# ---- add_req_issuer ----
**config.mk**
```make
export PLATFORM = sky130hd
export DESIGN_NAME = add_req_issuer
export DESIGN_NICKNAME = d
export VERILOG_FILES = /design/src/rtl/add_req_issuer.sv
export SDC_FILE = /design/constraint.sdc
export NUM_CORES = 1
export LEC_CHECK = 0
export ABC_AREA = 1
export CORE_ASPECT_RATIO = 2
export CORE_MARGIN = 5
export CORE_UTILIZATION = 49
export DETAILED_ROUTE_END_ITERATION = 16
export HOLD_SLACK_MARGIN = 0.03
export MAX_ROUTING_LAYER = met4
export PLACE_DENSITY = 0.83
export SLEW_MARGIN = 20
export SYNTH_ARGS = -nofsm -noshare
export SYNTH_HDL_FRONTEND = slang
export SYNTH_SLANG_ARGS = --single-unit
```
**constraint.sdc**
```tcl
create_clock -name clk -period 3.8 [get_ports clk]
set_input_delay 0.57 -clock clk [delete_from_list [all_inputs] [get_ports clk]]
set_output_delay 0.57 -clock clk [all_outputs]
set_load 0.02 [all_outputs]
```
**src/rtl/add_req_issuer.sv**
```systemverilog
// Issues operand pairs to a fixed-latency registered adder and collects the
// results, with credit-based flow control so no adder result is ever dropped.
module add_req_issuer #(
    parameter int W     = 16,
    parameter int DEPTH = 4,
    parameter int LAT   = 2
) (
    input  logic         clk,
    input  logic         rst_n,
    input  logic         in_valid,
    output logic         in_ready,
    input  logic [W-1:0] in_a,
    input  logic [W-1:0] in_b,
    output logic         add_start,
    output logic [W-1:0] add_a,
    output logic [W-1:0] add_b,
    input  logic [W-1:0] add_y,
    input  logic         add_valid,
    output logic         out_valid,
    input  logic         out_ready,
    output logic [W-1:0] out_sum,
    output logic [7:0]   out_seq,
    output logic         err_unexpected,
    output logic         err_missing,
    output logic         busy
);

    localparam int AW = $clog2(DEPTH);
    localparam int OW = AW + 1;

    logic          run;
    logic [OW-1:0] occ;
    logic [7:0]    seq;
    logic [7:0]    tag;

    logic [LAT-1:0] pexp;
    logic [7:0]     pseq [LAT];

    logic [W-1:0]  mem_sum [DEPTH];
    logic [7:0]    mem_seq [DEPTH];
    logic [AW-1:0] wr_ptr;
    logic [AW-1:0] rd_ptr;
    logic [OW-1:0] cnt;

    logic accept;
    logic pop;
    logic tail_exp;
    logic push;
    logic miss;
    logic take;
    logic direct;
    logic mem_wr;
    logic mem_rd;

    assign in_ready = run && (occ < OW'(DEPTH));
    assign busy     = (occ != '0);
    assign accept   = in_valid && in_ready;
    assign pop      = out_valid && out_ready;
    assign tail_exp = pexp[LAT-1];
    assign push     = tail_exp && add_valid;
    assign miss     = tail_exp && !add_valid;
    assign take     = !out_valid || out_ready;
    // An empty backing store lets a fresh result go straight to the head register.
    assign direct   = take && (cnt == '0) && push;
    assign mem_wr   = push && !direct;
    assign mem_rd   = take && (cnt != '0);

    always_ff @(posedge clk or negedge rst_n) begin
        if (!rst_n) begin
            run       <= 1'b0;
            occ       <= '0;
            seq       <= '0;
            tag       <= '0;
            add_start <= 1'b0;
            add_a     <= '0;
            add_b     <= '0;
        end else begin
            run       <= 1'b1;
            occ       <= occ + OW'(accept) - OW'(pop) - OW'(miss);
            add_start <= accept;
            if (accept) begin
                add_a <= in_a;
                add_b <= in_b;
                tag   <= seq;
                seq   <= seq + 8'd1;
            end
        end
    end

    always_ff @(posedge clk or negedge rst_n) begin
        if (!rst_n) begin
            pexp <= '0;
            for (int i = 0; i < LAT; i++) pseq[i] <= '0;
        end else begin
            pexp[0] <= add_start;
            pseq[0] <= tag;
            for (int i = 1; i < LAT; i++) begin
                pexp[i] <= pexp[i-1];
                pseq[i] <= pseq[i-1];
            end
        end
    end

    always_ff @(posedge clk or negedge rst_n) begin
        if (!rst_n) begin
            err_unexpected <= 1'b0;
            err_missing    <= 1'b0;
        end else begin
            if (add_valid && !tail_exp) err_unexpected <= 1'b1;
            if (miss) err_missing <= 1'b1;
        end
    end

    always_ff @(posedge clk) begin
        if (mem_wr) begin
            mem_sum[wr_ptr] <= add_y;
            mem_seq[wr_ptr] <= pseq[LAT-1];
        end
    end

    always_ff @(posedge clk or negedge rst_n) begin
        if (!rst_n) begin
            wr_ptr    <= '0;
            rd_ptr    <= '0;
            cnt       <= '0;
            out_valid <= 1'b0;
            out_sum   <= '0;
            out_seq   <= '0;
        end else begin
            if (mem_wr) wr_ptr <= wr_ptr + AW'(1);
            if (mem_rd) rd_ptr <= rd_ptr + AW'(1);
            cnt <= cnt + OW'(mem_wr) - OW'(mem_rd);
            if (take) begin
                if (cnt != '0) begin
                    out_valid <= 1'b1;
                    out_sum   <= mem_sum[rd_ptr];
                    out_seq   <= mem_seq[rd_ptr];
                end else if (push) begin
                    out_valid <= 1'b1;
                    out_sum   <= add_y;
                    out_seq   <= pseq[LAT-1];
                end else begin
                    out_valid <= 1'b0;
                end
            end
        end
    end

endmodule

```
==> Slide: Implementation Results <==
Implementation Results

Worst setup path
  • Crit path to: cnt[2]
  • Setup CP Type: reg -> reg
  • CP Launch Type: flop
  • Crit path arrival time: between 2 and 3 ns
  • CP Capture Type: flop
  • CP required: 4.20 ns

GRT
  • GRT Max-Usage Layer: met2
  • GRT Util Overall: between 10% and 20%
  • Met3 GRT Util: approximately 2.0%
  • Vias in the first global route: 6,006

Cells and area
  • MI comb cells: approximately 490
  • Flop share of the area: 54.2%
  • Signal inverters: 123
  • Signal buf overhead: 11.8%
  • Final core occ: 60.6%
  • Largest registers: mem_sum: 64 flops, mem_seq: 32 flops
  • Gate Area: between 2000 and 2500 sq um
  • # clk buffers: 21
  • Most frequent logic cells in the routed design: nand2_1 (309), inv_1 (118), clkdlybuf4s50_1 (113), dfrtp_1 (105), edfxtp_1 (96)

Routing
  • Remaining DRCs: 0
  • Met2 WL: between 9000 and 10,000 microns
  • DRT met1 WL: about 6200 microns

Outcome
  • Outcome: complete, no violations

STA
  • Final setup viols: 0
  • RSZ-0062 raised after global routing: no

CTS
  • Post_cts resized: 0
  • CTS H-tree depth: 1
  • CTS tree: done
  • Sink Count: ~200

Place
  • Cells after DPL: 1,141
  • GP Congestion: slightly below 0.8
  • Placed cell areas: 9590 sq um

Synthesis
  • YS chip area: 8350 sq um
  • Gate count of the mapped netlist: 848
  • Cell with the most instances after synthesis: nand2_1
  • Cells in synth_stat.txt: 848

Power and ir drop
  • Seq pwr share: 41.2%
  • Combinational logic power: 2770 uW
  • Logic pwr share: 36.0%
  • Clk power: 1750 uW
  • Switching share of power: 36.5%

Flow run
  • Max Cap Violations: 0
==> logic make-up after synthesis <==
logic type	share of synthesized area [%]
AND/OR/NAND/NOR	22.4
flip-flops	66.0
buffers and inverters	8.30
adder cells (fa/ha/maj)	1.98
AND-OR/OR-AND	0.689
XOR/XNOR	0.629
other	0.0449
==> critical path, cell delays in order (launching register included) <==
cell	delay, ns
dfrtp_1	0.43
nor2_4	0.07
nand2_4	0.45
inv_1	0.08
nand2_1	0.13
nand2_2	0.13
ha_1	0.30
inv_1	0.04
ha_1	0.18
fa_1	0.37
xnor2_1	0.18
xor2_1	0.15
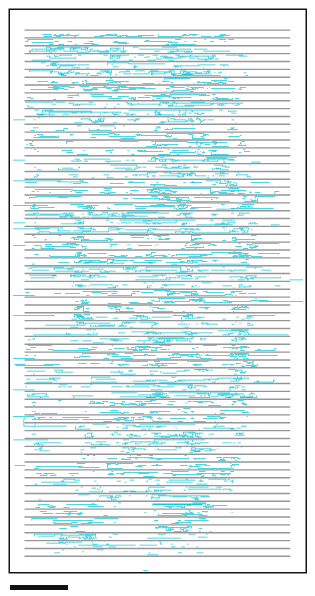
add_req_issuer: the metal 1 layer
The bar under the picture is 20 microns long. Supply wires on this layer in grey.
main direction = horizontal
longest straight run = 29.0 microns
share of all routed wire = 36%
met1 GRT Util: 19.8%
via count: 5,721
final WL: 17,400 microns


# ---- egress_arbiter ----
egress_arbiter, the metal 1 layer:
The bar under the picture is 20 microns long. Supply wires on this layer in grey.
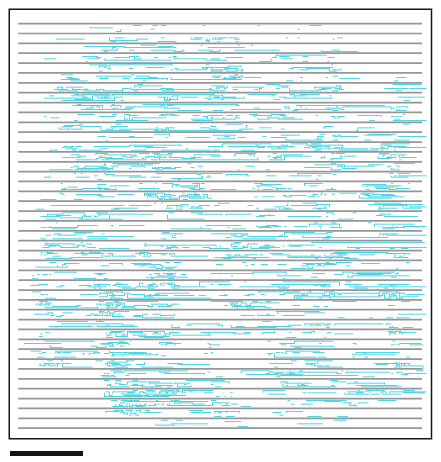
egress_arbiter, met2 routing:
Cells faint in the background.
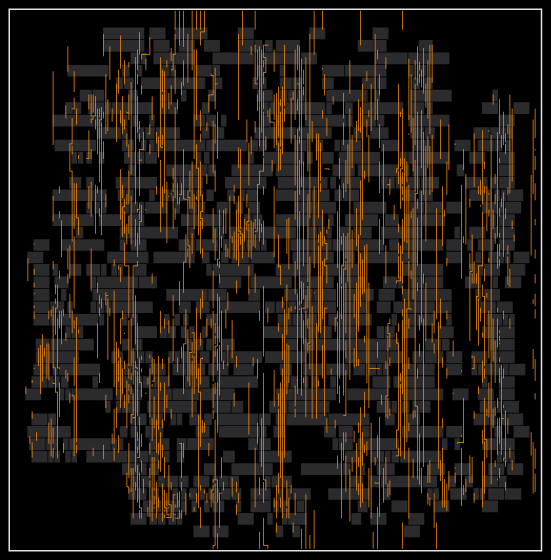
<file path="src/rtl/egress_arbiter.sv">
// egress_arbiter: weighted round-robin drain of four output FIFOs into a
// 2-entry valid/ready buffer, plus saturating per-class transfer counters.
module egress_arbiter #(
  parameter int DATA_SIZE = 12,
  parameter int WEIGHT_W  = 3
) (
  input  logic                 clk,
  input  logic                 reset,
  input  logic                 init,
  input  logic [WEIGHT_W-1:0]  weight0,
  input  logic [WEIGHT_W-1:0]  weight1,
  input  logic [WEIGHT_W-1:0]  weight2,
  input  logic [WEIGHT_W-1:0]  weight3,
  input  logic                 empty0,
  input  logic                 empty1,
  input  logic                 empty2,
  input  logic                 empty3,
  input  logic [DATA_SIZE-1:0] data_in0,
  input  logic [DATA_SIZE-1:0] data_in1,
  input  logic [DATA_SIZE-1:0] data_in2,
  input  logic [DATA_SIZE-1:0] data_in3,
  output logic                 pop0,
  output logic                 pop1,
  output logic                 pop2,
  output logic                 pop3,
  output logic [DATA_SIZE-1:0] data_out,
  output logic [1:0]           class_out,
  output logic                 valid_out,
  input  logic                 ready_in,
  input  logic                 req,
  input  logic [1:0]           idx,
  output logic [4:0]           cnt_out,
  output logic                 cnt_valid
);

  localparam logic [0:0]          ST_INIT   = 1'b0;
  localparam logic [0:0]          ST_ACTIVE = 1'b1;
  localparam logic [WEIGHT_W-1:0] W_ONE     = WEIGHT_W'(1);
  localparam logic [4:0]          CNT_MAX   = 5'd31;

  logic [WEIGHT_W-1:0]  weight_w [4];
  logic [DATA_SIZE-1:0] data_w   [4];
  logic [3:0]           empty_w;
  logic [3:0]           pop_w;

  assign weight_w[0] = weight0;
  assign weight_w[1] = weight1;
  assign weight_w[2] = weight2;
  assign weight_w[3] = weight3;
  assign data_w[0]   = data_in0;
  assign data_w[1]   = data_in1;
  assign data_w[2]   = data_in2;
  assign data_w[3]   = data_in3;
  assign empty_w     = {empty3, empty2, empty1, empty0};
  assign pop0        = pop_w[0];
  assign pop1        = pop_w[1];
  assign pop2        = pop_w[2];
  assign pop3        = pop_w[3];

  logic [0:0]           state_q, state_d;
  logic [1:0]           grant_q, grant_d;
  logic [WEIGHT_W-1:0]  credit_q, credit_d;
  logic [WEIGHT_W-1:0]  wt_q [4];
  logic [WEIGHT_W-1:0]  wt_d [4];
  logic                 rd_pending_q, rd_pending_d;
  logic [1:0]           rd_src_q, rd_src_d;
  logic [1:0]           occ_q, occ_d;
  logic [DATA_SIZE-1:0] buf_data_q [2];
  logic [DATA_SIZE-1:0] buf_data_d [2];
  logic [1:0]           buf_cls_q [2];
  logic [1:0]           buf_cls_d [2];
  logic [4:0]           cnt_q [4];
  logic [4:0]           cnt_d [4];
  logic [4:0]           cnt_out_q, cnt_out_d;
  logic                 cnt_valid_q, cnt_valid_d;

  logic       active;
  logic       xfer;
  logic       space;
  logic       pop_en;
  logic [2:0] fill;
  logic       nxt_found;
  logic [1:0] nxt_grant;
  logic [1:0] cand;

  assign valid_out = (occ_q != 2'd0);
  assign data_out  = buf_data_q[0];
  assign class_out = buf_cls_q[0];
  assign cnt_out   = cnt_out_q;
  assign cnt_valid = cnt_valid_q;

  // Pops are gated by the live init input so entering configuration stops them at once.
  assign active = (state_q == ST_ACTIVE) && !init;
  assign xfer   = valid_out && ready_in;
  assign fill   = {1'b0, occ_q} + {2'b00, rd_pending_q};
  assign space  = fill < (3'd2 + {2'b00, xfer});
  assign pop_en = active && !empty_w[grant_q] && space;

  // First non-empty class after the current grant, wrapping back to the grant itself.
  always_comb begin
    nxt_found = 1'b0;
    nxt_grant = grant_q;
    cand      = grant_q;
    for (int k = 1; k <= 4; k++) begin
      cand = grant_q + 2'(k);
      if (!nxt_found && !empty_w[cand]) begin
        nxt_found = 1'b1;
        nxt_grant = cand;
      end
    end
  end

  always_comb begin
    state_d      = init ? ST_INIT : ST_ACTIVE;
    grant_d      = grant_q;
    credit_d     = credit_q;
    rd_pending_d = pop_en;
    rd_src_d     = pop_en ? grant_q : rd_src_q;
    if (state_q == ST_INIT || init) begin
      grant_d  = 2'd0;
      credit_d = wt_q[0];
    end else begin
      if (pop_en)
        credit_d = credit_q - W_ONE;
      if (((pop_en && credit_q == W_ONE) || empty_w[grant_q]) && nxt_found) begin
        grant_d  = nxt_grant;
        credit_d = wt_q[nxt_grant];
      end
    end
  end

  // Entry 0 is always the head; entry 1 shifts down when the head is consumed.
  always_comb begin
    occ_d         = occ_q;
    buf_data_d[0] = buf_data_q[0];
    buf_data_d[1] = buf_data_q[1];
    buf_cls_d[0]  = buf_cls_q[0];
    buf_cls_d[1]  = buf_cls_q[1];
    case ({rd_pending_q, xfer})
      2'b01: begin
        buf_data_d[0] = buf_data_q[1];
        buf_cls_d[0]  = buf_cls_q[1];
        occ_d         = occ_q - 2'd1;
      end
      2'b10: begin
        if (occ_q == 2'd0) begin
          buf_data_d[0] = data_w[rd_src_q];
          buf_cls_d[0]  = rd_src_q;
        end else begin
          buf_data_d[1] = data_w[rd_src_q];
          buf_cls_d[1]  = rd_src_q;
        end
        occ_d = occ_q + 2'd1;
      end
      2'b11: begin
        if (occ_q == 2'd1) begin
          buf_data_d[0] = data_w[rd_src_q];
          buf_cls_d[0]  = rd_src_q;
        end else begin
          buf_data_d[0] = buf_data_q[1];
          buf_cls_d[0]  = buf_cls_q[1];
          buf_data_d[1] = data_w[rd_src_q];
          buf_cls_d[1]  = rd_src_q;
        end
      end
      default: ;
    endcase
  end

  genvar gi;
  generate
    for (gi = 0; gi < 4; gi++) begin : g_class
      assign pop_w[gi] = pop_en && (grant_q == 2'(gi));
      assign wt_d[gi]  = init ? ((weight_w[gi] == '0) ? W_ONE : weight_w[gi]) : wt_q[gi];
      assign cnt_d[gi] = init ? 5'd0 :
                         (xfer && class_out == 2'(gi) && cnt_q[gi] != CNT_MAX) ? cnt_q[gi] + 5'd1 :
                         cnt_q[gi];
    end
  endgenerate

  // Read returns the count as it stood before this edge's increment.
  assign cnt_valid_d = req;
  assign cnt_out_d   = req ? cnt_q[idx] : cnt_out_q;

  always_ff @(posedge clk or posedge reset) begin
    if (reset) begin
      state_q      <= ST_INIT;
      grant_q      <= 2'd0;
      credit_q     <= '0;
      rd_pending_q <= 1'b0;
      rd_src_q     <= 2'd0;
      occ_q        <= 2'd0;
      cnt_out_q    <= 5'd0;
      cnt_valid_q  <= 1'b0;
      for (int k = 0; k < 2; k++) begin
        buf_data_q[k] <= '0;
        buf_cls_q[k]  <= 2'd0;
      end
      for (int k = 0; k < 4; k++) begin
        wt_q[k]  <= W_ONE;
        cnt_q[k] <= 5'd0;
      end
    end else begin
      state_q      <= state_d;
      grant_q      <= grant_d;
      credit_q     <= credit_d;
      rd_pending_q <= rd_pending_d;
      rd_src_q     <= rd_src_d;
      occ_q        <= occ_d;
      cnt_out_q    <= cnt_out_d;
      cnt_valid_q  <= cnt_valid_d;
      for (int k = 0; k < 2; k++) begin
        buf_data_q[k] <= buf_data_d[k];
        buf_cls_q[k]  <= buf_cls_d[k];
      end
      for (int k = 0; k < 4; k++) begin
        wt_q[k]  <= wt_d[k];
        cnt_q[k] <= cnt_d[k];
      end
    end
  end

endmodule
</file>
<file path="config.mk">
export PLATFORM = sky130hd
export DESIGN_NAME = egress_arbiter
export DESIGN_NICKNAME = d
export VERILOG_FILES = /design/src/rtl/egress_arbiter.sv
export SDC_FILE = /design/constraint.sdc
export NUM_CORES = 1
export LEC_CHECK = 0
export ABC_AREA = 1
export CAP_MARGIN = 20
export CORE_AREA = 2 2 114 116
export CTS_BUF_LIST = sky130_fd_sc_hd__clkbuf_2 sky130_fd_sc_hd__clkbuf_4 sky130_fd_sc_hd__clkbuf_8
export DETAILED_ROUTE_END_ITERATION = 12
export DIE_AREA = 0 0 116 118
export PLACE_DENSITY_LB_ADDON = 0.1
export SETUP_SLACK_MARGIN = 0.15
export SLEW_MARGIN = 15
export SYNTH_ARGS = -nofsm -noshare
export SYNTH_HDL_FRONTEND = slang
export SYNTH_SLANG_ARGS = --single-unit
</file>
<file path="constraint.sdc">
create_clock -name clk -period 2.2 [get_ports clk]
set_clock_uncertainty 0.2 [all_clocks]
set_input_delay 0.22 -clock clk [delete_from_list [all_inputs] [get_ports clk]]
set_output_delay 0.22 -clock clk [all_outputs]
set_load 0.01 [all_outputs]
</file>
==> Slide: Implementation Results <==
Implementation Results

CTS
  • CTS root buf: clkbuf_8
  • Sink Count: slightly below 80
  • CTS Buf Count: 9
  • CTS tree: done

Worst setup path
  • Crit path depth: 12
  • Slowest cell on crit path: dfrtp_1
  • Worst Setup SP: occ_q[0]

Synthesis
  • Ys async rst share: 100%
  • Simple Share, Synth: 24.3%
  • Post-synthesis register bit count: 77
  • Sequential area share after synthesis: around two fifths
  • Cells in synth_stat.txt: 586

Outcome
  • Outcome: finished with violations
  • Failing checks: setup timing

STA
  • Fin Hold WS: 0.101 ns
  • Final WS setup: -0.000870 ns
  • Max Clock Freq: 454 MHz
  • RSZ-0062 raised after global routing: yes
  • Final setup viols: 1

Routing
  • Routed Antenna Nets: 0
  • Iteration-0 DRC Markers: about 170
  • Met2 WL: 6140 microns

Place
  • GP Congestion: 0.798

Cells and area
  • Share of layout cells above drive strength 1: 27.9%
  • Gate Area: 2710 sq um
  • Most instantiated logic cell after routing: nand2_1

Floorplan
  • IO Pins: 96
  • FP Util: 37.6%

Flow run
  • Max Cap Violations: 0

GRT
  • GRT Max-Usage Layer: met2
  • Congestion Overflow GR: 0
  • Largest net degree at the start of global routing: 78

Power and ir drop
  • Leak: between 0.002 and 0.003 uW
## Picture notes: 'the metal 1 layer' of egress_arbiter
main direction = horizontal
nets with wire on the layer = 722
wire length on this layer = 5,400 microns
longest straight run = 31.3 microns
share of all routed wire = 43%
final WL: 12,400 microns
met1 GRT Util: 22.8%
via count: 4,355

## Picture notes: 'met2 routing' of egress_arbiter
nets with wire on the layer = 658
wire length on this layer = 6,140 microns
share of all routed wire = 49%
longest straight run = 76.2 microns
main direction = vertical
grt met2 use: 29.1%

==> sequential cells by signal, indices dropped and copies added, names as in the netlist <==
name,cells
credit_q,3
class_out,2
wt_q,12
cnt_q,20
cnt_valid,1
grant_q,2
rd_pending_q,1
rd_src_q,2
buf_cls_q,2
buf_data_q,12
occ_q,2
cnt_out,5
data_out,12
state_q,1
==> cell type report <==
class                      instances  share of cell area [%]
timing repair buffer             151                    21.8
clock inverter                     2                   0.514
tap                              172                    3.16
multi-input combinational        404                    39.7
sequential                        77                    28.4
inverter                          70                    4.19
clock buffer                      13                    2.26

# ---- dhcp_manager ----
dhcp_manager, the metal 1 layer:
The bar under the picture is 50 microns long. Supply wires on this layer in grey.
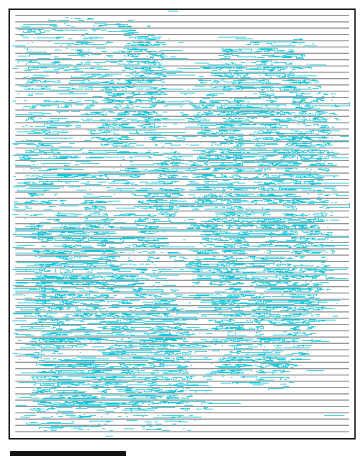
**config.mk**
```make
export PLATFORM = sky130hd
export DESIGN_NAME = dhcp_manager
export DESIGN_NICKNAME = d
export VERILOG_FILES = /design/src/rtl/dhcp_manager.sv
export SDC_FILE = /design/constraint.sdc
export NUM_CORES = 1
export LEC_CHECK = 0
export ABC_AREA = 1
export ABC_CLOCK_PERIOD_IN_PS = 2770
export CAP_MARGIN = 30
export CORE_ASPECT_RATIO = 1.25
export CORE_MARGIN = 2
export CORE_UTILIZATION = 50
export CTS_CLUSTER_SIZE = 8
export DETAILED_ROUTE_END_ITERATION = 10
export GPL_ROUTABILITY_DRIVEN = 0
export HOLD_SLACK_MARGIN = 0.1
export PLACE_DENSITY_LB_ADDON = 0.2
export SLEW_MARGIN = 20
export SYNTH_ARGS = -nofsm -noshare
export SYNTH_HDL_FRONTEND = slang
export SYNTH_SLANG_ARGS = --single-unit
```
**constraint.sdc**
```tcl
create_clock -name clock -period 2.77 [get_ports clock]
set_input_delay 0.6925 -clock clock [delete_from_list [all_inputs] [get_ports clock]]
set_output_delay 0.6925 -clock clock [all_outputs]
set_load 0.01 [all_outputs]
```
**src/rtl/dhcp_manager.sv**
```systemverilog
// dhcp_manager: supervises an external DHCP engine. It starts discovery on
// link-up, retries with growing back-off, tracks the lease once bound,
// issues a renewal at half-lease and restarts discovery at expiry.
// Optional feature: define DHCP_FALLBACK_IP_EN to assign a 169.254.x.y
// link-local address once retries are exhausted.
module dhcp_manager #(
    parameter int unsigned CLK_HZ    = 125000000,
    parameter int unsigned TIMEOUT_S = 4,
    parameter int unsigned MAX_RETRY = 5
) (
    input  logic        clock,
    input  logic        reset_n,
    input  logic        link_up,
    input  logic        dhcp_success,
    input  logic        dhcp_failed,
    input  logic [31:0] ip_accept,
    input  logic [31:0] lease,
    input  logic [47:0] local_mac,
    output logic        dhcp_start,
    output logic        ip_valid,
    output logic [31:0] assigned_ip,
    output logic [31:0] lease_remaining,
    output logic        dhcp_gave_up,
    output logic [2:0]  mgr_state
);

    typedef enum logic [2:0] {
        ST_IDLE     = 3'd0,
        ST_DISCOVER = 3'd1,
        ST_WAIT     = 3'd2,
        ST_BOUND    = 3'd3,
        ST_BACKOFF  = 3'd4,
        ST_FAILED   = 3'd5
    } state_t;

    localparam int unsigned   PW         = (CLK_HZ > 1) ? $clog2(CLK_HZ) : 1;
    localparam logic [PW-1:0] PRESC_LAST = PW'(CLK_HZ - 1);
    localparam logic [31:0]   INFINITE   = 32'hFFFF_FFFF;
    localparam logic [31:0]   TIMEOUT_LAST = 32'(TIMEOUT_S) - 32'd1;
    localparam logic [31:0]   RETRY_LIMIT  = 32'(MAX_RETRY);

    state_t        state;
    logic [PW-1:0] presc;
    logic          tick;
    logic [31:0]   sec_cnt;
    logic [31:0]   retry_cnt;
    logic [31:0]   lease_full;
    logic          renew_issued;
    logic          success_prev;
    logic          failed_prev;
    logic          success_rise;
    logic          failed_rise;

    // A lease of 0 or 1 s would expire before renewal could happen; treat it as 2 s.
    function automatic logic [31:0] load_lease(input logic [31:0] l);
        return (l < 32'd2) ? 32'd2 : l;
    endfunction

    assign tick         = (presc == PRESC_LAST);
    assign success_rise = dhcp_success & ~success_prev;
    assign failed_rise  = dhcp_failed & ~failed_prev;
    assign mgr_state    = state;

`ifdef DHCP_FALLBACK_IP_EN
    // Upper MAC bits play no part in the link-local address.
    logic unused_mac;
    assign unused_mac = ^local_mac[47:16];
`else
    // Without the fallback address the MAC is not needed at all.
    logic unused_mac;
    assign unused_mac = ^local_mac;
`endif

    // Previous values of the engine's status levels, for rising-edge detection.
    always_ff @(posedge clock or negedge reset_n) begin
        if (!reset_n) begin
            success_prev <= 1'b0;
            failed_prev  <= 1'b0;
        end else begin
            // NOTE: non-blocking assignments keep every register updating from
            // the same pre-edge values, so ordering inside the block is irrelevant.
            success_prev <= dhcp_success;
            failed_prev  <= dhcp_failed;
        end
    end

    // Manager FSM together with the one-second prescaler, counters and outputs.
    always_ff @(posedge clock or negedge reset_n) begin
        if (!reset_n) begin
            state           <= ST_IDLE;
            presc           <= '0;
            sec_cnt         <= '0;
            retry_cnt       <= '0;
            lease_full      <= '0;
            renew_issued    <= 1'b0;
            dhcp_start      <= 1'b0;
            ip_valid        <= 1'b0;
            assigned_ip     <= '0;
            lease_remaining <= '0;
            dhcp_gave_up    <= 1'b0;
        end else begin
            dhcp_start <= 1'b0;
            presc      <= tick ? '0 : presc + PW'(1);

            if (!link_up) begin
                state           <= ST_IDLE;
                ip_valid        <= 1'b0;
                assigned_ip     <= '0;
                lease_remaining <= '0;
                dhcp_gave_up    <= 1'b0;
                renew_issued    <= 1'b0;
                retry_cnt       <= '0;
                sec_cnt         <= '0;
            end else begin
                case (state)
                    ST_IDLE: begin
                        state     <= ST_DISCOVER;
                        retry_cnt <= '0;
                    end

                    ST_DISCOVER: begin
                        dhcp_start <= 1'b1;
                        state      <= ST_WAIT;
                        sec_cnt    <= '0;
                        presc      <= '0;
                    end

                    ST_WAIT: begin
                        // Success outranks a simultaneous failure report.
                        if (success_rise) begin
                            state           <= ST_BOUND;
                            assigned_ip     <= ip_accept;
                            lease_full      <= load_lease(lease);
                            lease_remaining <= load_lease(lease);
                            ip_valid        <= 1'b1;
                            retry_cnt       <= '0;
                            renew_issued    <= 1'b0;
                        end else if (failed_rise || (tick && sec_cnt == TIMEOUT_LAST)) begin
                            retry_cnt <= retry_cnt + 32'd1;
                            sec_cnt   <= '0;
                            if (retry_cnt + 32'd1 == RETRY_LIMIT) begin
                                state        <= ST_FAILED;
                                dhcp_gave_up <= 1'b1;
`ifdef DHCP_FALLBACK_IP_EN
                                assigned_ip     <= {8'd169, 8'd254, local_mac[15:8], local_mac[7:0]};
                                ip_valid        <= 1'b1;
                                lease_remaining <= '0;
`else
                                assigned_ip <= '0;
                                ip_valid    <= 1'b0;
`endif
                            end else begin
                                state <= ST_BACKOFF;
                                presc <= '0;
                            end
                        end else if (tick) begin
                            sec_cnt <= sec_cnt + 32'd1;
                        end
                    end

                    ST_BACKOFF: begin
                        // Back-off length in seconds equals the number of failed attempts.
                        if (tick) begin
                            if (sec_cnt + 32'd1 == retry_cnt) begin
                                state   <= ST_DISCOVER;
                                sec_cnt <= '0;
                            end else begin
                                sec_cnt <= sec_cnt + 32'd1;
                            end
                        end
                    end

                    ST_BOUND: begin
                        if (success_rise) begin
                            assigned_ip     <= ip_accept;
                            lease_full      <= load_lease(lease);
                            lease_remaining <= load_lease(lease);
                            renew_issued    <= 1'b0;
                        end else if (lease_full != INFINITE) begin
                            if (tick && lease_remaining <= 32'd1) begin
                                state           <= ST_DISCOVER;
                                lease_remaining <= '0;
                                ip_valid        <= 1'b0;
                                assigned_ip     <= '0;
                                retry_cnt       <= '0;
                                renew_issued    <= 1'b0;
                            end else begin
                                if (tick) begin
                                    lease_remaining <= lease_remaining - 32'd1;
                                end
                                if (!renew_issued && lease_remaining == (lease_full >> 1)) begin
                                    dhcp_start   <= 1'b1;
                                    renew_issued <= 1'b1;
                                end
                            end
                        end
                    end

                    ST_FAILED: begin
                        dhcp_gave_up <= 1'b1;
                    end

                    default: begin
                        state <= ST_IDLE;
                    end
                endcase
            end
        end
    end

endmodule

```
==> Slide: Implementation Results <==
Implementation Results

Flow run
  • Max Cap Violations: 0

CTS
  • Sink Count: slightly below 200
  • CTS Buffer Depth: 2
  • CTS H-tree depth: 4
  • CTS Buf Count: 17
  • Clock transition at path regs: 0.07 ns
  • Worst skew pair latency: ~0.45 ns
  • Post_cts resized: 2

Routing
  • Routed len/inst: 16.3 microns
  • Met2 WL: 19,400 microns
  • DRT met1 WL: 16,000 microns

Synthesis
  • Synth unique cells: about 50
  • Cells in synth_stat.txt: 1,900
  • Gate count of the mapped netlist: approximately 1,900
  • Synth Flop Type: dfrtp_1
  • Cell with the most instances after synthesis: nand2_1
  • Top cells, area: dfrtp_1 (38%), nand2_1 (18%), nor2_1 (6.2%), nand3_1 (6.2%), inv_1 (5.6%)
  • YS chip area: 13,100 sq um
  • Post-synth EDFFs: 0
  • Cell taking the most area after synthesis: dfrtp_1
  • Floorplan Nets: between 2,000 and 2,500

Power and ir drop
  • Switch Pwr: ~4100 uW
  • Clock share of power: 23.8%
  • Overall Power: 10,500 uW
  • Leak: 0.00739 uW
  • Sequential power: ~3900 uW
  • Switching share of power: 39.5%
  • Combinational logic power: 4130 uW
  • Logic pwr share: 39.3%

STA
  • Final Cycle Share: between 90% and 100%
  • Setup TNS: 0 ns
  • Clock Skews: 0.0148 ns
  • Final Hold Vio Count: 0
  • Final Slew Violations: 0
  • Final WS setup: approximately 0.14 ns
  • Slew headroom: a little under three fifths
  • Worst-Margin Slew: 0.645 ns
  • Period minus WS final: 2.63 ns
  • Final setup viols: 0

Worst setup path
  • CP Capture Type: flop
  • RR Startpoint: retry_cnt[0]
  • Slowest cell delay on critical path: 0.43 ns
  • WP buf/inv: 2

Floorplan
  • # Taps: around 340
  • FP Rows: 66
  • Chip Area: 27,400 sq um
  • FP Util: between 50% and 60%
  • Die Wd: between 100 and 150 microns
  • Placeable core area: 25,800 sq um
  • Die Y: 185 microns

Place
  • Pre-CTS setup slack: -0.0575 ns
  • Placed cell areas: between 15,000 and 20,000 sq um
  • IO buf count: 138
  • Post-DP HPWL: between 30,000 and 40,000 microns
  • Cells after DPL: around 2,400

Cells and area
  • Share of layout cells above drive strength 1: approximately 14%
  • Comb/total area: 44.8%
  • Sequential cell area: 4910 sq um
  • Gate Area: 7270 sq um
  • P&R area growth vs syn: 24.3%
  • Signal buf overhead: 14.0%
  • Signal inverters: about 200
  • Flop share of the area: a little under a third
  • Antenna diodes: 0
  • Largest class: multi-input combinational cells

GRT
  • Largest net degree at the start of global routing: 58
  • GRT Max-Usage Layer: met2
  • Grt met2 use: between 50% and 60%

Hold path
  • Worst min-delay path category: in -> async

Outcome
  • Outcome: complete, no violations
Notes on 'the metal 1 layer' of dhcp_manager above:
nets with wire on the layer = 2,012
longest straight run = 37.7 microns
wire length on this layer = 16,000 microns
main direction = horizontal
final WL: 40,100 microns
via count: 13,700
met1 GRT Util: 36.0%

==> cell families (layout without fill, tap and decap cells) <==
logic type,count (synthesis),in the layout,share of synthesized area [%]
AOI/OAI and AO/OA,222,222,10.5
xor gates and xnor gates,46,46,3.09
adders and majority gates,6,6,0.575
buffers and inverters,251,469,7.92
DFF,196,196,37.6
muxes,13,13,1.12
and+or+nand+nor,1166,1166,39.2
==> worst max-delay path by stage <==
stage                           end  cells after the start
global route            sec_cnt[11]                     19
CTS                  assigned_ip[9]                     17
global placement     assigned_ip[5]                     17
detailed placement  assigned_ip[11]                     17
floorplan            lease_full[29]                      8
finish               assigned_ip[9]                     17

# ---- rv_imem_responder ----
rv_imem_responder, the metal 1 layer:
The bar under the picture is 50 microns long. Supply wires on this layer in grey.
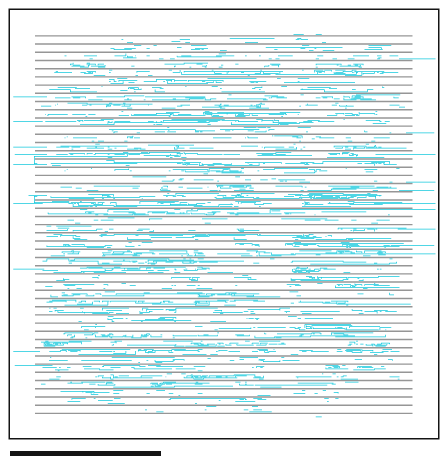
rv_imem_responder, met2 routing:
Cells faint in the background.
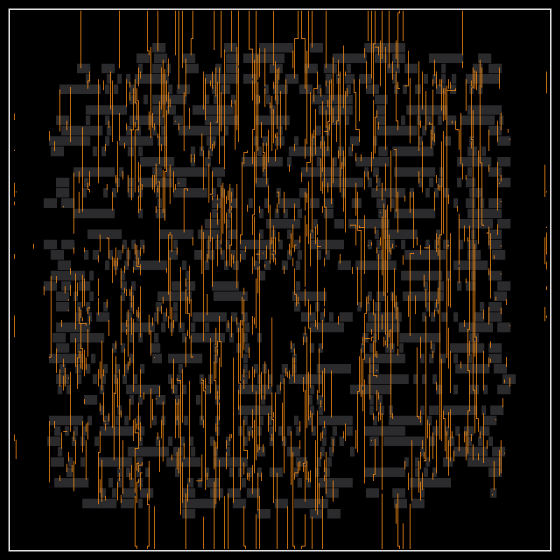
[src/rtl/rv_imem_responder.sv]
// -----------------------------------------------------------------------------
// rv_imem_responder
//
// Instruction-fetch responder with a one-entry line buffer. A fetch whose word
// address matches the buffered word is answered one cycle later without going
// to memory. Any other fetch issues a single read to the memory port and
// answers with the returned word. A fetch that is withdrawn or redirected while
// the read is outstanding still refills the buffer but is not acknowledged.
// i_inval (fence.i) drops the buffered word.
//
// Ports
//   i_clk, i_reset_n  clock, asynchronous active-low reset
//   i_cyc, i_addr     fetch request and byte address (bits [1:0] ignored)
//   i_inval           invalidate the line buffer
//   o_instruction     fetched word, held between acks
//   o_ack             one-cycle response strobe
//   o_mem_req         memory read request, held with o_mem_addr until i_mem_gnt
//   o_mem_addr        memory word address
//   i_mem_gnt         memory accepted the request
//   i_mem_rvalid      read data valid (only honoured while waiting for it)
//   i_mem_rdata       read data
//   o_busy            FSM is not idle
// -----------------------------------------------------------------------------
module rv_imem_responder #(
   parameter int IADDR_SPACE_BITS = 16,
   parameter int MEM_ADDR_BITS    = IADDR_SPACE_BITS - 2
) (
   input  logic                     i_clk,
   input  logic                     i_reset_n,
   input  logic                     i_cyc,
   input  logic [IADDR_SPACE_BITS-1:0] i_addr,
   input  logic                     i_inval,
   output logic [31:0]              o_instruction,
   output logic                     o_ack,
   output logic                     o_mem_req,
   output logic [MEM_ADDR_BITS-1:0] o_mem_addr,
   input  logic                     i_mem_gnt,
   input  logic                     i_mem_rvalid,
   input  logic [31:0]              i_mem_rdata,
   output logic                     o_busy
);

   typedef enum logic [1:0] {
      S_IDLE,
      S_REQ,
      S_WAIT,
      S_RESP
   } state_t;

   state_t                   state;
   logic [MEM_ADDR_BITS-1:0] req_addr;
   logic [MEM_ADDR_BITS-1:0] buf_addr;
   logic [31:0]              buf_data;
   logic                     buf_valid;
   logic                     stale;
   logic                     inval_seen;

   logic [MEM_ADDR_BITS-1:0] word_addr;
   logic                     hit;
   logic                     addr_moved;
   logic                     stale_now;
   logic                     refill;
   logic                     unused_byte_bits;

   // Byte offset within the word is irrelevant for a 32-bit fetch.
   assign unused_byte_bits = ^i_addr[1:0];

   // The cast zero-extends or truncates the word address to the port width.
   assign word_addr  = MEM_ADDR_BITS'(i_addr[IADDR_SPACE_BITS-1:2]);
   assign hit        = buf_valid && (buf_addr == word_addr) && !i_inval;
   assign addr_moved = !i_cyc || (word_addr != req_addr);
   // The rvalid cycle itself can make the fetch stale, so fold it in here.
   assign stale_now  = stale || addr_moved;
   assign refill     = (state == S_WAIT) && i_mem_rvalid;
   assign o_busy     = (state != S_IDLE);

   // NOTE: buf_data is a pure payload guarded by buf_valid, so it carries no
   // reset; keeping it out of the reset network lets it map to plain flops.
   always_ff @(posedge i_clk) begin
      if (refill) begin
         buf_data <= i_mem_rdata;
      end
   end

   // NOTE: all state here is updated with non-blocking assignments, so every
   // test in this block sees the values from before the current edge.
   always_ff @(posedge i_clk or negedge i_reset_n) begin
      if (!i_reset_n) begin
         state         <= S_IDLE;
         o_ack         <= 1'b0;
         o_mem_req     <= 1'b0;
         o_mem_addr    <= '0;
         o_instruction <= '0;
         req_addr      <= '0;
         buf_addr      <= '0;
         buf_valid     <= 1'b0;
         stale         <= 1'b0;
         inval_seen    <= 1'b0;
      end else begin
         case (state)
            S_IDLE: begin
               if (i_cyc) begin
                  if (hit) begin
                     o_instruction <= buf_data;
                     o_ack         <= 1'b1;
                     state         <= S_RESP;
                  end else begin
                     req_addr   <= word_addr;
                     o_mem_addr <= word_addr;
                     o_mem_req  <= 1'b1;
                     state      <= S_REQ;
                  end
               end
            end

            S_REQ: begin
               // A grant wins over a simultaneous withdrawal: the read is
               // already committed at the memory.
               if (i_mem_gnt) begin
                  o_mem_req  <= 1'b0;
                  stale      <= 1'b0;
                  inval_seen <= 1'b0;
                  state      <= S_WAIT;
               end else if (addr_moved) begin
                  o_mem_req <= 1'b0;
                  state     <= S_IDLE;
               end
            end

            S_WAIT: begin
               if (i_mem_rvalid) begin
                  buf_addr  <= req_addr;
                  buf_valid <= !(inval_seen || i_inval);
                  stale     <= 1'b0;
                  if (stale_now) begin
                     state <= S_IDLE;
                  end else begin
                     o_instruction <= i_mem_rdata;
                     o_ack         <= 1'b1;
                     state         <= S_RESP;
                  end
               end else begin
                  stale      <= stale_now;
                  inval_seen <= inval_seen || i_inval;
               end
            end

            S_RESP: begin
               o_ack <= 1'b0;
               state <= S_IDLE;
            end

            default: begin
               o_ack     <= 1'b0;
               o_mem_req <= 1'b0;
               state     <= S_IDLE;
            end
         endcase

         // Invalidate in any state; as the last assignment it overrides a
         // refill in the same cycle.
         if (i_inval) begin
            buf_valid <= 1'b0;
         end
      end
   end

endmodule

[config.mk]
export PLATFORM = sky130hd
export DESIGN_NAME = rv_imem_responder
export DESIGN_NICKNAME = d
export VERILOG_FILES = /design/src/rtl/rv_imem_responder.sv
export SDC_FILE = /design/constraint.sdc
export NUM_CORES = 1
export LEC_CHECK = 0
export ABC_AREA = 1
export ABC_CLOCK_PERIOD_IN_PS = 3100
export CAP_MARGIN = 10
export CELL_PAD_IN_SITES_DETAIL_PLACEMENT = 1
export CELL_PAD_IN_SITES_GLOBAL_PLACEMENT = 2
export CORE_MARGIN = 8
export CORE_UTILIZATION = 31
export CTS_BUF_LIST = sky130_fd_sc_hd__clkbuf_4
export CTS_CLUSTER_SIZE = 12
export DETAILED_ROUTE_END_ITERATION = 12
export PLACE_DENSITY_LB_ADDON = 0.1
export RECOVER_POWER = 50
export SLEW_MARGIN = 20
export SYNTH_ARGS = -nofsm -noshare
export SYNTH_HDL_FRONTEND = slang
export SYNTH_SLANG_ARGS = --single-unit
[constraint.sdc]
create_clock -name i_clk -period 3.1 [get_ports i_clk]
set_input_delay 0.62 -clock i_clk [delete_from_list [all_inputs] [get_ports i_clk]]
set_output_delay 0.62 -clock i_clk [all_outputs]
set_load 0.01 [all_outputs]
==> Slide: Implementation Results <==
Implementation Results

Cells and area
  • Antenna diodes: 0
  • Nets: 760
  • Gate Area: 1780 sq um
  • Clock network area share: 2.93%
  • Non-Filler Instances: 927
  • P&R area growth vs syn: 28.0%
  • Final core occ: 40.1%
  • Largest registers: buf_data: 32 flops, o_instruction: 32 flops
  • Largest class: sequential cells

CTS
  • CTS H-tree depth: 3
  • Post_cts resized: 0

Worst setup path
  • R2r endpoint: buf_valid
  • Crit path depth: 3
  • R2R cell count: 6
  • CP top delay family: buffers and inverters

Power and ir drop
  • Combinational logic power: 2810 uW
  • Pwr top: combinational logic
  • Leak: 0.00303 uW
  • Logic pwr share: 48.4%
  • Power per cell area: 926 nW/um^2

GRT
  • Largest net degree at the start of global routing: 68
  • Congestion Overflow GR: 0
  • Initial antenna violation count: 0

Synthesis
  • Synth cell count leaders: nand2_1 (255), inv_1 (81), dfrtp_1 (67)
  • Post-synth EDFFs: 32
  • Cell Area, Synth: between 4000 and 5000 sq um
  • Cells in synth_stat.txt: about 610
  • Top cells, area: dfrtp_1 (34%), edfxtp_1 (20%), nand2_1 (19%), inv_1 (6.2%), o21bai_1 (5.0%)
  • Post-synthesis register bit count: 99

Place
  • IO buf count: 100
  • Post-DP HPWL: between 9000 and 10,000 microns

Routing
  • Routed Antenna Nets: 0

Floorplan
  • Die Y: 142 microns

STA
  • Slew headroom: -22.5%
  • Final Slew Violations: 68
  • Fin Hold WS: roughly 0.52 ns
  • Final Cycle Share: roughly 83%
  • Max Clock Freq: a little under 400 MHz
  • Final WS setup: roughly 0.53 ns
  • Worst-Margin Slew: 1.84 ns
  • Clock Skews: 0.0177 ns

Outcome
  • Outcome: finished with violations
  • Failing checks: capacitance limit, slew limit

Hold path
  • Worst min-delay path category: reg -> reg

Flow run
  • Max Cap Violations: 1
Notes on 'the metal 1 layer' of rv_imem_responder above:
share of all routed wire = 46%
main direction = horizontal
wire length on this layer = 6,340 microns
longest straight run = 54.7 microns
nets with wire on the layer = 677
final WL: 13,700 microns
met1 GRT Util: 17.8%

Notes on 'met2 routing' of rv_imem_responder above:
nets with wire on the layer = 587
main direction = vertical
grt met2 use: 24.5%
via count: 4,044

## logic make-up (layout without fill, tap and decap cells)
kind of cell	Yosys count	count (layout)	share of synthesized area [%]
AOI/OAI and AO/OA	67	67	9.28
buffers and inverters	112	215	9.71
and+or+nand+nor	328	328	26.9
muxes	1	1	0.229
DFF	99	99	53.7
xor gates and xnor gates	1	1	0.178
## metal layers
layer	track usage (%)	part of all wire (%)
met1	17.8	46
met3	3.02	4.1
met5	0	0
met4	5.09	1.5
met2	24.5	48
## worst min-delay path, stage by stage (launching register included)
cell and delay [ns]:
dfrtp_1 0.38, nand2_1 0.06, o21ai_0 0.06

# ---- lc3_fetch_pq ----
lc3_fetch_pq, the metal 1 layer:
The bar under the picture is 50 microns long. Supply wires on this layer in grey.
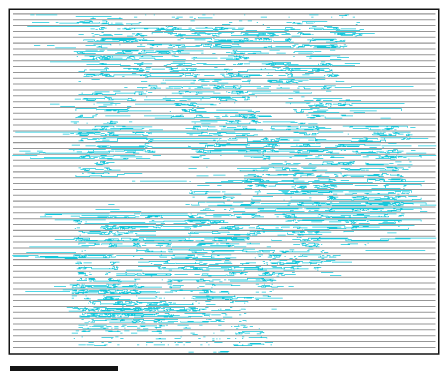
lc3_fetch_pq, met2 routing:
Cells faint in the background.
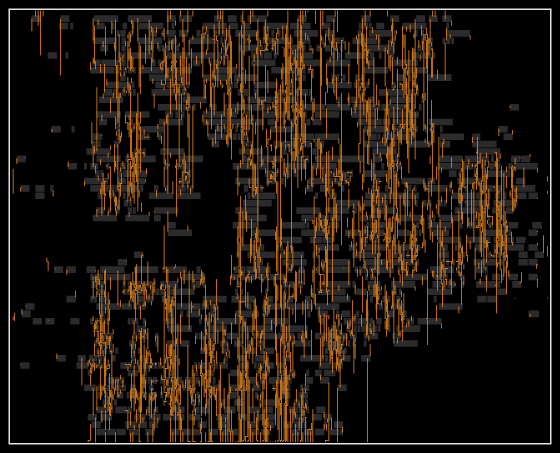
lc3_fetch_pq, met3 routing:
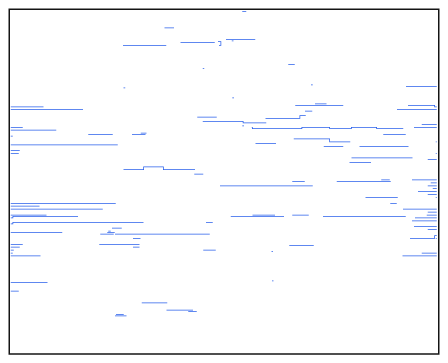
===== config.mk =====
export PLATFORM = sky130hd
export DESIGN_NAME = lc3_fetch_pq
export DESIGN_NICKNAME = d
export VERILOG_FILES = /design/src/rtl/lc3_fetch_pkg.sv /design/src/rtl/fetch_fifo.sv /design/src/rtl/lc3_fetch_pq.sv
export SDC_FILE = /design/constraint.sdc
export NUM_CORES = 1
export LEC_CHECK = 0
export ABC_AREA = 1
export ABC_CLOCK_PERIOD_IN_PS = 5400
export CAP_MARGIN = 20
export CORE_ASPECT_RATIO = 0.8
export CORE_UTILIZATION = 30
export DETAILED_ROUTE_END_ITERATION = 10
export HOLD_SLACK_MARGIN = 0.02
export SLEW_MARGIN = 20
export SYNTH_ARGS = -nofsm -noshare
export SYNTH_HDL_FRONTEND = slang
export SYNTH_HIERARCHICAL = 1
export SYNTH_SLANG_ARGS = --single-unit

===== constraint.sdc =====
create_clock -name clk -period 5.4 [get_ports clk]
set_input_delay 1.08 -clock clk [delete_from_list [all_inputs] [get_ports clk]]
set_output_delay 1.08 -clock clk [all_outputs]
set_load 0.03 [all_outputs]

===== src/rtl/lc3_fetch_pkg.sv =====
// Shared opcode constants, fetch FSM states and the offset sign-extension helper.
package lc3_fetch_pkg;

  localparam logic [3:0] OP_BR  = 4'b0000;
  localparam logic [3:0] OP_JMP = 4'b1100;

  typedef enum logic [1:0] {IDLE, REQ, DRAIN} fetch_state_t;

  // Sign-extend the low w bits of val to 32 bits; callers truncate to their own width.
  function automatic logic [31:0] sext(input logic [31:0] val, input int unsigned w);
    logic signed [31:0] t;
    t = val << (32 - w);
    return t >>> (32 - w);
  endfunction

endpackage


===== src/rtl/fetch_fifo.sv =====
// Show-ahead prefetch FIFO with synchronous flush; head is visible the cycle after the push.
// Push while full is accepted only together with a pop; pop while empty is ignored.
module fetch_fifo #(
  parameter int DEPTH = 4,
  parameter int W     = 32
) (
  input  logic                   clk,
  input  logic                   rst_n,
  input  logic                   i_flush,
  input  logic                   i_push,
  input  logic [W-1:0]           i_dat,
  input  logic                   i_pop,
  output logic                   o_vld,
  output logic [W-1:0]           o_dat,
  output logic [$clog2(DEPTH):0] o_cnt
);
  localparam int AW = $clog2(DEPTH);
  localparam int CW = AW + 1;

  logic [W-1:0]  r_mem [DEPTH];
  logic [AW-1:0] r_wp;
  logic [AW-1:0] r_rp;
  logic [CW-1:0] r_cnt;
  logic          w_pop_ok;
  logic          w_push_ok;

  assign w_pop_ok  = i_pop && (r_cnt != '0);
  assign w_push_ok = i_push && ((r_cnt != CW'(DEPTH)) || w_pop_ok);

  always_ff @(posedge clk or negedge rst_n) begin
    if (!rst_n) begin
      for (int i = 0; i < DEPTH; i++) r_mem[i] <= '0;
      r_wp  <= '0;
      r_rp  <= '0;
      r_cnt <= '0;
    end else if (i_flush) begin
      r_wp  <= '0;
      r_rp  <= '0;
      r_cnt <= '0;
    end else begin
      if (w_push_ok) begin
        r_mem[r_wp] <= i_dat;
        r_wp        <= r_wp + AW'(1);
      end
      if (w_pop_ok) r_rp <= r_rp + AW'(1);
      case ({w_push_ok, w_pop_ok})
        2'b10:   r_cnt <= r_cnt + CW'(1);
        2'b01:   r_cnt <= r_cnt - CW'(1);
        default: r_cnt <= r_cnt;
      endcase
    end
  end

  assign o_vld = (r_cnt != '0);
  assign o_dat = r_mem[r_rp];
  assign o_cnt = r_cnt;

endmodule


===== src/rtl/lc3_fetch_pq.sv =====
// LC-3 fetch unit: single-outstanding memory reads into a show-ahead prefetch queue, flushed on taken BR/JMP.
// Requests issue only with a free slot reserved; FETCH_STATS_EN adds saturating push/flush counters.
module lc3_fetch_pq
  import lc3_fetch_pkg::*;
#(
  parameter int                ADDR_W   = 16,
  parameter int                DATA_W   = 16,
  parameter int                OFF_W    = 9,
  parameter int                DEPTH    = 4,
  parameter logic [ADDR_W-1:0] RESET_PC = '0
) (
  input  logic              clk,
  input  logic              rst_n,
  input  logic              fetch_start,
  output logic              mem_req,
  output logic [ADDR_W-1:0] mem_addr,
  output logic              wea_out,
  input  logic              mem_ack,
  input  logic [DATA_W-1:0] mem_rdata,
  output logic              instr_valid,
  input  logic              instr_ready,
  output logic [DATA_W-1:0] instr_out,
  output logic [ADDR_W-1:0] instr_pc,
  input  logic              resolve_valid,
  input  logic [ADDR_W-1:0] resolve_pc,
  input  logic [3:0]        opCode_in,
  input  logic [OFF_W-1:0]  offset_in,
  input  logic [ADDR_W-1:0] reg_in,
  input  logic [2:0]        br_nzp,
  input  logic [2:0]        result_nzp,
`ifdef FETCH_STATS_EN
  output logic [31:0]       fetch_cnt,
  output logic [15:0]       flush_cnt,
`endif
  output logic [ADDR_W-1:0] pc
);
  localparam int CW = $clog2(DEPTH) + 1;

  fetch_state_t      r_state;
  fetch_state_t      w_state_nxt;
  logic [ADDR_W-1:0] r_pc;
  logic [ADDR_W-1:0] w_pc_nxt;
  logic [ADDR_W-1:0] r_addr;
  logic [ADDR_W-1:0] w_target;
  logic              w_taken;
  logic              w_push;
  logic              w_pop;
  logic              w_full;
  logic [CW-1:0]     w_cnt;
  logic [CW-1:0]     w_cnt_nxt;

  assign w_taken = resolve_valid &&
                   (((opCode_in == OP_BR) && |(br_nzp & result_nzp)) || (opCode_in == OP_JMP));
  assign w_target = (opCode_in == OP_JMP) ? reg_in
                  : resolve_pc + ADDR_W'(sext(32'(offset_in), OFF_W));

  assign w_push    = (r_state == REQ) && mem_ack && !w_taken;
  assign w_pop     = instr_ready && instr_valid && !w_taken;
  assign w_full    = (w_cnt == CW'(DEPTH));
  assign w_cnt_nxt = w_cnt + CW'(w_push) - CW'(w_pop);

  always_comb begin
    w_state_nxt = r_state;
    w_pc_nxt    = r_pc;
    unique case (r_state)
      IDLE: if (fetch_start && !w_full) w_state_nxt = REQ;
      REQ: begin
        if (w_taken) begin
          w_state_nxt = mem_ack ? IDLE : DRAIN;
        end else if (mem_ack) begin
          w_pc_nxt    = r_pc + ADDR_W'(1);
          w_state_nxt = (fetch_start && (w_cnt_nxt < CW'(DEPTH))) ? REQ : IDLE;
        end
      end
      DRAIN: if (mem_ack) w_state_nxt = IDLE;
      default: w_state_nxt = IDLE;
    endcase
    if (w_taken) w_pc_nxt = w_target;
  end

  // The address register latches only when a request is (re)issued, so it holds through DRAIN.
  always_ff @(posedge clk or negedge rst_n) begin
    if (!rst_n) begin
      r_state <= IDLE;
      r_pc    <= RESET_PC;
      r_addr  <= '0;
    end else begin
      r_state <= w_state_nxt;
      r_pc    <= w_pc_nxt;
      if (w_state_nxt == REQ) r_addr <= w_pc_nxt;
    end
  end

  fetch_fifo #(
    .DEPTH(DEPTH),
    .W    (DATA_W + ADDR_W)
  ) u_fifo (
    .clk    (clk),
    .rst_n  (rst_n),
    .i_flush(w_taken),
    .i_push (w_push),
    .i_dat  ({mem_rdata, r_addr}),
    .i_pop  (w_pop),
    .o_vld  (instr_valid),
    .o_dat  ({instr_out, instr_pc}),
    .o_cnt  (w_cnt)
  );

  assign mem_req  = (r_state == REQ) || (r_state == DRAIN);
  assign mem_addr = r_addr;
  assign wea_out  = 1'b0;
  assign pc       = r_pc;

`ifdef FETCH_STATS_EN
  logic [31:0] r_fetch_cnt;
  logic [15:0] r_flush_cnt;

  always_ff @(posedge clk or negedge rst_n) begin
    if (!rst_n) begin
      r_fetch_cnt <= '0;
      r_flush_cnt <= '0;
    end else begin
      if (w_push && (r_fetch_cnt != '1)) r_fetch_cnt <= r_fetch_cnt + 32'd1;
      if (w_taken && (r_flush_cnt != '1)) r_flush_cnt <= r_flush_cnt + 16'd1;
    end
  end

  assign fetch_cnt = r_fetch_cnt;
  assign flush_cnt = r_flush_cnt;
`endif

endmodule


==> Slide: Implementation Results <==
Implementation Results

Power and ir drop
  • Worst VDD drop: 0.246 mV
  • Power per cell area: around 610 nW/um^2

Synthesis
  • Cell Area, Synth: 9310 sq um
  • Cell taking the most area after synthesis: dfrtp_1
  • Mapped Avg Cell Area: between 8 and 9 sq um
  • Ao+oa area frac: 19.0%
  • Mux area share: 0%
  • Sequential area share after synthesis: 45.4%
  • Fa+ha+maj area frac: 3.92%
  • Gate count of the mapped netlist: 1,106
  • Floorplan Nets: 1,207
  • Syn. warnings: 6
  • Ys async rst share: 100%
  • Synth Flop Type: dfrtp_1
  • YS chip area: 9310 sq um

Routing
  • Remaining DRCs: 0
  • DR top layer: met4
  • Met2 WL: 10,800 microns
  • Met3 wire length: roughly 1300 microns
  • Pre-antenna DRT Iters: 5
  • DRT met1 WL: between 10,000 and 15,000 microns
  • Iteration-0 DRC Markers: 550
  • Vias/cell: 4.76
  • Routed Antenna Nets: 0

Place
  • IO buf count: between 100 and 150
  • Cells after DPL: roughly 1,600
  • Post-DP HPWL: 16,500 microns
  • GP Congestion: 0.810
  • Placed cell areas: 10,900 sq um

CTS
  • Hold Buf Count CTS: 0
  • Clock transition at path regs: 0.07 ns
  • CTS root buf: clkbuf_16
  • CTS tree: done

GRT
  • GRT Util Overall: 16.1%
  • Vias in the first global route: 7,489
  • Wire length of the first global-routing pass: 40,100 microns
  • Congestion Overflow GR: 0
  • Initial antenna violation count: 1

Worst setup path
  • Setup CP Type: reg -> out
  • WP buf/inv: 3
  • R2r endpoint: mem_addr[10]
  • Crit path depth: 5
  • Setup slack, reg-to-reg: 2.68 ns
  • Slowest cell delay on critical path: 0.74 ns
  • R2R cell count: 18
  • Slowest cell on crit path: clkdlybuf4s50_1

Floorplan
  • Die Wd: 199 microns
  • Die Y: 160 microns
  • FP Util: 30.6%
  • FP Rows: about 57

Flow run
  • Log Warnings: 34

STA
  • Max Clock Freq: 251 MHz
  • Clock Skews: 0.0112 ns
  • Final WS setup: 1.41 ns
  • Period minus WS final: about 4.0 ns
  • RSZ-0062 raised after global routing: no
  • Setup TNS: 0 ns
  • Final Slew Violations: 0
  • Final Hold Vio Count: 0
  • Slew headroom: 39.2%

Cells and area
  • P&R area growth vs syn: 23.2%
  • Non-Filler Instances: 1,642
  • Gate Area: 4300 sq um
  • Most instantiated logic cell after routing: nand2_1
  • Fin area: 11,500 sq um
  • Fillers: 3,130

Hold path
  • Beginning of the worst hold path: u_fifo/r_mem[91]
  • Hold path depth: 2

Outcome
  • Outcome: complete, no violations
Notes on 'the metal 1 layer' of lc3_fetch_pq above:
main direction = horizontal
wire length on this layer = 12,000 microns
via count: 7,815
final WL: 24,400 microns
met1 GRT Util: 22.5%

Notes on 'met2 routing' of lc3_fetch_pq above:
wire length on this layer = 10,800 microns
share of all routed wire = 44%
grt met2 use: 24.9%

Notes on 'met3 routing' of lc3_fetch_pq above:
longest straight run = 60.5 microns
wire length on this layer = 1,320 microns
share of all routed wire = 5.4%
main direction = horizontal
nets with wire on the layer = 84
met3 GRT Util: 3.30%

==> report_power, final <==
part           leakage [uW]  switching, uW  internal (uW)
Combinational       0.00296           2220           1330
Sequential          0.00215            384           1810
Clock              0.000303            540            755
==> area by class of cell <==
type | instances | share of cell area (%)
Multi-Input combinational cell | 789 | 37.5
Sequential cell | 169 | 36.9
Timing Repair Buffer | 146 | 12.7
Tap cell | 413 | 4.50
Clock buffer | 19 | 3.86
Inverter | 93 | 3.05
Clock inverter | 13 | 1.55

# ---- gen_scheduler ----
gen_scheduler, the metal 1 layer:
The bar under the picture is 20 microns long. Supply wires on this layer in grey.
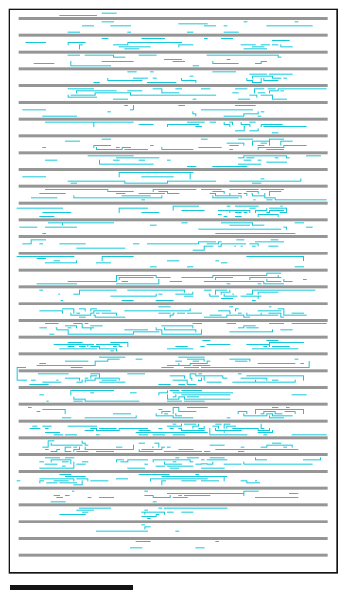
gen_scheduler, met2 routing:
Cells faint in the background.
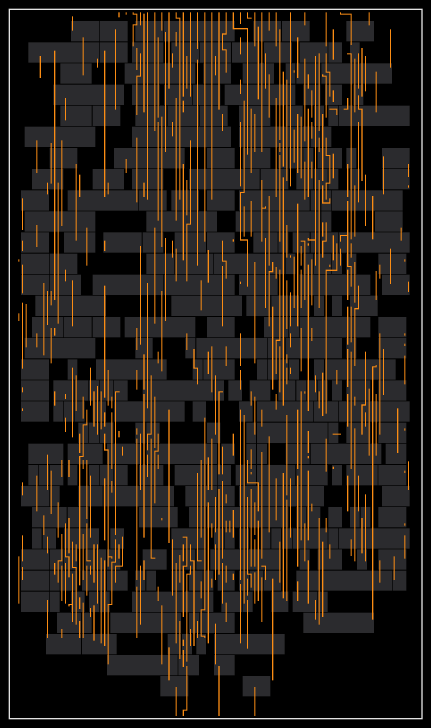
**src/rtl/gen_scheduler.sv**
```systemverilog
// gen_scheduler
// Paces life-engine generations from frame ticks / single steps, flips the
// double-buffer select when a generation finishes, and turns user clicks into
// read-modify-write toggles of the cell under the cursor between generations.
//
// Ports
//   clk_in, rst_n_in            clock, async active-low reset
//   frame_tick_in               one pulse per video frame
//   speed_in                    0 = paused, s > 0 = one generation per (2**LOG_MAX_SPEED - s) frames
//   step_in                     single-generation request pulse
//   click_in                    debounced click level; rising edge requests a toggle
//   cursor_x_in, cursor_y_in    cursor cell position
//   logic_start_out             one-cycle engine start
//   logic_done_in               one-cycle engine completion
//   buf_sel_out                 displayed/source buffer; engine writes the other one
//   edit_addr_out               {y, x} of the cell being edited
//   edit_rd_en_out              edit read strobe
//   edit_rd_data_in             cell value, RD_LATENCY cycles after the read strobe
//   edit_wr_en_out              edit write strobe
//   edit_wr_data_out            inverted cell value
//   busy_out                    high whenever not IDLE
//   gen_count_out               completed generations, wrapping
//
// state       | meaning
// ------------+---------------------------------------------
// IDLE        | nothing in flight; edits take priority
// RUN_START   | pulse logic_start_out, consume gen request
// RUN_WAIT    | engine running, waiting for logic_done_in
// SWAP        | flip buffer select, bump generation count
// EDIT_RD     | pulse read of the captured cell
// EDIT_WAIT   | wait out the memory read latency
// EDIT_WR     | write back the inverted cell value

module gen_scheduler #(
  parameter int LOG_BOARD_SIZE = 8,
  parameter int LOG_MAX_SPEED  = 4,
  parameter int RD_LATENCY     = 2
) (
  input  logic                        clk_in,
  input  logic                        rst_n_in,
  input  logic                        frame_tick_in,
  input  logic [LOG_MAX_SPEED-1:0]    speed_in,
  input  logic                        step_in,
  input  logic                        click_in,
  input  logic [LOG_BOARD_SIZE-1:0]   cursor_x_in,
  input  logic [LOG_BOARD_SIZE-1:0]   cursor_y_in,
  output logic                        logic_start_out,
  input  logic                        logic_done_in,
  output logic                        buf_sel_out,
  output logic [2*LOG_BOARD_SIZE-1:0] edit_addr_out,
  output logic                        edit_rd_en_out,
  input  logic                        edit_rd_data_in,
  output logic                        edit_wr_en_out,
  output logic                        edit_wr_data_out,
  output logic                        busy_out,
  output logic [15:0]                 gen_count_out
);

  localparam int WAIT_W = $clog2(RD_LATENCY + 1);
  localparam int PER_W  = LOG_MAX_SPEED + 1;

  typedef enum logic [2:0] {
    S_IDLE, S_RUN_START, S_RUN_WAIT, S_SWAP, S_EDIT_RD, S_EDIT_WAIT, S_EDIT_WR
  } state_t;

  state_t                      r_state;
  state_t                      w_next;
  logic [LOG_MAX_SPEED-1:0]    r_frame_cnt;
  logic                        r_gen_pend;
  logic                        r_edit_pend;
  logic                        r_click_q;
  logic [2*LOG_BOARD_SIZE-1:0] r_edit_addr;
  logic [WAIT_W-1:0]           r_wait_cnt;
  logic                        r_rd_latched;
  logic                        r_buf_sel;
  logic [15:0]                 r_gen_count;

  logic [PER_W-1:0]            w_period;
  logic [PER_W-1:0]            w_cnt_inc;
  logic                        w_fire;
  logic                        w_click_rise;
  logic                        w_rd_valid;

  assign w_period     = PER_W'(2**LOG_MAX_SPEED) - PER_W'(speed_in);
  assign w_cnt_inc    = PER_W'(r_frame_cnt) + PER_W'(1);
  // >= (not ==) so a speed increase that shortens the period mid-count fires on the next tick
  assign w_fire       = frame_tick_in && (speed_in != '0) && (w_cnt_inc >= w_period);
  assign w_click_rise = click_in && !r_click_q;
  // the read data lands in the last EDIT_WAIT cycle
  assign w_rd_valid   = (r_state == S_EDIT_WAIT) && (r_wait_cnt == WAIT_W'(1));

  // state register
  always_ff @(posedge clk_in or negedge rst_n_in) begin
    if (!rst_n_in) r_state <= S_IDLE;
    else           r_state <= w_next;
  end

  // next-state logic
  always_comb begin
    w_next = r_state;
    case (r_state)
      S_IDLE: begin
        if (r_edit_pend)     w_next = S_EDIT_RD;
        else if (r_gen_pend) w_next = S_RUN_START;
      end
      S_RUN_START: w_next = S_RUN_WAIT;
      S_RUN_WAIT:  if (logic_done_in) w_next = S_SWAP;
      S_SWAP:      w_next = S_IDLE;
      S_EDIT_RD:   w_next = S_EDIT_WAIT;
      S_EDIT_WAIT: if (w_rd_valid) w_next = S_EDIT_WR;
      S_EDIT_WR:   w_next = S_IDLE;
      default:     w_next = S_IDLE;
    endcase
  end

  // outputs decoded from state
  always_comb begin
    logic_start_out  = 1'b0;
    edit_rd_en_out   = 1'b0;
    edit_wr_en_out   = 1'b0;
    edit_wr_data_out = 1'b0;
    busy_out         = (r_state != S_IDLE);
    case (r_state)
      S_RUN_START: logic_start_out = 1'b1;
      S_EDIT_RD:   edit_rd_en_out  = 1'b1;
      S_EDIT_WR: begin
        edit_wr_en_out   = 1'b1;
        edit_wr_data_out = ~r_rd_latched;
      end
      default: ;
    endcase
  end

  // request capture, frame pacing and datapath registers
  always_ff @(posedge clk_in or negedge rst_n_in) begin
    if (!rst_n_in) begin
      r_frame_cnt  <= '0;
      r_gen_pend   <= 1'b0;
      r_edit_pend  <= 1'b0;
      r_click_q    <= 1'b0;
      r_edit_addr  <= '0;
      r_wait_cnt   <= '0;
      r_rd_latched <= 1'b0;
      r_buf_sel    <= 1'b0;
      r_gen_count  <= '0;
    end else begin
      r_click_q <= click_in;

      if (speed_in == '0)  r_frame_cnt <= '0;
      else if (w_fire)     r_frame_cnt <= '0;
      else if (frame_tick_in) r_frame_cnt <= r_frame_cnt + 1'b1;

      // a new request in the consuming cycle is kept rather than lost
      if (w_fire || step_in)             r_gen_pend <= 1'b1;
      else if (r_state == S_RUN_START)   r_gen_pend <= 1'b0;

      // edit_pend holds the address stable until the write-back completes
      if (w_click_rise && !r_edit_pend) begin
        r_edit_pend <= 1'b1;
        r_edit_addr <= {cursor_y_in, cursor_x_in};
      end else if (r_state == S_EDIT_WR) begin
        r_edit_pend <= 1'b0;
      end

      if (r_state == S_EDIT_RD)        r_wait_cnt <= WAIT_W'(RD_LATENCY);
      else if (r_state == S_EDIT_WAIT) r_wait_cnt <= r_wait_cnt - 1'b1;

      if (w_rd_valid) r_rd_latched <= edit_rd_data_in;

      if (r_state == S_SWAP) begin
        r_buf_sel   <= ~r_buf_sel;
        r_gen_count <= r_gen_count + 16'd1;
      end
    end
  end

  assign buf_sel_out   = r_buf_sel;
  assign gen_count_out = r_gen_count;
  assign edit_addr_out = r_edit_addr;

endmodule
```
**config.mk**
```make
export PLATFORM = sky130hd
export DESIGN_NAME = gen_scheduler
export DESIGN_NICKNAME = d
export VERILOG_FILES = /design/src/rtl/gen_scheduler.sv
export SDC_FILE = /design/constraint.sdc
export NUM_CORES = 1
export LEC_CHECK = 0
export ABC_AREA = 1
export CAP_MARGIN = 20
export CORE_ASPECT_RATIO = 1.75
export CORE_MARGIN = 1
export CORE_UTILIZATION = 51
export CTS_CLUSTER_DIAMETER = 100
export DETAILED_ROUTE_END_ITERATION = 6
export PLACE_DENSITY = 0.84
export SETUP_SLACK_MARGIN = 0.05
export SLEW_MARGIN = 40
export SYNTH_ARGS = -nofsm -noshare
export SYNTH_HDL_FRONTEND = slang
export SYNTH_SLANG_ARGS = --single-unit
```
**constraint.sdc**
```tcl
create_clock -name clk_in -period 2.6 [get_ports clk_in]
set_input_delay 0.78 -clock clk_in [delete_from_list [all_inputs] [get_ports clk_in]]
set_output_delay 0.78 -clock clk_in [all_outputs]
set_load 0.05 [all_outputs]
```
==> Slide: Implementation Results <==
Implementation Results

Outcome
  • Outcome: finished with violations
  • Failing checks: DRC

Hold path
  • Hold path depth: 1
  • Beginning of the worst hold path: buf_sel_out
  • Worst min-delay path category: reg -> reg

Synthesis
  • Top cells, area: dfrtp_1 (50%), mux2_2 (8.3%), nand2_1 (7.5%), inv_1 (5.0%), ha_1 (4.9%)
  • Ao+oa area frac: 3.19%
  • Synth Flop Type: dfrtp_1
  • Post-synthesis register bit count: between 40 and 50
  • Mux area share: just over 8%

CTS
  • CTS root buf: clkbuf_8
  • Worst skew pair latency: 0.30 ns
  • Clock transition at path regs: 0.09 ns
  • Hold Buf Count CTS: 0

Power and ir drop
  • Seq pwr share: 32.6%
  • Combinational logic power: 1760 uW
  • Clk power: 641 uW

Worst setup path
  • CP top delay family: buffers and inverters
  • Crit path arrival time: ~1.6 ns
  • RR Startpoint: r_frame_cnt[0]
  • Worst Setup SP: gen_count_out[2]
  • Crit path to: gen_count_out[2]
  • Setup slack, reg-to-reg: 0.85 ns

Cells and area
  • Sequential cell area: 1150 sq um
  • Antenna diodes: 0
  • Signal buf overhead: 20.5%
  • Signal inverters: 32
  • Gate Area: 1030 sq um
  • Share of layout cells above drive strength 1: between 15 and 20%

Routing
  • Remaining DRCs: 2
  • Iteration-0 DRC Markers: 23

Floorplan
  • Die Y: 91.1 microns

STA
  • Max Clock Freq: about 420 MHz
  • Final Hold Vio Count: 0

Place
  • IO buf count: 64

GRT
  • Largest net degree at the start of global routing: 30
## Picture notes: 'the metal 1 layer' of gen_scheduler
longest straight run = 17.5 microns
share of all routed wire = 39%
nets with wire on the layer = 293
wire length on this layer = 1,920 microns
final WL: 4980 microns
met1 GRT Util: 27.6%
via count: 1,901

## Picture notes: 'met2 routing' of gen_scheduler
nets with wire on the layer = 305
main direction = vertical
share of all routed wire = 54%
longest straight run = 32.5 microns
wire length on this layer = 2,700 microns
grt met2 use: 40.5%

## per-layer routing
| metal | global-route usage (%) | up-vias |
|---|---|---|
| li1 | - | 913 |
| met1 | 27.6 | 907 |
| met2 | 40.5 | 65 |
| met3 | 5.03 | 16 |
| met4 | 12.9 | 0 |
| met5 | 0 | - |
## flip-flops by register name (all words and copies together) (netlist names)
register	flops
r_edit_pend	1
r_state	3
r_click_q	1
r_gen_pend	1
edit_addr_out	16
r_rd_latched	1
r_wait_cnt	2
gen_count_out	16
r_frame_cnt	4
buf_sel_out	1

# ---- hdmi_capture_ctrl ----
hdmi_capture_ctrl, the metal 4 layer:
Supply wires on this layer in grey.
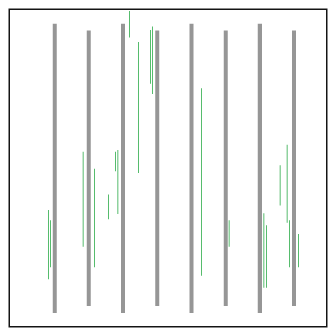
hdmi_capture_ctrl, the metal 1 layer:
The bar under the picture is 50 microns long. Supply wires on this layer in grey.
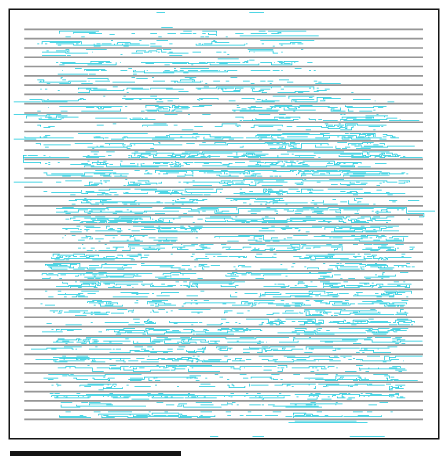
===== src/rtl/hdmi_capture_ctrl.sv =====
// Single-frame HDMI window capture: waits for link ready and a vsync rise, then
// forwards in-window pixels to a FIFO with one cycle of latency.
module hdmi_capture_ctrl #(
  parameter int CNT_W = 12
) (
  input  logic             clk,
  input  logic             rst,
  input  logic [CNT_W-1:0] cfg_x0,
  input  logic [CNT_W-1:0] cfg_y0,
  input  logic [CNT_W-1:0] cfg_w,
  input  logic [CNT_W-1:0] cfg_h,
  input  logic             cmd_start,
  input  logic             cmd_abort,
  input  logic             hdmi_ready,
  input  logic             vsync,
  input  logic             de,
  input  logic [23:0]      pix_in,
  input  logic             fifo_full,
  output logic [23:0]      fifo_data,
  output logic             fifo_wr_en,
  output logic             busy,
  output logic             done,
  output logic             overflow,
  output logic             short_frame
);

  typedef enum logic [2:0] {
    S_IDLE, S_WAIT_READY, S_WAIT_VSYNC, S_CAPTURE, S_DONE
  } state_e;

  state_e           state_q, state_d;
  logic [CNT_W-1:0] x0_q, x0_d, y0_q, y0_d, w_q, w_d, h_q, h_d;
  logic [CNT_W-1:0] x_cnt_q, x_cnt_d, y_cnt_q, y_cnt_d;
  logic             vsync_q, vsync_d, de_q, de_d;
  logic [23:0]      fifo_data_q, fifo_data_d;
  logic             fifo_wr_en_q, fifo_wr_en_d;
  logic             overflow_q, overflow_d, short_frame_q, short_frame_d;

  logic             vs_rise, de_fall, in_win, last_row;
  logic [CNT_W:0]   x_end, y_end;

  // Window bounds are one bit wider so x0+w never wraps back into range.
  always_comb begin
    vs_rise  = vsync & ~vsync_q;
    de_fall  = ~de & de_q;
    x_end    = {1'b0, x0_q} + {1'b0, w_q};
    y_end    = {1'b0, y0_q} + {1'b0, h_q};
    in_win   = ({1'b0, x_cnt_q} >= {1'b0, x0_q}) && ({1'b0, x_cnt_q} < x_end) &&
               ({1'b0, y_cnt_q} >= {1'b0, y0_q}) && ({1'b0, y_cnt_q} < y_end);
    last_row = (({1'b0, y_cnt_q} + 1'b1) == y_end);
  end

  always_comb begin
    state_d       = state_q;
    x0_d          = x0_q;
    y0_d          = y0_q;
    w_d           = w_q;
    h_d           = h_q;
    x_cnt_d       = x_cnt_q;
    y_cnt_d       = y_cnt_q;
    vsync_d       = vsync;
    de_d          = de;
    fifo_data_d   = fifo_data_q;
    fifo_wr_en_d  = 1'b0;
    overflow_d    = overflow_q;
    short_frame_d = short_frame_q;

    case (state_q)
      S_IDLE: begin
        if (cmd_start) begin
          x0_d          = cfg_x0;
          y0_d          = cfg_y0;
          w_d           = cfg_w;
          h_d           = cfg_h;
          overflow_d    = 1'b0;
          short_frame_d = 1'b0;
          state_d       = S_WAIT_READY;
        end
      end
      S_WAIT_READY: begin
        if (hdmi_ready) state_d = S_WAIT_VSYNC;
      end
      S_WAIT_VSYNC: begin
        if (vs_rise) begin
          x_cnt_d = '0;
          y_cnt_d = '0;
          state_d = ((w_q == '0) || (h_q == '0)) ? S_DONE : S_CAPTURE;
        end
      end
      S_CAPTURE: begin
        if (de) begin
          if (!(&x_cnt_q)) x_cnt_d = x_cnt_q + 1'b1;
          if (in_win) begin
            if (fifo_full) begin
              overflow_d = 1'b1;
            end else begin
              fifo_wr_en_d = 1'b1;
              fifo_data_d  = pix_in;
            end
          end
        end
        // A completed last row takes precedence over a coincident vsync rise.
        if (de_fall) begin
          x_cnt_d = '0;
          if (!(&y_cnt_q)) y_cnt_d = y_cnt_q + 1'b1;
          if (last_row) state_d = S_DONE;
        end else if (vs_rise) begin
          short_frame_d = 1'b1;
          state_d       = S_DONE;
        end
      end
      S_DONE:  state_d = S_IDLE;
      default: state_d = S_IDLE;
    endcase

    if (cmd_abort && (state_q != S_IDLE)) begin
      state_d      = S_IDLE;
      fifo_wr_en_d = 1'b0;
    end
  end

  always_ff @(posedge clk) begin
    if (rst) begin
      state_q       <= S_IDLE;
      x0_q          <= '0;
      y0_q          <= '0;
      w_q           <= '0;
      h_q           <= '0;
      x_cnt_q       <= '0;
      y_cnt_q       <= '0;
      vsync_q       <= 1'b0;
      de_q          <= 1'b0;
      fifo_data_q   <= '0;
      fifo_wr_en_q  <= 1'b0;
      overflow_q    <= 1'b0;
      short_frame_q <= 1'b0;
    end else begin
      state_q       <= state_d;
      x0_q          <= x0_d;
      y0_q          <= y0_d;
      w_q           <= w_d;
      h_q           <= h_d;
      x_cnt_q       <= x_cnt_d;
      y_cnt_q       <= y_cnt_d;
      vsync_q       <= vsync_d;
      de_q          <= de_d;
      fifo_data_q   <= fifo_data_d;
      fifo_wr_en_q  <= fifo_wr_en_d;
      overflow_q    <= overflow_d;
      short_frame_q <= short_frame_d;
    end
  end

  assign fifo_data   = fifo_data_q;
  assign fifo_wr_en  = fifo_wr_en_q;
  assign overflow    = overflow_q;
  assign short_frame = short_frame_q;
  assign done        = (state_q == S_DONE);
  assign busy        = (state_q == S_WAIT_READY) || (state_q == S_WAIT_VSYNC) ||
                       (state_q == S_CAPTURE);

endmodule

===== config.mk =====
export PLATFORM = sky130hd
export DESIGN_NAME = hdmi_capture_ctrl
export DESIGN_NICKNAME = d
export VERILOG_FILES = /design/src/rtl/hdmi_capture_ctrl.sv
export SDC_FILE = /design/constraint.sdc
export NUM_CORES = 1
export LEC_CHECK = 0
export CORE_MARGIN = 4
export CORE_UTILIZATION = 50
export CTS_CLUSTER_DIAMETER = 60
export DETAILED_ROUTE_END_ITERATION = 8
export PLACE_DENSITY_LB_ADDON = 0.2
export SKIP_CTS_REPAIR_TIMING = 1
export SYNTH_ARGS = -nofsm -noshare
export SYNTH_HDL_FRONTEND = slang
export SYNTH_SLANG_ARGS = --single-unit

===== constraint.sdc =====
create_clock -name clk -period 3.57 [get_ports clk]
set_input_delay 0.5355 -clock clk [delete_from_list [all_inputs] [get_ports clk]]
set_output_delay 0.5355 -clock clk [all_outputs]
set_load 0.005 [all_outputs]

==> Slide: Implementation Results <==
Implementation Results

Outcome
  • Outcome: finished with violations
  • Failing checks: setup timing

STA
  • Final setup viols: 25
  • RSZ-0062 raised after global routing: yes
  • Final Cycle Share: 102%
  • Period minus WS final: 3.65 ns
  • Final WS setup: -0.0757 ns
  • Worst-Margin Slew: 0.565 ns
  • Final Slew Violations: 0
  • Slew headroom: 62.2%
  • Clock Skews: ~0.0097 ns
  • Fin Hold WS: 0.473 ns

Power and ir drop
  • Worst VDD drop: 0.286 mV
  • Power per cell area: approximately 470 nW/um^2
  • Leak: 0.00349 uW
  • Overall Power: about 4200 uW

Worst setup path
  • Crit path to: fifo_data[8]
  • Slowest cell delay on critical path: 0.34 ns
  • Crit path arrival time: 3.94 ns
  • Crit path depth: 20
  • CP Launch Type: flop
  • CP Capture Type: flop

Synthesis
  • Sequential area share after synthesis: between 30% and 40%
  • Synth cell count leaders: nand2_1 (127), dfxtp_1 (104), a21oi_1 (94)
  • Post-synth EDFFs: 0
  • Syn. warnings: 0
  • Cell with the most instances after synthesis: nand2_1
  • Floorplan Nets: 1,000

Routing
  • Vias/cell: roughly 5.4
  • Iteration-0 DRC Markers: 337

Cells and area
  • Fillers: 1,137
  • Nets: 1,129
  • Antenna diodes: 0
  • Largest class: multi-input combinational cells
  • Flop share of the area: 23.6%
  • P&R area growth vs syn: 28.4%
  • MI comb cells: 667
  • Clock network area share: under 10%
  • # clk buffers: 10

Floorplan
  • Placeable core area: about 13,000 sq um
  • FP Util: 51.6%
  • Chip Area: roughly 16,000 sq um

CTS
  • Clock transition at path regs: about 0.080 ns
  • Worst skew pair latency: 0.36 ns
  • CTS root buf: clkbuf_16
  • CTS tree: done
  • Sink Count: 104

Place
  • Placed cell areas: 8360 sq um
  • Cells after DPL: 1,133

Hold path
  • Hold EP: fifo_data[14]
  • Hold path depth: 2
  • Worst min-delay path category: reg -> reg

GRT
  • Grt met2 use: 39.1%
  • Congestion Overflow GR: 0

Flow run
  • Max Cap Violations: 0
## Picture notes: 'the metal 4 layer' of hdmi_capture_ctrl
nets with wire on the layer = 18
main direction = vertical
via count: 6,273
final WL: 17,900 microns

## Picture notes: 'the metal 1 layer' of hdmi_capture_ctrl
share of all routed wire = 44%
main direction = horizontal
longest straight run = 69.9 microns
wire length on this layer = 7,850 microns
nets with wire on the layer = 1,073
met1 GRT Util: 27.0%

==> worst min-delay path: cells and delay by family (launching register included) <==
kind	cells	cell delay, ns
multiplexers	1	0.05
AND/OR/NAND/NOR	1	0.06
flip-flops	1	0.32
==> cell families after synthesis <==
logic type / Yosys count / synth area share, %
simple gates: 336 / 25.4
compound gates: 184 / 16.1
flops: 104 / 30.2
fa+ha+maj: 75 / 13.8
buf+inv: 74 / 4.29
xor+xnor: 43 / 5.89
mux: 29 / 4.22
==> power by group <==
group	internal, uW	total (uW)	switching [uW]
sequential	1280	1410	133
combinational	752	1650	902
clock	644	1120	472
total	2670	4180	1510

# ---- alu_seq ----
alu_seq, the metal 1 layer:
The bar under the picture is 50 microns long. Supply wires on this layer in grey.
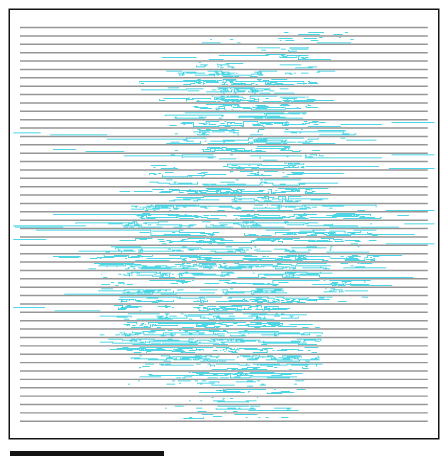
alu_seq, met2 routing:
Cells faint in the background.
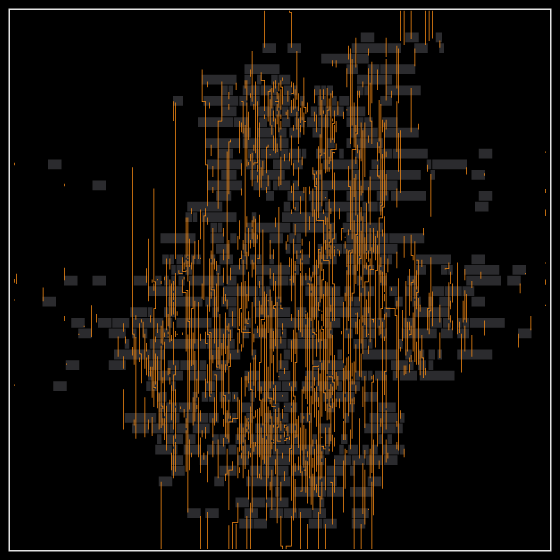
alu_seq, met3 routing:
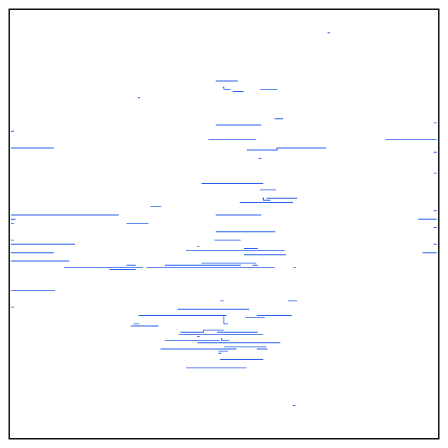
<file path="config.mk">
export PLATFORM = sky130hd
export DESIGN_NAME = alu_seq
export DESIGN_NICKNAME = d
export VERILOG_FILES = /design/src/rtl/alu_seq.sv
export SDC_FILE = /design/constraint.sdc
export NUM_CORES = 1
export LEC_CHECK = 0
export CAP_MARGIN = 10
export CORE_MARGIN = 3
export CORE_UTILIZATION = 25
export CTS_BUF_LIST = sky130_fd_sc_hd__clkbuf_8
export DETAILED_ROUTE_END_ITERATION = 8
export GPL_TIMING_DRIVEN = 1
export RECOVER_POWER = 50
export SYNTH_ARGS = -nofsm -noshare
export SYNTH_HDL_FRONTEND = slang
export SYNTH_SLANG_ARGS = --single-unit
export TNS_END_PERCENT = 1
</file>
<file path="constraint.sdc">
create_clock -name clk -period 5.02 [get_ports clk]
set_input_delay 1.004 -clock clk [delete_from_list [all_inputs] [get_ports clk]]
set_output_delay 1.004 -clock clk [all_outputs]
set_load 0.05 [all_outputs]
</file>
<file path="src/rtl/alu_seq.sv">
// alu_seq: registered ALU with sticky {Z,V,R,C} flags.
// Single-cycle arithmetic, logic and 1-bit shifts; iterative MUL and SHLN.
module alu_seq #(
    parameter int WIDTH = 8
) (
    input  logic             clk,
    input  logic             rst_n,
    input  logic             in_valid,
    output logic             in_ready,
    input  logic [3:0]       op,
    input  logic [WIDTH-1:0] a,
    input  logic [WIDTH-1:0] b,
    output logic             out_valid,
    output logic [WIDTH-1:0] result,
    output logic [WIDTH-1:0] result_hi,
    output logic [3:0]       flags
);
    localparam int CW = $clog2(WIDTH);

    localparam logic [3:0] OP_ADD  = 4'd0,  OP_ADC  = 4'd1,  OP_SUB  = 4'd2,  OP_SBC = 4'd3;
    localparam logic [3:0] OP_AND  = 4'd4,  OP_OR   = 4'd5,  OP_XOR  = 4'd6,  OP_PASB = 4'd7;
    localparam logic [3:0] OP_SHL  = 4'd8,  OP_SHR  = 4'd9,  OP_RCL  = 4'd10, OP_RCR = 4'd11;
    localparam logic [3:0] OP_MUL  = 4'd12, OP_SHLN = 4'd13, OP_CLRF = 4'd14, OP_NOP = 4'd15;

    // flag bit positions inside {Z,V,R,C}
    localparam int F_Z = 3, F_V = 2, F_R = 1, F_C = 0;

    typedef enum logic {S_IDLE, S_ITER} state_t;

    state_t                 state_q, state_d;
    logic [WIDTH-1:0]       result_q, result_d, hi_q, hi_d;
    logic [3:0]             flags_q, flags_d;
    logic                   ovld_q, ovld_d;
    logic [2*WIDTH-1:0]     p_q, p_d;          // MUL {acc,multiplier} or SHLN shift value (low half)
    logic [WIDTH-1:0]       a_q, a_d;          // latched multiplicand
    logic [CW-1:0]          cnt_q, cnt_d, last_q, last_d;
    logic                   mul_q, mul_d;      // 1: iterating MUL, 0: iterating SHLN

    logic                   accept, iter_last, cin, ovf;
    logic [WIDTH-1:0]       bx, bmod, shl_nxt;
    logic [WIDTH:0]         sum;
    logic [2*WIDTH-1:0]     mul_nxt;

    // one shift-add step: conditionally add multiplicand to the high half, then shift right
    function automatic logic [2*WIDTH-1:0] mul_step(input logic [2*WIDTH-1:0] p,
                                                    input logic [WIDTH-1:0]   m);
        logic [WIDTH:0] s;
        s = {1'b0, p[2*WIDTH-1:WIDTH]} + (p[0] ? {1'b0, m} : '0);
        return {s, p[WIDTH-1:1]};
    endfunction

    assign accept    = in_valid & in_ready;
    assign iter_last = (cnt_q == last_q);
    assign bmod      = b % WIDTH'(WIDTH);
    assign bx        = (op == OP_SUB || op == OP_SBC) ? ~b : b;
    assign cin       = (op == OP_ADD) ? 1'b0 : (op == OP_SUB) ? 1'b1 : flags_q[F_C];
    assign sum       = {1'b0, a} + {1'b0, bx} + {{WIDTH{1'b0}}, cin};
    assign ovf       = (a[WIDTH-1] == bx[WIDTH-1]) && (sum[WIDTH-1] != a[WIDTH-1]);
    assign mul_nxt   = mul_step(p_q, a_q);
    assign shl_nxt   = p_q[WIDTH-1:0] << 1;

    // state register and datapath registers
    always_ff @(posedge clk or negedge rst_n) begin
        if (!rst_n) begin
            state_q  <= S_IDLE;
            result_q <= '0;
            hi_q     <= '0;
            flags_q  <= '0;
            ovld_q   <= 1'b0;
            p_q      <= '0;
            a_q      <= '0;
            cnt_q    <= '0;
            last_q   <= '0;
            mul_q    <= 1'b0;
        end else begin
            state_q  <= state_d;
            result_q <= result_d;
            hi_q     <= hi_d;
            flags_q  <= flags_d;
            ovld_q   <= ovld_d;
            p_q      <= p_d;
            a_q      <= a_d;
            cnt_q    <= cnt_d;
            last_q   <= last_d;
            mul_q    <= mul_d;
        end
    end

    // next state: MUL and SHLN with n>1 iterate, everything else completes on the accept edge
    always_comb begin
        state_d = state_q;
        unique case (state_q)
            S_IDLE: if (accept && (op == OP_MUL || (op == OP_SHLN && bmod > WIDTH'(1))))
                        state_d = S_ITER;
            S_ITER: if (iter_last) state_d = S_IDLE;
            default: state_d = S_IDLE;
        endcase
    end

    // datapath next values; outputs only move on completion
    always_comb begin
        result_d = result_q;
        hi_d     = hi_q;
        flags_d  = flags_q;
        ovld_d   = 1'b0;
        p_d      = p_q;
        a_d      = a_q;
        cnt_d    = cnt_q;
        last_d   = last_q;
        mul_d    = mul_q;
        if (state_q == S_IDLE) begin
            if (accept) begin
                ovld_d = 1'b1;
                hi_d   = '0;
                case (op)
                    OP_ADD, OP_ADC, OP_SUB, OP_SBC: begin
                        result_d      = sum[WIDTH-1:0];
                        flags_d[F_C]  = sum[WIDTH];
                        flags_d[F_V]  = ovf;
                    end
                    OP_AND:  begin result_d = a & b; flags_d[F_V] = 1'b0; end
                    OP_OR:   begin result_d = a | b; flags_d[F_V] = 1'b0; end
                    OP_XOR:  begin result_d = a ^ b; flags_d[F_V] = 1'b0; end
                    OP_PASB: begin result_d = b;     flags_d[F_V] = 1'b0; end
                    OP_SHL: begin
                        result_d = a << 1;                  flags_d[F_R] = a[WIDTH-1]; flags_d[F_V] = 1'b0;
                    end
                    OP_SHR: begin
                        result_d = a >> 1;                  flags_d[F_R] = a[0];       flags_d[F_V] = 1'b0;
                    end
                    OP_RCL: begin
                        result_d = {a[WIDTH-2:0], flags_q[F_R]}; flags_d[F_R] = a[WIDTH-1]; flags_d[F_V] = 1'b0;
                    end
                    OP_RCR: begin
                        result_d = {flags_q[F_R], a[WIDTH-1:1]}; flags_d[F_R] = a[0];       flags_d[F_V] = 1'b0;
                    end
                    OP_MUL: begin
                        // first partial product is taken on the accept edge
                        ovld_d = 1'b0;
                        hi_d   = hi_q;
                        p_d    = mul_step({{WIDTH{1'b0}}, b}, a);
                        a_d    = a;
                        cnt_d  = '0;
                        last_d = CW'(WIDTH - 2);
                        mul_d  = 1'b1;
                    end
                    OP_SHLN: begin
                        if (bmod == '0) begin
                            result_d = a;
                        end else if (bmod == WIDTH'(1)) begin
                            result_d     = a << 1;
                            flags_d[F_R] = a[WIDTH-1];
                        end else begin
                            ovld_d = 1'b0;
                            hi_d   = hi_q;
                            p_d    = {{WIDTH{1'b0}}, a << 1};
                            cnt_d  = '0;
                            last_d = CW'(bmod - WIDTH'(2));
                            mul_d  = 1'b0;
                        end
                    end
                    OP_CLRF: begin hi_d = hi_q; flags_d = '0; end
                    default: hi_d = hi_q;          // NOP
                endcase
                // Z tracks every completing opcode except CLRF/NOP
                if (ovld_d && op != OP_CLRF && op != OP_NOP)
                    flags_d[F_Z] = ({hi_d, result_d} == '0);
            end
        end else begin
            cnt_d = cnt_q + CW'(1);
            if (mul_q) begin
                p_d = mul_nxt;
                if (iter_last) begin
                    result_d     = mul_nxt[WIDTH-1:0];
                    hi_d         = mul_nxt[2*WIDTH-1:WIDTH];
                    flags_d[F_C] = (mul_nxt[2*WIDTH-1:WIDTH] != '0);
                    flags_d[F_Z] = (mul_nxt == '0);
                    ovld_d       = 1'b1;
                end
            end else begin
                p_d = {{WIDTH{1'b0}}, shl_nxt};
                if (iter_last) begin
                    result_d     = shl_nxt;
                    hi_d         = '0;
                    flags_d[F_R] = p_q[WIDTH-1];
                    flags_d[F_Z] = (shl_nxt == '0);
                    ovld_d       = 1'b1;
                end
            end
        end
    end

    // outputs: ready only while idle, everything else straight from registers
    always_comb begin
        in_ready  = (state_q == S_IDLE);
        out_valid = ovld_q;
        result    = result_q;
        result_hi = hi_q;
        flags     = flags_q;
    end

endmodule

</file>
==> Slide: Implementation Results <==
Implementation Results

CTS
  • Postcts setup bufs: 0
  • Sink Count: around 53
  • Worst skew pair latency: 0.32 ns
  • Post_cts resized: 0
  • Clock transition at path regs: 0.10 ns
  • Hold Buf Count CTS: 0

Place
  • Pre-CTS setup slack: 0.233 ns
  • Placed cell areas: 5110 sq um

STA
  • Worst-Margin Slew: 2.90 ns
  • Setup TNS: 0 ns
  • Final Cycle Share: 92.1%
  • RSZ-0062 raised after global routing: no
  • Fin Hold WS: ~0.50 ns
  • Final setup viols: 0
  • Final Slew Violations: 54

Worst setup path
  • Setup CP Type: in -> reg
  • Crit path to: flags[3]
  • Slowest cell delay on critical path: 0.60 ns
  • CP Launch Type: primary input
  • Crit path arrival time: about 4.9 ns
  • CP Max Fanout: 6
  • WP buf/inv: 3

Routing
  • Vias/cell: about 5.1
  • DR top layer: met4
  • Routed len/inst: between 15 and 20 microns
  • Iteration-0 DRC Markers: roughly 360
  • DRT met1 WL: 6300 microns

Synthesis
  • YS chip area: 4420 sq um
  • Ys async rst share: 100%
  • Cell taking the most area after synthesis: dfrtp_1
  • Cell Area, Synth: roughly 4400 sq um
  • Post-synth top area share: 30.0%
  • Mapped Avg Cell Area: 8.64 sq um

Floorplan
  • FP Util: 26.1%
  • # Taps: 220
  • IO Pins: 45
  • Chip Area: 19,300 sq um

Power and ir drop
  • Switch Pwr: 1140 uW
  • Int Power: ~1200 uW
  • Logic pwr share: 55.3%
  • Seq pwr share: 34.3%
  • Worst VDD drop: 0.174 mV

Cells and area
  • P&R area growth vs syn: 17.2%
  • Fin area: 5180 sq um
  • Seq_cells: between 50 and 60
  • Flop share of the area: 25.6%
  • MI comb cells: 402
  • Signal buf overhead: 10.1%
  • Sequential cell area: 1330 sq um
  • Most frequent logic cells in the routed design: nand2_1 (57), o21ai_0 (57), dfrtp_1 (53), ha_1 (39), clkdlybuf4s50_1 (33)

Outcome
  • Outcome: finished with violations
  • Failing checks: capacitance limit, slew limit

GRT
  • Vias in the first global route: 3,893
  • Initial antenna violation count: 0
  • Wire length of the first global-routing pass: 21,700 microns

Flow run
  • Max Cap Violations: 1
About 'the metal 1 layer' of alu_seq:
share of all routed wire = 47%
longest straight run = 40.9 microns
main direction = horizontal
met1 GRT Util: 19.2%
via count: 3,938
final WL: 13,400 microns

About 'met2 routing' of alu_seq:
share of all routed wire = 45%
longest straight run = 45.7 microns
grt met2 use: 21.8%

About 'met3 routing' of alu_seq:
main direction = horizontal
longest straight run = 41.4 microns
nets with wire on the layer = 61
wire length on this layer = 770 microns
met3 GRT Util: 2.45%

[cells by family after synthesis]
group	after synthesis	share of synthesized area, %
muxes	31	8.21
AOI/OAI and AO/OA	159	23.2
and+or+nand+nor	149	16.8
xor gates and xnor gates	21	4.16
adders and majority gates	42	12.4
DFF	53	30.0
buffers and inverters	57	5.26
[worst min-delay path by stage]
stage,startpoint,endpoint,cells past startpoint
global placement,p_q[8],p_q[8],2
global route,a_q[4],a_q[4],1
finish,p_q[13],p_q[13],2
CTS,p_q[14],p_q[14],2
floorplan,p_q[10],p_q[10],2
detailed placement,p_q[8],p_q[8],2

# ---- decomp_seq_ctrl ----
decomp_seq_ctrl, the metal 1 layer:
The bar under the picture is 10 microns long. Supply wires on this layer in grey.
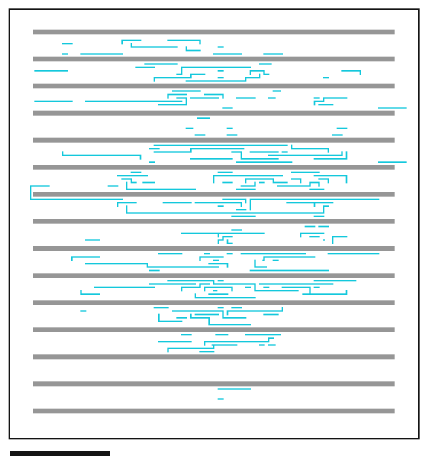
decomp_seq_ctrl, met2 routing:
Cells faint in the background.
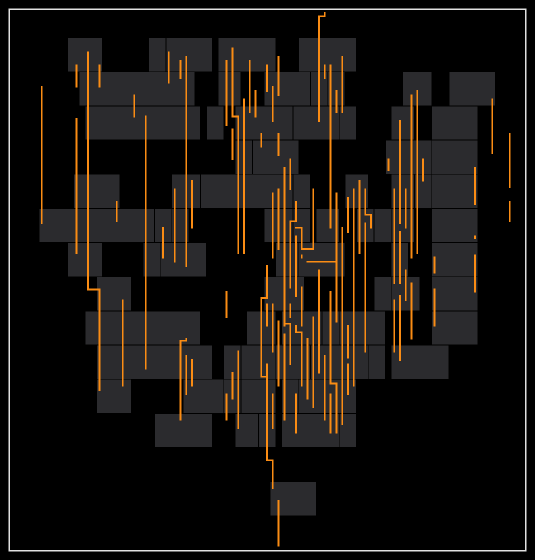
===== config.mk =====
export PLATFORM = sky130hd
export DESIGN_NAME = decomp_seq_ctrl
export DESIGN_NICKNAME = d
export VERILOG_FILES = /design/src/rtl/decomp_pkg.sv /design/src/rtl/decomp_sat_cnt.sv /design/src/rtl/decomp_seq_ctrl.sv
export SDC_FILE = /design/constraint.sdc
export NUM_CORES = 1
export LEC_CHECK = 0
export CAP_MARGIN = 15
export CORE_AREA = 2 2 39 41
export CTS_BUF_LIST = sky130_fd_sc_hd__clkbuf_2 sky130_fd_sc_hd__clkbuf_4 sky130_fd_sc_hd__clkbuf_8
export DETAILED_ROUTE_END_ITERATION = 10
export DIE_AREA = 0 0 41 43
export GPL_ROUTABILITY_DRIVEN = 0
export PLACE_DENSITY = 0.67
export SLEW_MARGIN = 30
export SYNTH_ARGS = -nofsm -noshare
export SYNTH_HDL_FRONTEND = slang
export SYNTH_SLANG_ARGS = --single-unit
export TNS_END_PERCENT = 30

===== constraint.sdc =====
create_clock -name clk -period 3.6 [get_ports clk]
set_clock_uncertainty 0.2 [all_clocks]
set_input_delay 0.54 -clock clk [delete_from_list [all_inputs] [get_ports clk]]
set_output_delay 0.54 -clock clk [all_outputs]
set_load 0.005 [all_outputs]

===== src/rtl/decomp_pkg.sv =====
// decomp_pkg: shared types and constants for the decompressor fetch sequencer.
//   seq_state_t : sequencer states (IDLE, FETCH, DRAIN, DISCARD)
//   PERF_MAX    : saturation value of the 16-bit performance counters
package decomp_pkg;

    typedef enum logic [1:0] {
        IDLE,
        FETCH,
        DRAIN,
        DISCARD
    } seq_state_t;

    localparam logic [15:0] PERF_MAX = 16'hFFFF;

endpackage


===== src/rtl/decomp_sat_cnt.sv =====
// decomp_sat_cnt: 16-bit counter that increments on en and sticks at PERF_MAX.
//   clk : clock, rising edge
//   rst : asynchronous active-high reset, clears the count
//   en  : increment request for this cycle
//   cnt : current count
module decomp_sat_cnt
    import decomp_pkg::*;
(
    input  logic        clk,
    input  logic        rst,
    input  logic        en,
    output logic [15:0] cnt
);

    logic [15:0] cnt_q;
    logic [15:0] cnt_d;

    always_comb begin
        cnt_d = cnt_q;
        if (en && (cnt_q != PERF_MAX)) begin
            cnt_d = cnt_q + 16'd1;
        end
    end

    always_ff @(posedge clk or posedge rst) begin
        if (rst) begin
            cnt_q <= '0;
        end else begin
            cnt_q <= cnt_d;
        end
    end

    assign cnt = cnt_q;

endmodule


===== src/rtl/decomp_seq_ctrl.sv =====
// decomp_seq_ctrl: sequencer that issues compressed fetches and releases up to
// SLOTS instructions from each fetched word, one per CPU request.
//   clk, reset    : clock (rising edge) and asynchronous active-high reset
//   pc_req        : CPU wants the next instruction (level)
//   branch        : CPU branch taken (pulse); flushes cached slots
//   fetch_valid   : memory word present; encode/count qualify it
//   fetch_req     : request next compressed word
//   in_buff_load  : capture the memory word into the input buffer
//   branch_mux    : steer branch target into the compressed PC
//   table_sel     : decode-table path (1) or raw bypass (0)
//   slot_sel      : slot of the cached word driven to the CPU
//   out_valid     : instruction on the output bus is valid
//   busy          : fetch outstanding or cached slots remain
// Optional: DECOMP_SEQ_PERF_EN adds fetch_cnt / instr_cnt saturating counters.
module decomp_seq_ctrl
    import decomp_pkg::*;
#(
    parameter int unsigned SLOTS = 2,
    parameter int unsigned IDX_W = $clog2(SLOTS),
    parameter int unsigned CNT_W = $clog2(SLOTS + 1)
) (
    input  logic             clk,
    input  logic             reset,
    input  logic             pc_req,
    input  logic             branch,
    input  logic             fetch_valid,
    input  logic             encode,
    input  logic [CNT_W-1:0] count,
    output logic             fetch_req,
    output logic             in_buff_load,
    output logic             branch_mux,
    output logic             table_sel,
    output logic [IDX_W-1:0] slot_sel,
    output logic             out_valid,
    output logic             busy
`ifdef DECOMP_SEQ_PERF_EN
    ,
    output logic [15:0]      fetch_cnt,
    output logic [15:0]      instr_cnt
`endif
);

    seq_state_t       state_q, state_d;
    logic [CNT_W-1:0] rem_q, rem_d;
    logic [IDX_W-1:0] idx_q, idx_d;
    logic [CNT_W-1:0] n_eff;

    // Packed count clamped to 1..SLOTS.
    always_comb begin
        if (count == '0) begin
            n_eff = CNT_W'(1);
        end else if (count > CNT_W'(SLOTS)) begin
            n_eff = CNT_W'(SLOTS);
        end else begin
            n_eff = count;
        end
    end

    always_comb begin
        state_d      = state_q;
        rem_d        = rem_q;
        idx_d        = idx_q;
        fetch_req    = 1'b0;
        in_buff_load = 1'b0;
        branch_mux   = 1'b0;
        table_sel    = 1'b0;
        slot_sel     = '0;
        out_valid    = 1'b0;

        if (branch) begin
            branch_mux = 1'b1;
            rem_d      = '0;
            idx_d      = '0;
            case (state_q)
                FETCH:   state_d = fetch_valid ? IDLE : DISCARD;
                DISCARD: state_d = DISCARD;
                default: state_d = IDLE;
            endcase
        end else begin
            case (state_q)
                IDLE: begin
                    if (pc_req) begin
                        fetch_req = 1'b1;
                        state_d   = FETCH;
                    end
                end
                FETCH: begin
                    if (fetch_valid) begin
                        in_buff_load = 1'b1;
                        out_valid    = 1'b1;
                        table_sel    = encode;
                        if (encode) begin
                            rem_d   = n_eff - CNT_W'(1);
                            idx_d   = IDX_W'(1);
                            state_d = (n_eff == CNT_W'(1)) ? IDLE : DRAIN;
                        end else begin
                            state_d = IDLE;
                        end
                    end
                end
                DRAIN: begin
                    if (pc_req) begin
                        out_valid = 1'b1;
                        table_sel = 1'b1;
                        slot_sel  = idx_q;
                        idx_d     = idx_q + IDX_W'(1);
                        rem_d     = rem_q - CNT_W'(1);
                        if (rem_q == CNT_W'(1)) begin
                            state_d = IDLE;
                        end
                    end
                end
                DISCARD: begin
                    if (fetch_valid) begin
                        state_d = IDLE;
                    end
                end
                default: state_d = IDLE;
            endcase
        end

        // Outputs are combinational, so they must be masked while reset is held.
        if (reset) begin
            fetch_req    = 1'b0;
            in_buff_load = 1'b0;
            branch_mux   = 1'b0;
            table_sel    = 1'b0;
            slot_sel     = '0;
            out_valid    = 1'b0;
        end
    end

    always_ff @(posedge clk or posedge reset) begin
        if (reset) begin
            state_q <= IDLE;
            rem_q   <= '0;
            idx_q   <= '0;
        end else begin
            state_q <= state_d;
            rem_q   <= rem_d;
            idx_q   <= idx_d;
        end
    end

    assign busy = ~reset & (state_q != IDLE);

`ifdef DECOMP_SEQ_PERF_EN
    decomp_sat_cnt u_fetch_cnt (
        .clk (clk),
        .rst (reset),
        .en  (in_buff_load),
        .cnt (fetch_cnt)
    );

    decomp_sat_cnt u_instr_cnt (
        .clk (clk),
        .rst (reset),
        .en  (out_valid),
        .cnt (instr_cnt)
    );
`endif

endmodule


==> Slide: Implementation Results <==
Implementation Results

Cells and area
  • Final core occ: between 40% and 50%
  • P&R area growth vs syn: 32.9%
  • Share of layout cells above drive strength 1: 7.69%
  • Largest class: multi-input combinational cells
  • Non-Filler Instances: roughly 94
  • Signal buf overhead: 19.1%
  • Most frequent logic cells in the routed design: clkdlybuf4s50_1 (13), inv_1 (9), nor2_1 (9), ha_1 (7)
  • Fin area: 682 sq um

GRT
  • Largest net degree at the start of global routing: 14
  • Wire length of the first global-routing pass: 1820 microns
  • Congestion Overflow GR: 0

CTS
  • CTS Buf Count: 3
  • Post_cts resized: 0
  • CTS root buf: clkbuf_4

Power and ir drop
  • Logic pwr share: 59.8%
  • Worst VDD drop: 0.307 mV
  • Overall Power: 428 uW
  • Clk power: 70.1 uW
  • Clock share of power: 16.4%
  • Sequential power: 102 uW
  • Pwr top: combinational logic

Synthesis
  • Mapped Avg Cell Area: 8.14 sq um
  • Cell taking the most area after synthesis: dfrtp_1
  • Sequential area share after synthesis: approximately 24%
  • XORs/XNORs by Area: 0%
  • Simple Share, Synth: 20.5%
  • Synth unique cells: 24

Worst setup path
  • R2R cell count: 6
  • CP Launch Type: primary input
  • Slowest cell delay on critical path: 0.63 ns
  • CP required: 2.86 ns
  • Worst Setup SP: branch
  • Setup slack, reg-to-reg: between 1.5 and 2 ns

Floorplan
  • Placeable core area: 1380 sq um
  • # Taps: 16

STA
  • Final Hold Vio Count: 0

Routing
  • Remaining DRCs: 0
  • Met3 wire length: about 70 microns

Place
  • Pre-CTS setup slack: 0.741 ns
  • Cells after DPL: 90

Outcome
  • Outcome: complete, no violations
## Picture notes: 'the metal 1 layer' of decomp_seq_ctrl
longest straight run = 19.8 microns
nets with wire on the layer = 78
share of all routed wire = 45%
wire length on this layer = 495 microns
main direction = horizontal
via count: 475
final WL: 1090 microns
met1 GRT Util: 19.0%

## Picture notes: 'met2 routing' of decomp_seq_ctrl
wire length on this layer = 524 microns
main direction = vertical
share of all routed wire = 48%
longest straight run = 20.1 microns
nets with wire on the layer = 70
grt met2 use: 22.5%

==> registers in the layout (all words and copies together) (netlist names) <==
signal	cells
rem_q	2
state_q	2
idx_q	1
==> cell usage after synthesis <==
master,n
mux2i_1,4
a21bo_1,1
o221ai_1,1
nand2_1,5
a22oi_1,1
inv_1,9
a221oi_1,1
a2bb2oi_1,1
and3_1,1
nor2_1,9
a31oi_1,1
buf_1,1
nor2b_1,2
nand3_1,1
o21a_1,1
a211oi_2,1
a211oi_4,1
buf_4,1
dfrtp_1,5
nor4_1,1
or2b_1,1
a21oi_1,4
nor3_1,3
ha_1,7

# ---- decode_stage ----
## config.mk

```make
export PLATFORM = sky130hd
export DESIGN_NAME = decode_stage
export DESIGN_NICKNAME = d
export VERILOG_FILES = /design/src/rtl/decode_stage_pkg.sv /design/src/rtl/decode_stage_comb.sv /design/src/rtl/decode_stage.sv
export SDC_FILE = /design/constraint.sdc
export NUM_CORES = 1
export LEC_CHECK = 0
export CAP_MARGIN = 30
export CORE_UTILIZATION = 48
export CTS_BUF_LIST = sky130_fd_sc_hd__clkbuf_8 sky130_fd_sc_hd__clkbuf_16
export DETAILED_ROUTE_END_ITERATION = 8
export PLACE_DENSITY_LB_ADDON = 0.1
export SYNTH_ARGS = -nofsm -noshare
export SYNTH_HDL_FRONTEND = slang
export SYNTH_HIERARCHICAL = 1
export SYNTH_SLANG_ARGS = --single-unit
export TNS_END_PERCENT = 1
```

## constraint.sdc

```tcl
create_clock -name clk -period 2.9 [get_ports clk]
set_input_delay 0.435 -clock clk [delete_from_list [all_inputs] [get_ports clk]]
set_output_delay 0.435 -clock clk [all_outputs]
set_load 0.01 [all_outputs]
```

## src/rtl/decode_stage_pkg.sv

```systemverilog
// decode_stage_pkg
//   Shared constants and types for the RV32I/RV64I decode stage.
//   - ALU operation codes (must match the execute-stage ALU)
//   - major opcode constants for the nine supported instruction classes
//   - ctrl_t: the control half of a decoded instruction bundle
package decode_stage_pkg;

  localparam int ALU_OP_BITS = 4;

  typedef enum logic [ALU_OP_BITS-1:0] {
    ALU_ADD  = 4'd0,
    ALU_SUB  = 4'd1,
    ALU_SLL  = 4'd2,
    ALU_SLT  = 4'd3,
    ALU_SLTU = 4'd4,
    ALU_XOR  = 4'd5,
    ALU_SRL  = 4'd6,
    ALU_SRA  = 4'd7,
    ALU_OR   = 4'd8,
    ALU_AND  = 4'd9
  } alu_op_e;

  typedef enum logic [6:0] {
    OPC_OP     = 7'b0110011,
    OPC_OP_IMM = 7'b0010011,
    OPC_LOAD   = 7'b0000011,
    OPC_STORE  = 7'b0100011,
    OPC_BRANCH = 7'b1100011,
    OPC_LUI    = 7'b0110111,
    OPC_AUIPC  = 7'b0010111,
    OPC_JAL    = 7'b1101111,
    OPC_JALR   = 7'b1100111
  } opcode_e;

  typedef struct packed {
    alu_op_e alu_op;
    logic    alu_src;
    logic    pc_src;
    logic    branch_sel;
    logic    jump_sel;
    logic    mr_sel;
    logic    mw_sel;
    logic    mtr_sel;
    logic    rw_sel;
    logic    illegal;
  } ctrl_t;

endpackage

```

## src/rtl/decode_stage_comb.sv

```systemverilog
// decode_stage_comb
//   Pure combinational RV32I/RV64I decoder: raw instruction in, register
//   indices, sign-extended immediate and control selects out. Also reports
//   which source registers the instruction actually reads, for hazard checks.
// Ports:
//   instr            raw 32-bit instruction
//   rs1, rs2, rd     register indices (rs1 forced to x0 for LUI)
//   funct3           instr[14:12] passthrough
//   imm              XLEN-wide immediate
//   ctrl             alu_op and datapath selects, plus illegal flag
//   uses_rs1/2       instruction reads rs1 / rs2
module decode_stage_comb
  import decode_stage_pkg::*;
#(
  parameter int XLEN = 32
) (
  input  logic [31:0]     instr,
  output logic [4:0]      rs1,
  output logic [4:0]      rs2,
  output logic [4:0]      rd,
  output logic [2:0]      funct3,
  output logic [XLEN-1:0] imm,
  output ctrl_t           ctrl,
  output logic            uses_rs1,
  output logic            uses_rs2
);

  // RV64 shifts take a 6-bit shamt; RV32 only uses instr[24:20].
  localparam int SHAMT_W = (XLEN == 64) ? 6 : 5;

  logic [6:0]      funct7;
  logic [XLEN-1:0] imm_i, imm_s, imm_b, imm_u, imm_j, imm_sh;

  assign funct7 = instr[31:25];
  assign funct3 = instr[14:12];
  assign rs2    = instr[24:20];
  assign rd     = instr[11:7];

  // Signed size casts sign-extend each format from its top bit.
  assign imm_i  = XLEN'(signed'(instr[31:20]));
  assign imm_s  = XLEN'(signed'({instr[31:25], instr[11:7]}));
  assign imm_b  = XLEN'(signed'({instr[31], instr[7], instr[30:25], instr[11:8], 1'b0}));
  assign imm_u  = XLEN'(signed'({instr[31:12], 12'b0}));
  assign imm_j  = XLEN'(signed'({instr[31], instr[19:12], instr[20], instr[30:21], 1'b0}));
  assign imm_sh = XLEN'(instr[20 +: SHAMT_W]);

  always_comb begin
    rs1      = instr[19:15];
    imm      = '0;
    ctrl     = '0;
    uses_rs1 = 1'b0;
    uses_rs2 = 1'b0;

    case (instr[6:0])
      OPC_OP: begin
        uses_rs1    = 1'b1;
        uses_rs2    = 1'b1;
        ctrl.rw_sel = 1'b1;
        case ({funct7[5], funct3})
          4'b0000: ctrl.alu_op = ALU_ADD;
          4'b1000: ctrl.alu_op = ALU_SUB;
          4'b0001: ctrl.alu_op = ALU_SLL;
          4'b0010: ctrl.alu_op = ALU_SLT;
          4'b0011: ctrl.alu_op = ALU_SLTU;
          4'b0100: ctrl.alu_op = ALU_XOR;
          4'b0101: ctrl.alu_op = ALU_SRL;
          4'b1101: ctrl.alu_op = ALU_SRA;
          4'b0110: ctrl.alu_op = ALU_OR;
          4'b0111: ctrl.alu_op = ALU_AND;
          default: ctrl.alu_op = ALU_ADD;
        endcase
        if (funct7 != 7'b0000000 && funct7 != 7'b0100000) ctrl.illegal = 1'b1;
      end
      OPC_OP_IMM: begin
        uses_rs1     = 1'b1;
        ctrl.alu_src = 1'b1;
        ctrl.rw_sel  = 1'b1;
        imm          = imm_i;
        case (funct3)
          3'b000: ctrl.alu_op = ALU_ADD;
          3'b001: begin
            ctrl.alu_op = ALU_SLL;
            imm         = imm_sh;
          end
          3'b010: ctrl.alu_op = ALU_SLT;
          3'b011: ctrl.alu_op = ALU_SLTU;
          3'b100: ctrl.alu_op = ALU_XOR;
          3'b101: begin
            ctrl.alu_op = funct7[5] ? ALU_SRA : ALU_SRL;
            imm         = imm_sh;
          end
          3'b110: ctrl.alu_op = ALU_OR;
          default: ctrl.alu_op = ALU_AND;
        endcase
      end
      OPC_LOAD: begin
        uses_rs1     = 1'b1;
        ctrl.alu_src = 1'b1;
        ctrl.mr_sel  = 1'b1;
        ctrl.mtr_sel = 1'b1;
        ctrl.rw_sel  = 1'b1;
        imm          = imm_i;
      end
      OPC_STORE: begin
        uses_rs1     = 1'b1;
        uses_rs2     = 1'b1;
        ctrl.alu_src = 1'b1;
        ctrl.mw_sel  = 1'b1;
        imm          = imm_s;
      end
      OPC_BRANCH: begin
        uses_rs1        = 1'b1;
        uses_rs2        = 1'b1;
        ctrl.alu_op     = ALU_SUB;
        ctrl.branch_sel = 1'b1;
        imm             = imm_b;
      end
      OPC_LUI: begin
        rs1          = 5'd0;
        ctrl.alu_src = 1'b1;
        ctrl.rw_sel  = 1'b1;
        imm          = imm_u;
      end
      OPC_AUIPC: begin
        ctrl.alu_src = 1'b1;
        ctrl.pc_src  = 1'b1;
        ctrl.rw_sel  = 1'b1;
        imm          = imm_u;
      end
      OPC_JAL: begin
        ctrl.jump_sel = 1'b1;
        ctrl.pc_src   = 1'b1;
        ctrl.rw_sel   = 1'b1;
        imm           = imm_j;
      end
      OPC_JALR: begin
        uses_rs1      = 1'b1;
        ctrl.jump_sel = 1'b1;
        ctrl.alu_src  = 1'b1;
        ctrl.rw_sel   = 1'b1;
        imm           = imm_i;
      end
      default: ctrl.illegal = 1'b1;
    endcase

    // An illegal instruction must never change architectural state.
    if (ctrl.illegal) begin
      ctrl.rw_sel     = 1'b0;
      ctrl.mw_sel     = 1'b0;
      ctrl.mr_sel     = 1'b0;
      ctrl.branch_sel = 1'b0;
      ctrl.jump_sel   = 1'b0;
    end
  end

endmodule

```

## src/rtl/decode_stage.sv

```systemverilog
// decode_stage
//   Registered decode stage between fetch and execute. Decodes the incoming
//   instruction and holds the result in an output pipeline register.
//   Inserts one bubble on a load-use hazard and supports a synchronous flush.
// Ports:
//   clk, rst               clock, synchronous active-high reset
//   flush                  drop the held bundle and refuse input this cycle
//   in_valid/in_ready      instr + in_pc handshake from fetch
//   out_valid/out_ready    decoded bundle handshake to execute
//   out_pc, rs1, rs2, rd, imm, alu_op, funct3, *_sel, illegal   bundle
module decode_stage
  import decode_stage_pkg::*;
#(
  parameter int XLEN     = 32,
  parameter int ALU_OP_W = 4
) (
  input  logic                clk,
  input  logic                rst,
  input  logic                flush,
  input  logic                in_valid,
  output logic                in_ready,
  input  logic [31:0]         instr,
  input  logic [XLEN-1:0]     in_pc,
  output logic                out_valid,
  input  logic                out_ready,
  output logic [XLEN-1:0]     out_pc,
  output logic [4:0]          rs1,
  output logic [4:0]          rs2,
  output logic [4:0]          rd,
  output logic [XLEN-1:0]     imm,
  output logic [ALU_OP_W-1:0] alu_op,
  output logic                alu_src,
  output logic                pc_src,
  output logic                branch_sel,
  output logic                jump_sel,
  output logic                mr_sel,
  output logic                mw_sel,
  output logic                mtr_sel,
  output logic                rw_sel,
  output logic [2:0]          funct3,
  output logic                illegal
);

  logic [4:0]      dec_rs1, dec_rs2, dec_rd;
  logic [2:0]      dec_funct3;
  logic [XLEN-1:0] dec_imm;
  ctrl_t           dec_ctrl;
  logic            dec_uses_rs1, dec_uses_rs2;

  logic            out_valid_q, out_valid_d;
  logic [XLEN-1:0] pc_q, pc_d;
  logic [4:0]      rs1_q, rs1_d, rs2_q, rs2_d, rd_q, rd_d;
  logic [XLEN-1:0] imm_q, imm_d;
  logic [2:0]      funct3_q, funct3_d;
  ctrl_t           ctrl_q, ctrl_d;

  logic hazard, in_fire, out_fire;

  decode_stage_comb #(.XLEN(XLEN)) u_comb (
    .instr    (instr),
    .rs1      (dec_rs1),
    .rs2      (dec_rs2),
    .rd       (dec_rd),
    .funct3   (dec_funct3),
    .imm      (dec_imm),
    .ctrl     (dec_ctrl),
    .uses_rs1 (dec_uses_rs1),
    .uses_rs2 (dec_uses_rs2)
  );

  // A held load whose destination the incoming instruction reads must leave
  // before that instruction is accepted; this yields exactly one bubble.
  assign hazard = out_valid_q & ctrl_q.mr_sel & (rd_q != 5'd0) &
                  ((dec_uses_rs1 & (dec_rs1 == rd_q)) |
                   (dec_uses_rs2 & (dec_rs2 == rd_q)));

  assign in_ready = ~flush & ~hazard & (~out_valid_q | out_ready);
  assign in_fire  = in_valid & in_ready;
  assign out_fire = out_valid_q & out_ready;

  always_comb begin
    out_valid_d = out_valid_q;
    pc_d        = pc_q;
    rs1_d       = rs1_q;
    rs2_d       = rs2_q;
    rd_d        = rd_q;
    imm_d       = imm_q;
    funct3_d    = funct3_q;
    ctrl_d      = ctrl_q;
    if (in_fire) begin
      out_valid_d = 1'b1;
      pc_d        = in_pc;
      rs1_d       = dec_rs1;
      rs2_d       = dec_rs2;
      rd_d        = dec_rd;
      imm_d       = dec_imm;
      funct3_d    = dec_funct3;
      ctrl_d      = dec_ctrl;
    end else if (out_fire || flush) begin
      // Data fields keep their stale values; only valid drops.
      out_valid_d = 1'b0;
    end
  end

  always_ff @(posedge clk) begin
    if (rst) begin
      out_valid_q <= 1'b0;
      pc_q        <= '0;
      rs1_q       <= '0;
      rs2_q       <= '0;
      rd_q        <= '0;
      imm_q       <= '0;
      funct3_q    <= '0;
      ctrl_q      <= '0;
    end else begin
      out_valid_q <= out_valid_d;
      pc_q        <= pc_d;
      rs1_q       <= rs1_d;
      rs2_q       <= rs2_d;
      rd_q        <= rd_d;
      imm_q       <= imm_d;
      funct3_q    <= funct3_d;
      ctrl_q      <= ctrl_d;
    end
  end

  assign out_valid  = out_valid_q;
  assign out_pc     = pc_q;
  assign rs1        = rs1_q;
  assign rs2        = rs2_q;
  assign rd         = rd_q;
  assign imm        = imm_q;
  assign funct3     = funct3_q;
  assign alu_op     = ALU_OP_W'(ctrl_q.alu_op);
  assign alu_src    = ctrl_q.alu_src;
  assign pc_src     = ctrl_q.pc_src;
  assign branch_sel = ctrl_q.branch_sel;
  assign jump_sel   = ctrl_q.jump_sel;
  assign mr_sel     = ctrl_q.mr_sel;
  assign mw_sel     = ctrl_q.mw_sel;
  assign mtr_sel    = ctrl_q.mtr_sel;
  assign rw_sel     = ctrl_q.rw_sel;
  assign illegal    = ctrl_q.illegal;

endmodule

```

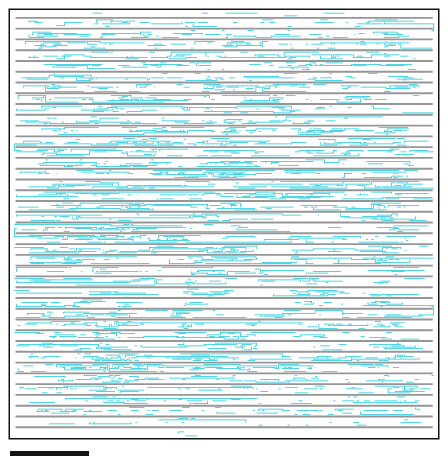
decode_stage: the metal 1 layer
The bar under the picture is 20 microns long. Supply wires on this layer in grey.
share of all routed wire = 47%
nets with wire on the layer = 714
wire length on this layer = 6,560 microns
main direction = horizontal
longest straight run = 48.3 microns
met1 GRT Util: 31.4%
final WL: 13,900 microns

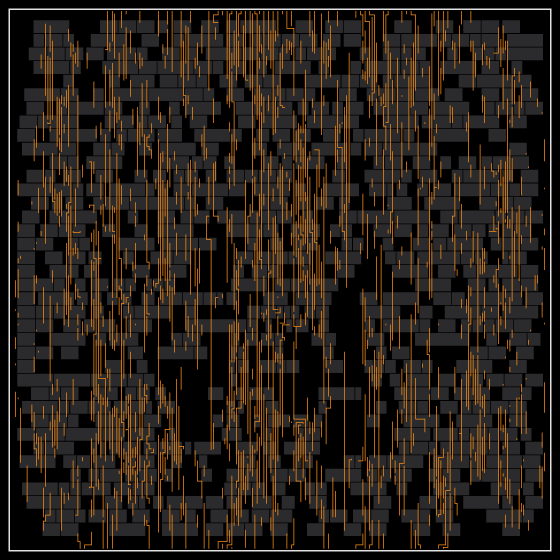
decode_stage: met2 routing
Cells faint in the background.
share of all routed wire = 44%
nets with wire on the layer = 698
via count: 4,467
grt met2 use: 37.8%

==> Slide: Implementation Results <==
Implementation Results

Hold path
  • Hold EP: rs1[2]

Floorplan
  • IO Pins: 166
  • Placeable core area: 10,900 sq um

Routing
  • Iteration-0 DRC Markers: 194
  • Vias/cell: roughly 5.0
  • DRT met1 WL: 6560 microns
  • Remaining DRCs: 0
  • Pre-antenna DRT Iters: 4

Cells and area
  • Most frequent logic cells in the routed design: nand2b_1 (191), clkdlybuf4s50_1 (162), mux2i_1 (96), dfxtp_1 (96), buf_4 (34)
  • Final core occ: 68.2%

Power and ir drop
  • Int Power: approximately 2000 uW
  • Logic pwr share: 18.8%
  • Overall Power: around 2800 uW
  • Sequential power: 1390 uW
  • Worst VDD drop: 0.243 mV

Worst setup path
  • R2R cell count: 5
  • CP Max Fanout: 5
  • WP buf/inv: 2
  • RR Startpoint: rd[4]
  • Worst Setup SP: instr[1]
  • Setup slack, reg-to-reg: 0.75 ns
  • Crit path to: in_ready
  • Slowest cell on crit path: clkdlybuf4s50_1
  • Crit path cell chain: clkdlybuf4s50_1 > and3b_1 > and3_4 > nand2_2 > and2_4 > xnor2_1 > nand4_1 > o22ai_4 > a21boi_2 > clkdlybuf4s15_2
  • CP Capture Type: output port

CTS
  • CTS tree: done
  • Sink Count: around 96
  • CTS Buf Count: 9
  • Clock transition at path regs: 0.09 ns

Place
  • GP Congestion: 0.867
  • Placed cell areas: just over 7000 sq um
  • Post-DP HPWL: 10,200 microns

GRT
  • Met3 GRT Util: about 4.6%
  • Congestion Overflow GR: 0
  • Wire length of the first global-routing pass: between 20,000 and 25,000 microns

STA
  • Fin Hold WS: about 0.48 ns
  • Final Cycle Share: 98.4%
  • Slew headroom: 60.0%

Synthesis
  • Post-synthesis register bit count: roughly 96
  • Top cells, area: dfxtp_1 (36%), nand2b_1 (22%), mux2i_1 (18%), a21o_1 (2.6%), buf_4 (2.4%)
  • Floorplan Nets: 657
  • Syn. warnings: 6
  • Post-synth top area share: 35.6%

Outcome
  • Outcome: complete, no violations
-- cell families (layout without fill, tap and decap cells) --
family	after synthesis	after routing	share of synthesized area [%]
mux	96	96	17.8
fa+ha+maj	5	5	1.16
simple gates	259	259	28.9
buf+inv	58	220	6.42
xor+xnor	10	10	1.62
flops	96	96	35.6
compound gates	59	59	8.53
-- final cells by class --
type / count / area, sq um
fill: 885 / 3460
multi-input combinational: 429 / 3190
timing repair buffer: 200 / 1940
sequential: 96 / 1920
tap: 140 / 175
clock buffer: 9 / 124
clock inverter: 6 / 61.3
inverter: 5 / 18.8

# ---- phase_gen ----
phase_gen, the metal 1 layer:
The bar under the picture is 20 microns long. Supply wires on this layer in grey.
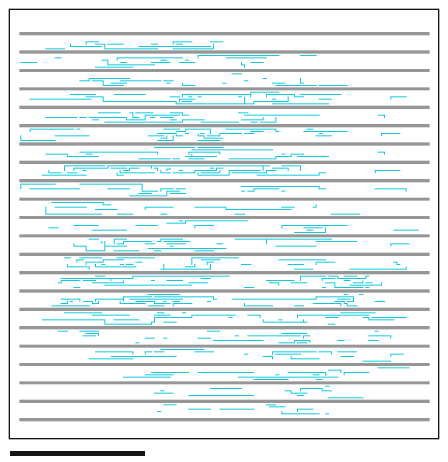
phase_gen, met2 routing:
Cells faint in the background.
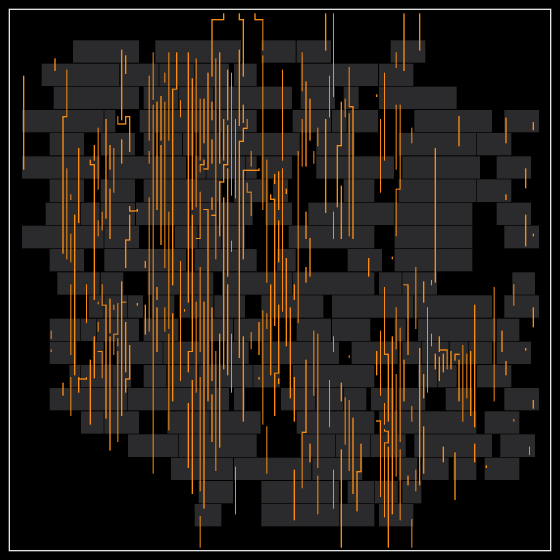
**config.mk**
```make
export PLATFORM = sky130hd
export DESIGN_NAME = phase_gen
export DESIGN_NICKNAME = d
export VERILOG_FILES = /design/src/rtl/phase_gen.sv
export SDC_FILE = /design/constraint.sdc
export NUM_CORES = 1
export LEC_CHECK = 0
export ABC_CLOCK_PERIOD_IN_PS = 1800
export CORE_UTILIZATION = 35
export CTS_BUF_LIST = sky130_fd_sc_hd__clkbuf_16
export CTS_CLUSTER_SIZE = 25
export DETAILED_ROUTE_END_ITERATION = 8
export GPL_TIMING_DRIVEN = 0
export PLACE_DENSITY = 0.59
export SETUP_SLACK_MARGIN = 0.5
export SLEW_MARGIN = 10
export SYNTH_ARGS = -nofsm -noshare
export SYNTH_HDL_FRONTEND = slang
export SYNTH_SLANG_ARGS = --single-unit
```
**constraint.sdc**
```tcl
create_clock -name clk -period 1.8 [get_ports clk]
set_clock_uncertainty 0.2 [all_clocks]
set_input_delay 0.36 -clock clk [delete_from_list [all_inputs] [get_ports clk]]
set_output_delay 0.36 -clock clk [all_outputs]
set_load 0.03 [all_outputs]
```
**src/rtl/phase_gen.sv**
```systemverilog
// phase_gen: turns rising edges of the divided clock (tick) into a one-hot
// ring of PHASES timing pulses, a one-clk frame strobe and a wrapping frame
// counter. Everything runs in the fast clk domain.
// Optional build macro: PHASE_GEN_SYNC_EN adds a 2-flop synchronizer on tick
// (tick-to-phase latency 3 clk instead of 1 clk).
module phase_gen #(
  parameter int PHASES     = 12,
  parameter int FRAME_BITS = 8,
  localparam int IW        = $clog2(PHASES)
) (
  input  logic                  clk,
  input  logic                  rst_n,
  input  logic                  tick,
  input  logic                  start,
  input  logic                  stop,
  output logic [PHASES-1:0]     phase,
  output logic [IW-1:0]         phase_idx,
  output logic                  frame_strobe,
  output logic [FRAME_BITS-1:0] frame_count,
  output logic                  running
);

  typedef enum logic [1:0] {S_IDLE, S_ARMED, S_RUN, S_STOP} state_t;

  localparam logic [IW-1:0] LAST_IDX = IW'(PHASES - 1);

  state_t                r_state, w_state_nxt;
  logic                  r_tick_q;
  logic                  w_tick, w_adv;
  logic [IW-1:0]         r_idx, w_idx_nxt;
  logic [PHASES-1:0]     r_phase, w_phase_nxt;
  logic                  r_strobe, w_strobe_nxt;
  logic [FRAME_BITS-1:0] r_count, w_count_nxt;
  logic                  r_running, w_run_nxt;

`ifdef PHASE_GEN_SYNC_EN
  logic [1:0] r_sync;

  // two-flop synchronizer for a tick coming from an unrelated domain
  always_ff @(posedge clk or negedge rst_n) begin
    if (!rst_n) r_sync <= '0;
    else        r_sync <= {r_sync[0], tick};
  end

  assign w_tick = r_sync[1];
`else
  assign w_tick = tick;
`endif

  // previous tick level; reset low so a tick held high out of reset is an edge
  always_ff @(posedge clk or negedge rst_n) begin
    if (!rst_n) r_tick_q <= 1'b0;
    else        r_tick_q <= w_tick;
  end

  assign w_adv = w_tick & ~r_tick_q;

  // state register
  always_ff @(posedge clk or negedge rst_n) begin
    if (!rst_n) r_state <= S_IDLE;
    else        r_state <= w_state_nxt;
  end

  // next state plus next ring index, strobe and frame count
  always_comb begin
    w_state_nxt  = r_state;
    w_idx_nxt    = r_idx;
    w_strobe_nxt = 1'b0;
    w_count_nxt  = r_count;
    unique case (r_state)
      S_IDLE: begin
        w_idx_nxt = '0;
        if (start && !stop) w_state_nxt = S_ARMED;
      end
      S_ARMED: begin
        w_idx_nxt = '0;
        if (stop)       w_state_nxt = S_IDLE;
        else if (w_adv) w_state_nxt = S_RUN;
      end
      S_RUN: begin
        if (w_adv) begin
          if (r_idx == LAST_IDX) begin
            w_idx_nxt    = '0;
            w_strobe_nxt = 1'b1;
            w_count_nxt  = r_count + FRAME_BITS'(1);
          end else begin
            w_idx_nxt = r_idx + IW'(1);
          end
        end
        // a stop on the wrap cycle lets the wrap finish and stops next frame
        if (stop) w_state_nxt = S_STOP;
      end
      S_STOP: begin
        if (w_adv) begin
          if (r_idx == LAST_IDX) begin
            w_idx_nxt    = '0;
            w_strobe_nxt = 1'b1;
            w_count_nxt  = r_count + FRAME_BITS'(1);
            w_state_nxt  = S_IDLE;
          end else begin
            w_idx_nxt = r_idx + IW'(1);
          end
        end
        // a fresh start cancels the pending stop and keeps the ring going
        if (start && !stop) w_state_nxt = S_RUN;
      end
      default: w_state_nxt = S_IDLE;
    endcase
  end

  assign w_run_nxt = (w_state_nxt == S_RUN) || (w_state_nxt == S_STOP);

  // one-hot decode of the next index, blanked when not sequencing
  for (genvar g = 0; g < PHASES; g++) begin : g_dec
    assign w_phase_nxt[g] = w_run_nxt && (w_idx_nxt == IW'(g));
  end

  // registered outputs
  always_ff @(posedge clk or negedge rst_n) begin
    if (!rst_n) begin
      r_idx     <= '0;
      r_phase   <= '0;
      r_strobe  <= 1'b0;
      r_count   <= '0;
      r_running <= 1'b0;
    end else begin
      r_idx     <= w_run_nxt ? w_idx_nxt : '0;
      r_phase   <= w_phase_nxt;
      r_strobe  <= w_strobe_nxt;
      r_count   <= w_count_nxt;
      r_running <= w_run_nxt;
    end
  end

  assign phase        = r_phase;
  assign phase_idx    = r_idx;
  assign frame_strobe = r_strobe;
  assign frame_count  = r_count;
  assign running      = r_running;

endmodule
```
==> Slide: Implementation Results <==
Implementation Results

Outcome
  • Outcome: complete, no violations

Place
  • Cells after DPL: about 180
  • Placed cell areas: 1700 sq um
  • IO buf count: 30
  • GP Congestion: 0.729

Synthesis
  • Sequential area share after synthesis: 55.1%
  • Mux area share: 2.56%
  • Simple Share, Synth: 20.4%
  • Main logic family: simple AND/OR/NAND/NOR gates
  • Synth cell count leaders: dfrtp_1 (29), xnor2_1 (8), nand4_1 (5), nor3_1 (5)
  • Ao+oa area frac: 11.1%
  • Post-synth top area share: 55.1%

CTS
  • Clock transition at path regs: 0.05 ns
  • CTS Buf Count: 5
  • Postcts setup bufs: 24

Cells and area
  • Sequential cell area: 733 sq um
  • MI comb cells: about 70
  • # clk buffers: 5

Power and ir drop
  • Clock share of power: 20.4%
  • Overall Power: 3660 uW
  • Worst VDD drop: 1.19 mV
  • Seq pwr share: 25.8%

Worst setup path
  • CP Capture Type: flop
  • Crit path depth: 5
  • CP Launch Type: flop

GRT
  • Initial antenna violation count: 0
  • Congestion Overflow GR: 0

STA
  • Setup TNS: 0 ns
Notes on 'the metal 1 layer' of phase_gen above:
main direction = horizontal
share of all routed wire = 41%
wire length on this layer = 1,440 microns
nets with wire on the layer = 155
longest straight run = 23.9 microns
via count: 1,119
met1 GRT Util: 19.8%
final WL: 3480 microns

Notes on 'met2 routing' of phase_gen above:
nets with wire on the layer = 162
share of all routed wire = 51%
main direction = vertical
longest straight run = 43.2 microns
wire length on this layer = 1,780 microns
grt met2 use: 31.3%

[power by group through the flow]
stage | Sequential, uW | Combinational [uW] | Clock, uW
after floorplan | 1210 | 530 | 0
after global placement | 942 | 1200 | 0
after detailed placement | 951 | 1210 | 0
after CTS | 930 | 1570 | 768
after global routing | 968 | 2070 | 795
final | 945 | 1970 | 749
[cells in the final DEF (no fill, tap or decap), types with 3 or more instances in the layout]
cell and instances:
buf_4 17, buf_6 41, clkbuf_16 5, dfrtp_1 23, dfrtp_2 6, inv_1 4
nand4_1 5, nor3_2 3, nor4_2 3, xnor2_1 6

# ---- conway_state_reader ----
conway_state_reader, the metal 1 layer:
The bar under the picture is 50 microns long. Supply wires on this layer in grey.
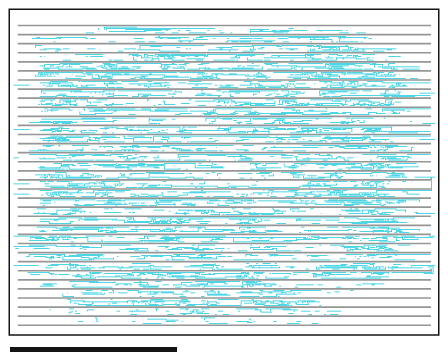
<file path="src/rtl/conway_pkg.sv">
// Shared types and helpers for the Conway grid readout path.
package conway_pkg;

  localparam int unsigned DEFAULT_ROWS = 8;
  localparam int unsigned DEFAULT_COLS = 8;
  localparam int unsigned MAX_COLS     = 64;
  localparam int unsigned MAX_GRID     = 1024;

  typedef enum logic [2:0] {
    IDLE,
    CAPTURE,
    SEND,
    ADVANCE,
    SETTLE
  } reader_state_t;

  // Row r of a flattened grid is bits [r*cols +: cols]; result is zero-padded to MAX_COLS.
  function automatic logic [MAX_COLS-1:0] row_slice(input logic [MAX_GRID-1:0] grid,
                                                    input int unsigned       row,
                                                    input int unsigned       cols);
    logic [MAX_GRID-1:0] shifted;
    logic [MAX_COLS-1:0] mask;
    shifted = grid >> (row * cols);
    mask    = {MAX_COLS{1'b1}} >> (MAX_COLS - cols);
    return MAX_COLS'(shifted) & mask;
  endfunction

endpackage

</file>
<file path="src/rtl/popcount_tree.sv">
// Combinational population count of a bit vector.
module popcount_tree #(
  parameter  int unsigned WIDTH = 64,
  localparam int unsigned CNT_W = $clog2(WIDTH + 1)
) (
  input  logic [WIDTH-1:0] i_bits,
  output logic [CNT_W-1:0] o_count_c
);

  always_comb begin
    o_count_c = '0;
    for (int i = 0; i < WIDTH; i++) begin
      o_count_c = o_count_c + CNT_W'(i_bits[i]);
    end
  end

endmodule

</file>
<file path="src/rtl/conway_state_reader.sv">
// Snapshots the Conway grid state, streams it row by row over valid/ready,
// and optionally pulses the core clock enable to step one generation.
module conway_state_reader
  import conway_pkg::*;
#(
  parameter  int unsigned ROWS      = DEFAULT_ROWS,
  parameter  int unsigned COLS      = DEFAULT_COLS,
  parameter  int unsigned GEN_WIDTH = 16,
  localparam int unsigned GRID_W    = ROWS * COLS,
  localparam int unsigned IDX_W     = (ROWS > 1) ? $clog2(ROWS) : 1,
  localparam int unsigned CNT_W     = $clog2(ROWS * COLS + 1)
) (
  input  logic                 CLK,
  input  logic                 RESET,
  input  logic [GRID_W-1:0]    STATE_IN,
  input  logic                 START,
  input  logic                 RUN_EN,
  input  logic                 ADVANCE_EN,
  input  logic                 GEN_CLEAR,
  output logic [COLS-1:0]      ROW_DATA,
  output logic [IDX_W-1:0]     ROW_IDX,
  output logic                 ROW_VALID,
  input  logic                 ROW_READY,
  output logic                 ROW_LAST,
  output logic [CNT_W-1:0]     LIVE_COUNT,
  output logic [GEN_WIDTH-1:0] FRAME_GEN,
  output logic                 CLK_EN_OUT,
  output logic                 BUSY
);

  reader_state_t        r_state;
  reader_state_t        w_state_next;
  logic [GRID_W-1:0]    r_snap;
  logic [COLS-1:0]      r_row_data;
  logic [IDX_W-1:0]     r_row_idx;
  logic                 r_row_valid;
  logic                 r_row_last;
  logic [CNT_W-1:0]     r_live;
  logic [GEN_WIDTH-1:0] r_frame_gen;
  logic [GEN_WIDTH-1:0] r_gen;
  logic                 r_clk_en;
  logic                 r_busy;

  logic                 w_handshake;
  logic [IDX_W-1:0]     w_idx_next;
  logic [CNT_W-1:0]     w_pop;
  logic [COLS-1:0]      w_first_row;
  logic [COLS-1:0]      w_next_row;

  popcount_tree #(.WIDTH(GRID_W)) u_popcount (
    .i_bits    (STATE_IN),
    .o_count_c (w_pop)
  );

  assign w_handshake = r_row_valid & ROW_READY;
  assign w_idx_next  = r_row_idx + IDX_W'(1);
  // Row 0 comes straight from the input since the snapshot is loaded on the same edge.
  assign w_first_row = COLS'(row_slice(MAX_GRID'(STATE_IN), 0, COLS));
  assign w_next_row  = COLS'(row_slice(MAX_GRID'(r_snap), 32'(w_idx_next), COLS));

  always_ff @(posedge CLK) begin
    if (RESET) r_state <= IDLE;
    else       r_state <= w_state_next;
  end

  always_comb begin
    w_state_next = r_state;
    case (r_state)
      IDLE:    if (START || RUN_EN) w_state_next = CAPTURE;
      CAPTURE: w_state_next = SEND;
      SEND:    if (w_handshake && r_row_last) w_state_next = ADVANCE_EN ? ADVANCE : IDLE;
      ADVANCE: w_state_next = SETTLE;
      SETTLE:  w_state_next = RUN_EN ? CAPTURE : IDLE;
      default: w_state_next = IDLE;
    endcase
  end

  always_ff @(posedge CLK) begin
    if (RESET) begin
      r_snap      <= '0;
      r_row_data  <= '0;
      r_row_idx   <= '0;
      r_row_valid <= 1'b0;
      r_row_last  <= 1'b0;
      r_live      <= '0;
      r_frame_gen <= '0;
      r_gen       <= '0;
      r_clk_en    <= 1'b0;
      r_busy      <= 1'b0;
    end else begin
      r_busy   <= (w_state_next != IDLE);
      r_clk_en <= (w_state_next == ADVANCE);

      // Clear wins over the post-advance increment.
      if (GEN_CLEAR)               r_gen <= '0;
      else if (r_state == ADVANCE) r_gen <= r_gen + GEN_WIDTH'(1);

      case (r_state)
        CAPTURE: begin
          r_snap      <= STATE_IN;
          r_live      <= w_pop;
          r_frame_gen <= r_gen;
          r_row_idx   <= '0;
          r_row_data  <= w_first_row;
          r_row_valid <= 1'b1;
          r_row_last  <= (ROWS == 1);
        end
        SEND: begin
          if (w_handshake) begin
            if (r_row_last) begin
              r_row_valid <= 1'b0;
              r_row_last  <= 1'b0;
            end else begin
              r_row_idx  <= w_idx_next;
              r_row_data <= w_next_row;
              r_row_last <= (w_idx_next == IDX_W'(ROWS - 1));
            end
          end
        end
        default: ;
      endcase
    end
  end

  assign ROW_DATA   = r_row_data;
  assign ROW_IDX    = r_row_idx;
  assign ROW_VALID  = r_row_valid;
  assign ROW_LAST   = r_row_last;
  assign LIVE_COUNT = r_live;
  assign FRAME_GEN  = r_frame_gen;
  assign CLK_EN_OUT = r_clk_en;
  assign BUSY       = r_busy;

endmodule

</file>
<file path="config.mk">
export PLATFORM = sky130hd
export DESIGN_NAME = conway_state_reader
export DESIGN_NICKNAME = d
export VERILOG_FILES = /design/src/rtl/conway_pkg.sv /design/src/rtl/popcount_tree.sv /design/src/rtl/conway_state_reader.sv
export SDC_FILE = /design/constraint.sdc
export NUM_CORES = 1
export LEC_CHECK = 0
export CORE_ASPECT_RATIO = 0.75
export CORE_MARGIN = 2
export CORE_UTILIZATION = 59
export DETAILED_ROUTE_END_ITERATION = 8
export PLACE_DENSITY = 0.87
export SYNTH_ARGS = -nofsm -noshare
export SYNTH_HDL_FRONTEND = slang
export SYNTH_SLANG_ARGS = --single-unit
export TNS_END_PERCENT = 10
</file>
<file path="constraint.sdc">
create_clock -name CLK -period 16.24 [get_ports CLK]
set_input_delay 3.248 -clock CLK [delete_from_list [all_inputs] [get_ports CLK]]
set_output_delay 3.248 -clock CLK [all_outputs]
set_load 0.005 [all_outputs]
</file>
==> Slide: Implementation Results <==
Implementation Results

Synthesis
  • Synth Flop Type: dfxtp_1
  • Ao+oa area frac: under 10%
  • Cell with the most instances after synthesis: nand2_1
  • Mux area share: 7.92%
  • Post-synth EDFFs: 0
  • Mapped Avg Cell Area: around 8.9 sq um
  • Post-synthesis register bit count: 121
  • Syn. warnings: 0
  • Floorplan Nets: around 900
  • Simple Share, Synth: 16.6%
  • YS chip area: 6820 sq um
  • Sequential area share after synthesis: 35.5%

STA
  • Period minus WS final: about 9 ns
  • Final Cycle Share: roughly 57%
  • Fin Hold WS: 0.450 ns
  • Final setup viols: 0
  • Slew headroom: a little under a fifth

Cells and area
  • P&R area growth vs syn: 24.0%
  • Final core occ: between 70% and 80%
  • Most frequent logic cells in the routed design: nand2_1 (185), dfxtp_1 (121), clkdlybuf4s50_1 (107), inv_1 (98), a21oi_1 (98)
  • Antenna diodes: 0
  • Fin area: 8460 sq um
  • Share of layout cells above drive strength 1: 5.34%

Routing
  • Met3 wire length: approximately 1400 microns
  • Remaining DRCs: 0
  • DR top layer: met4
  • Routed len/inst: 17.2 microns
  • Pre-antenna DRT Iters: 8
  • Met2 WL: 8190 microns

Power and ir drop
  • Switch Pwr: around 740 uW
  • Clk power: 363 uW
  • Power per cell area: between 200 and 250 nW/um^2
  • Leak: 0.00348 uW
  • Int Power: 1100 uW
  • Worst VDD drop: about 0.34 mV
  • Combinational logic power: 1140 uW
  • Pwr top: combinational logic

GRT
  • Met3 GRT Util: 6.99%
  • Grt met2 use: 45.3%
  • Wire length of the first global-routing pass: 27,700 microns
  • Congestion Overflow GR: 0
  • Largest net degree at the start of global routing: 108

Worst setup path
  • CP Capture Type: flop
  • R2R cell count: 8
  • Slowest cell delay on critical path: 0.55 ns
  • Crit path arrival time: 9.51 ns
  • Worst Setup SP: STATE_IN[0]
  • Crit path to: LIVE_COUNT[6]
  • Critical path's most frequent cell: fa_1
  • CP Max Fanout: 3
  • CP required: 16.55 ns

CTS
  • CTS Buf Count: 17
  • CTS root buf: clkbuf_16
  • Postcts setup bufs: 0
  • Sink Count: 121
  • Hold Buf Count CTS: 0
  • Post_cts resized: 0
  • Clock transition at path regs: 0.05 ns

Hold path
  • Hold path depth: 2

Floorplan
  • Chip Area: around 12,000 sq um
  • FP Rows: 33
  • FP Util: 61.4%
  • Placeable core area: 11,100 sq um

Place
  • Cells after DPL: 971
  • Placed cell areas: about 7900 sq um
  • IO buf count: approximately 110
  • Pre-CTS setup slack: between 6 and 7 ns

Flow run
  • Log Warnings: 31
  • Max Cap Violations: 0

Outcome
  • Outcome: complete, no violations
Notes on 'the metal 1 layer' of conway_state_reader above:
wire length on this layer = 7,370 microns
main direction = horizontal
nets with wire on the layer = 913
final WL: 17,300 microns
met1 GRT Util: 39.2%
via count: 5,672

flip-flops by register name, summed over array words and instances (netlist names):
register and count:
ROW_IDX 3, r_gen 16, ROW_LAST 1, BUSY 1
LIVE_COUNT 7, ROW_VALID 1, FRAME_GEN 16, r_state 3
ROW_DATA 8, CLK_EN_OUT 1, r_snap 64
final cells by class:
class | instances | area, sq um | area share (%)
well taps | 140 | 175 | 2.07
multi-input cells | 500 | 3820 | 45.2
clock inverters | 8 | 96.3 | 1.14
repair buffers | 112 | 1110 | 13.1
inverters | 98 | 368 | 4.35
clock buffers | 23 | 468 | 5.53
flip-flops and latches | 121 | 2420 | 28.6

# ---- word_adder ----
word_adder, routing congestion:
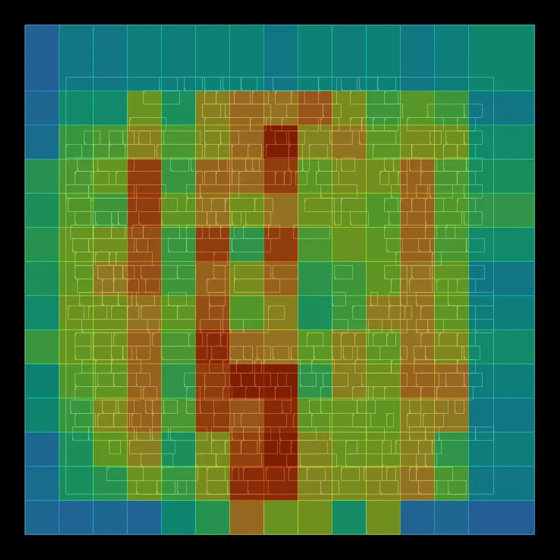
word_adder, the metal 1 layer:
The bar under the picture is 20 microns long. Supply wires on this layer in grey.
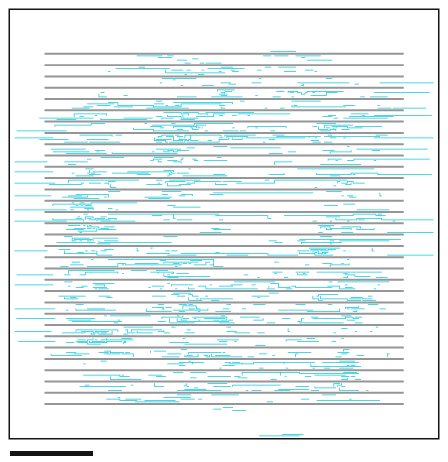
[config.mk]
export PLATFORM = sky130hd
export DESIGN_NAME = word_adder
export DESIGN_NICKNAME = d
export VERILOG_FILES = /design/src/rtl/word_adder_pkg.sv /design/src/rtl/word_adder_cla4_slice.sv /design/src/rtl/word_adder.sv
export SDC_FILE = /design/constraint.sdc
export NUM_CORES = 1
export LEC_CHECK = 0
export ABC_AREA = 0
export CORE_MARGIN = 8
export CORE_UTILIZATION = 30
export DETAILED_ROUTE_END_ITERATION = 12
export GPL_TIMING_DRIVEN = 0
export PLACE_DENSITY = 0.66
export SLEW_MARGIN = 5
export SYNTH_ARGS = -nofsm -noshare
export SYNTH_HDL_FRONTEND = slang
export SYNTH_SLANG_ARGS = --single-unit
[constraint.sdc]
create_clock -name clk -period 6.2 [get_ports clk]
set_input_delay 1.86 -clock clk [delete_from_list [all_inputs] [get_ports clk]]
set_output_delay 1.86 -clock clk [all_outputs]
set_load 0.005 [all_outputs]
[src/rtl/word_adder_pkg.sv]
// Shared word-level definitions for the datapath adder and its CLA slices.
package word_adder_pkg;

  localparam int WORD_W  = 32;
  localparam int SLICE_W = 4;

  typedef logic [WORD_W-1:0] word_t;

  // Two's-complement overflow: like-signed operands producing an opposite-signed result.
  function automatic logic signed_ovf(input logic a_msb, input logic b_msb, input logic s_msb);
    return (a_msb == b_msb) && (s_msb != a_msb);
  endfunction

endpackage

[src/rtl/word_adder_cla4_slice.sv]
// 4-bit carry-lookahead slice: all internal carries are formed in parallel from
// the bit generate/propagate terms; group P/G are exported for a future
// two-level lookahead tree.
module cla4_slice
  import word_adder_pkg::*;
(
  input  logic [SLICE_W-1:0] a,
  input  logic [SLICE_W-1:0] b,
  input  logic               cin,
  output logic [SLICE_W-1:0] s,
  output logic               cout,
  output logic               grp_p,
  output logic               grp_g
);

  logic [SLICE_W-1:0] g;
  logic [SLICE_W-1:0] p;
  logic [SLICE_W:0]   c;

  // Bit generate/propagate, flattened lookahead carries, and sum bits.
  always_comb begin
    g = a & b;
    p = a ^ b;

    c[0] = cin;
    c[1] = g[0] | (p[0] & cin);
    c[2] = g[1] | (p[1] & g[0]) | (p[1] & p[0] & cin);
    c[3] = g[2] | (p[2] & g[1]) | (p[2] & p[1] & g[0])
         | (p[2] & p[1] & p[0] & cin);
    c[4] = g[3] | (p[3] & g[2]) | (p[3] & p[2] & g[1])
         | (p[3] & p[2] & p[1] & g[0])
         | (p[3] & p[2] & p[1] & p[0] & cin);

    s     = p ^ c[SLICE_W-1:0];
    cout  = c[4];
    grp_p = &p;
    grp_g = g[3] | (p[3] & g[2]) | (p[3] & p[2] & g[1])
          | (p[3] & p[2] & p[1] & g[0]);
  end

endmodule

[src/rtl/word_adder.sv]
// Word adder for PC increment / branch targets: combinational sum, carry and
// signed overflow, plus a registered status copy for debug/trace.
module word_adder
  import word_adder_pkg::*;
#(
  parameter int WIDTH = WORD_W
) (
  input  logic             clk,
  input  logic             rst,
  input  logic [WIDTH-1:0] add_in1,
  input  logic [WIDTH-1:0] add_in2,
  output logic [WIDTH-1:0] add_out,
  output logic             carry,
  output logic             ovf,
  output logic [WIDTH-1:0] sum_q,
  output logic             carry_q,
  output logic             ovf_q
);

  localparam int NSLICE = WIDTH / SLICE_W;

  // Carry into each slice; slice_c[NSLICE] is the carry-out of the MSB.
  logic [NSLICE:0]   slice_c;
  // Group terms are kept for a later two-level lookahead; the ripple uses cout.
  logic [NSLICE-1:0] unused_grp_p;
  logic [NSLICE-1:0] unused_grp_g;

  assign slice_c[0] = 1'b0;

  // Ripple the slice carries; each slice resolves its own bits in parallel.
  for (genvar i = 0; i < NSLICE; i++) begin : g_slice
    cla4_slice u_slice (
      .a     (add_in1[i*SLICE_W +: SLICE_W]),
      .b     (add_in2[i*SLICE_W +: SLICE_W]),
      .cin   (slice_c[i]),
      .s     (add_out[i*SLICE_W +: SLICE_W]),
      .cout  (slice_c[i+1]),
      .grp_p (unused_grp_p[i]),
      .grp_g (unused_grp_g[i])
    );
  end

  // Unsigned carry-out and signed overflow from the final slice and the MSBs.
  always_comb begin
    carry = slice_c[NSLICE];
    ovf   = signed_ovf(add_in1[WIDTH-1], add_in2[WIDTH-1], add_out[WIDTH-1]);
  end

  // Status capture stage: one-cycle copy of the combinational results.
  always_ff @(posedge clk) begin
    if (rst) begin
      sum_q   <= '0;
      carry_q <= 1'b0;
      ovf_q   <= 1'b0;
    end else begin
      sum_q   <= add_out;
      carry_q <= carry;
      ovf_q   <= ovf;
    end
  end

endmodule

==> Slide: Implementation Results <==
Implementation Results

Routing
  • Iteration-0 DRC Markers: 29

Power and ir drop
  • Worst VDD drop: 0.0875 mV
  • Switching share of power: about 30%

Synthesis
  • Main logic family: adder cells
  • Simple Share, Synth: 18.1%
  • Sequential area share after synthesis: 30.0%
  • Cell with the most instances after synthesis: dfxtp_1

Cells and area
  • Sequential cell area: 681 sq um
  • Fillers: 636

Outcome
  • Outcome: finished with violations
  • Failing checks: setup timing

STA
  • Fin Hold WS: 1.99 ns
  • Final WS setup: -0.0839 ns
  • Final setup viols: 4

Place
  • GP Congestion: approximately 0.77
Notes on 'routing congestion' of word_adder above:
GRT Util Overall: 15.2%
routed len/inst: 16.0 microns
GRT Max-Usage Layer: met2
met1 GRT Util: 15.6%
met3 GRT Util: 5.67%

Notes on 'the metal 1 layer' of word_adder above:
nets with wire on the layer = 465
share of all routed wire = 39%
wire length on this layer = 3,140 microns
main direction = horizontal
longest straight run = 26.7 microns
final WL: 8120 microns
via count: 2,354

[final cells by class]
type / count / area share, %
clock inverters: 1 / 0.112
plain buffers: 3 / 0.253
repair buffers: 173 / 35.7
multi-input cells: 183 / 43.4
well taps: 99 / 2.78
clock buffers: 7 / 1.94
inverters: 6 / 0.505
diodes: 1 / 0.0561
flip-flops and latches: 34 / 15.3
[flip-flops by register name, summed over array words and instances, names as in the netlist]
| register | count |
|---|---|
| ovf_q | 1 |
| sum_q | 32 |
| carry_q | 1 |

# ---- key_schedule_ctrl ----
key_schedule_ctrl, met2 routing:
Cells faint in the background.
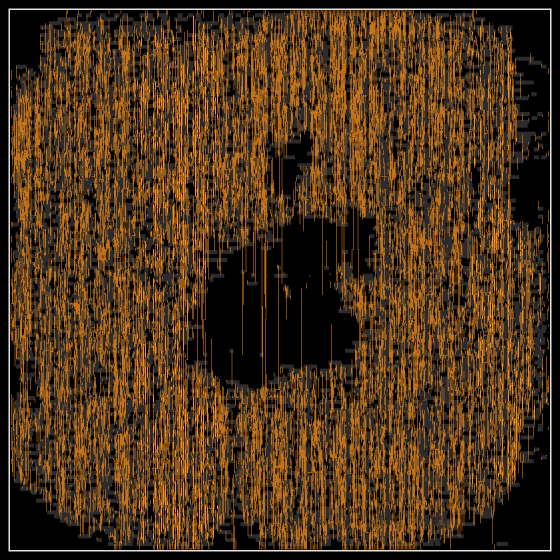
key_schedule_ctrl, the metal 4 layer:
Supply wires on this layer in grey.
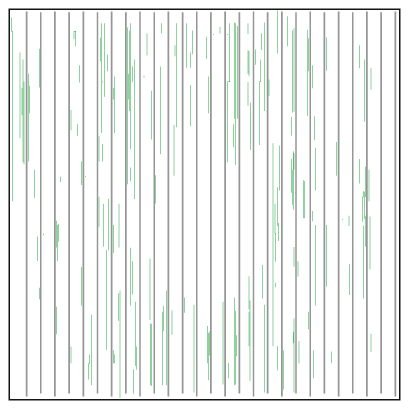
[src/rtl/aes_pkg.sv]
// Shared constants and state type for the AES round-key sequencer.
package aes_pkg;

  localparam int unsigned AES_KEY_LEN  = 128;
  localparam int unsigned AES_WORD_LEN = 32;
  localparam int unsigned AES_NR       = 10;
  localparam int unsigned AES_TIMEOUT  = 15;
  localparam int unsigned RIDX_W       = 4;

  typedef enum logic [2:0] {
    ST_IDLE,
    ST_ISSUE,
    ST_WAIT,
    ST_DONE,
    ST_ERR
  } ks_state_t;

endpackage

[src/rtl/key_schedule_ctrl_round_key_rf.sv]
// (NR+1) x KEY_LEN round-key storage: one write port, one registered read port.
module round_key_rf
  import aes_pkg::*;
#(
  parameter int unsigned KEY_LEN = AES_KEY_LEN,
  parameter int unsigned NR      = AES_NR
) (
  input  logic               clk,
  input  logic               rst,
  input  logic               we,
  input  logic [RIDX_W-1:0]  wr_idx,
  input  logic [KEY_LEN-1:0] wr_data,
  input  logic [RIDX_W-1:0]  rd_idx,
  output logic [KEY_LEN-1:0] rd_data
);

  localparam logic [RIDX_W-1:0] LAST_SLOT = RIDX_W'(NR);

  logic [KEY_LEN-1:0] mem [NR+1];

  // Slot storage; writes to indices past the last slot are dropped.
  always_ff @(posedge clk or posedge rst) begin
    if (rst) begin
      for (int unsigned i = 0; i <= NR; i++) begin
        mem[i] <= '0;
      end
    end else if (we && (wr_idx <= LAST_SLOT)) begin
      mem[wr_idx] <= wr_data;
    end
  end

  // Registered read; out-of-range slots read as zero.
  always_ff @(posedge clk or posedge rst) begin
    if (rst) begin
      rd_data <= '0;
    end else begin
      rd_data <= (rd_idx <= LAST_SLOT) ? mem[rd_idx] : '0;
    end
  end

endmodule

[src/rtl/key_schedule_ctrl.sv]
// Sequences GenSubKey through NR rounds, chaining each round key into the next
// request, and stores every round key for the cipher datapath.
module key_schedule_ctrl
  import aes_pkg::*;
#(
  parameter int unsigned KEY_LEN  = AES_KEY_LEN,
  parameter int unsigned WORD_LEN = AES_WORD_LEN,
  parameter int unsigned NR       = AES_NR,
  parameter int unsigned TIMEOUT  = AES_TIMEOUT
) (
  input  logic               clk,
  input  logic               reset,
  input  logic [KEY_LEN-1:0] key_in,
  input  logic               key_valid,
  output logic               key_ready,
  output logic [RIDX_W-1:0]  gsk_round_n,
  output logic [KEY_LEN-1:0] gsk_data,
  output logic               gsk_valid_in,
  input  logic [KEY_LEN-1:0] gsk_data_in,
  input  logic               gsk_valid_out,
  input  logic [RIDX_W-1:0]  rd_round,
  output logic [KEY_LEN-1:0] rd_key,
  output logic               keys_ready,
  output logic               busy,
  output logic               err
);

  localparam int unsigned       TMR_W      = $clog2(TIMEOUT + 1);
  localparam logic [TMR_W-1:0]  TMR_LIMIT  = TMR_W'(TIMEOUT);
  localparam logic [RIDX_W-1:0] LAST_ROUND = RIDX_W'(NR - 1);

  if (KEY_LEN != 4 * WORD_LEN) begin : g_len_check
    $error("KEY_LEN must be exactly four WORD_LEN words");
  end

  ks_state_t          state_q, state_d;
  logic [RIDX_W-1:0]  round_q, round_d;
  logic [TMR_W-1:0]   timer_q, timer_d;
  logic [KEY_LEN-1:0] chain_q, chain_d;
  logic               rf_we;
  logic [RIDX_W-1:0]  rf_wr_idx;
  logic [KEY_LEN-1:0] rf_wr_data;

  // chain_q mirrors slot[round] so the request data needs no second RF read port.
  assign gsk_data     = chain_q;
  assign gsk_round_n  = round_q;
  assign gsk_valid_in = (state_q == ST_ISSUE);
  assign busy         = (state_q == ST_ISSUE) || (state_q == ST_WAIT);
  assign key_ready    = !busy;
  assign keys_ready   = (state_q == ST_DONE);
  assign err          = (state_q == ST_ERR);

  // State, round, timeout and chain registers.
  always_ff @(posedge clk or posedge reset) begin
    if (reset) begin
      state_q <= ST_IDLE;
      round_q <= '0;
      timer_q <= '0;
      chain_q <= '0;
    end else begin
      state_q <= state_d;
      round_q <= round_d;
      timer_q <= timer_d;
      chain_q <= chain_d;
    end
  end

  // Next-state logic and slot write requests.
  always_comb begin
    state_d    = state_q;
    round_d    = round_q;
    timer_d    = timer_q;
    chain_d    = chain_q;
    rf_we      = 1'b0;
    rf_wr_idx  = round_q + 1'b1;
    rf_wr_data = gsk_data_in;
    unique case (state_q)
      ST_IDLE, ST_DONE, ST_ERR: begin
        if (key_valid) begin
          rf_we      = 1'b1;
          rf_wr_idx  = '0;
          rf_wr_data = key_in;
          chain_d    = key_in;
          round_d    = '0;
          state_d    = ST_ISSUE;
        end
      end
      ST_ISSUE: begin
        timer_d = '0;
        state_d = ST_WAIT;
      end
      ST_WAIT: begin
        // A response on the timeout cycle still counts.
        if (gsk_valid_out) begin
          rf_we   = 1'b1;
          chain_d = gsk_data_in;
          if (round_q == LAST_ROUND) begin
            state_d = ST_DONE;
          end else begin
            round_d = round_q + 1'b1;
            state_d = ST_ISSUE;
          end
        end else if (timer_q == TMR_LIMIT) begin
          state_d = ST_ERR;
        end else begin
          timer_d = timer_q + 1'b1;
        end
      end
      default: state_d = ST_IDLE;
    endcase
  end

  round_key_rf #(
    .KEY_LEN(KEY_LEN),
    .NR     (NR)
  ) u_rf (
    .clk    (clk),
    .rst    (reset),
    .we     (rf_we),
    .wr_idx (rf_wr_idx),
    .wr_data(rf_wr_data),
    .rd_idx (rd_round),
    .rd_data(rd_key)
  );

endmodule
[config.mk]
export PLATFORM = sky130hd
export DESIGN_NAME = key_schedule_ctrl
export DESIGN_NICKNAME = d
export VERILOG_FILES = /design/src/rtl/aes_pkg.sv /design/src/rtl/key_schedule_ctrl_round_key_rf.sv /design/src/rtl/key_schedule_ctrl.sv
export SDC_FILE = /design/constraint.sdc
export NUM_CORES = 2
export LEC_CHECK = 0
export CAP_MARGIN = 15
export CORE_MARGIN = 2
export CORE_UTILIZATION = 55
export DETAILED_ROUTE_END_ITERATION = 16
export PLACE_DENSITY = 0.74
export SLEW_MARGIN = 20
export SYNTH_ARGS = -nofsm -noshare
export SYNTH_HDL_FRONTEND = slang
export SYNTH_SLANG_ARGS = --single-unit
[constraint.sdc]
create_clock -name clk -period 107.9 [get_ports clk]
set_clock_uncertainty 0.2 [all_clocks]
set_input_delay 16.185 -clock clk [delete_from_list [all_inputs] [get_ports clk]]
set_output_delay 16.185 -clock clk [all_outputs]
set_load 0.02 [all_outputs]
==> Slide: Implementation Results <==
Implementation Results

Synthesis
  • Post-synthesis register bit count: 1,675
  • Simple Share, Synth: ~5.2%
  • Synth cell count leaders: dfrtp_1 (1,675), mux2_2 (886), nor2_1 (519)
  • Sequential area share after synthesis: a little under three fifths
  • Top cells, area: dfrtp_1 (56%), mux2_2 (13%), mux4_2 (7.7%), mux2i_1 (6.9%), a21oi_1 (3.4%)
  • Ao+oa area frac: 7.26%

Floorplan
  • Chip Area: 139,000 sq um
  • Placeable core area: around 130,000 sq um

Routing
  • Iteration-0 DRC Markers: 4,093

Worst setup path
  • Worst Setup SP: reset
  • Setup CP Type: in -> async
  • CP Capture Type: asynchronous set/reset pin
  • CP Max Fanout: 186
  • Crit path depth: 7
  • CP required: 108.51 ns
  • Slowest cell on crit path: buf_4
  • Crit path to: u_rf.rd_data[68]

Cells and area
  • Max FFs per register: between 1,000 and 1,500
  • Signal buf overhead: 6.93%
  • Largest class: sequential cells

CTS
  • Worst skew pair latency: just over 0.8 ns
  • CTS H-tree depth: 4

STA
  • Final Slew Violations: 0
  • Period minus WS final: 21.08 ns
  • Final setup viols: 0
  • Fin Hold WS: 0.272 ns
  • Max Clock Freq: 47.4 MHz

Power and ir drop
  • Switching share of power: 31.9%
  • Power per cell area: 24.6 nW/um^2
  • Logic pwr share: between 20% and 30%

Place
  • IO buf count: 528

GRT
  • Vias in the first global route: 51,700

Outcome
  • Outcome: complete, no violations
## Picture notes: 'met2 routing' of key_schedule_ctrl
wire length on this layer = 97.8 mm
main direction = vertical
longest straight run = 121 microns
nets with wire on the layer = 5,579
grt met2 use: 47.3%
final WL: 208,000 microns
via count: 49,700

## Picture notes: 'the metal 4 layer' of key_schedule_ctrl
nets with wire on the layer = 96
share of all routed wire = 3.3%
main direction = vertical

how the worst min path moves through the flow:
stage	to	slack (ns)	depth (start not counted)
global route	u_rf.mem[962]	0.30	2
finish	u_rf.mem[948]	0.27	2
floorplan	u_rf.mem[1009]	0.24	2
CTS	u_rf.mem[508]	0.28	2
detailed placement	u_rf.mem[508]	0.26	2
global placement	u_rf.mem[456]	0.26	2
power by group through the flow:
stage          clock network (uW)  logic (uW)  registers [uW]
3_5_place_dp                    0         626             899
2_1_floorplan                   0         389             921
6_report                      608         628             894
3_3_place_gp                    0         609             889
4_1_cts                       617         629             891
5_1_grt                       642         678             911

# ---- axi_rd_sched ----
axi_rd_sched, the metal 1 layer:
The bar under the picture is 50 microns long. Supply wires on this layer in grey.
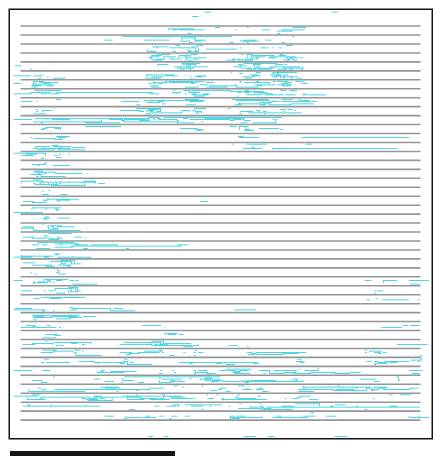
axi_rd_sched, met2 routing:
Cells faint in the background.
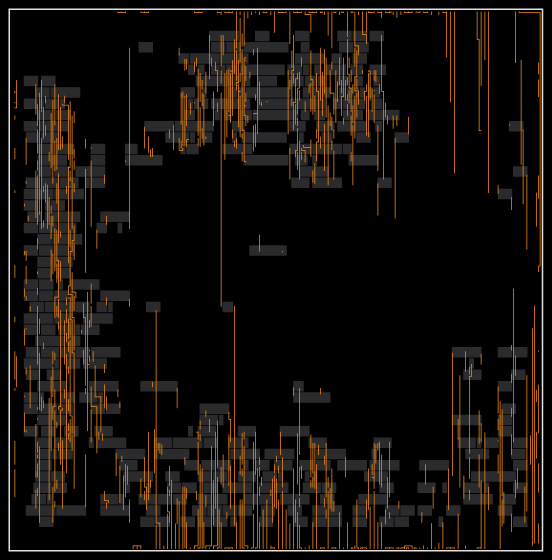
File: src/rtl/axi_rd_sched.sv
// axi_rd_sched: round-robin AR arbiter feeding one master read port, in-order R steering via pending FIFO; optional sticky watchdog under AXI_RD_SCHED_TIMEOUT_EN
module axi_rd_sched #(
  parameter int Ports = 2,
  parameter int DataBits = 64,
  parameter int AddrBits = 32,
  parameter int LenBits = 4,
  parameter int NumPendingReads = 6,
  parameter int TimeoutCycles = 1024
) (
  input  logic                                   clk,
  input  logic                                   rst,
  input  logic [Ports-1:0]                       slv_arvalid,
  output logic [Ports-1:0]                       slv_arready,
  input  logic [Ports*AddrBits-1:0]              slv_araddr,
  input  logic [Ports*LenBits-1:0]               slv_arlen,
  output logic [Ports-1:0]                       slv_rvalid,
  input  logic [Ports-1:0]                       slv_rready,
  output logic [Ports*DataBits-1:0]              slv_rdata,
  output logic [Ports*2-1:0]                     slv_rresp,
  output logic [Ports-1:0]                       slv_rlast,
  output logic                                   mst_arvalid,
  input  logic                                   mst_arready,
  output logic [AddrBits-1:0]                    mst_araddr,
  output logic [LenBits-1:0]                     mst_arlen,
  input  logic                                   mst_rvalid,
  output logic                                   mst_rready,
  input  logic [DataBits-1:0]                    mst_rdata,
  input  logic [1:0]                             mst_rresp,
  input  logic                                   mst_rlast,
  output logic [$clog2(NumPendingReads+1)-1:0]   pend_count,
  output logic                                   timeout_err
);
  localparam int PW = $clog2(Ports);
  localparam int CW = $clog2(NumPendingReads + 1);
  localparam int FW = NumPendingReads > 1 ? $clog2(NumPendingReads) : 1;
  typedef enum logic {IDLE, ISSUE} state_t;
  state_t state_q, state_d;
  logic [PW-1:0] ptr_q, ptr_d, idx_q, idx_d, win, cand, head;
  logic [AddrBits-1:0] addr_q, addr_d;
  logic [LenBits-1:0] len_q, len_d;
  logic [FW-1:0] wr_q, wr_d, rd_q, rd_d;
  logic [CW-1:0] cnt_q, cnt_d;
  logic [PW-1:0] mem_q [NumPendingReads];
  logic [PW-1:0] mem_d [NumPendingReads];
  logic found, empty, full, push, pop;
  always_comb begin
    win = ptr_q;
    found = 1'b0;
    cand = ptr_q;
    for (int i = 0; i < Ports; i++) begin
      cand = (cand == PW'(Ports - 1)) ? '0 : cand + PW'(1);
      if (!found && slv_arvalid[cand]) begin
        win = cand;
        found = 1'b1;
      end
    end
  end
  assign empty = cnt_q == '0;
  assign full = cnt_q == CW'(NumPendingReads);
  assign head = mem_q[rd_q];
  assign slv_arready = (state_q == IDLE && found && !full && !rst) ? Ports'(1) << win : '0;
  assign mst_arvalid = state_q == ISSUE;
  assign push = mst_arvalid && mst_arready;
  assign slv_rvalid = empty ? '0 : Ports'(mst_rvalid) << head;
  assign mst_rready = !empty && slv_rready[head];
  assign pop = mst_rvalid && mst_rready && mst_rlast;
  assign slv_rdata = {Ports{mst_rdata}};
  assign slv_rresp = {Ports{mst_rresp}};
  assign slv_rlast = {Ports{mst_rlast}};
  assign mst_araddr = addr_q;
  assign mst_arlen = len_q;
  assign pend_count = cnt_q;
  always_comb begin
    state_d = state_q;
    ptr_d = ptr_q;
    idx_d = idx_q;
    addr_d = addr_q;
    len_d = len_q;
    if (|slv_arready) begin
      addr_d = slv_araddr[win*AddrBits +: AddrBits];
      len_d = slv_arlen[win*LenBits +: LenBits];
      idx_d = win;
      ptr_d = win;
      state_d = ISSUE;
    end
    if (push) state_d = IDLE;
    mem_d = mem_q;
    if (push) mem_d[wr_q] = idx_q;
    wr_d = push ? ((wr_q == FW'(NumPendingReads - 1)) ? '0 : wr_q + FW'(1)) : wr_q;
    rd_d = pop ? ((rd_q == FW'(NumPendingReads - 1)) ? '0 : rd_q + FW'(1)) : rd_q;
    cnt_d = cnt_q + CW'(push) - CW'(pop);
  end
  always_ff @(posedge clk) begin
    if (rst) begin
      state_q <= IDLE;
      ptr_q <= PW'(Ports - 1);
      idx_q <= '0;
      addr_q <= '0;
      len_q <= '0;
      wr_q <= '0;
      rd_q <= '0;
      cnt_q <= '0;
    end else begin
      state_q <= state_d;
      ptr_q <= ptr_d;
      idx_q <= idx_d;
      addr_q <= addr_d;
      len_q <= len_d;
      wr_q <= wr_d;
      rd_q <= rd_d;
      cnt_q <= cnt_d;
    end
  end
  always_ff @(posedge clk) mem_q <= mem_d;
`ifdef AXI_RD_SCHED_TIMEOUT_EN
  localparam int TW = $clog2(TimeoutCycles + 1);
  logic [TW-1:0] wd_q, wd_d;
  logic err_q, err_d;
  always_comb begin
    wd_d = (empty || (mst_rvalid && mst_rready)) ? '0 : (wd_q == TW'(TimeoutCycles)) ? wd_q : wd_q + TW'(1);
    err_d = err_q || wd_d == TW'(TimeoutCycles);
  end
  always_ff @(posedge clk) begin
    if (rst) begin
      wd_q <= '0;
      err_q <= 1'b0;
    end else begin
      wd_q <= wd_d;
      err_q <= err_d;
    end
  end
  assign timeout_err = err_q;
`else
  assign timeout_err = 1'b0;
`endif
endmodule
File: config.mk
export PLATFORM = sky130hd
export DESIGN_NAME = axi_rd_sched
export DESIGN_NICKNAME = d
export VERILOG_FILES = /design/src/rtl/axi_rd_sched.sv
export SDC_FILE = /design/constraint.sdc
export NUM_CORES = 1
export LEC_CHECK = 0
export CAP_MARGIN = 20
export CORE_AREA = 3 3 125 127
export CTS_CLUSTER_SIZE = 30
export DETAILED_ROUTE_END_ITERATION = 16
export DIE_AREA = 0 0 128 130
export HOLD_SLACK_MARGIN = 0.02
export PLACE_DENSITY = 0.75
export SLEW_MARGIN = 15
export SYNTH_ARGS = -nofsm -noshare
export SYNTH_HDL_FRONTEND = slang
export SYNTH_SLANG_ARGS = --single-unit
File: constraint.sdc
create_clock -name clk -period 4.7 [get_ports clk]
set_input_delay 0.94 -clock clk [delete_from_list [all_inputs] [get_ports clk]]
set_output_delay 0.94 -clock clk [all_outputs]
set_load 0.02 [all_outputs]
==> Slide: Implementation Results <==
Implementation Results

Synthesis
  • Cell Area, Synth: about 3800 sq um
  • Sequential area share after synthesis: a little under a third
  • Ys async rst share: 0%
  • Floorplan Nets: 543
  • Main logic family: buffers and inverters

Cells and area
  • Flop share of the area: about a quarter
  • Most instantiated logic cell after routing: clkdlybuf4s50_1
  • Most frequent logic cells in the routed design: clkdlybuf4s50_1 (126), dfxtp_1 (48), nor2_1 (45), mux2i_1 (39), a211oi_2 (34)
  • P&R area growth vs syn: 14.4%
  • Max FFs per register: 32
  • Nets: 526
  • Non-clock buffers: between 100 and 150
  • Seq_cells: 54
  • Antenna diodes: 0
  • Clock network area share: ~3.6%

Floorplan
  • Chip Area: ~17,000 sq um
  • FP Util: 25.8%

Worst setup path
  • CP top delay family: buffers and inverters
  • CP Capture Type: output port
  • Worst Setup SP: slv_arvalid[1]
  • CP required: 3.76 ns
  • Crit path to: slv_arready[0]
  • WP buf/inv: 2
  • Critical path's most frequent cell: clkdlybuf4s50_1
  • CP Max Fanout: 6
  • CP Launch Type: primary input
  • RR Startpoint: rd_q[0]
  • Crit path cell chain: clkdlybuf4s50_1 > nor2_1 > a311o_1 > nor3b_1 > clkdlybuf4s50_1
  • Setup slack, reg-to-reg: 2.04 ns
  • Slowest cell delay on critical path: between 0.6 and 0.7 ns
  • Slowest cell on crit path: clkdlybuf4s50_1
  • Crit path depth: 5
  • R2R cell count: 11
  • Setup CP Type: in -> out

STA
  • Final Slew Violations: 0
  • Fin Hold WS: approximately 0.5 ns
  • RSZ-0062 raised after global routing: no
  • Worst-Margin Slew: slightly below 0.9 ns
  • Final WS setup: just under 0.9 ns
  • Slew headroom: 41.1%

Power and ir drop
  • Switch Pwr: around 450 uW
  • Clock share of power: between 20% and 30%
  • Leak: between 0.0015 and 0.002 uW
  • Seq pwr share: 39.5%
  • Clk power: 392 uW
  • Pwr top: registers
  • Power per cell area: between 300 and 400 nW/um^2
  • Int Power: 968 uW

CTS
  • CTS root buf: clkbuf_16
  • Worst skew pair latency: 0.30 ns
  • CTS tree: done
  • Clock transition at path regs: 0.07 ns
  • CTS H-tree depth: 2

Routing
  • Met3 wire length: 1310 microns
  • Routed Antenna Nets: 0
  • DRT met1 WL: 2990 microns
  • Remaining DRCs: 0

GRT
  • Wire length of the first global-routing pass: 13,700 microns
  • Vias in the first global route: around 2,500
  • GRT Max-Usage Layer: met2

Place
  • IO buf count: 127
  • Placed cell areas: 4140 sq um
  • Pre-CTS setup slack: between 0.8 and 0.9 ns
  • Cells after DPL: 553

Hold path
  • Hold EP: rd_q[1]
  • Beginning of the worst hold path: rd_q[1]

Outcome
  • Outcome: complete, no violations

Flow run
  • Log Warnings: 26
## Picture notes: 'the metal 1 layer' of axi_rd_sched
nets with wire on the layer = 398
share of all routed wire = 32%
longest straight run = 46.5 microns
wire length on this layer = 2,990 microns
final WL: 9300 microns
met1 GRT Util: 10.2%
via count: 2,481

## Picture notes: 'met2 routing' of axi_rd_sched
share of all routed wire = 48%
main direction = vertical
longest straight run = 61.0 microns
wire length on this layer = 4,430 microns
nets with wire on the layer = 447
grt met2 use: 17.7%

synth_stat cells, types with 3 or more instances:
cell type	count	share of area [%]
mux2i_1	39	10
buf_4	140	28
a211oi_2	34	11
nand2_1	5	0.50
a21o_1	3	0.60
edfxtp_1	6	4.8
dfxtp_1	48	26
inv_1	3	0.30
nand2b_1	6	1.0
buf_2	3	0.40
a21oi_1	8	1.1
buf_6	5	1.5
nor2_1	45	4.5
clkbuf_1	6	0.60
nor3_1	5	0.67
nand3_1	5	0.67

# ---- imem_port_arbiter ----
**config.mk**
```make
export PLATFORM = sky130hd
export DESIGN_NAME = imem_port_arbiter
export DESIGN_NICKNAME = d
export VERILOG_FILES = /design/src/rtl/imem_port_arbiter.sv
export SDC_FILE = /design/constraint.sdc
export NUM_CORES = 1
export LEC_CHECK = 0
export CAP_MARGIN = 10
export CORE_MARGIN = 5
export CORE_UTILIZATION = 37
export DETAILED_ROUTE_END_ITERATION = 6
export HOLD_SLACK_MARGIN = 0.03
export PLACE_DENSITY = 0.82
export SLEW_MARGIN = 10
export SYNTH_ARGS = -nofsm -noshare
export SYNTH_HDL_FRONTEND = slang
export SYNTH_SLANG_ARGS = --single-unit
```
**constraint.sdc**
```tcl
create_clock -name clk -period 1.4 [get_ports clk]
set_input_delay 0.28 -clock clk [delete_from_list [all_inputs] [get_ports clk]]
set_output_delay 0.28 -clock clk [all_outputs]
set_load 0.02 [all_outputs]
```
**src/rtl/imem_port_arbiter.sv**
```systemverilog
`default_nettype none
//============================================================================
// Module      : imem_port_arbiter
// Description : Round-robin arbiter that shares one read port of the
//               byte-addressed memory model between the IF (fetch) and MEM
//               (load / loader) requesters, with a watchdog that aborts an
//               access whose DATA_READY never arrives.
// Revision    : 1.0 - initial release
//============================================================================
module imem_port_arbiter #(
    parameter int WORD_SIZE      = 32,
    parameter int ADDRESS_SIZE   = 16,
    parameter int TIMEOUT_CYCLES = 8
) (
    input  logic                    clk,
    input  logic                    rst,
    input  logic                    IF_REQ,
    input  logic [ADDRESS_SIZE-1:0] IF_ADDR,
    output logic [WORD_SIZE-1:0]    IF_DATA,
    output logic                    IF_READY,
    input  logic                    MEM_REQ,
    input  logic [ADDRESS_SIZE-1:0] MEM_ADDR,
    output logic [WORD_SIZE-1:0]    MEM_DATA,
    output logic                    MEM_READY,
    output logic                    ERR,
    output logic                    ENABLE,
    output logic [ADDRESS_SIZE-1:0] ADDRESS,
    input  logic [WORD_SIZE-1:0]    DATA,
    input  logic                    DATA_READY,
    output logic                    BUSY
);

    // Counter only has to reach TIMEOUT_CYCLES-1; one spare value keeps it
    // from ever wrapping.
    localparam int c_CNT_W = $clog2(TIMEOUT_CYCLES + 1);
    localparam logic [c_CNT_W-1:0] c_CNT_LAST = c_CNT_W'(TIMEOUT_CYCLES - 1);

    localparam logic [1:0] c_IDLE = 2'd0;
    localparam logic [1:0] c_BUSY = 2'd1;
    localparam logic [1:0] c_RESP = 2'd2;

    localparam logic c_OWNER_IF  = 1'b0;
    localparam logic c_OWNER_MEM = 1'b1;

    logic [1:0]              r_state;
    logic                    r_owner;
    logic                    r_last;
    logic [c_CNT_W-1:0]      r_cnt;
    logic                    r_enable;
    logic [ADDRESS_SIZE-1:0] r_address;
    logic [WORD_SIZE-1:0]    r_if_data;
    logic                    r_if_ready;
    logic [WORD_SIZE-1:0]    r_mem_data;
    logic                    r_mem_ready;
    logic                    r_err;
    logic                    r_busy;

    logic                    w_pick_mem;
    logic                    w_any_req;
    logic                    w_timeout;

    // MEM wins when it is the only requester, or on a tie when IF went last.
    assign w_pick_mem = MEM_REQ && (!IF_REQ || (r_last == c_OWNER_IF));
    assign w_any_req  = IF_REQ || MEM_REQ;
    assign w_timeout  = (r_cnt == c_CNT_LAST);

    // Arbitration FSM with every output register updated in one place.
    always_ff @(posedge clk) begin
        if (!rst) begin
            r_state     <= c_IDLE;
            r_owner     <= c_OWNER_IF;
            r_last      <= c_OWNER_MEM;
            r_cnt       <= '0;
            r_enable    <= 1'b0;
            r_address   <= '0;
            r_if_data   <= '0;
            r_if_ready  <= 1'b0;
            r_mem_data  <= '0;
            r_mem_ready <= 1'b0;
            r_err       <= 1'b0;
            r_busy      <= 1'b0;
        end else begin
            case (r_state)
                c_IDLE: begin
                    if (w_any_req) begin
                        r_owner   <= w_pick_mem ? c_OWNER_MEM : c_OWNER_IF;
                        r_address <= w_pick_mem ? MEM_ADDR : IF_ADDR;
                        r_enable  <= 1'b1;
                        r_cnt     <= '0;
                        r_busy    <= 1'b1;
                        r_state   <= c_BUSY;
                    end
                end

                c_BUSY: begin
                    if (DATA_READY || w_timeout) begin
                        // DATA is only looked at when DATA_READY is high, so an
                        // undriven bus never reaches the requester.
                        if (r_owner == c_OWNER_MEM) begin
                            r_mem_data  <= DATA_READY ? DATA : '0;
                            r_mem_ready <= 1'b1;
                        end else begin
                            r_if_data   <= DATA_READY ? DATA : '0;
                            r_if_ready  <= 1'b1;
                        end
                        r_err    <= !DATA_READY;
                        r_enable <= 1'b0;
                        r_last   <= r_owner;
                        r_state  <= c_RESP;
                    end else begin
                        r_cnt <= r_cnt + 1'b1;
                    end
                end

                c_RESP: begin
                    r_if_ready  <= 1'b0;
                    r_mem_ready <= 1'b0;
                    r_err       <= 1'b0;
                    r_busy      <= 1'b0;
                    r_state     <= c_IDLE;
                end

                default: begin
                    r_enable    <= 1'b0;
                    r_if_ready  <= 1'b0;
                    r_mem_ready <= 1'b0;
                    r_err       <= 1'b0;
                    r_busy      <= 1'b0;
                    r_state     <= c_IDLE;
                end
            endcase
        end
    end

    assign ENABLE    = r_enable;
    assign ADDRESS   = r_address;
    assign IF_DATA   = r_if_data;
    assign IF_READY  = r_if_ready;
    assign MEM_DATA  = r_mem_data;
    assign MEM_READY = r_mem_ready;
    assign ERR       = r_err;
    assign BUSY      = r_busy;

endmodule
`default_nettype wire

```
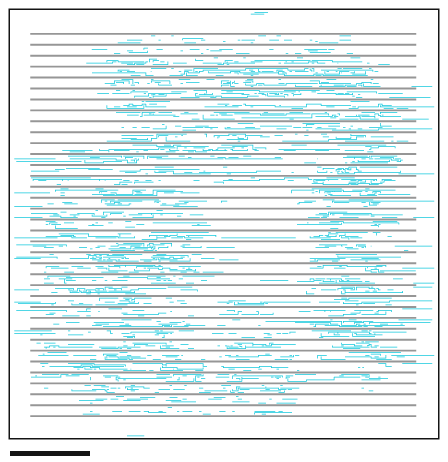
imem_port_arbiter: the metal 1 layer
The bar under the picture is 20 microns long. Supply wires on this layer in grey.
longest straight run = 25.3 microns
nets with wire on the layer = 571
share of all routed wire = 40%
wire length on this layer = 4,540 microns
met1 GRT Util: 20.7%
final WL: 11,400 microns
via count: 3,593

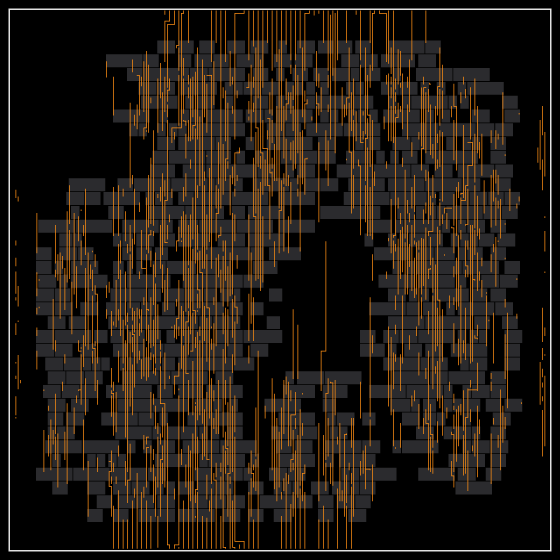
imem_port_arbiter: met2 routing
Cells faint in the background.
longest straight run = 41.1 microns
main direction = vertical
grt met2 use: 34.6%

==> Slide: Implementation Results <==
Implementation Results

Outcome
  • Outcome: finished with violations
  • Failing checks: setup timing

CTS
  • Worst skew pair latency: ~0.35 ns
  • CTS Buffer Depth: 2

Place
  • Pre-CTS setup slack: -0.277 ns

Worst setup path
  • Crit path cell chain: ha_4 > and3b_2 > o211ai_1 > buf_4 > buf_12 > nand3_1 > o21ai_1
  • Setup CP Type: reg -> reg

STA
  • Final Cycle Share: 115%
  • Final WS setup: -0.206 ns
  • Worst-Margin Slew: 0.347 ns
  • Final setup viols: 71

Floorplan
  • FP Util: 37.7%

Synthesis
  • Synth cell count leaders: nand3_1 (100), dfxtp_1 (93), o21ai_1 (49)
  • Cells in synth_stat.txt: 388

GRT
  • Congestion Overflow GR: 0
  • GRT Max-Usage Layer: met2

Hold path
  • Hold path depth: 3

Cells and area
  • Final core occ: approximately two thirds

Flow run
  • Log Warnings: 29
==> cells by family (layout without fill, tap and decap cells) <==
kind of cell / count (synthesis) / in the layout / share of synthesized area, %
flops: 93 / 93 / 53.9
buf+inv: 41 / 223 / 5.44
simple gates: 118 / 118 / 17.5
fa+ha+maj: 1 / 1 / 0.362
mux: 16 / 16 / 4.64
compound gates: 119 / 119 / 18.2
==> sequential cells by signal, indices dropped and copies added, names as in the netlist <==
register   flops
ENABLE         1
ADDRESS       16
IF_READY       1
r_owner        1
MEM_READY      1
BUSY           1
r_cnt          4
r_last         1
ERR            1
MEM_DATA      32
r_state        2
IF_DATA       32

# ---- branch_predictor ----
File: config.mk
export PLATFORM = sky130hd
export DESIGN_NAME = branch_predictor
export DESIGN_NICKNAME = d
export VERILOG_FILES = /design/src/rtl/branch_predictor_pkg.sv /design/src/rtl/branch_predictor_sat_counter.sv /design/src/rtl/branch_predictor.sv
export SDC_FILE = /design/constraint.sdc
export NUM_CORES = 1
export LEC_CHECK = 0
export ABC_AREA = 0
export CAP_MARGIN = 20
export CORE_MARGIN = 3
export CORE_UTILIZATION = 52
export DETAILED_ROUTE_END_ITERATION = 8
export MAX_ROUTING_LAYER = met4
export PLACE_DENSITY = 0.93
export SLEW_MARGIN = 40
export SYNTH_ARGS = -nofsm -noshare
export SYNTH_HDL_FRONTEND = slang
export SYNTH_HIERARCHICAL = 1
export SYNTH_SLANG_ARGS = --single-unit
File: constraint.sdc
create_clock -name clk_i -period 5.3 [get_ports clk_i]
set_clock_uncertainty 0.2 [all_clocks]
set_input_delay 1.59 -clock clk_i [delete_from_list [all_inputs] [get_ports clk_i]]
set_output_delay 1.59 -clock clk_i [all_outputs]
set_load 0.03 [all_outputs]
File: src/rtl/branch_predictor_pkg.sv
// Shared definitions for the branch predictor: 2-bit counter states,
// the PC increment and the default table index width.
package branch_predictor_pkg;

    // Default log2 of the branch history table depth
    localparam int unsigned BP_IDX_BITS = 6;

    // Sequential fetch increment
    localparam logic [31:0] PC_INC = 32'd4;

    // 2-bit saturating counter; bit 1 is the taken prediction
    typedef enum logic [1:0] {
        SNT = 2'b00,
        WNT = 2'b01,
        WT  = 2'b10,
        ST  = 2'b11
    } ctr_t;

endpackage

File: src/rtl/branch_predictor_sat_counter.sv
// Next-state function of one 2-bit saturating counter.
module bp_sat_counter
    import branch_predictor_pkg::*;
(
    input  ctr_t state,
    input  logic taken,
    output ctr_t next_state
);

    // Step towards ST on taken, towards SNT on not-taken, saturating at both ends
    always_comb begin
        next_state = state;
        unique case (state)
            SNT: next_state = taken ? WNT : SNT;
            WNT: next_state = taken ? WT  : SNT;
            WT:  next_state = taken ? ST  : WNT;
            ST:  next_state = taken ? ST  : WT;
            default: next_state = state;
        endcase
    end

endmodule

File: src/rtl/branch_predictor.sv
// Next-PC producer: bimodal table of 2-bit counters predicting ID branches,
// trained by EX resolution, with misprediction recovery and flush.
// Optional macro BP_GSHARE_EN: XOR a global history register into the index.
module branch_predictor
    import branch_predictor_pkg::*;
#(
    parameter int unsigned IDX_BITS   = BP_IDX_BITS,
    parameter logic [1:0]  INIT_STATE = 2'b01
) (
    input  logic        clk_i,
    input  logic        rst_n_i,
    input  logic [31:0] pc_i,
    input  logic        id_branch_i,
    input  logic [31:0] id_pc_i,
    input  logic [31:0] id_target_i,
    input  logic        ex_valid_i,
    input  logic [31:0] ex_pc_i,
    input  logic [31:0] ex_target_i,
    input  logic        ex_taken_i,
    input  logic        ex_pred_i,
    output logic [31:0] pc_next_o,
    output logic        pred_taken_o,
    output logic        flush_o
);

    localparam int unsigned TBL_SIZE = 1 << IDX_BITS;

    ctr_t                table_q [TBL_SIZE];
    ctr_t                ctr_next;
    logic [IDX_BITS-1:0] rd_idx;
    logic [IDX_BITS-1:0] wr_idx;
    logic                mispredict;
    logic                unused_id_pc;

    assign unused_id_pc = ^{id_pc_i[31:IDX_BITS+2], id_pc_i[1:0]};

`ifdef BP_GSHARE_EN
    logic [IDX_BITS-1:0] ghr;

    // Global history: shift in each resolved outcome
    always_ff @(posedge clk_i or negedge rst_n_i) begin
        if (!rst_n_i)
            ghr <= '0;
        else if (ex_valid_i)
            ghr <= {ghr[IDX_BITS-2:0], ex_taken_i};
    end

    // Prediction and update both hash with the current history value
    assign rd_idx = id_pc_i[IDX_BITS+1:2] ^ ghr;
    assign wr_idx = ex_pc_i[IDX_BITS+1:2] ^ ghr;
`else
    assign rd_idx = id_pc_i[IDX_BITS+1:2];
    assign wr_idx = ex_pc_i[IDX_BITS+1:2];
`endif

    bp_sat_counter u_sat_counter (
        .state      (table_q[wr_idx]),
        .taken      (ex_taken_i),
        .next_state (ctr_next)
    );

    // Counter table: asynchronous reinit, train the resolved entry
    always_ff @(posedge clk_i or negedge rst_n_i) begin
        if (!rst_n_i) begin
            for (int unsigned i = 0; i < TBL_SIZE; i++)
                table_q[i] <= ctr_t'(INIT_STATE);
        end else if (ex_valid_i) begin
            table_q[wr_idx] <= ctr_next;
        end
    end

    // Prediction, recovery select and flush; mispredict held off while in reset
    always_comb begin
        pred_taken_o = id_branch_i & table_q[rd_idx][1];
        mispredict   = rst_n_i & ex_valid_i & (ex_taken_i != ex_pred_i);
        flush_o      = mispredict;
        if (mispredict)
            pc_next_o = ex_taken_i ? ex_target_i : (ex_pc_i + PC_INC);
        else if (pred_taken_o)
            pc_next_o = id_target_i;
        else
            pc_next_o = pc_i + PC_INC;
    end

endmodule

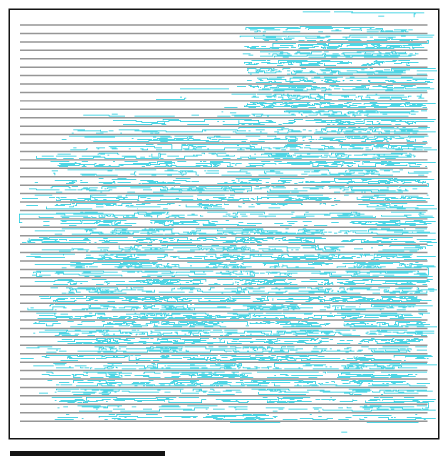
branch_predictor: the metal 1 layer
The bar under the picture is 50 microns long. Supply wires on this layer in grey.
main direction = horizontal
nets with wire on the layer = 1,163
longest straight run = 35.0 microns
wire length on this layer = 13,000 microns
met1 GRT Util: 42.3%
via count: 9,790
final WL: 40,800 microns

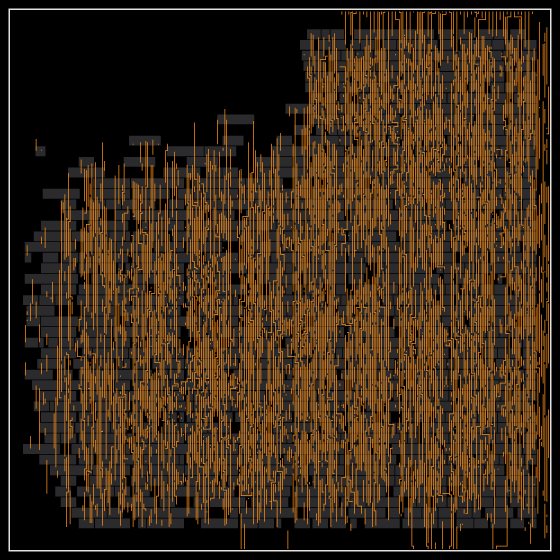
branch_predictor: met2 routing
Cells faint in the background.
share of all routed wire = 43%
longest straight run = 50.5 microns
grt met2 use: 58.9%

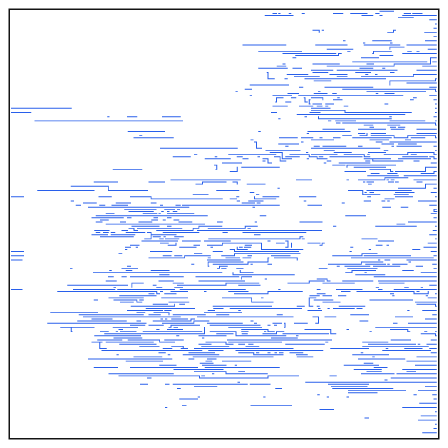
branch_predictor: met3 routing
share of all routed wire = 13%
main direction = horizontal
met3 GRT Util: 12.0%

-- final cells by class --
type	count	share of cell area (%)
repair buffers	280	21.9
clock inverters	10	1.06
clock buffers	21	3.53
flip-flops and latches	128	25.2
multi-input cells	671	46.0
diodes	2	0.0384
well taps	220	2.11
inverters	6	0.173
-- kinds of logic after synthesis --
family                   count (synthesis)
multiplexers                           223
AND/OR/NAND/NOR                        273
buffers and inverters                   63
XOR/XNOR                                57
flip-flops                             128
adder cells (fa/ha/maj)                  4
AND-OR/OR-AND                          114
==> Slide: Implementation Results <==
Implementation Results

Outcome
  • Outcome: finished with violations
  • Failing checks: setup timing

Synthesis
  • Top cells, area: dfstp_2 (19%), dfrtp_1 (18%), mux2_2 (17%), mux2i_1 (6.1%), mux4_2 (4.5%)
  • Post-synth top area share: 18.5%
  • Syn. warnings: 6
  • XORs/XNORs by Area: 5.50%

Cells and area
  • Most frequent logic cells in the routed design: mux2_2 (140), clkdlybuf4s50_1 (125), buf_4 (90), nand2_1 (81)
  • Nets: 1,272
  • Share of layout cells above drive strength 1: a little under half
  • Non-Filler Instances: 1,338
  • Sequential cell area: about 3300 sq um

STA
  • Worst-Margin Slew: roughly 0.9 ns
  • Final WS setup: -0.378 ns
  • Final Hold Vio Count: 0
  • Final setup viols: 32

Worst setup path
  • CP top delay family: multiplexers

Power and ir drop
  • Sequential power: 1260 uW
  • Switching share of power: a little over 30%

Hold path
  • Hold path depth: 1
  • Hold EP: table_q[81]

Routing
  • Pre-antenna DRT Iters: 7
  • DR top layer: met4

GRT
  • GRT Max-Usage Layer: met2
  • Wire length of the first global-routing pass: 55,300 microns

CTS
  • CTS Buffer Depth: 2
  • Clock transition at path regs: 0.06 ns

Place
  • Placed cell areas: 11,700 sq um

Flow run
  • Max Cap Violations: 0

Floorplan
  • Die Wd: 138 microns

# ---- multicycle_ctrl_fsm ----
**config.mk**
```make
export PLATFORM = sky130hd
export DESIGN_NAME = multicycle_ctrl_fsm
export DESIGN_NICKNAME = d
export VERILOG_FILES = /design/src/rtl/multicycle_ctrl_fsm.sv
export SDC_FILE = /design/constraint.sdc
export NUM_CORES = 1
export LEC_CHECK = 0
export CAP_MARGIN = 5
export CORE_MARGIN = 2
export CORE_UTILIZATION = 40
export DETAILED_ROUTE_END_ITERATION = 12
export PLACE_DENSITY = 0.82
export RECOVER_POWER = 50
export SYNTH_ARGS = -nofsm -noshare
export SYNTH_HDL_FRONTEND = slang
export SYNTH_SLANG_ARGS = --single-unit
```
**constraint.sdc**
```tcl
create_clock -name i_Clk -period 2.4 [get_ports i_Clk]
set_input_delay 0.48 -clock i_Clk [delete_from_list [all_inputs] [get_ports i_Clk]]
set_output_delay 0.48 -clock i_Clk [all_outputs]
set_load 0.01 [all_outputs]
```
**src/rtl/multicycle_ctrl_fsm.sv**
```systemverilog
// rtl/multicycle_ctrl_fsm.sv - main control state machine for the multicycle datapath
//
// Purpose:
//   Sequences each instruction through fetch, decode, execute, memory and
//   writeback, one state per cycle. Memory states stall on i_MemReady.
//   Outputs are Moore-decoded from the registered state, except IRWrite and
//   PCWrite in FETCH (wait for i_MemReady), IllegalOp in DECODE (depends on
//   i_Op) and InstrDone in MEMWR (waits for i_MemReady).
//
// Ports:
//   i_Clk        clock, rising edge
//   i_Rst        synchronous reset, active-high; forces all outputs to 0
//   i_Op         opcode field of the instruction register
//   i_MemReady   memory completes the current read/write this cycle
//   o_AluSrcA    0=PC, 1=RegA
//   o_AluSrcB    00=RegB, 01=const 1, 10=Imm, 11=shifted Imm
//   o_AluOp      00=add, 01=sub, 10=use funct
//   o_IorD       memory address: 0=PC, 1=ALUOut
//   o_MemRead    memory read request
//   o_MemWrite   memory write request
//   o_IRWrite    load instruction register
//   o_RegDst     write register: 0=rt, 1=rd
//   o_MemtoReg   writeback data: 0=ALUOut, 1=MDR
//   o_RegWrite   register file write enable
//   o_PCWrite    unconditional PC load
//   o_Branch     conditional PC load
//   o_PCSrc      00=ALU result, 01=ALUOut, 10=jump target
//   o_IllegalOp  unrecognised opcode seen in DECODE
//   o_InstrDone  final cycle of an instruction
//   o_State      current state encoding

module multicycle_ctrl_fsm #(
  parameter int              OP_W     = 6,
  parameter logic [OP_W-1:0] OP_RTYPE = 6'h00,
  parameter logic [OP_W-1:0] OP_LW    = 6'h23,
  parameter logic [OP_W-1:0] OP_SW    = 6'h2B,
  parameter logic [OP_W-1:0] OP_BEQ   = 6'h04,
  parameter logic [OP_W-1:0] OP_ADDI  = 6'h08,
  parameter logic [OP_W-1:0] OP_J     = 6'h02
) (
  input  logic            i_Clk,
  input  logic            i_Rst,
  input  logic [OP_W-1:0] i_Op,
  input  logic            i_MemReady,
  output logic            o_AluSrcA,
  output logic [1:0]      o_AluSrcB,
  output logic [1:0]      o_AluOp,
  output logic            o_IorD,
  output logic            o_MemRead,
  output logic            o_MemWrite,
  output logic            o_IRWrite,
  output logic            o_RegDst,
  output logic            o_MemtoReg,
  output logic            o_RegWrite,
  output logic            o_PCWrite,
  output logic            o_Branch,
  output logic [1:0]      o_PCSrc,
  output logic            o_IllegalOp,
  output logic            o_InstrDone,
  output logic [3:0]      o_State
);

  localparam logic [3:0] S_FETCH  = 4'd0;
  localparam logic [3:0] S_DECODE = 4'd1;
  localparam logic [3:0] S_MEMADR = 4'd2;
  localparam logic [3:0] S_MEMRD  = 4'd3;
  localparam logic [3:0] S_MEMWB  = 4'd4;
  localparam logic [3:0] S_MEMWR  = 4'd5;
  localparam logic [3:0] S_EXECR  = 4'd6;
  localparam logic [3:0] S_ALUWB  = 4'd7;
  localparam logic [3:0] S_BRANCH = 4'd8;
  localparam logic [3:0] S_EXECI  = 4'd9;
  localparam logic [3:0] S_IWB    = 4'd10;
  localparam logic [3:0] S_JUMP   = 4'd11;

  logic [3:0] state_q;
  logic [3:0] state_d;

  // State register
  always_ff @(posedge i_Clk) begin
    if (i_Rst) begin
      state_q <= S_FETCH;
    end else begin
      state_q <= state_d;
    end
  end

  // Next-state logic
  always_comb begin
    state_d = S_FETCH;
    case (state_q)
      S_FETCH:  state_d = i_MemReady ? S_DECODE : S_FETCH;
      S_DECODE: begin
        if (i_Op == OP_LW || i_Op == OP_SW) begin
          state_d = S_MEMADR;
        end else if (i_Op == OP_RTYPE) begin
          state_d = S_EXECR;
        end else if (i_Op == OP_BEQ) begin
          state_d = S_BRANCH;
        end else if (i_Op == OP_ADDI) begin
          state_d = S_EXECI;
        end else if (i_Op == OP_J) begin
          state_d = S_JUMP;
        end else begin
          state_d = S_FETCH;
        end
      end
      // IR is held through MEMADR, so i_Op still selects load vs store here.
      S_MEMADR: state_d = (i_Op == OP_LW) ? S_MEMRD : S_MEMWR;
      S_MEMRD:  state_d = i_MemReady ? S_MEMWB : S_MEMRD;
      S_MEMWB:  state_d = S_FETCH;
      S_MEMWR:  state_d = i_MemReady ? S_FETCH : S_MEMWR;
      S_EXECR:  state_d = S_ALUWB;
      S_ALUWB:  state_d = S_FETCH;
      S_BRANCH: state_d = S_FETCH;
      S_EXECI:  state_d = S_IWB;
      S_IWB:    state_d = S_FETCH;
      S_JUMP:   state_d = S_FETCH;
      default:  state_d = S_FETCH;
    endcase
  end

  logic opcode_known;
  assign opcode_known = (i_Op == OP_RTYPE) || (i_Op == OP_LW)  || (i_Op == OP_SW) ||
                        (i_Op == OP_BEQ)   || (i_Op == OP_ADDI) || (i_Op == OP_J);

  // Output decode. Reset overrides everything in the same cycle, so a memory
  // request in flight is dropped immediately rather than at the next edge.
  always_comb begin
    o_AluSrcA   = 1'b0;
    o_AluSrcB   = 2'b00;
    o_AluOp     = 2'b00;
    o_IorD      = 1'b0;
    o_MemRead   = 1'b0;
    o_MemWrite  = 1'b0;
    o_IRWrite   = 1'b0;
    o_RegDst    = 1'b0;
    o_MemtoReg  = 1'b0;
    o_RegWrite  = 1'b0;
    o_PCWrite   = 1'b0;
    o_Branch    = 1'b0;
    o_PCSrc     = 2'b00;
    o_IllegalOp = 1'b0;
    o_InstrDone = 1'b0;
    o_State     = 4'd0;
    if (!i_Rst) begin
      o_State = state_q;
      case (state_q)
        S_FETCH: begin
          // PC + 1 computed every cycle; only committed when memory is ready.
          o_MemRead = 1'b1;
          o_AluSrcB = 2'b01;
          o_IRWrite = i_MemReady;
          o_PCWrite = i_MemReady;
        end
        S_DECODE: begin
          // Speculative branch target into ALUOut.
          o_AluSrcB   = 2'b11;
          o_IllegalOp = !opcode_known;
        end
        S_MEMADR: begin
          o_AluSrcA = 1'b1;
          o_AluSrcB = 2'b10;
        end
        S_MEMRD: begin
          o_MemRead = 1'b1;
          o_IorD    = 1'b1;
        end
        S_MEMWB: begin
          o_MemtoReg  = 1'b1;
          o_RegWrite  = 1'b1;
          o_InstrDone = 1'b1;
        end
        S_MEMWR: begin
          o_MemWrite  = 1'b1;
          o_IorD      = 1'b1;
          o_InstrDone = i_MemReady;
        end
        S_EXECR: begin
          o_AluSrcA = 1'b1;
          o_AluOp   = 2'b10;
        end
        S_ALUWB: begin
          o_RegDst    = 1'b1;
          o_RegWrite  = 1'b1;
          o_InstrDone = 1'b1;
        end
        S_BRANCH: begin
          o_AluSrcA   = 1'b1;
          o_AluOp     = 2'b01;
          o_Branch    = 1'b1;
          o_PCSrc     = 2'b01;
          o_InstrDone = 1'b1;
        end
        S_EXECI: begin
          o_AluSrcA = 1'b1;
          o_AluSrcB = 2'b10;
        end
        S_IWB: begin
          o_RegWrite  = 1'b1;
          o_InstrDone = 1'b1;
        end
        S_JUMP: begin
          o_PCWrite   = 1'b1;
          o_PCSrc     = 2'b10;
          o_InstrDone = 1'b1;
        end
        default: ;
      endcase
    end
  end

endmodule

```
==> Slide: Implementation Results <==
Implementation Results

Outcome
  • Outcome: complete, no violations

STA
  • Fin Hold WS: 0.647 ns
  • Slew headroom: 71.7%

Synthesis
  • Cell taking the most area after synthesis: dfxtp_1
  • Floorplan Nets: 91
  • Ys async rst share: 0%
  • Post-synthesis register bit count: 4
  • Synth unique cells: 36

Power and ir drop
  • Logic pwr share: 37.7%
  • Switching share of power: 29.4%
  • Seq pwr share: about 29%
  • Overall Power: approximately 240 uW
  • Power per cell area: 232 nW/um^2

Cells and area
  • Largest class: buffers
  • # clk buffers: 3
  • Largest registers: state_q: 4 flops

CTS
  • CTS Buffer Depth: 2

Floorplan
  • IO Pins: 31
  • FP Util: 42.9%

Place
  • GP Congestion: 0.876
  • Cells after DPL: 136

Hold path
  • Hold path depth: 2

Worst setup path
  • Crit path arrival time: ~1.9 ns
cell families (layout without fill, tap and decap cells):
logic type	Yosys count	in the layout	synth area share, %
AND-OR/OR-AND	23	23	30.5
AND/OR/NAND/NOR	42	42	43.4
flip-flops	4	4	14.2
XOR/XNOR	3	3	4.65
buffers and inverters	10	60	7.30
routing by layer:
| metal | up-vias | global-route usage, % |
|---|---|---|
| met5 | - | 0 |
| met4 | 0 | 1.29 |
| met3 | 2 | 5.65 |
| met2 | 44 | 40.3 |
| met1 | 394 | 26.5 |
| li1 | 413 | - |
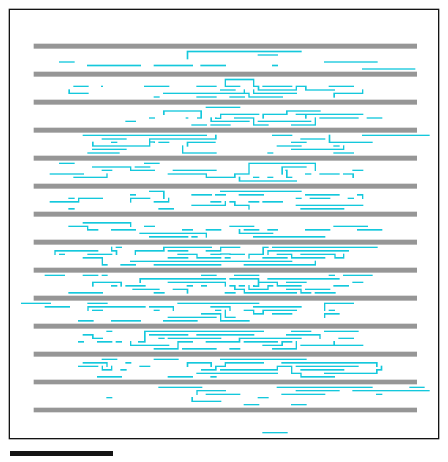
multicycle_ctrl_fsm: the metal 1 layer
The bar under the picture is 10 microns long. Supply wires on this layer in grey.
longest straight run = 15.6 microns
nets with wire on the layer = 118
wire length on this layer = 815 microns
main direction = horizontal
share of all routed wire = 40%
via count: 853
final WL: 2060 microns
met1 GRT Util: 26.5%


# ---- keypad_scan ----
File: config.mk
export PLATFORM = sky130hd
export DESIGN_NAME = keypad_scan
export DESIGN_NICKNAME = d
export VERILOG_FILES = /design/src/rtl/washer_pkg.sv /design/src/rtl/keypad_tick.sv /design/src/rtl/keypad_scan.sv
export SDC_FILE = /design/constraint.sdc
export NUM_CORES = 1
export LEC_CHECK = 0
export ABC_AREA = 0
export CAP_MARGIN = 20
export CORE_AREA = 2 2 71 73
export CTS_CLUSTER_SIZE = 24
export DETAILED_ROUTE_END_ITERATION = 16
export DIE_AREA = 0 0 73 75
export GPL_TIMING_DRIVEN = 1
export MAX_ROUTING_LAYER = met4
export PLACE_DENSITY_LB_ADDON = 0.1
export SLEW_MARGIN = 25
export SYNTH_ARGS = -nofsm -noshare
export SYNTH_HDL_FRONTEND = slang
export SYNTH_HIERARCHICAL = 1
export SYNTH_SLANG_ARGS = --single-unit
File: constraint.sdc
create_clock -name clk -period 3.3 [get_ports clk]
set_input_delay 0.495 -clock clk [delete_from_list [all_inputs] [get_ports clk]]
set_output_delay 0.495 -clock clk [all_outputs]
set_load 0.01 [all_outputs]
File: src/rtl/washer_pkg.sv
// Shared definitions for the washer front-panel logic.
//   keypad_state_e : keypad scanner states
//   COL_IDLE       : column strobe value with no column driven
//   KEY_*          : key codes delivered by keypad_scan (row_idx*4 + col_idx)
// Helper functions decode active-low one-hot strobe/row patterns.
package washer_pkg;

    typedef enum logic [1:0] {
        SCAN,
        DEBOUNCE,
        PRESSED,
        RELEASE
    } keypad_state_e;

    localparam logic [3:0] COL_IDLE  = 4'b1111;
    localparam logic [3:0] COL_FIRST = 4'b1110;
    localparam logic [3:0] ROW_IDLE  = 4'b1111;

    localparam logic [3:0] KEY_START      = 4'd0;
    localparam logic [3:0] KEY_MODE       = 4'd1;
    localparam logic [3:0] KEY_PAUSE      = 4'd2;
    localparam logic [3:0] KEY_CANCEL     = 4'd3;
    localparam logic [3:0] KEY_DIGIT_BASE = 4'd4;

    // Index of the lowest bit that is pulled low.
    function automatic logic [1:0] low_index(input logic [3:0] v);
        if (!v[0]) return 2'd0;
        if (!v[1]) return 2'd1;
        if (!v[2]) return 2'd2;
        return 2'd3;
    endfunction

    // True when exactly one bit of an active-low pattern is asserted.
    function automatic logic single_low(input logic [3:0] v);
        logic [3:0] z;
        z = ~v;
        return (z != 4'd0) && ((z & (z - 4'd1)) == 4'd0);
    endfunction

    // Next column strobe: 1110 -> 1101 -> 1011 -> 0111 -> 1110.
    function automatic logic [3:0] col_rotate(input logic [3:0] v);
        return {v[2:0], v[3]};
    endfunction

endpackage

File: src/rtl/keypad_tick.sv
// Dwell counter for time-sliced column/digit scanning.
//   clk_i  : clock
//   rst_ni : asynchronous active-low reset
//   clr_i  : holds the counter at 0 (scan restart)
//   tick_o : high in the last cycle of each Dwell-cycle period
module keypad_tick #(
    parameter int unsigned Dwell = 100000
) (
    input  logic clk_i,
    input  logic rst_ni,
    input  logic clr_i,
    output logic tick_o
);

    localparam int unsigned CntW = $clog2(Dwell);
    localparam logic [CntW-1:0] Last = CntW'(Dwell - 1);

    logic [CntW-1:0] cnt_q, cnt_d;

    always_comb begin
        cnt_d = cnt_q + 1'b1;
        if (clr_i || (cnt_q == Last)) begin
            cnt_d = '0;
        end
    end

    assign tick_o = (cnt_q == Last);

    always_ff @(posedge clk_i or negedge rst_ni) begin
        if (!rst_ni) begin
            cnt_q <= '0;
        end else begin
            cnt_q <= cnt_d;
        end
    end

endmodule

File: src/rtl/keypad_scan.sv
// 4x4 membrane keypad scanner with debounce.
//   clk       : system clock
//   rst       : asynchronous active-low reset
//   en        : scanning enable; low parks the columns at COL_IDLE
//   row       : keypad rows, active-low, asynchronous
//   col       : column strobes, active-low one-hot
//   key_code  : last accepted key, row_idx*4 + col_idx
//   key_valid : one-cycle pulse when key_code is (re)issued
//   key_held  : high while the accepted key is still down
// Build option: define KEYPAD_REPEAT_EN to add auto-repeat while a key is held.
module keypad_scan
    import washer_pkg::*;
#(
    parameter int unsigned CLK_HZ         = 100000000,
    parameter int unsigned SCAN_HZ        = 1000,
    parameter int unsigned DEBOUNCE_SCANS = 20,
    parameter int unsigned REPEAT_DELAY   = 500,
    parameter int unsigned REPEAT_PERIOD  = 100
) (
    input  logic       clk,
    input  logic       rst,
    input  logic       en,
    input  logic [3:0] row,
    output logic [3:0] col,
    output logic [3:0] key_code,
    output logic       key_valid,
    output logic       key_held
);

    localparam int unsigned Dwell = CLK_HZ / SCAN_HZ;
    localparam logic [7:0]  DebN  = 8'(DEBOUNCE_SCANS);

    if (Dwell < 4 || DEBOUNCE_SCANS == 0 || DEBOUNCE_SCANS > 255 ||
        REPEAT_DELAY == 0 || REPEAT_PERIOD == 0) begin : g_bad_params
        $error("keypad_scan: unsupported parameter set");
    end

    logic [3:0]    row_meta_q, rs_q;
    keypad_state_e state_q, state_d;
    logic [3:0]    col_q, col_d;
    logic [1:0]    row_idx_q, row_idx_d;
    logic [7:0]    cnt_q, cnt_d;
    logic [7:0]    cnt_inc;
    logic [3:0]    code_q, code_d;
    logic          valid_q, valid_d;
    logic          held_q, held_d;
    logic [3:0]    latched_pat;
    logic          tick;

`ifdef KEYPAD_REPEAT_EN
    localparam int unsigned RptW = $clog2(REPEAT_DELAY + REPEAT_PERIOD + 1);
    logic [RptW-1:0] rpt_q, rpt_d;
    logic [RptW-1:0] rpt_inc;
    assign rpt_inc = rpt_q + 1'b1;
`endif

    // The dwell counter is held at 0 while parked so a restart gets a full first dwell.
    keypad_tick #(
        .Dwell(Dwell)
    ) u_tick (
        .clk_i (clk),
        .rst_ni(rst),
        .clr_i (!en || (col_q == COL_IDLE)),
        .tick_o(tick)
    );

    assign cnt_inc     = cnt_q + 8'd1;
    assign latched_pat = ~(4'b0001 << row_idx_q);

    always_comb begin
        state_d   = state_q;
        col_d     = col_q;
        row_idx_d = row_idx_q;
        cnt_d     = cnt_q;
        code_d    = code_q;
        valid_d   = 1'b0;
        held_d    = held_q;
`ifdef KEYPAD_REPEAT_EN
        rpt_d     = rpt_q;
`endif
        if (!en) begin
            state_d = SCAN;
            col_d   = COL_IDLE;
            cnt_d   = '0;
            held_d  = 1'b0;
`ifdef KEYPAD_REPEAT_EN
            rpt_d   = '0;
`endif
        end else if (col_q == COL_IDLE) begin
            col_d = COL_FIRST;
        end else if (tick) begin
            unique case (state_q)
                SCAN: begin
                    // Multi-key (ghost) patterns are skipped like an idle column.
                    if (single_low(rs_q)) begin
                        row_idx_d = low_index(rs_q);
                        cnt_d     = '0;
                        state_d   = DEBOUNCE;
                    end else begin
                        col_d = col_rotate(col_q);
                    end
                end
                DEBOUNCE: begin
                    if (rs_q == latched_pat) begin
                        cnt_d = cnt_inc;
                        if (cnt_inc == DebN) begin
                            valid_d = 1'b1;
                            code_d  = {row_idx_q, low_index(col_q)};
                            held_d  = 1'b1;
                            state_d = PRESSED;
`ifdef KEYPAD_REPEAT_EN
                            rpt_d   = '0;
`endif
                        end
                    end else begin
                        state_d = SCAN;
                        col_d   = col_rotate(col_q);
                    end
                end
                PRESSED: begin
                    if (rs_q[row_idx_q]) begin
                        cnt_d   = '0;
                        state_d = RELEASE;
                    end else begin
`ifdef KEYPAD_REPEAT_EN
                        // First repeat at REPEAT_DELAY, then fold back every REPEAT_PERIOD.
                        rpt_d = rpt_inc;
                        if (rpt_inc == RptW'(REPEAT_DELAY)) begin
                            valid_d = 1'b1;
                        end else if (rpt_inc == RptW'(REPEAT_DELAY + REPEAT_PERIOD)) begin
                            valid_d = 1'b1;
                            rpt_d   = RptW'(REPEAT_DELAY);
                        end
`endif
                    end
                end
                RELEASE: begin
                    if (rs_q == ROW_IDLE) begin
                        cnt_d = cnt_inc;
                        if (cnt_inc == DebN) begin
                            held_d  = 1'b0;
                            state_d = SCAN;
                            col_d   = col_rotate(col_q);
`ifdef KEYPAD_REPEAT_EN
                            rpt_d   = '0;
`endif
                        end
                    end else if (!rs_q[row_idx_q]) begin
                        state_d = PRESSED;
                    end
                end
            endcase
        end
    end

    always_ff @(posedge clk or negedge rst) begin
        if (!rst) begin
            row_meta_q <= ROW_IDLE;
            rs_q       <= ROW_IDLE;
            state_q    <= SCAN;
            col_q      <= COL_FIRST;
            row_idx_q  <= '0;
            cnt_q      <= '0;
            code_q     <= '0;
            valid_q    <= 1'b0;
            held_q     <= 1'b0;
        end else begin
            row_meta_q <= row;
            rs_q       <= row_meta_q;
            state_q    <= state_d;
            col_q      <= col_d;
            row_idx_q  <= row_idx_d;
            cnt_q      <= cnt_d;
            code_q     <= code_d;
            valid_q    <= valid_d;
            held_q     <= held_d;
        end
    end

`ifdef KEYPAD_REPEAT_EN
    always_ff @(posedge clk or negedge rst) begin
        if (!rst) begin
            rpt_q <= '0;
        end else begin
            rpt_q <= rpt_d;
        end
    end
`endif

    assign col       = col_q;
    assign key_code  = code_q;
    assign key_valid = valid_q;
    assign key_held  = held_q;

endmodule

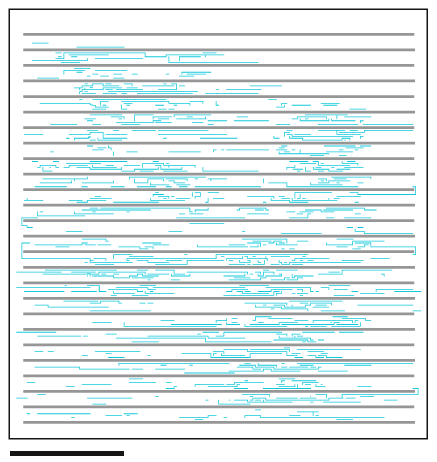
keypad_scan: the metal 1 layer
The bar under the picture is 20 microns long. Supply wires on this layer in grey.
nets with wire on the layer = 249
longest straight run = 21.6 microns
wire length on this layer = 2,390 microns
share of all routed wire = 50%
main direction = horizontal
final WL: 4790 microns
met1 GRT Util: 28.7%
via count: 1,870

==> Slide: Implementation Results <==
Implementation Results

Power and ir drop
  • Clock share of power: around 34%
  • Clk power: ~340 uW
  • Switching share of power: 24.1%
  • Worst VDD drop: 0.228 mV

Synthesis
  • Ao+oa area frac: 14.3%
  • YS chip area: 2510 sq um
  • Post-synth EDFFs: 0
  • Fa+ha+maj area frac: 0.996%
  • Synth cell count leaders: dfrtp_1 (36), nor2_1 (24), inv_1 (17)
  • Cell taking the most area after synthesis: dfrtp_1
  • Gate count of the mapped netlist: 243
  • Mapped Avg Cell Area: 10.3 sq um
  • Cells in synth_stat.txt: 243
  • Synth Flop Type: dfrtp_1
  • Mux area share: about 4.6%

STA
  • Setup TNS: 0 ns
  • Final Slew Violations: 0
  • Slew headroom: 57.8%

Routing
  • Iteration-0 DRC Markers: 158
  • Routed len/inst: 15.3 microns

Floorplan
  • FP Rows: 25
  • # Taps: 54
  • FP Util: 53.9%
  • Placeable core area: 4660 sq um

Worst setup path
  • Crit path to: key_code[3]
  • WP buf/inv: 0
  • CP Max Fanout: 7
  • Crit path arrival time: 2.71 ns
  • Setup CP Type: reg -> reg
  • Worst Setup SP: u_tick/cnt_q[0]
  • RR Startpoint: u_tick/cnt_q[0]
  • R2r endpoint: key_code[3]
  • CP Launch Type: flop

Cells and area
  • Clock network area share: 3.07%
  • Largest registers: u_tick/cnt_q: 17 flops, cnt_q: 8 flops
  • Fillers: around 380
  • MI comb cells: 170
  • Flop share of the area: 42.9%
  • Antenna diodes: 0
  • Most instantiated logic cell after routing: dfrtp_1

Place
  • Placed cell areas: 2690 sq um
  • Post-DP HPWL: about 3300 microns

CTS
  • Worst skew pair latency: approximately 0.30 ns
  • Hold Buf Count CTS: 0

GRT
  • Congestion Overflow GR: 0

Outcome
  • Outcome: complete, no violations
## per-stage QoR
step	hold WS (ns)	utilization (%)
3_5_place_dp	0.347	57.6
6_report	0.181	59.5
4_1_cts	0.359	59.4
2_1_floorplan	0.199	-
5_1_grt	0.226	59.5
3_3_place_gp	0.346	57.6
## layer usage
layer	share of wire, %	global-route usage [%]	wire length [microns]	vias up
met5	0	-	0	-
met4	1.4	6.79	66	0
met3	4.4	4.55	210	9
met2	44	29.9	2120	51
met1	50	28.7	2390	892
li1	-	-	-	918

# ---- aes_128_key_expand_64_flat ----
$ cat src/rtl/aes_128_pkg.sv
// Shared AES-128 constants and types: S-box, round constants, key-stream sizes and the
// key-expansion FSM state type.
package aes_128_pkg;

    localparam int unsigned NUM_RK  = 11;
    localparam int unsigned KEY_SET = 22;

    localparam logic [7:0] RCON [10] = '{
        8'h01, 8'h02, 8'h04, 8'h08, 8'h10, 8'h20, 8'h40, 8'h80, 8'h1b, 8'h36
    };

    localparam logic [7:0] SBOX [256] = '{
        8'h63, 8'h7c, 8'h77, 8'h7b, 8'hf2, 8'h6b, 8'h6f, 8'hc5,
        8'h30, 8'h01, 8'h67, 8'h2b, 8'hfe, 8'hd7, 8'hab, 8'h76,
        8'hca, 8'h82, 8'hc9, 8'h7d, 8'hfa, 8'h59, 8'h47, 8'hf0,
        8'had, 8'hd4, 8'ha2, 8'haf, 8'h9c, 8'ha4, 8'h72, 8'hc0,
        8'hb7, 8'hfd, 8'h93, 8'h26, 8'h36, 8'h3f, 8'hf7, 8'hcc,
        8'h34, 8'ha5, 8'he5, 8'hf1, 8'h71, 8'hd8, 8'h31, 8'h15,
        8'h04, 8'hc7, 8'h23, 8'hc3, 8'h18, 8'h96, 8'h05, 8'h9a,
        8'h07, 8'h12, 8'h80, 8'he2, 8'heb, 8'h27, 8'hb2, 8'h75,
        8'h09, 8'h83, 8'h2c, 8'h1a, 8'h1b, 8'h6e, 8'h5a, 8'ha0,
        8'h52, 8'h3b, 8'hd6, 8'hb3, 8'h29, 8'he3, 8'h2f, 8'h84,
        8'h53, 8'hd1, 8'h00, 8'hed, 8'h20, 8'hfc, 8'hb1, 8'h5b,
        8'h6a, 8'hcb, 8'hbe, 8'h39, 8'h4a, 8'h4c, 8'h58, 8'hcf,
        8'hd0, 8'hef, 8'haa, 8'hfb, 8'h43, 8'h4d, 8'h33, 8'h85,
        8'h45, 8'hf9, 8'h02, 8'h7f, 8'h50, 8'h3c, 8'h9f, 8'ha8,
        8'h51, 8'ha3, 8'h40, 8'h8f, 8'h92, 8'h9d, 8'h38, 8'hf5,
        8'hbc, 8'hb6, 8'hda, 8'h21, 8'h10, 8'hff, 8'hf3, 8'hd2,
        8'hcd, 8'h0c, 8'h13, 8'hec, 8'h5f, 8'h97, 8'h44, 8'h17,
        8'hc4, 8'ha7, 8'h7e, 8'h3d, 8'h64, 8'h5d, 8'h19, 8'h73,
        8'h60, 8'h81, 8'h4f, 8'hdc, 8'h22, 8'h2a, 8'h90, 8'h88,
        8'h46, 8'hee, 8'hb8, 8'h14, 8'hde, 8'h5e, 8'h0b, 8'hdb,
        8'he0, 8'h32, 8'h3a, 8'h0a, 8'h49, 8'h06, 8'h24, 8'h5c,
        8'hc2, 8'hd3, 8'hac, 8'h62, 8'h91, 8'h95, 8'he4, 8'h79,
        8'he7, 8'hc8, 8'h37, 8'h6d, 8'h8d, 8'hd5, 8'h4e, 8'ha9,
        8'h6c, 8'h56, 8'hf4, 8'hea, 8'h65, 8'h7a, 8'hae, 8'h08,
        8'hba, 8'h78, 8'h25, 8'h2e, 8'h1c, 8'ha6, 8'hb4, 8'hc6,
        8'he8, 8'hdd, 8'h74, 8'h1f, 8'h4b, 8'hbd, 8'h8b, 8'h8a,
        8'h70, 8'h3e, 8'hb5, 8'h66, 8'h48, 8'h03, 8'hf6, 8'h0e,
        8'h61, 8'h35, 8'h57, 8'hb9, 8'h86, 8'hc1, 8'h1d, 8'h9e,
        8'he1, 8'hf8, 8'h98, 8'h11, 8'h69, 8'hd9, 8'h8e, 8'h94,
        8'h9b, 8'h1e, 8'h87, 8'he9, 8'hce, 8'h55, 8'h28, 8'hdf,
        8'h8c, 8'ha1, 8'h89, 8'h0d, 8'hbf, 8'he6, 8'h42, 8'h68,
        8'h41, 8'h99, 8'h2d, 8'h0f, 8'hb0, 8'h54, 8'hbb, 8'h16
    };

    typedef enum logic [2:0] {
        StIdle,
        StLow,
        StHigh,
        StGap,
        StDone
    } state_e;

    function automatic logic [7:0] xtime(input logic [7:0] r);
        return {r[6:0], 1'b0} ^ (r[7] ? 8'h1b : 8'h00);
    endfunction

endpackage

$ cat src/rtl/aes_128_key_expand_64_if.sv
// Key-load request and 64-bit round-key write stream. The expander uses the master view;
// whoever loads keys and consumes the stream uses the slave view.
interface aes_128_key_expand_64_if;

    logic [127:0] key_in;
    logic         key_load;
    logic         busy;
    logic         en_wr;
    logic [63:0]  key_round_wr;
    logic         exp_done;

    modport master (
        input  key_in,
        input  key_load,
        output busy,
        output en_wr,
        output key_round_wr,
        output exp_done
    );

    modport slave (
        output key_in,
        output key_load,
        input  busy,
        input  en_wr,
        input  key_round_wr,
        input  exp_done
    );

endinterface

$ cat src/rtl/aes_128_sub_word.sv
// AES SubWord: four parallel S-box lookups on a 32-bit word, purely combinational.
module aes_128_sub_word
    import aes_128_pkg::*;
(
    input  logic [31:0] word,
    output logic [31:0] sub
);

    assign sub = {SBOX[word[31:24]], SBOX[word[23:16]], SBOX[word[15:8]], SBOX[word[7:0]]};

endmodule

$ cat src/rtl/aes_128_key_expand_64.sv
// AES-128 key expander streaming 11 round keys as 22 x 64-bit beats (low half first).
// Define AES_KEY_SBOX_PIPE_EN to register SubWord in LOW, taking the S-box out of the rk loop.
module aes_128_key_expand_64
    import aes_128_pkg::*;
#(
    parameter int unsigned GAP = 0
) (
    input  logic                           clk,
    input  logic                           kill,
    aes_128_key_expand_64_if.master        bus
);

    localparam logic [3:0] LastRnd = 4'(NUM_RK - 1);
    localparam logic [2:0] GapLast = 3'(GAP - 1);

    state_e       state_q, state_d;
    logic [127:0] rk_q, rk_d;
    logic [3:0]   rnd_q, rnd_d;
    logic [7:0]   rcon_q, rcon_d;
    logic [2:0]   gap_q, gap_d;
    logic [63:0]  hold_q, hold_d;

    logic [31:0]  sw_in, sw_out, sw_use, t;
    logic [31:0]  n0, n1, n2, n3;

    assign sw_in = {rk_q[23:0], rk_q[31:24]};

    aes_128_sub_word u_sub_word (
        .word (sw_in),
        .sub  (sw_out)
    );

`ifdef AES_KEY_SBOX_PIPE_EN
    // rk is stable across LOW->HIGH, so SubWord captured in LOW is valid for HIGH's update.
    logic [31:0] sw_q;

    always_ff @(posedge clk) begin
        if (kill) begin
            sw_q <= '0;
        end else if (state_q == StLow) begin
            sw_q <= sw_out;
        end
    end

    assign sw_use = sw_q;
`else
    assign sw_use = sw_out;
`endif

    assign t  = sw_use ^ {rcon_q, 24'h0};
    assign n0 = rk_q[127:96] ^ t;
    assign n1 = rk_q[95:64] ^ n0;
    assign n2 = rk_q[63:32] ^ n1;
    assign n3 = rk_q[31:0] ^ n2;

    always_comb begin
        state_d = state_q;
        rk_d    = rk_q;
        rnd_d   = rnd_q;
        rcon_d  = rcon_q;
        gap_d   = gap_q;
        hold_d  = hold_q;
        unique case (state_q)
            StIdle, StDone: begin
                state_d = StIdle;
                if (bus.key_load) begin
                    rk_d    = bus.key_in;
                    rnd_d   = '0;
                    rcon_d  = RCON[0];
                    gap_d   = '0;
                    state_d = StLow;
                end
            end
            StLow: state_d = StHigh;
            StHigh: begin
                // Keep the high half on the bus once the beat is over.
                hold_d = rk_q[127:64];
                if (rnd_q == LastRnd) begin
                    state_d = StDone;
                end else begin
                    rk_d    = {n0, n1, n2, n3};
                    rcon_d  = xtime(rcon_q);
                    rnd_d   = rnd_q + 4'd1;
                    gap_d   = '0;
                    state_d = (GAP > 0) ? StGap : StLow;
                end
            end
            StGap: begin
                if (gap_q == GapLast) begin
                    state_d = StLow;
                end else begin
                    gap_d = gap_q + 3'd1;
                end
            end
            default: state_d = StIdle;
        endcase
    end

    always_ff @(posedge clk) begin
        if (kill) begin
            state_q <= StIdle;
            rk_q    <= '0;
            rnd_q   <= '0;
            rcon_q  <= '0;
            gap_q   <= '0;
            hold_q  <= '0;
        end else begin
            state_q <= state_d;
            rk_q    <= rk_d;
            rnd_q   <= rnd_d;
            rcon_q  <= rcon_d;
            gap_q   <= gap_d;
            hold_q  <= hold_d;
        end
    end

    assign bus.en_wr        = (state_q == StLow) || (state_q == StHigh);
    assign bus.busy         = bus.en_wr || (state_q == StGap);
    assign bus.exp_done     = (state_q == StDone);
    assign bus.key_round_wr = (state_q == StLow)  ? rk_q[63:0]   :
                              (state_q == StHigh) ? rk_q[127:64] : hold_q;

endmodule
$ cat src/flat_wrapper.sv
// flat-port wrapper written by rule: the top's interface ports become plain ports
module aes_128_key_expand_64_flat import aes_128_pkg::*;
#(
    parameter int unsigned GAP = 0
)
  (clk, kill, bus_key_in, bus_key_load, bus_busy, bus_en_wr, bus_key_round_wr, bus_exp_done);
  aes_128_key_expand_64_if bus_i ();
  input  logic clk;
  input  logic kill;
  input wire logic [$bits(bus_i.key_in)-1:0] bus_key_in;
  input wire logic [$bits(bus_i.key_load)-1:0] bus_key_load;
  output wire logic [$bits(bus_i.busy)-1:0] bus_busy;
  output wire logic [$bits(bus_i.en_wr)-1:0] bus_en_wr;
  output wire logic [$bits(bus_i.key_round_wr)-1:0] bus_key_round_wr;
  output wire logic [$bits(bus_i.exp_done)-1:0] bus_exp_done;
  assign bus_i.key_in = bus_key_in;
  assign bus_i.key_load = bus_key_load;
  assign bus_busy = bus_i.busy;
  assign bus_en_wr = bus_i.en_wr;
  assign bus_key_round_wr = bus_i.key_round_wr;
  assign bus_exp_done = bus_i.exp_done;
  aes_128_key_expand_64 #(.GAP(GAP)) u_core (.clk(clk), .kill(kill), .bus(bus_i));
endmodule
$ cat config.mk
export PLATFORM = sky130hd
export DESIGN_NAME = aes_128_key_expand_64_flat
export DESIGN_NICKNAME = d
export VERILOG_FILES = /design/src/rtl/aes_128_pkg.sv /design/src/rtl/aes_128_key_expand_64_if.sv /design/src/rtl/aes_128_sub_word.sv /design/src/rtl/aes_128_key_expand_64.sv /design/src/flat_wrapper.sv
export SDC_FILE = /design/constraint.sdc
export NUM_CORES = 1
export LEC_CHECK = 0
export CAP_MARGIN = 20
export CELL_PAD_IN_SITES_DETAIL_PLACEMENT = 1
export CELL_PAD_IN_SITES_GLOBAL_PLACEMENT = 2
export CORE_AREA = 2 2 265 267
export CTS_CLUSTER_SIZE = 8
export DETAILED_ROUTE_END_ITERATION = 16
export DIE_AREA = 0 0 267 269
export PLACE_DENSITY_LB_ADDON = 0.1
export SLEW_MARGIN = 20
export SYNTH_ARGS = -nofsm -noshare
export SYNTH_HDL_FRONTEND = slang
export SYNTH_SLANG_ARGS = --single-unit
$ cat constraint.sdc
create_clock -name clk -period 12.6 [get_ports clk]
set_clock_uncertainty 0.05 [all_clocks]
set_input_delay 1.89 -clock clk [delete_from_list [all_inputs] [get_ports clk]]
set_output_delay 1.89 -clock clk [all_outputs]
set_load 0.01 [all_outputs]
==> Slide: Implementation Results <==
Implementation Results

Cells and area
  • # clk buffers: 40
  • Max FFs per register: about 130
  • Most instantiated logic cell after routing: nor2_1
  • Gate Area: 19,700 sq um
  • Comb/total area: 68.6%
  • Clock network area share: 2.98%
  • Non-clock buffers: about 270
  • Seq_cells: 210
  • Antenna diodes: 4

Outcome
  • Outcome: complete, no violations

Synthesis
  • Cell Area, Synth: 26,000 sq um
  • Fa+ha+maj area frac: 3.12%
  • Ao+oa area frac: 34.2%
  • XORs/XNORs by Area: 4.77%
  • Gate count of the mapped netlist: 3,653
  • Top cells, area: dfxtp_1 (16%), a21oi_1 (5.6%), nor2_1 (5.6%), mux4_2 (4.5%), o21ai_0 (4.2%)
  • Main logic family: AND-OR/OR-AND gates
  • Post-synth EDFFs: 0
  • Cell taking the most area after synthesis: dfxtp_1

Routing
  • Met2 WL: approximately 57,000 microns
  • Vias/cell: 6.78
  • Met3 wire length: 11,900 microns
  • Routed Antenna Nets: 0

Floorplan
  • Placeable core area: 69,300 sq um
  • FP Util: 37.5%
  • IO Pins: 198

STA
  • Worst-Margin Slew: approximately 1.0 ns
  • Period minus WS final: 5.98 ns
  • Final Cycle Share: 47.4%
  • Fin Hold WS: roughly 0.43 ns
  • Max Clock Freq: 167 MHz
  • Final Hold Vio Count: 0
  • Slew headroom: 31.6%

Power and ir drop
  • Pwr top: combinational logic
  • Switching share of power: 51.0%
  • Clk power: 777 uW
  • Clock share of power: 17.1%

CTS
  • Postcts setup bufs: 0
  • Worst skew pair latency: 0.56 ns
  • Sink Count: ~210
  • Post_cts resized: 0

GRT
  • Met3 GRT Util: about 7.5%
  • Congestion Overflow GR: 0
  • Wire length of the first global-routing pass: 196,000 microns
  • Met1 GRT Util: about 50%
  • Vias in the first global route: 29,500
  • Initial antenna violation count: 19
  • GRT Util Overall: 35.3%

Hold path
  • Hold path depth: 2
  • Worst min-delay path category: reg -> reg

Worst setup path
  • RR Startpoint: u_core.rk_q[8]
  • CP Capture Type: output port
  • CP required: 10.66 ns

Place
  • Post-DP HPWL: ~90,000 microns

Flow run
  • Max Cap Violations: 0
[through the flow]
| step | area, sq um | std cells | setup slack, ns | power (uW) |
|---|---|---|---|---|
| final | 28600 | 4470 | 6.62 | 4540 |
| after floorplan | 26000 | 3653 | 8.64 | 2820 |
| after CTS | 28600 | 4466 | 6.65 | 4460 |
| after global placement | 27800 | 4423 | 7.34 | 3630 |
| after detailed placement | 27800 | 4423 | 7.26 | 3680 |
| after global routing | 28600 | 4466 | 6.51 | 4760 |
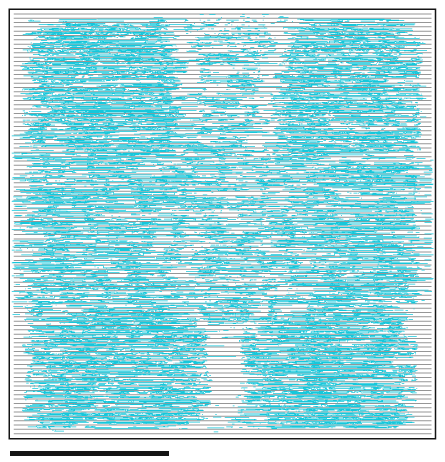
aes_128_key_expand_64_flat: the metal 1 layer
The bar under the picture is 100 microns long. Supply wires on this layer in grey.
main direction = horizontal
nets with wire on the layer = 3,427
longest straight run = 83.0 microns
wire length on this layer = 59.0 mm
final WL: 132,000 microns
via count: 30,300

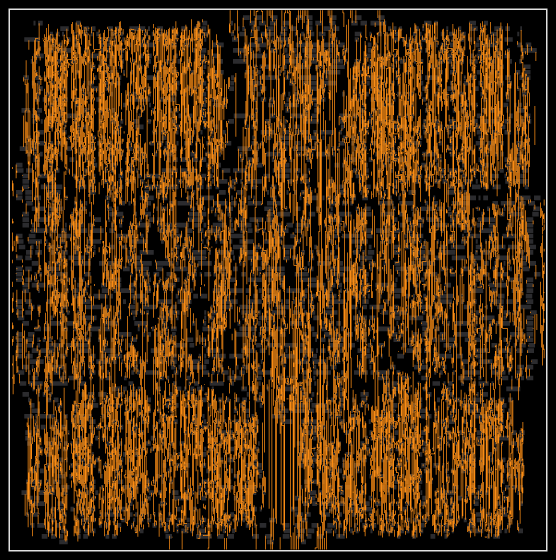
aes_128_key_expand_64_flat: met2 routing
Cells faint in the background.
main direction = vertical
wire length on this layer = 56.9 mm
share of all routed wire = 43%
nets with wire on the layer = 3,225
longest straight run = 102 microns
grt met2 use: 53.4%


# ---- li_expander ----
li_expander, the metal 1 layer:
The bar under the picture is 20 microns long. Supply wires on this layer in grey.
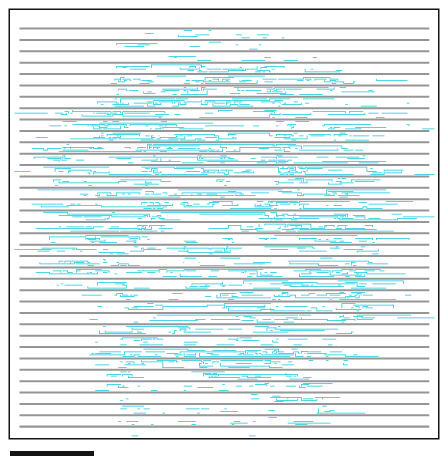
li_expander, met2 routing:
Cells faint in the background.
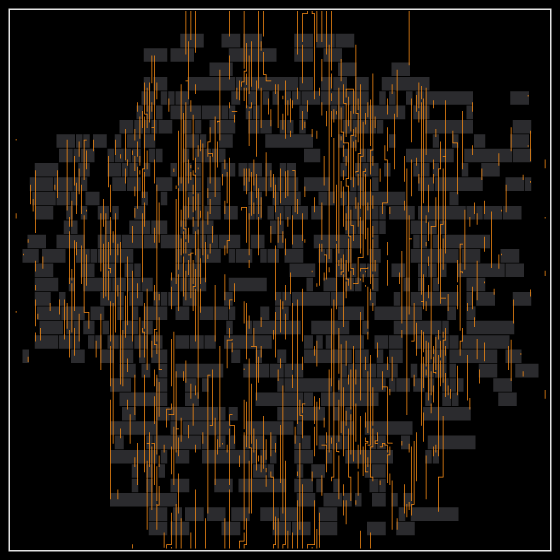
li_expander, met3 routing:
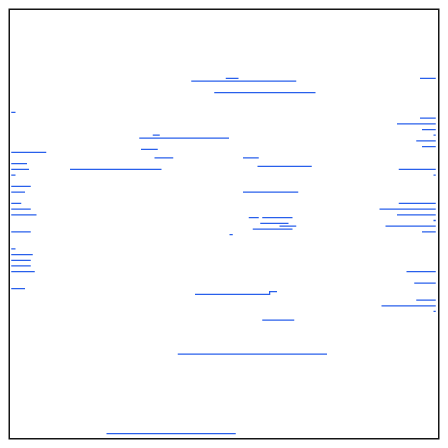
--- config.mk ---
export PLATFORM = sky130hd
export DESIGN_NAME = li_expander
export DESIGN_NICKNAME = d
export VERILOG_FILES = /design/src/rtl/li_expander.sv
export SDC_FILE = /design/constraint.sdc
export NUM_CORES = 1
export LEC_CHECK = 0
export ABC_AREA = 1
export CAP_MARGIN = 10
export CORE_MARGIN = 2
export CORE_UTILIZATION = 30
export CTS_CLUSTER_SIZE = 20
export DETAILED_ROUTE_END_ITERATION = 8
export PLACE_DENSITY = 0.53
export SLEW_MARGIN = 10
export SYNTH_ARGS = -nofsm -noshare
export SYNTH_HDL_FRONTEND = slang
export SYNTH_SLANG_ARGS = --single-unit
--- constraint.sdc ---
create_clock -name i_clk -period 2.04 [get_ports i_clk]
set_clock_uncertainty 0.05 [all_clocks]
set_input_delay 0.612 -clock i_clk [delete_from_list [all_inputs] [get_ports i_clk]]
set_output_delay 0.612 -clock i_clk [all_outputs]
set_load 0.02 [all_outputs]
--- src/rtl/li_expander.sv ---
// Materializes a 32-bit constant into an RV32I "li rd, value" sequence (LUI and/or ADDI),
// streamed one instruction per handshake with registered outputs.
module li_expander #(
    parameter bit OPT_SHORT = 1'b1
) (
    input  logic        i_clk,
    input  logic        i_rst_n,
    input  logic        i_valid,
    output logic        o_ready,
    input  logic [4:0]  i_rd,
    input  logic [31:0] i_value,
    output logic        o_valid,
    input  logic        i_ready,
    output logic [31:0] o_inst,
    output logic        o_last
);

    typedef enum logic [1:0] {
        IDLE = 2'd0,
        OUT1 = 2'd1,
        OUT2 = 2'd2
    } state_t;

    localparam logic [31:0] NOP_INST = 32'h0000_0013;

    function automatic logic [31:0] enc_lui(input logic [19:0] hi, input logic [4:0] rd);
        return {hi, rd, 7'b0110111};
    endfunction

    function automatic logic [31:0] enc_addi(input logic [11:0] lo, input logic [4:0] rs1,
                                             input logic [4:0] rd);
        return {lo, rs1, 3'b000, rd, 7'b0010011};
    endfunction

    state_t      state_r, state_s;
    logic [4:0]  rd_r, rd_s;
    logic [11:0] lo_r, lo_s;
    logic [31:0] inst_r, inst_s;
    logic        valid_r, valid_s;
    logic        last_r, last_s;

    logic [19:0] hi_s;
    logic        sext_s;
    logic [31:0] first_inst_s;
    logic        first_last_s;
    logic        accept_s;
    logic        xfer_s;

    assign o_ready = (state_r == IDLE);
    assign o_valid = valid_r;
    assign o_inst  = inst_r;
    assign o_last  = last_r;

    assign accept_s = i_valid & (state_r == IDLE);
    assign xfer_s   = valid_r & i_ready;

    // First instruction of the sequence; the +value[11] carry cancels ADDI sign extension.
    always_comb begin
        hi_s         = i_value[31:12] + {19'd0, i_value[11]};
        sext_s       = (i_value[31:11] == 21'h00_0000) || (i_value[31:11] == 21'h1F_FFFF);
        first_inst_s = enc_lui(hi_s, i_rd);
        first_last_s = 1'b0;
        if (i_rd == 5'd0) begin
            first_inst_s = NOP_INST;
            first_last_s = 1'b1;
        end else if (OPT_SHORT && sext_s) begin
            first_inst_s = enc_addi(i_value[11:0], 5'd0, i_rd);
            first_last_s = 1'b1;
        end else if (OPT_SHORT && (i_value[11:0] == 12'd0)) begin
            first_inst_s = enc_lui(hi_s, i_rd);
            first_last_s = 1'b1;
        end else begin
            first_inst_s = enc_lui(hi_s, i_rd);
            first_last_s = 1'b0;
        end
    end

    // Next-state and next-output logic; everything holds unless a handshake fires.
    always_comb begin
        state_s = state_r;
        rd_s    = rd_r;
        lo_s    = lo_r;
        inst_s  = inst_r;
        valid_s = valid_r;
        last_s  = last_r;
        case (state_r)
            IDLE: begin
                if (accept_s) begin
                    rd_s    = i_rd;
                    lo_s    = i_value[11:0];
                    inst_s  = first_inst_s;
                    valid_s = 1'b1;
                    last_s  = first_last_s;
                    state_s = OUT1;
                end else begin
                    state_s = IDLE;
                end
            end
            OUT1: begin
                if (xfer_s && last_r) begin
                    valid_s = 1'b0;
                    last_s  = 1'b0;
                    state_s = IDLE;
                end else if (xfer_s) begin
                    inst_s  = enc_addi(lo_r, rd_r, rd_r);
                    last_s  = 1'b1;
                    state_s = OUT2;
                end else begin
                    state_s = OUT1;
                end
            end
            OUT2: begin
                if (xfer_s) begin
                    valid_s = 1'b0;
                    last_s  = 1'b0;
                    state_s = IDLE;
                end else begin
                    state_s = OUT2;
                end
            end
            default: begin
                valid_s = 1'b0;
                last_s  = 1'b0;
                state_s = IDLE;
            end
        endcase
    end

    // State and output registers; reset aborts any sequence in flight.
    always_ff @(posedge i_clk or negedge i_rst_n) begin
        if (!i_rst_n) begin
            state_r <= IDLE;
            rd_r    <= 5'd0;
            lo_r    <= 12'd0;
            inst_r  <= 32'd0;
            valid_r <= 1'b0;
            last_r  <= 1'b0;
        end else begin
            state_r <= state_s;
            rd_r    <= rd_s;
            lo_r    <= lo_s;
            inst_r  <= inst_s;
            valid_r <= valid_s;
            last_r  <= last_s;
        end
    end

endmodule

==> Slide: Implementation Results <==
Implementation Results

Routing
  • DR top layer: met4
  • Iteration-0 DRC Markers: 119
  • Pre-antenna DRT Iters: 4
  • Routed len/inst: 12.8 microns

Floorplan
  • Placeable core area: about 9300 sq um
  • Die Y: 102 microns

Power and ir drop
  • Switch Pwr: 2130 uW
  • Sequential power: 1670 uW
  • Int Power: 2930 uW
  • Leak: 0.00227 uW
  • Combinational logic power: ~2800 uW
  • Worst VDD drop: 0.637 mV

Outcome
  • Outcome: complete, no violations

Synthesis
  • Synth cell count leaders: nand2_1 (148), nor2_1 (52), dfrtp_1 (48)
  • Gate count of the mapped netlist: 412
  • Cells in synth_stat.txt: 412
  • Fa+ha+maj area frac: 1.29%
  • Synth unique cells: 33
  • Ao+oa area frac: 9.01%
  • Ys async rst share: 100%
  • Synth Flop Type: dfrtp_1
  • Post-synth EDFFs: 0
  • Top cells, area: dfrtp_1 (41%), nand2_1 (19%), nor2_1 (6.7%), a21oi_1 (4.5%), nand3_1 (4.5%)

Cells and area
  • MI comb cells: between 300 and 400
  • Sequential cell area: 1200 sq um
  • Gate Area: 1530 sq um
  • Share of layout cells above drive strength 1: between 20% and 30%
  • Antenna diodes: 0
  • Non-clock buffers: around 140
  • Final core occ: between 40% and 50%
  • Most frequent logic cells in the routed design: nand2_1 (143), buf_4 (66), clkdlybuf4s50_1 (55), dfrtp_1 (48), nor2_1 (46)
  • Largest class: multi-input combinational cells

STA
  • Max Clock Freq: 510 MHz
  • Final Hold Vio Count: 0
  • Final Cycle Share: 96.1%
  • Period minus WS final: a little under 2 ns
  • Final setup viols: 0
  • Final WS setup: 0.0789 ns
  • Fin Hold WS: 0.204 ns

Worst setup path
  • Crit path arrival time: 1.30 ns
  • WP buf/inv: 1
  • Setup slack, reg-to-reg: 0.38 ns
  • CP Max Fanout: 2
  • Setup CP Type: reg -> out
  • CP Capture Type: output port
  • Crit path cell chain: clkdlybuf4s50_1
  • R2R cell count: 7

Flow run
  • Max Cap Violations: 0

CTS
  • CTS H-tree depth: 2
  • Worst skew pair latency: 0.31 ns
  • Hold Buf Count CTS: 0

Place
  • Cells after DPL: around 670
  • GP Congestion: 0.883
  • Post-DP HPWL: just under 7000 microns

GRT
  • GRT Util Overall: between 10% and 20%
  • Met1 GRT Util: 24.0%
  • Vias in the first global route: 2,958
  • Initial antenna violation count: 0
About 'the metal 1 layer' of li_expander:
share of all routed wire = 48%
nets with wire on the layer = 538
main direction = horizontal
final WL: 8690 microns
via count: 3,071

About 'met2 routing' of li_expander:
wire length on this layer = 4,050 microns
main direction = vertical
grt met2 use: 28.7%

About 'met3 routing' of li_expander:
nets with wire on the layer = 53
longest straight run = 35.4 microns
met3 GRT Util: 2.05%

## worst max path at each step
stage / cells past startpoint / slack [ns] / to / from
final: 1 / 0.08 / o_inst[30] / o_inst[30]
after global routing: 14 / -0.02 / o_inst[26] / i_value[12]
after CTS: 11 / 0.0002 / o_inst[26] / i_value[16]
after detailed placement: 13 / -0.52 / o_inst[30] / i_value[12]
after global placement: 12 / -0.47 / o_inst[26] / i_value[11]
after floorplan: 12 / 0.16 / o_inst[26] / i_value[11]
## state kept, by name, indices dropped and copies added (netlist names)
name,flops
o_inst,27
lo_r,12
rd_r,5
state_r,2
o_last,1
o_valid,1

# ---- pipe_hazard_scoreboard_flat ----
pipe_hazard_scoreboard_flat, the metal 1 layer:
The bar under the picture is 20 microns long. Supply wires on this layer in grey.
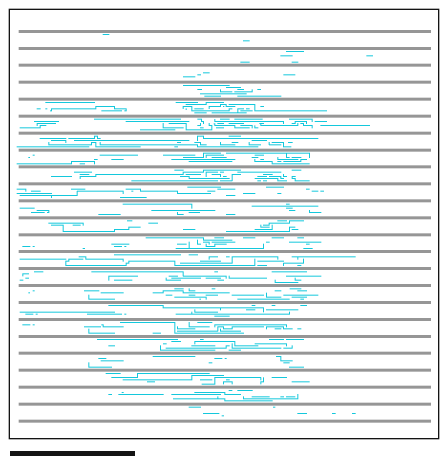
pipe_hazard_scoreboard_flat, met2 routing:
Cells faint in the background.
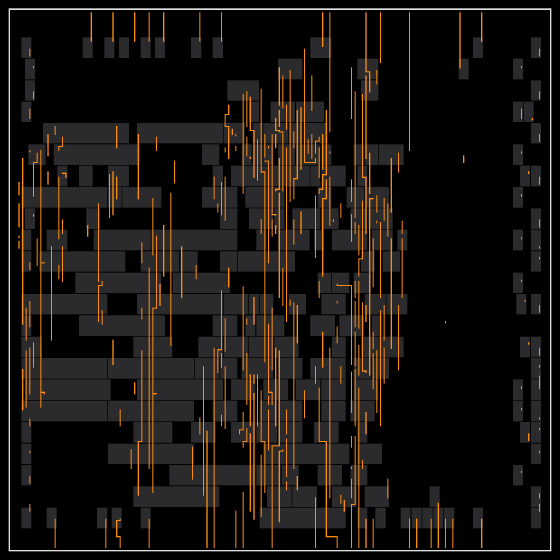
pipe_hazard_scoreboard_flat, met3 routing:
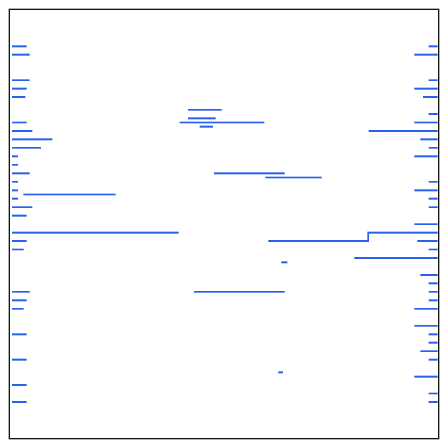
**config.mk**
```make
export PLATFORM = sky130hd
export DESIGN_NAME = pipe_hazard_scoreboard_flat
export DESIGN_NICKNAME = d
export VERILOG_FILES = /design/src/rtl/pipe_hazard_scoreboard_if.sv /design/src/rtl/pipe_hazard_scoreboard.sv /design/src/flat_wrapper.sv
export SDC_FILE = /design/constraint.sdc
export NUM_CORES = 1
export LEC_CHECK = 0
export CAP_MARGIN = 20
export CORE_UTILIZATION = 45
export CTS_BUF_LIST = sky130_fd_sc_hd__clkbuf_8
export DETAILED_ROUTE_END_ITERATION = 7
export DONT_BUFFER_PORTS = 1
export PLACE_DENSITY = 0.59
export SYNTH_ARGS = -nofsm -noshare
export SYNTH_HDL_FRONTEND = slang
export SYNTH_SLANG_ARGS = --single-unit
```
**constraint.sdc**
```tcl
create_clock -name clk_i -period 3.9 [get_ports clk_i]
set_input_delay 0.39 -clock clk_i [delete_from_list [all_inputs] [get_ports clk_i]]
set_output_delay 0.39 -clock clk_i [all_outputs]
set_load 0.01 [all_outputs]
```
**src/rtl/pipe_hazard_scoreboard_if.sv**
```systemverilog
// rtl/pipe_hazard_scoreboard_if.sv - ID-stage operand/issue bundle between the decode stage and the hazard scoreboard
interface pipe_hazard_scoreboard_if #(
  parameter int REG_W = 5,
  parameter int LAT_W = 2,
  parameter int SEL_W = 2
);
  logic             id_valid;
  logic [REG_W-1:0] id_rs;
  logic [REG_W-1:0] id_rt;
  logic             id_use_rs;
  logic             id_use_rt;
  logic             id_reg_write;
  logic [REG_W-1:0] id_dest;
  logic [LAT_W-1:0] id_lat;
  logic             branch_taken;
  logic             pc_we;
  logic             ifid_we;
  logic             ifid_flush;
  logic             idex_bubble;
  logic [SEL_W-1:0] fwd_sel_a;
  logic [SEL_W-1:0] fwd_sel_b;
  logic [31:0]      stall_cnt;
  logic [31:0]      flush_cnt;

  modport master (
    output id_valid, id_rs, id_rt, id_use_rs, id_use_rt, id_reg_write, id_dest, id_lat, branch_taken,
    input  pc_we, ifid_we, ifid_flush, idex_bubble, fwd_sel_a, fwd_sel_b, stall_cnt, flush_cnt
  );

  modport slave (
    input  id_valid, id_rs, id_rt, id_use_rs, id_use_rt, id_reg_write, id_dest, id_lat, branch_taken,
    output pc_we, ifid_we, ifid_flush, idex_bubble, fwd_sel_a, fwd_sel_b, stall_cnt, flush_cnt
  );
endinterface

```
**src/rtl/pipe_hazard_scoreboard.sv**
```systemverilog
// rtl/pipe_hazard_scoreboard.sv - in-flight writer scoreboard driving stall/bubble/flush and operand forward selects
// Optional stall/flush performance counters are built when HAZ_PERF_CNT_EN is defined.
module pipe_hazard_scoreboard #(
  parameter int REG_W = 5,
  parameter int DEPTH = 3,
  parameter int LAT_W = 2,
  parameter int SEL_W = 2
) (
  input  logic                    clk_i,
  input  logic                    reset_i,
  pipe_hazard_scoreboard_if.slave hz
);
  localparam int IDX_W = $clog2(DEPTH);

  typedef struct packed {
    logic             stall;
    logic [SEL_W-1:0] sel;
  } res_t;

  logic             v_q    [DEPTH];
  logic [REG_W-1:0] dest_q [DEPTH];
  logic [IDX_W-1:0] lat_q  [DEPTH];
  logic             v_d    [DEPTH];
  logic [REG_W-1:0] dest_d [DEPTH];
  logic [IDX_W-1:0] lat_d  [DEPTH];

  res_t res_a;
  res_t res_b;
  logic stall;
  logic flush;

  // Scan oldest to youngest so the lowest-index (youngest) match overrides.
  function automatic res_t resolve(input logic use_src, input logic [REG_W-1:0] src);
    res_t             r;
    logic             hit;
    logic [IDX_W-1:0] idx;
    r   = '0;
    hit = 1'b0;
    idx = '0;
    for (int i = DEPTH - 1; i >= 0; i--) begin
      if (use_src && (src != '0) && v_q[i] && (dest_q[i] == src)) begin
        hit = 1'b1;
        idx = IDX_W'(i);
      end
    end
    if (hit) begin
      if (idx < lat_q[idx]) r.stall = 1'b1;
      else if (idx == IDX_W'(DEPTH - 1)) r.sel = SEL_W'(DEPTH);
      else r.sel = SEL_W'(idx) + SEL_W'(1);
    end
    return r;
  endfunction

  always_comb begin
    res_a = resolve(hz.id_use_rs, hz.id_rs);
    res_b = resolve(hz.id_use_rt, hz.id_rt);
    stall = ~reset_i & hz.id_valid & (res_a.stall | res_b.stall);
    flush = ~reset_i & hz.branch_taken & hz.id_valid & ~stall;
  end

  assign hz.pc_we       = ~stall;
  assign hz.ifid_we     = ~stall;
  assign hz.idex_bubble = stall;
  assign hz.ifid_flush  = flush;
  assign hz.fwd_sel_a   = (stall | reset_i) ? '0 : res_a.sel;
  assign hz.fwd_sel_b   = (stall | reset_i) ? '0 : res_b.sel;

  always_comb begin
    v_d[0]    = hz.id_valid & ~stall & hz.id_reg_write & (hz.id_dest != '0);
    dest_d[0] = hz.id_dest;
    lat_d[0]  = (32'(hz.id_lat) >= 32'(DEPTH - 1)) ? IDX_W'(DEPTH - 1) : IDX_W'(hz.id_lat);
    for (int i = 1; i < DEPTH; i++) begin
      v_d[i]    = v_q[i-1];
      dest_d[i] = dest_q[i-1];
      lat_d[i]  = lat_q[i-1];
    end
  end

  always_ff @(posedge clk_i) begin
    if (reset_i) begin
      for (int i = 0; i < DEPTH; i++) v_q[i] <= 1'b0;
    end else begin
      v_q    <= v_d;
      dest_q <= dest_d;
      lat_q  <= lat_d;
    end
  end

`ifdef HAZ_PERF_CNT_EN
  logic [31:0] stall_cnt_q;
  logic [31:0] flush_cnt_q;
  logic [31:0] stall_cnt_d;
  logic [31:0] flush_cnt_d;

  always_comb begin
    stall_cnt_d = stall_cnt_q;
    flush_cnt_d = flush_cnt_q;
    if (stall && (stall_cnt_q != 32'hFFFF_FFFF)) stall_cnt_d = stall_cnt_q + 32'd1;
    if (flush && (flush_cnt_q != 32'hFFFF_FFFF)) flush_cnt_d = flush_cnt_q + 32'd1;
  end

  always_ff @(posedge clk_i) begin
    if (reset_i) begin
      stall_cnt_q <= '0;
      flush_cnt_q <= '0;
    end else begin
      stall_cnt_q <= stall_cnt_d;
      flush_cnt_q <= flush_cnt_d;
    end
  end

  assign hz.stall_cnt = stall_cnt_q;
  assign hz.flush_cnt = flush_cnt_q;
`else
  assign hz.stall_cnt = '0;
  assign hz.flush_cnt = '0;
`endif
endmodule

```
**src/flat_wrapper.sv**
```systemverilog
// flat-port wrapper written by rule: the top's interface ports become plain ports
module pipe_hazard_scoreboard_flat 
#(
  parameter int REG_W = 5,
  parameter int DEPTH = 3,
  parameter int LAT_W = 2,
  parameter int SEL_W = 2
)
  (clk_i, reset_i, hz_id_valid, hz_id_rs, hz_id_rt, hz_id_use_rs, hz_id_use_rt, hz_id_reg_write, hz_id_dest, hz_id_lat, hz_branch_taken, hz_pc_we, hz_ifid_we, hz_ifid_flush, hz_idex_bubble, hz_fwd_sel_a, hz_fwd_sel_b, hz_stall_cnt, hz_flush_cnt);
  pipe_hazard_scoreboard_if #(.REG_W(REG_W), .LAT_W(LAT_W), .SEL_W(SEL_W)) hz_i ();
  input  logic clk_i;
  input  logic reset_i;
  input wire logic [$bits(hz_i.id_valid)-1:0] hz_id_valid;
  input wire logic [$bits(hz_i.id_rs)-1:0] hz_id_rs;
  input wire logic [$bits(hz_i.id_rt)-1:0] hz_id_rt;
  input wire logic [$bits(hz_i.id_use_rs)-1:0] hz_id_use_rs;
  input wire logic [$bits(hz_i.id_use_rt)-1:0] hz_id_use_rt;
  input wire logic [$bits(hz_i.id_reg_write)-1:0] hz_id_reg_write;
  input wire logic [$bits(hz_i.id_dest)-1:0] hz_id_dest;
  input wire logic [$bits(hz_i.id_lat)-1:0] hz_id_lat;
  input wire logic [$bits(hz_i.branch_taken)-1:0] hz_branch_taken;
  output wire logic [$bits(hz_i.pc_we)-1:0] hz_pc_we;
  output wire logic [$bits(hz_i.ifid_we)-1:0] hz_ifid_we;
  output wire logic [$bits(hz_i.ifid_flush)-1:0] hz_ifid_flush;
  output wire logic [$bits(hz_i.idex_bubble)-1:0] hz_idex_bubble;
  output wire logic [$bits(hz_i.fwd_sel_a)-1:0] hz_fwd_sel_a;
  output wire logic [$bits(hz_i.fwd_sel_b)-1:0] hz_fwd_sel_b;
  output wire logic [$bits(hz_i.stall_cnt)-1:0] hz_stall_cnt;
  output wire logic [$bits(hz_i.flush_cnt)-1:0] hz_flush_cnt;
  assign hz_i.id_valid = hz_id_valid;
  assign hz_i.id_rs = hz_id_rs;
  assign hz_i.id_rt = hz_id_rt;
  assign hz_i.id_use_rs = hz_id_use_rs;
  assign hz_i.id_use_rt = hz_id_use_rt;
  assign hz_i.id_reg_write = hz_id_reg_write;
  assign hz_i.id_dest = hz_id_dest;
  assign hz_i.id_lat = hz_id_lat;
  assign hz_i.branch_taken = hz_branch_taken;
  assign hz_pc_we = hz_i.pc_we;
  assign hz_ifid_we = hz_i.ifid_we;
  assign hz_ifid_flush = hz_i.ifid_flush;
  assign hz_idex_bubble = hz_i.idex_bubble;
  assign hz_fwd_sel_a = hz_i.fwd_sel_a;
  assign hz_fwd_sel_b = hz_i.fwd_sel_b;
  assign hz_stall_cnt = hz_i.stall_cnt;
  assign hz_flush_cnt = hz_i.flush_cnt;
  pipe_hazard_scoreboard #(.REG_W(REG_W), .DEPTH(DEPTH), .LAT_W(LAT_W), .SEL_W(SEL_W)) u_core (.clk_i(clk_i), .reset_i(reset_i), .hz(hz_i));
endmodule
```
==> Slide: Implementation Results <==
Implementation Results

Synthesis
  • Fa+ha+maj area frac: 1.25%
  • Cell taking the most area after synthesis: edfxtp_1
  • Ys async rst share: 0%
  • Sequential area share after synthesis: about a third
  • Cells in synth_stat.txt: ~200

CTS
  • Post_cts resized: 0
  • CTS H-tree depth: 1
  • Sink Count: 24

GRT
  • Largest net degree at the start of global routing: 23
  • Initial antenna violation count: 0

STA
  • Worst-Margin Slew: 0.825 ns
  • Final Slew Violations: 0
  • Period minus WS final: about 3.8 ns
  • Clock Skews: 0.00354 ns

Worst setup path
  • Crit path arrival time: 3.37 ns
  • Worst Setup SP: u_core.dest_q[1]
  • Crit path to: hz_fwd_sel_a[1]
  • Slowest cell delay on critical path: 0.53 ns
  • CP Max Fanout: 6
  • R2R cell count: 9
  • Crit path cell chain: xor2_1 > nor4_1 > nand4_1 > nor3_1 > mux2i_1 > ha_1 > a31oi_1 > o31a_1 > a2111oi_0 > buf_4

Cells and area
  • Seq_cells: 24
  • Gate Area: 1040 sq um
  • Non-Filler Instances: 254
  • Fin area: 1890 sq um
  • Max FFs per register: 10
  • Share of layout cells above drive strength 1: ~7.4%

Flow run
  • Max Cap Violations: 0

Routing
  • DRT met1 WL: between 1000 and 1500 microns
  • Routed Antenna Nets: 0
  • Met2 WL: 1460 microns

Floorplan
  • FP Rows: 23

Hold path
  • Worst min-delay path category: in -> reg

Power and ir drop
  • Overall Power: 564 uW

Outcome
  • Outcome: complete, no violations
About 'the metal 1 layer' of pipe_hazard_scoreboard_flat:
longest straight run = 18.4 microns
main direction = horizontal
wire length on this layer = 1,410 microns
nets with wire on the layer = 161
share of all routed wire = 44%
met1 GRT Util: 19.3%
final WL: 3170 microns
via count: 1,200

About 'met2 routing' of pipe_hazard_scoreboard_flat:
longest straight run = 32.6 microns
wire length on this layer = 1,460 microns
grt met2 use: 22.4%

About 'met3 routing' of pipe_hazard_scoreboard_flat:
main direction = horizontal
wire length on this layer = 271 microns
longest straight run = 26.4 microns
share of all routed wire = 8.5%
met3 GRT Util: 1.81%

==> worst max-delay path, delay by kind of cell, from the launching register on <==
| family | cells | cell delay [ns] |
|---|---|---|
| AND-OR/OR-AND | 3 | 0.95 |
| AND/OR/NAND/NOR | 3 | 0.90 |
| flip-flops | 1 | 0.43 |
| adder cells (fa/ha/maj) | 1 | 0.30 |
| buffers and inverters | 1 | 0.21 |
| XOR/XNOR | 1 | 0.18 |
| multiplexers | 1 | 0.14 |

# ---- uart_rxr ----
uart_rxr, the metal 1 layer:
The bar under the picture is 20 microns long. Supply wires on this layer in grey.
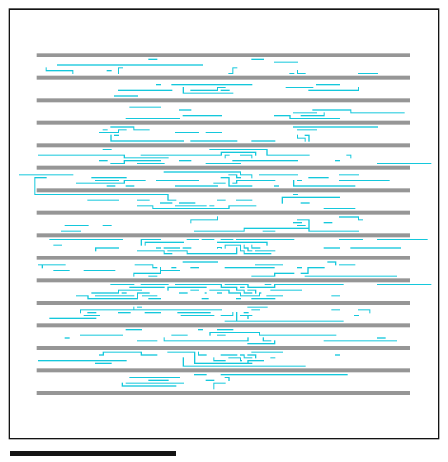
## config.mk

```make
export PLATFORM = sky130hd
export DESIGN_NAME = uart_rxr
export DESIGN_NICKNAME = d
export VERILOG_FILES = /design/src/rtl/uart_rxr_pkg.sv /design/src/rtl/uart_rxr_sync_2ff.sv /design/src/rtl/uart_rxr.sv
export SDC_FILE = /design/constraint.sdc
export NUM_CORES = 1
export LEC_CHECK = 0
export ABC_CLOCK_PERIOD_IN_PS = 2400
export CORE_MARGIN = 3
export CORE_UTILIZATION = 58
export CTS_BUF_LIST = sky130_fd_sc_hd__clkbuf_16
export DETAILED_ROUTE_END_ITERATION = 12
export PLACE_DENSITY = 0.91
export REMOVE_ABC_BUFFERS = 1
export SLEW_MARGIN = 40
export SYNTH_ARGS = -nofsm -noshare
export SYNTH_HDL_FRONTEND = slang
export SYNTH_HIERARCHICAL = 1
export SYNTH_SLANG_ARGS = --single-unit
```

## constraint.sdc

```tcl
create_clock -name i_clk -period 2.4 [get_ports i_clk]
set_input_delay 0.36 -clock i_clk [delete_from_list [all_inputs] [get_ports i_clk]]
set_output_delay 0.36 -clock i_clk [all_outputs]
set_load 0.01 [all_outputs]
```

## src/rtl/uart_rxr_pkg.sv

```systemverilog
// Shared definitions for the UART receiver: FSM states and frame constants.
package uart_rxr_pkg;

    typedef enum logic [1:0] {
        IDLE  = 2'd0,
        START = 2'd1,
        DATA  = 2'd2,
        STOP  = 2'd3
    } rx_state_t;

    localparam int DATA_BITS = 8;

    // Counter value at which the start bit is re-checked (middle of the start bit).
    function automatic int half_bit(input int cpb);
        return (cpb - 1) / 2;
    endfunction

endpackage

```

## src/rtl/uart_rxr_sync_2ff.sv

```systemverilog
// Two-flop synchronizer for a single asynchronous input bit.
module sync_2ff #(
    parameter logic RST_VAL = 1'b1
) (
    input  logic clk,
    input  logic rst_n,
    input  logic d,
    output logic q
);

    logic meta;

    always_ff @(posedge clk or negedge rst_n) begin
        if (!rst_n) begin
            meta <= RST_VAL;
            q    <= RST_VAL;
        end else begin
            meta <= d;
            q    <= meta;
        end
    end

endmodule

```

## src/rtl/uart_rxr.sv

```systemverilog
// UART receiver: 8N1, MSB first, mid-bit sampling driven by a per-bit cycle counter.
module uart_rxr
    import uart_rxr_pkg::*;
#(
    parameter int CLKS_PER_BIT = 10
) (
    input  logic       i_clk,
    input  logic       i_rst_n,
    input  logic       i_rx_data_line,
    output logic       o_data_ready,
    output logic [7:0] o_data_byte_out
);

    localparam int               CNT_W    = $clog2(CLKS_PER_BIT);
    localparam logic [CNT_W-1:0] HALF_CNT = CNT_W'(half_bit(CLKS_PER_BIT));
    localparam logic [CNT_W-1:0] LAST_CNT = CNT_W'(CLKS_PER_BIT - 1);
    localparam logic [2:0]       LAST_BIT = 3'(DATA_BITS - 1);

    logic                 rx;
    rx_state_t            state;
    rx_state_t            state_nxt;
    logic [CNT_W-1:0]     cyc_cnt;
    logic [2:0]           bit_cnt;
    logic [DATA_BITS-1:0] shift_reg;
    logic                 start_hit;
    logic                 bit_hit;
    logic                 stop_hit;
    logic                 cnt_clr;
    logic                 load_byte;

    sync_2ff #(
        .RST_VAL(1'b1)
    ) u_sync (
        .clk  (i_clk),
        .rst_n(i_rst_n),
        .d    (i_rx_data_line),
        .q    (rx)
    );

    always_ff @(posedge i_clk or negedge i_rst_n) begin
        if (!i_rst_n) begin
            state <= IDLE;
        end else begin
            state <= state_nxt;
        end
    end

    always_comb begin
        state_nxt = state;
        case (state)
            IDLE: begin
                if (!rx) state_nxt = START;
            end
            START: begin
                // A start bit that is high again at its midpoint was only a glitch.
                if (start_hit) state_nxt = rx ? IDLE : DATA;
            end
            DATA: begin
                if (bit_hit && (bit_cnt == LAST_BIT)) state_nxt = STOP;
            end
            STOP: begin
                if (stop_hit) state_nxt = IDLE;
            end
            default: state_nxt = IDLE;
        endcase
    end

    always_comb begin
        start_hit = (state == START) && (cyc_cnt == HALF_CNT);
        bit_hit   = (state == DATA)  && (cyc_cnt == LAST_CNT);
        stop_hit  = (state == STOP)  && (cyc_cnt == LAST_CNT);
        cnt_clr   = (state == IDLE) || start_hit || bit_hit || stop_hit;
        load_byte = stop_hit && rx;
    end

    always_ff @(posedge i_clk or negedge i_rst_n) begin
        if (!i_rst_n) begin
            cyc_cnt <= '0;
            bit_cnt <= '0;
        end else begin
            cyc_cnt <= cnt_clr ? '0 : cyc_cnt + 1'b1;
            if (state == IDLE) begin
                bit_cnt <= '0;
            end else if (bit_hit && (bit_cnt != LAST_BIT)) begin
                bit_cnt <= bit_cnt + 1'b1;
            end
        end
    end

    always_ff @(posedge i_clk or negedge i_rst_n) begin
        if (!i_rst_n) begin
            shift_reg <= '0;
        end else if (bit_hit) begin
            shift_reg <= {shift_reg[DATA_BITS-2:0], rx};
        end
    end

    // A framing error simply skips the load, so the previous byte stays visible.
    always_ff @(posedge i_clk or negedge i_rst_n) begin
        if (!i_rst_n) begin
            o_data_ready    <= 1'b0;
            o_data_byte_out <= '0;
        end else begin
            o_data_ready <= load_byte;
            if (load_byte) o_data_byte_out <= shift_reg;
        end
    end

endmodule

```

==> Slide: Implementation Results <==
Implementation Results

CTS
  • Hold Buf Count CTS: 0
  • Sink Count: 28
  • CTS Buffer Depth: 2

Cells and area
  • Non-Filler Instances: around 120
  • P&R area growth vs syn: 16.6%
  • Sequential cell area: 703 sq um
  • MI comb cells: 49
  • Share of layout cells above drive strength 1: 29.2%
  • # clk buffers: 3

Synthesis
  • Syn. warnings: 6
  • Cell Area, Synth: ~1200 sq um
  • Post-synth EDFFs: 0
  • Ys async rst share: 100%

Worst setup path
  • Crit path depth: 5
  • CP top delay family: simple AND/OR/NAND/NOR gates
  • Setup CP Type: reg -> reg
  • Crit path to: o_data_byte_out[2]
  • R2r endpoint: o_data_byte_out[2]
  • Worst Setup SP: cyc_cnt[1]
  • WP buf/inv: 1

Routing
  • Routed len/inst: 16.6 microns
  • Vias/cell: 5.61
  • Pre-antenna DRT Iters: 4

GRT
  • Largest net degree at the start of global routing: 29
  • Initial antenna violation count: 0

STA
  • Period minus WS final: 1.84 ns
  • Final Slew Violations: 0

Floorplan
  • FP Util: 65.9%

Outcome
  • Outcome: complete, no violations
Notes on 'the metal 1 layer' of uart_rxr above:
nets with wire on the layer = 94
main direction = horizontal
wire length on this layer = 890 microns
share of all routed wire = 44%
met1 GRT Util: 21.8%
final WL: 2010 microns
via count: 679

[metrics by stage]
| step | setup WS, ns | area (sq um) | hold slack [ns] |
|---|---|---|---|
| floorplan | 0.733 | 1180 | 0.0644 |
| global placement | 0.630 | 1330 | 0.346 |
| finish | 0.557 | 1410 | 0.355 |
| global route | 0.478 | 1410 | 0.358 |
| CTS | 0.560 | 1410 | 0.357 |
| detailed placement | 0.587 | 1330 | 0.348 |
[where the power goes]
part | switching (uW) | internal (uW) | total, uW | leakage [uW]
Sequential | 84.2 | 540 | 625 | 0.000369
Clock | 143 | 223 | 366 | 0.0000423
Combinational | 116 | 116 | 232 | 0.000275


## Gallery

Met2 routing.
Cells faint in the background.
shot_01.png
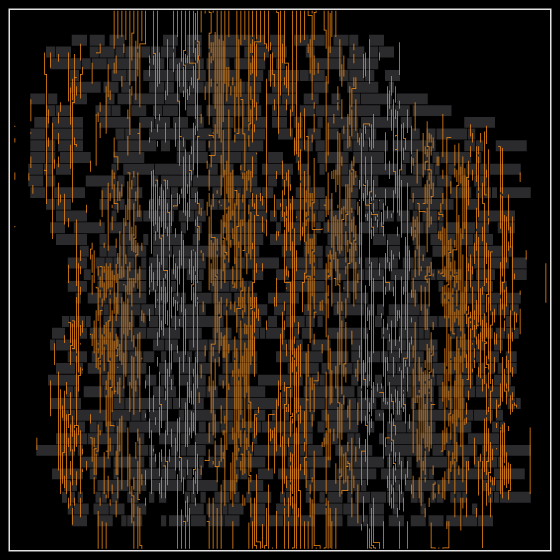
shot_02.png
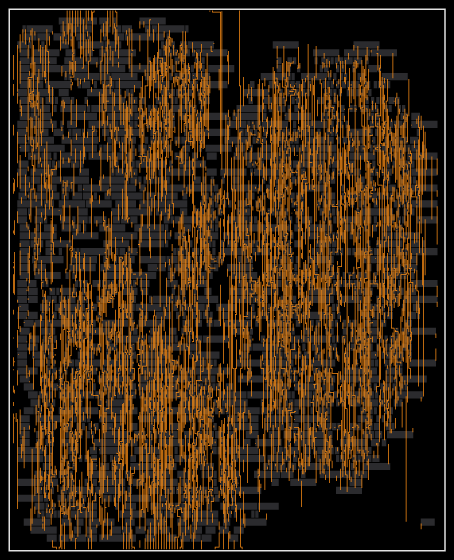
shot_03.png
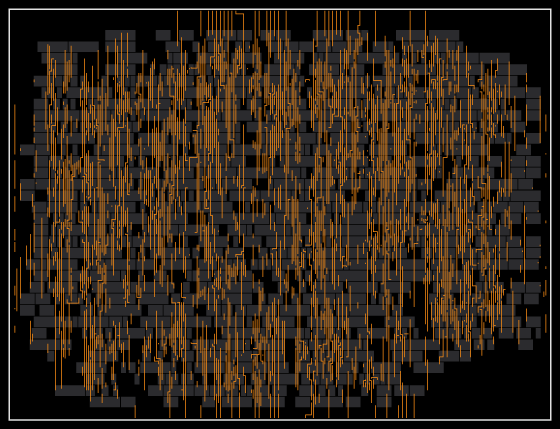
shot_04.png
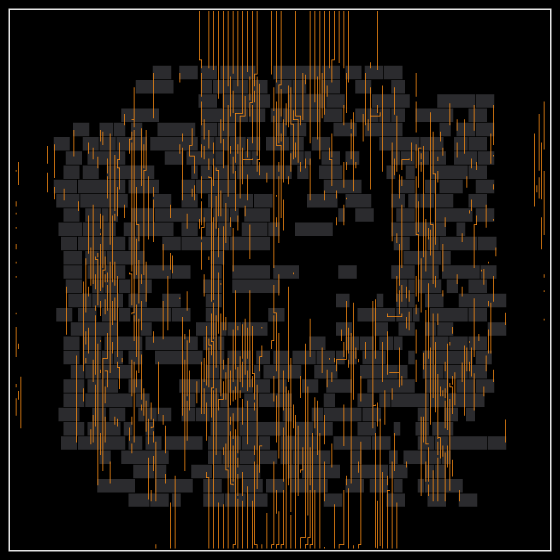
shot_05.png
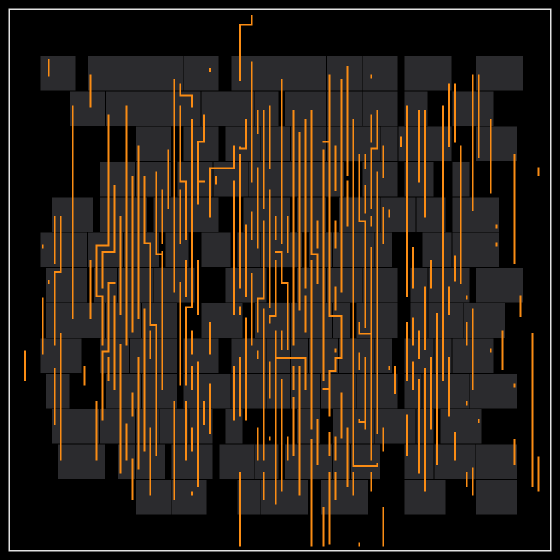
shot_06.png
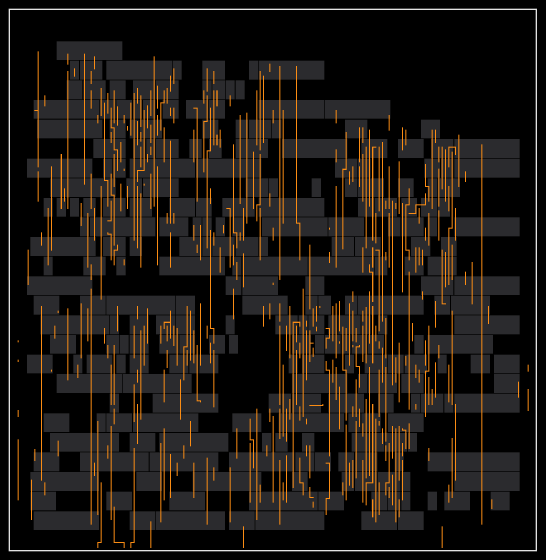
multicycle_ctrl_fsm -> shot_05.png
conway_state_reader -> shot_03.png
word_adder -> shot_04.png
dhcp_manager -> shot_02.png
hdmi_capture_ctrl -> shot_01.png
keypad_scan -> shot_06.png


==> screenshots <==
Signal metal coverage by tile.
(a)
The die is cut into 14 by 14 equal tiles; dark blue is low, red is high, scaled to the fullest tile. Values are wire area over tile area, all layers added.
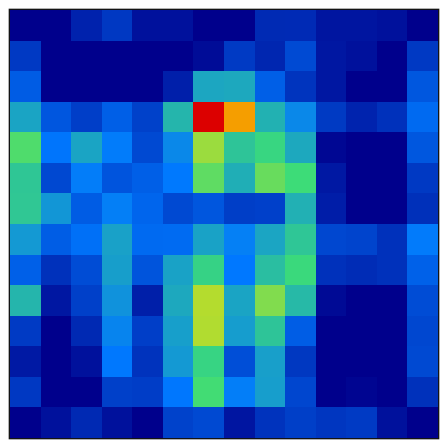
(b)
The die is cut into 15 by 15 equal tiles; dark blue is low, red is high, scaled to the fullest tile. Values are wire area over tile area, all layers added.
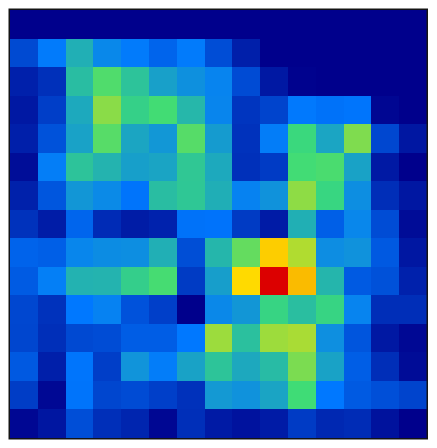
(c)
The die is cut into 8 by 8 equal tiles; dark blue is low, red is high, scaled to the fullest tile. Values are wire area over tile area, all layers added.
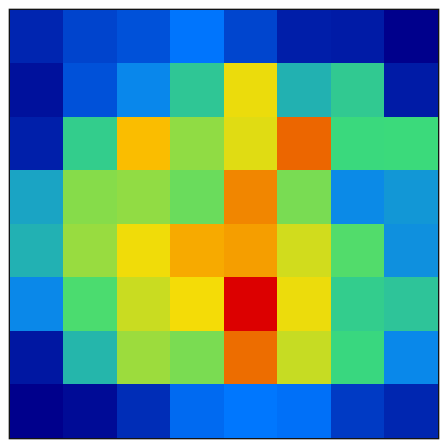
(d)
The die is cut into 20 by 20 equal tiles; dark blue is low, red is high, scaled to the fullest tile. Values are wire area over tile area, all layers added.
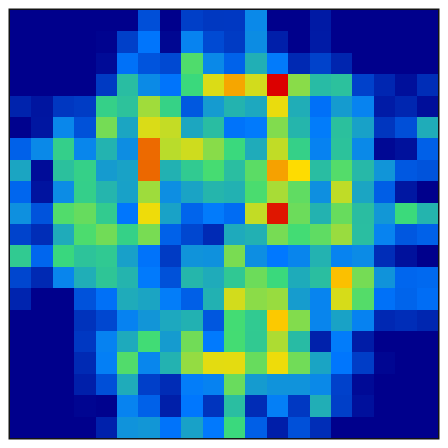
(e)
The die is cut into 13 by 13 equal tiles; dark blue is low, red is high, scaled to the fullest tile. Values are wire area over tile area, all layers added.
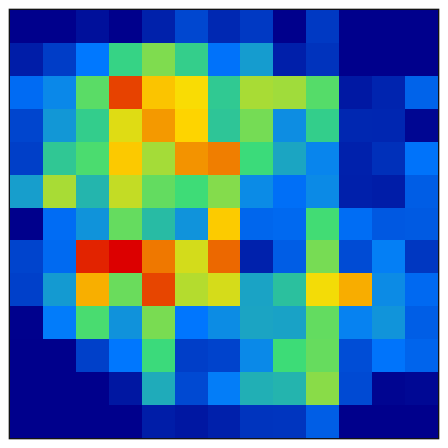
(f)
The die is cut into 21 by 21 equal tiles; dark blue is low, red is high, scaled to the fullest tile. Values are wire area over tile area, all layers added.
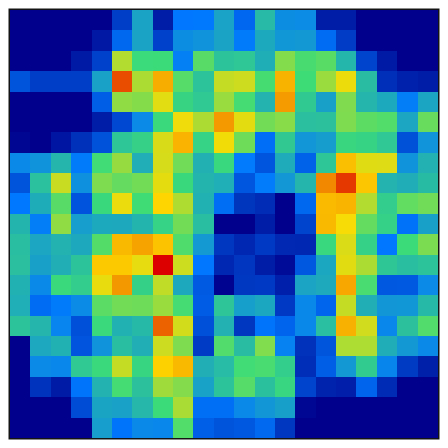
pipe_hazard_scoreboard_flat: (a)
imem_port_arbiter: (f)
multicycle_ctrl_fsm: (c)
li_expander: (d)
keypad_scan: (b)
phase_gen: (e)

Power figures rest on the tool's default switching activity, not on a simulated workload.
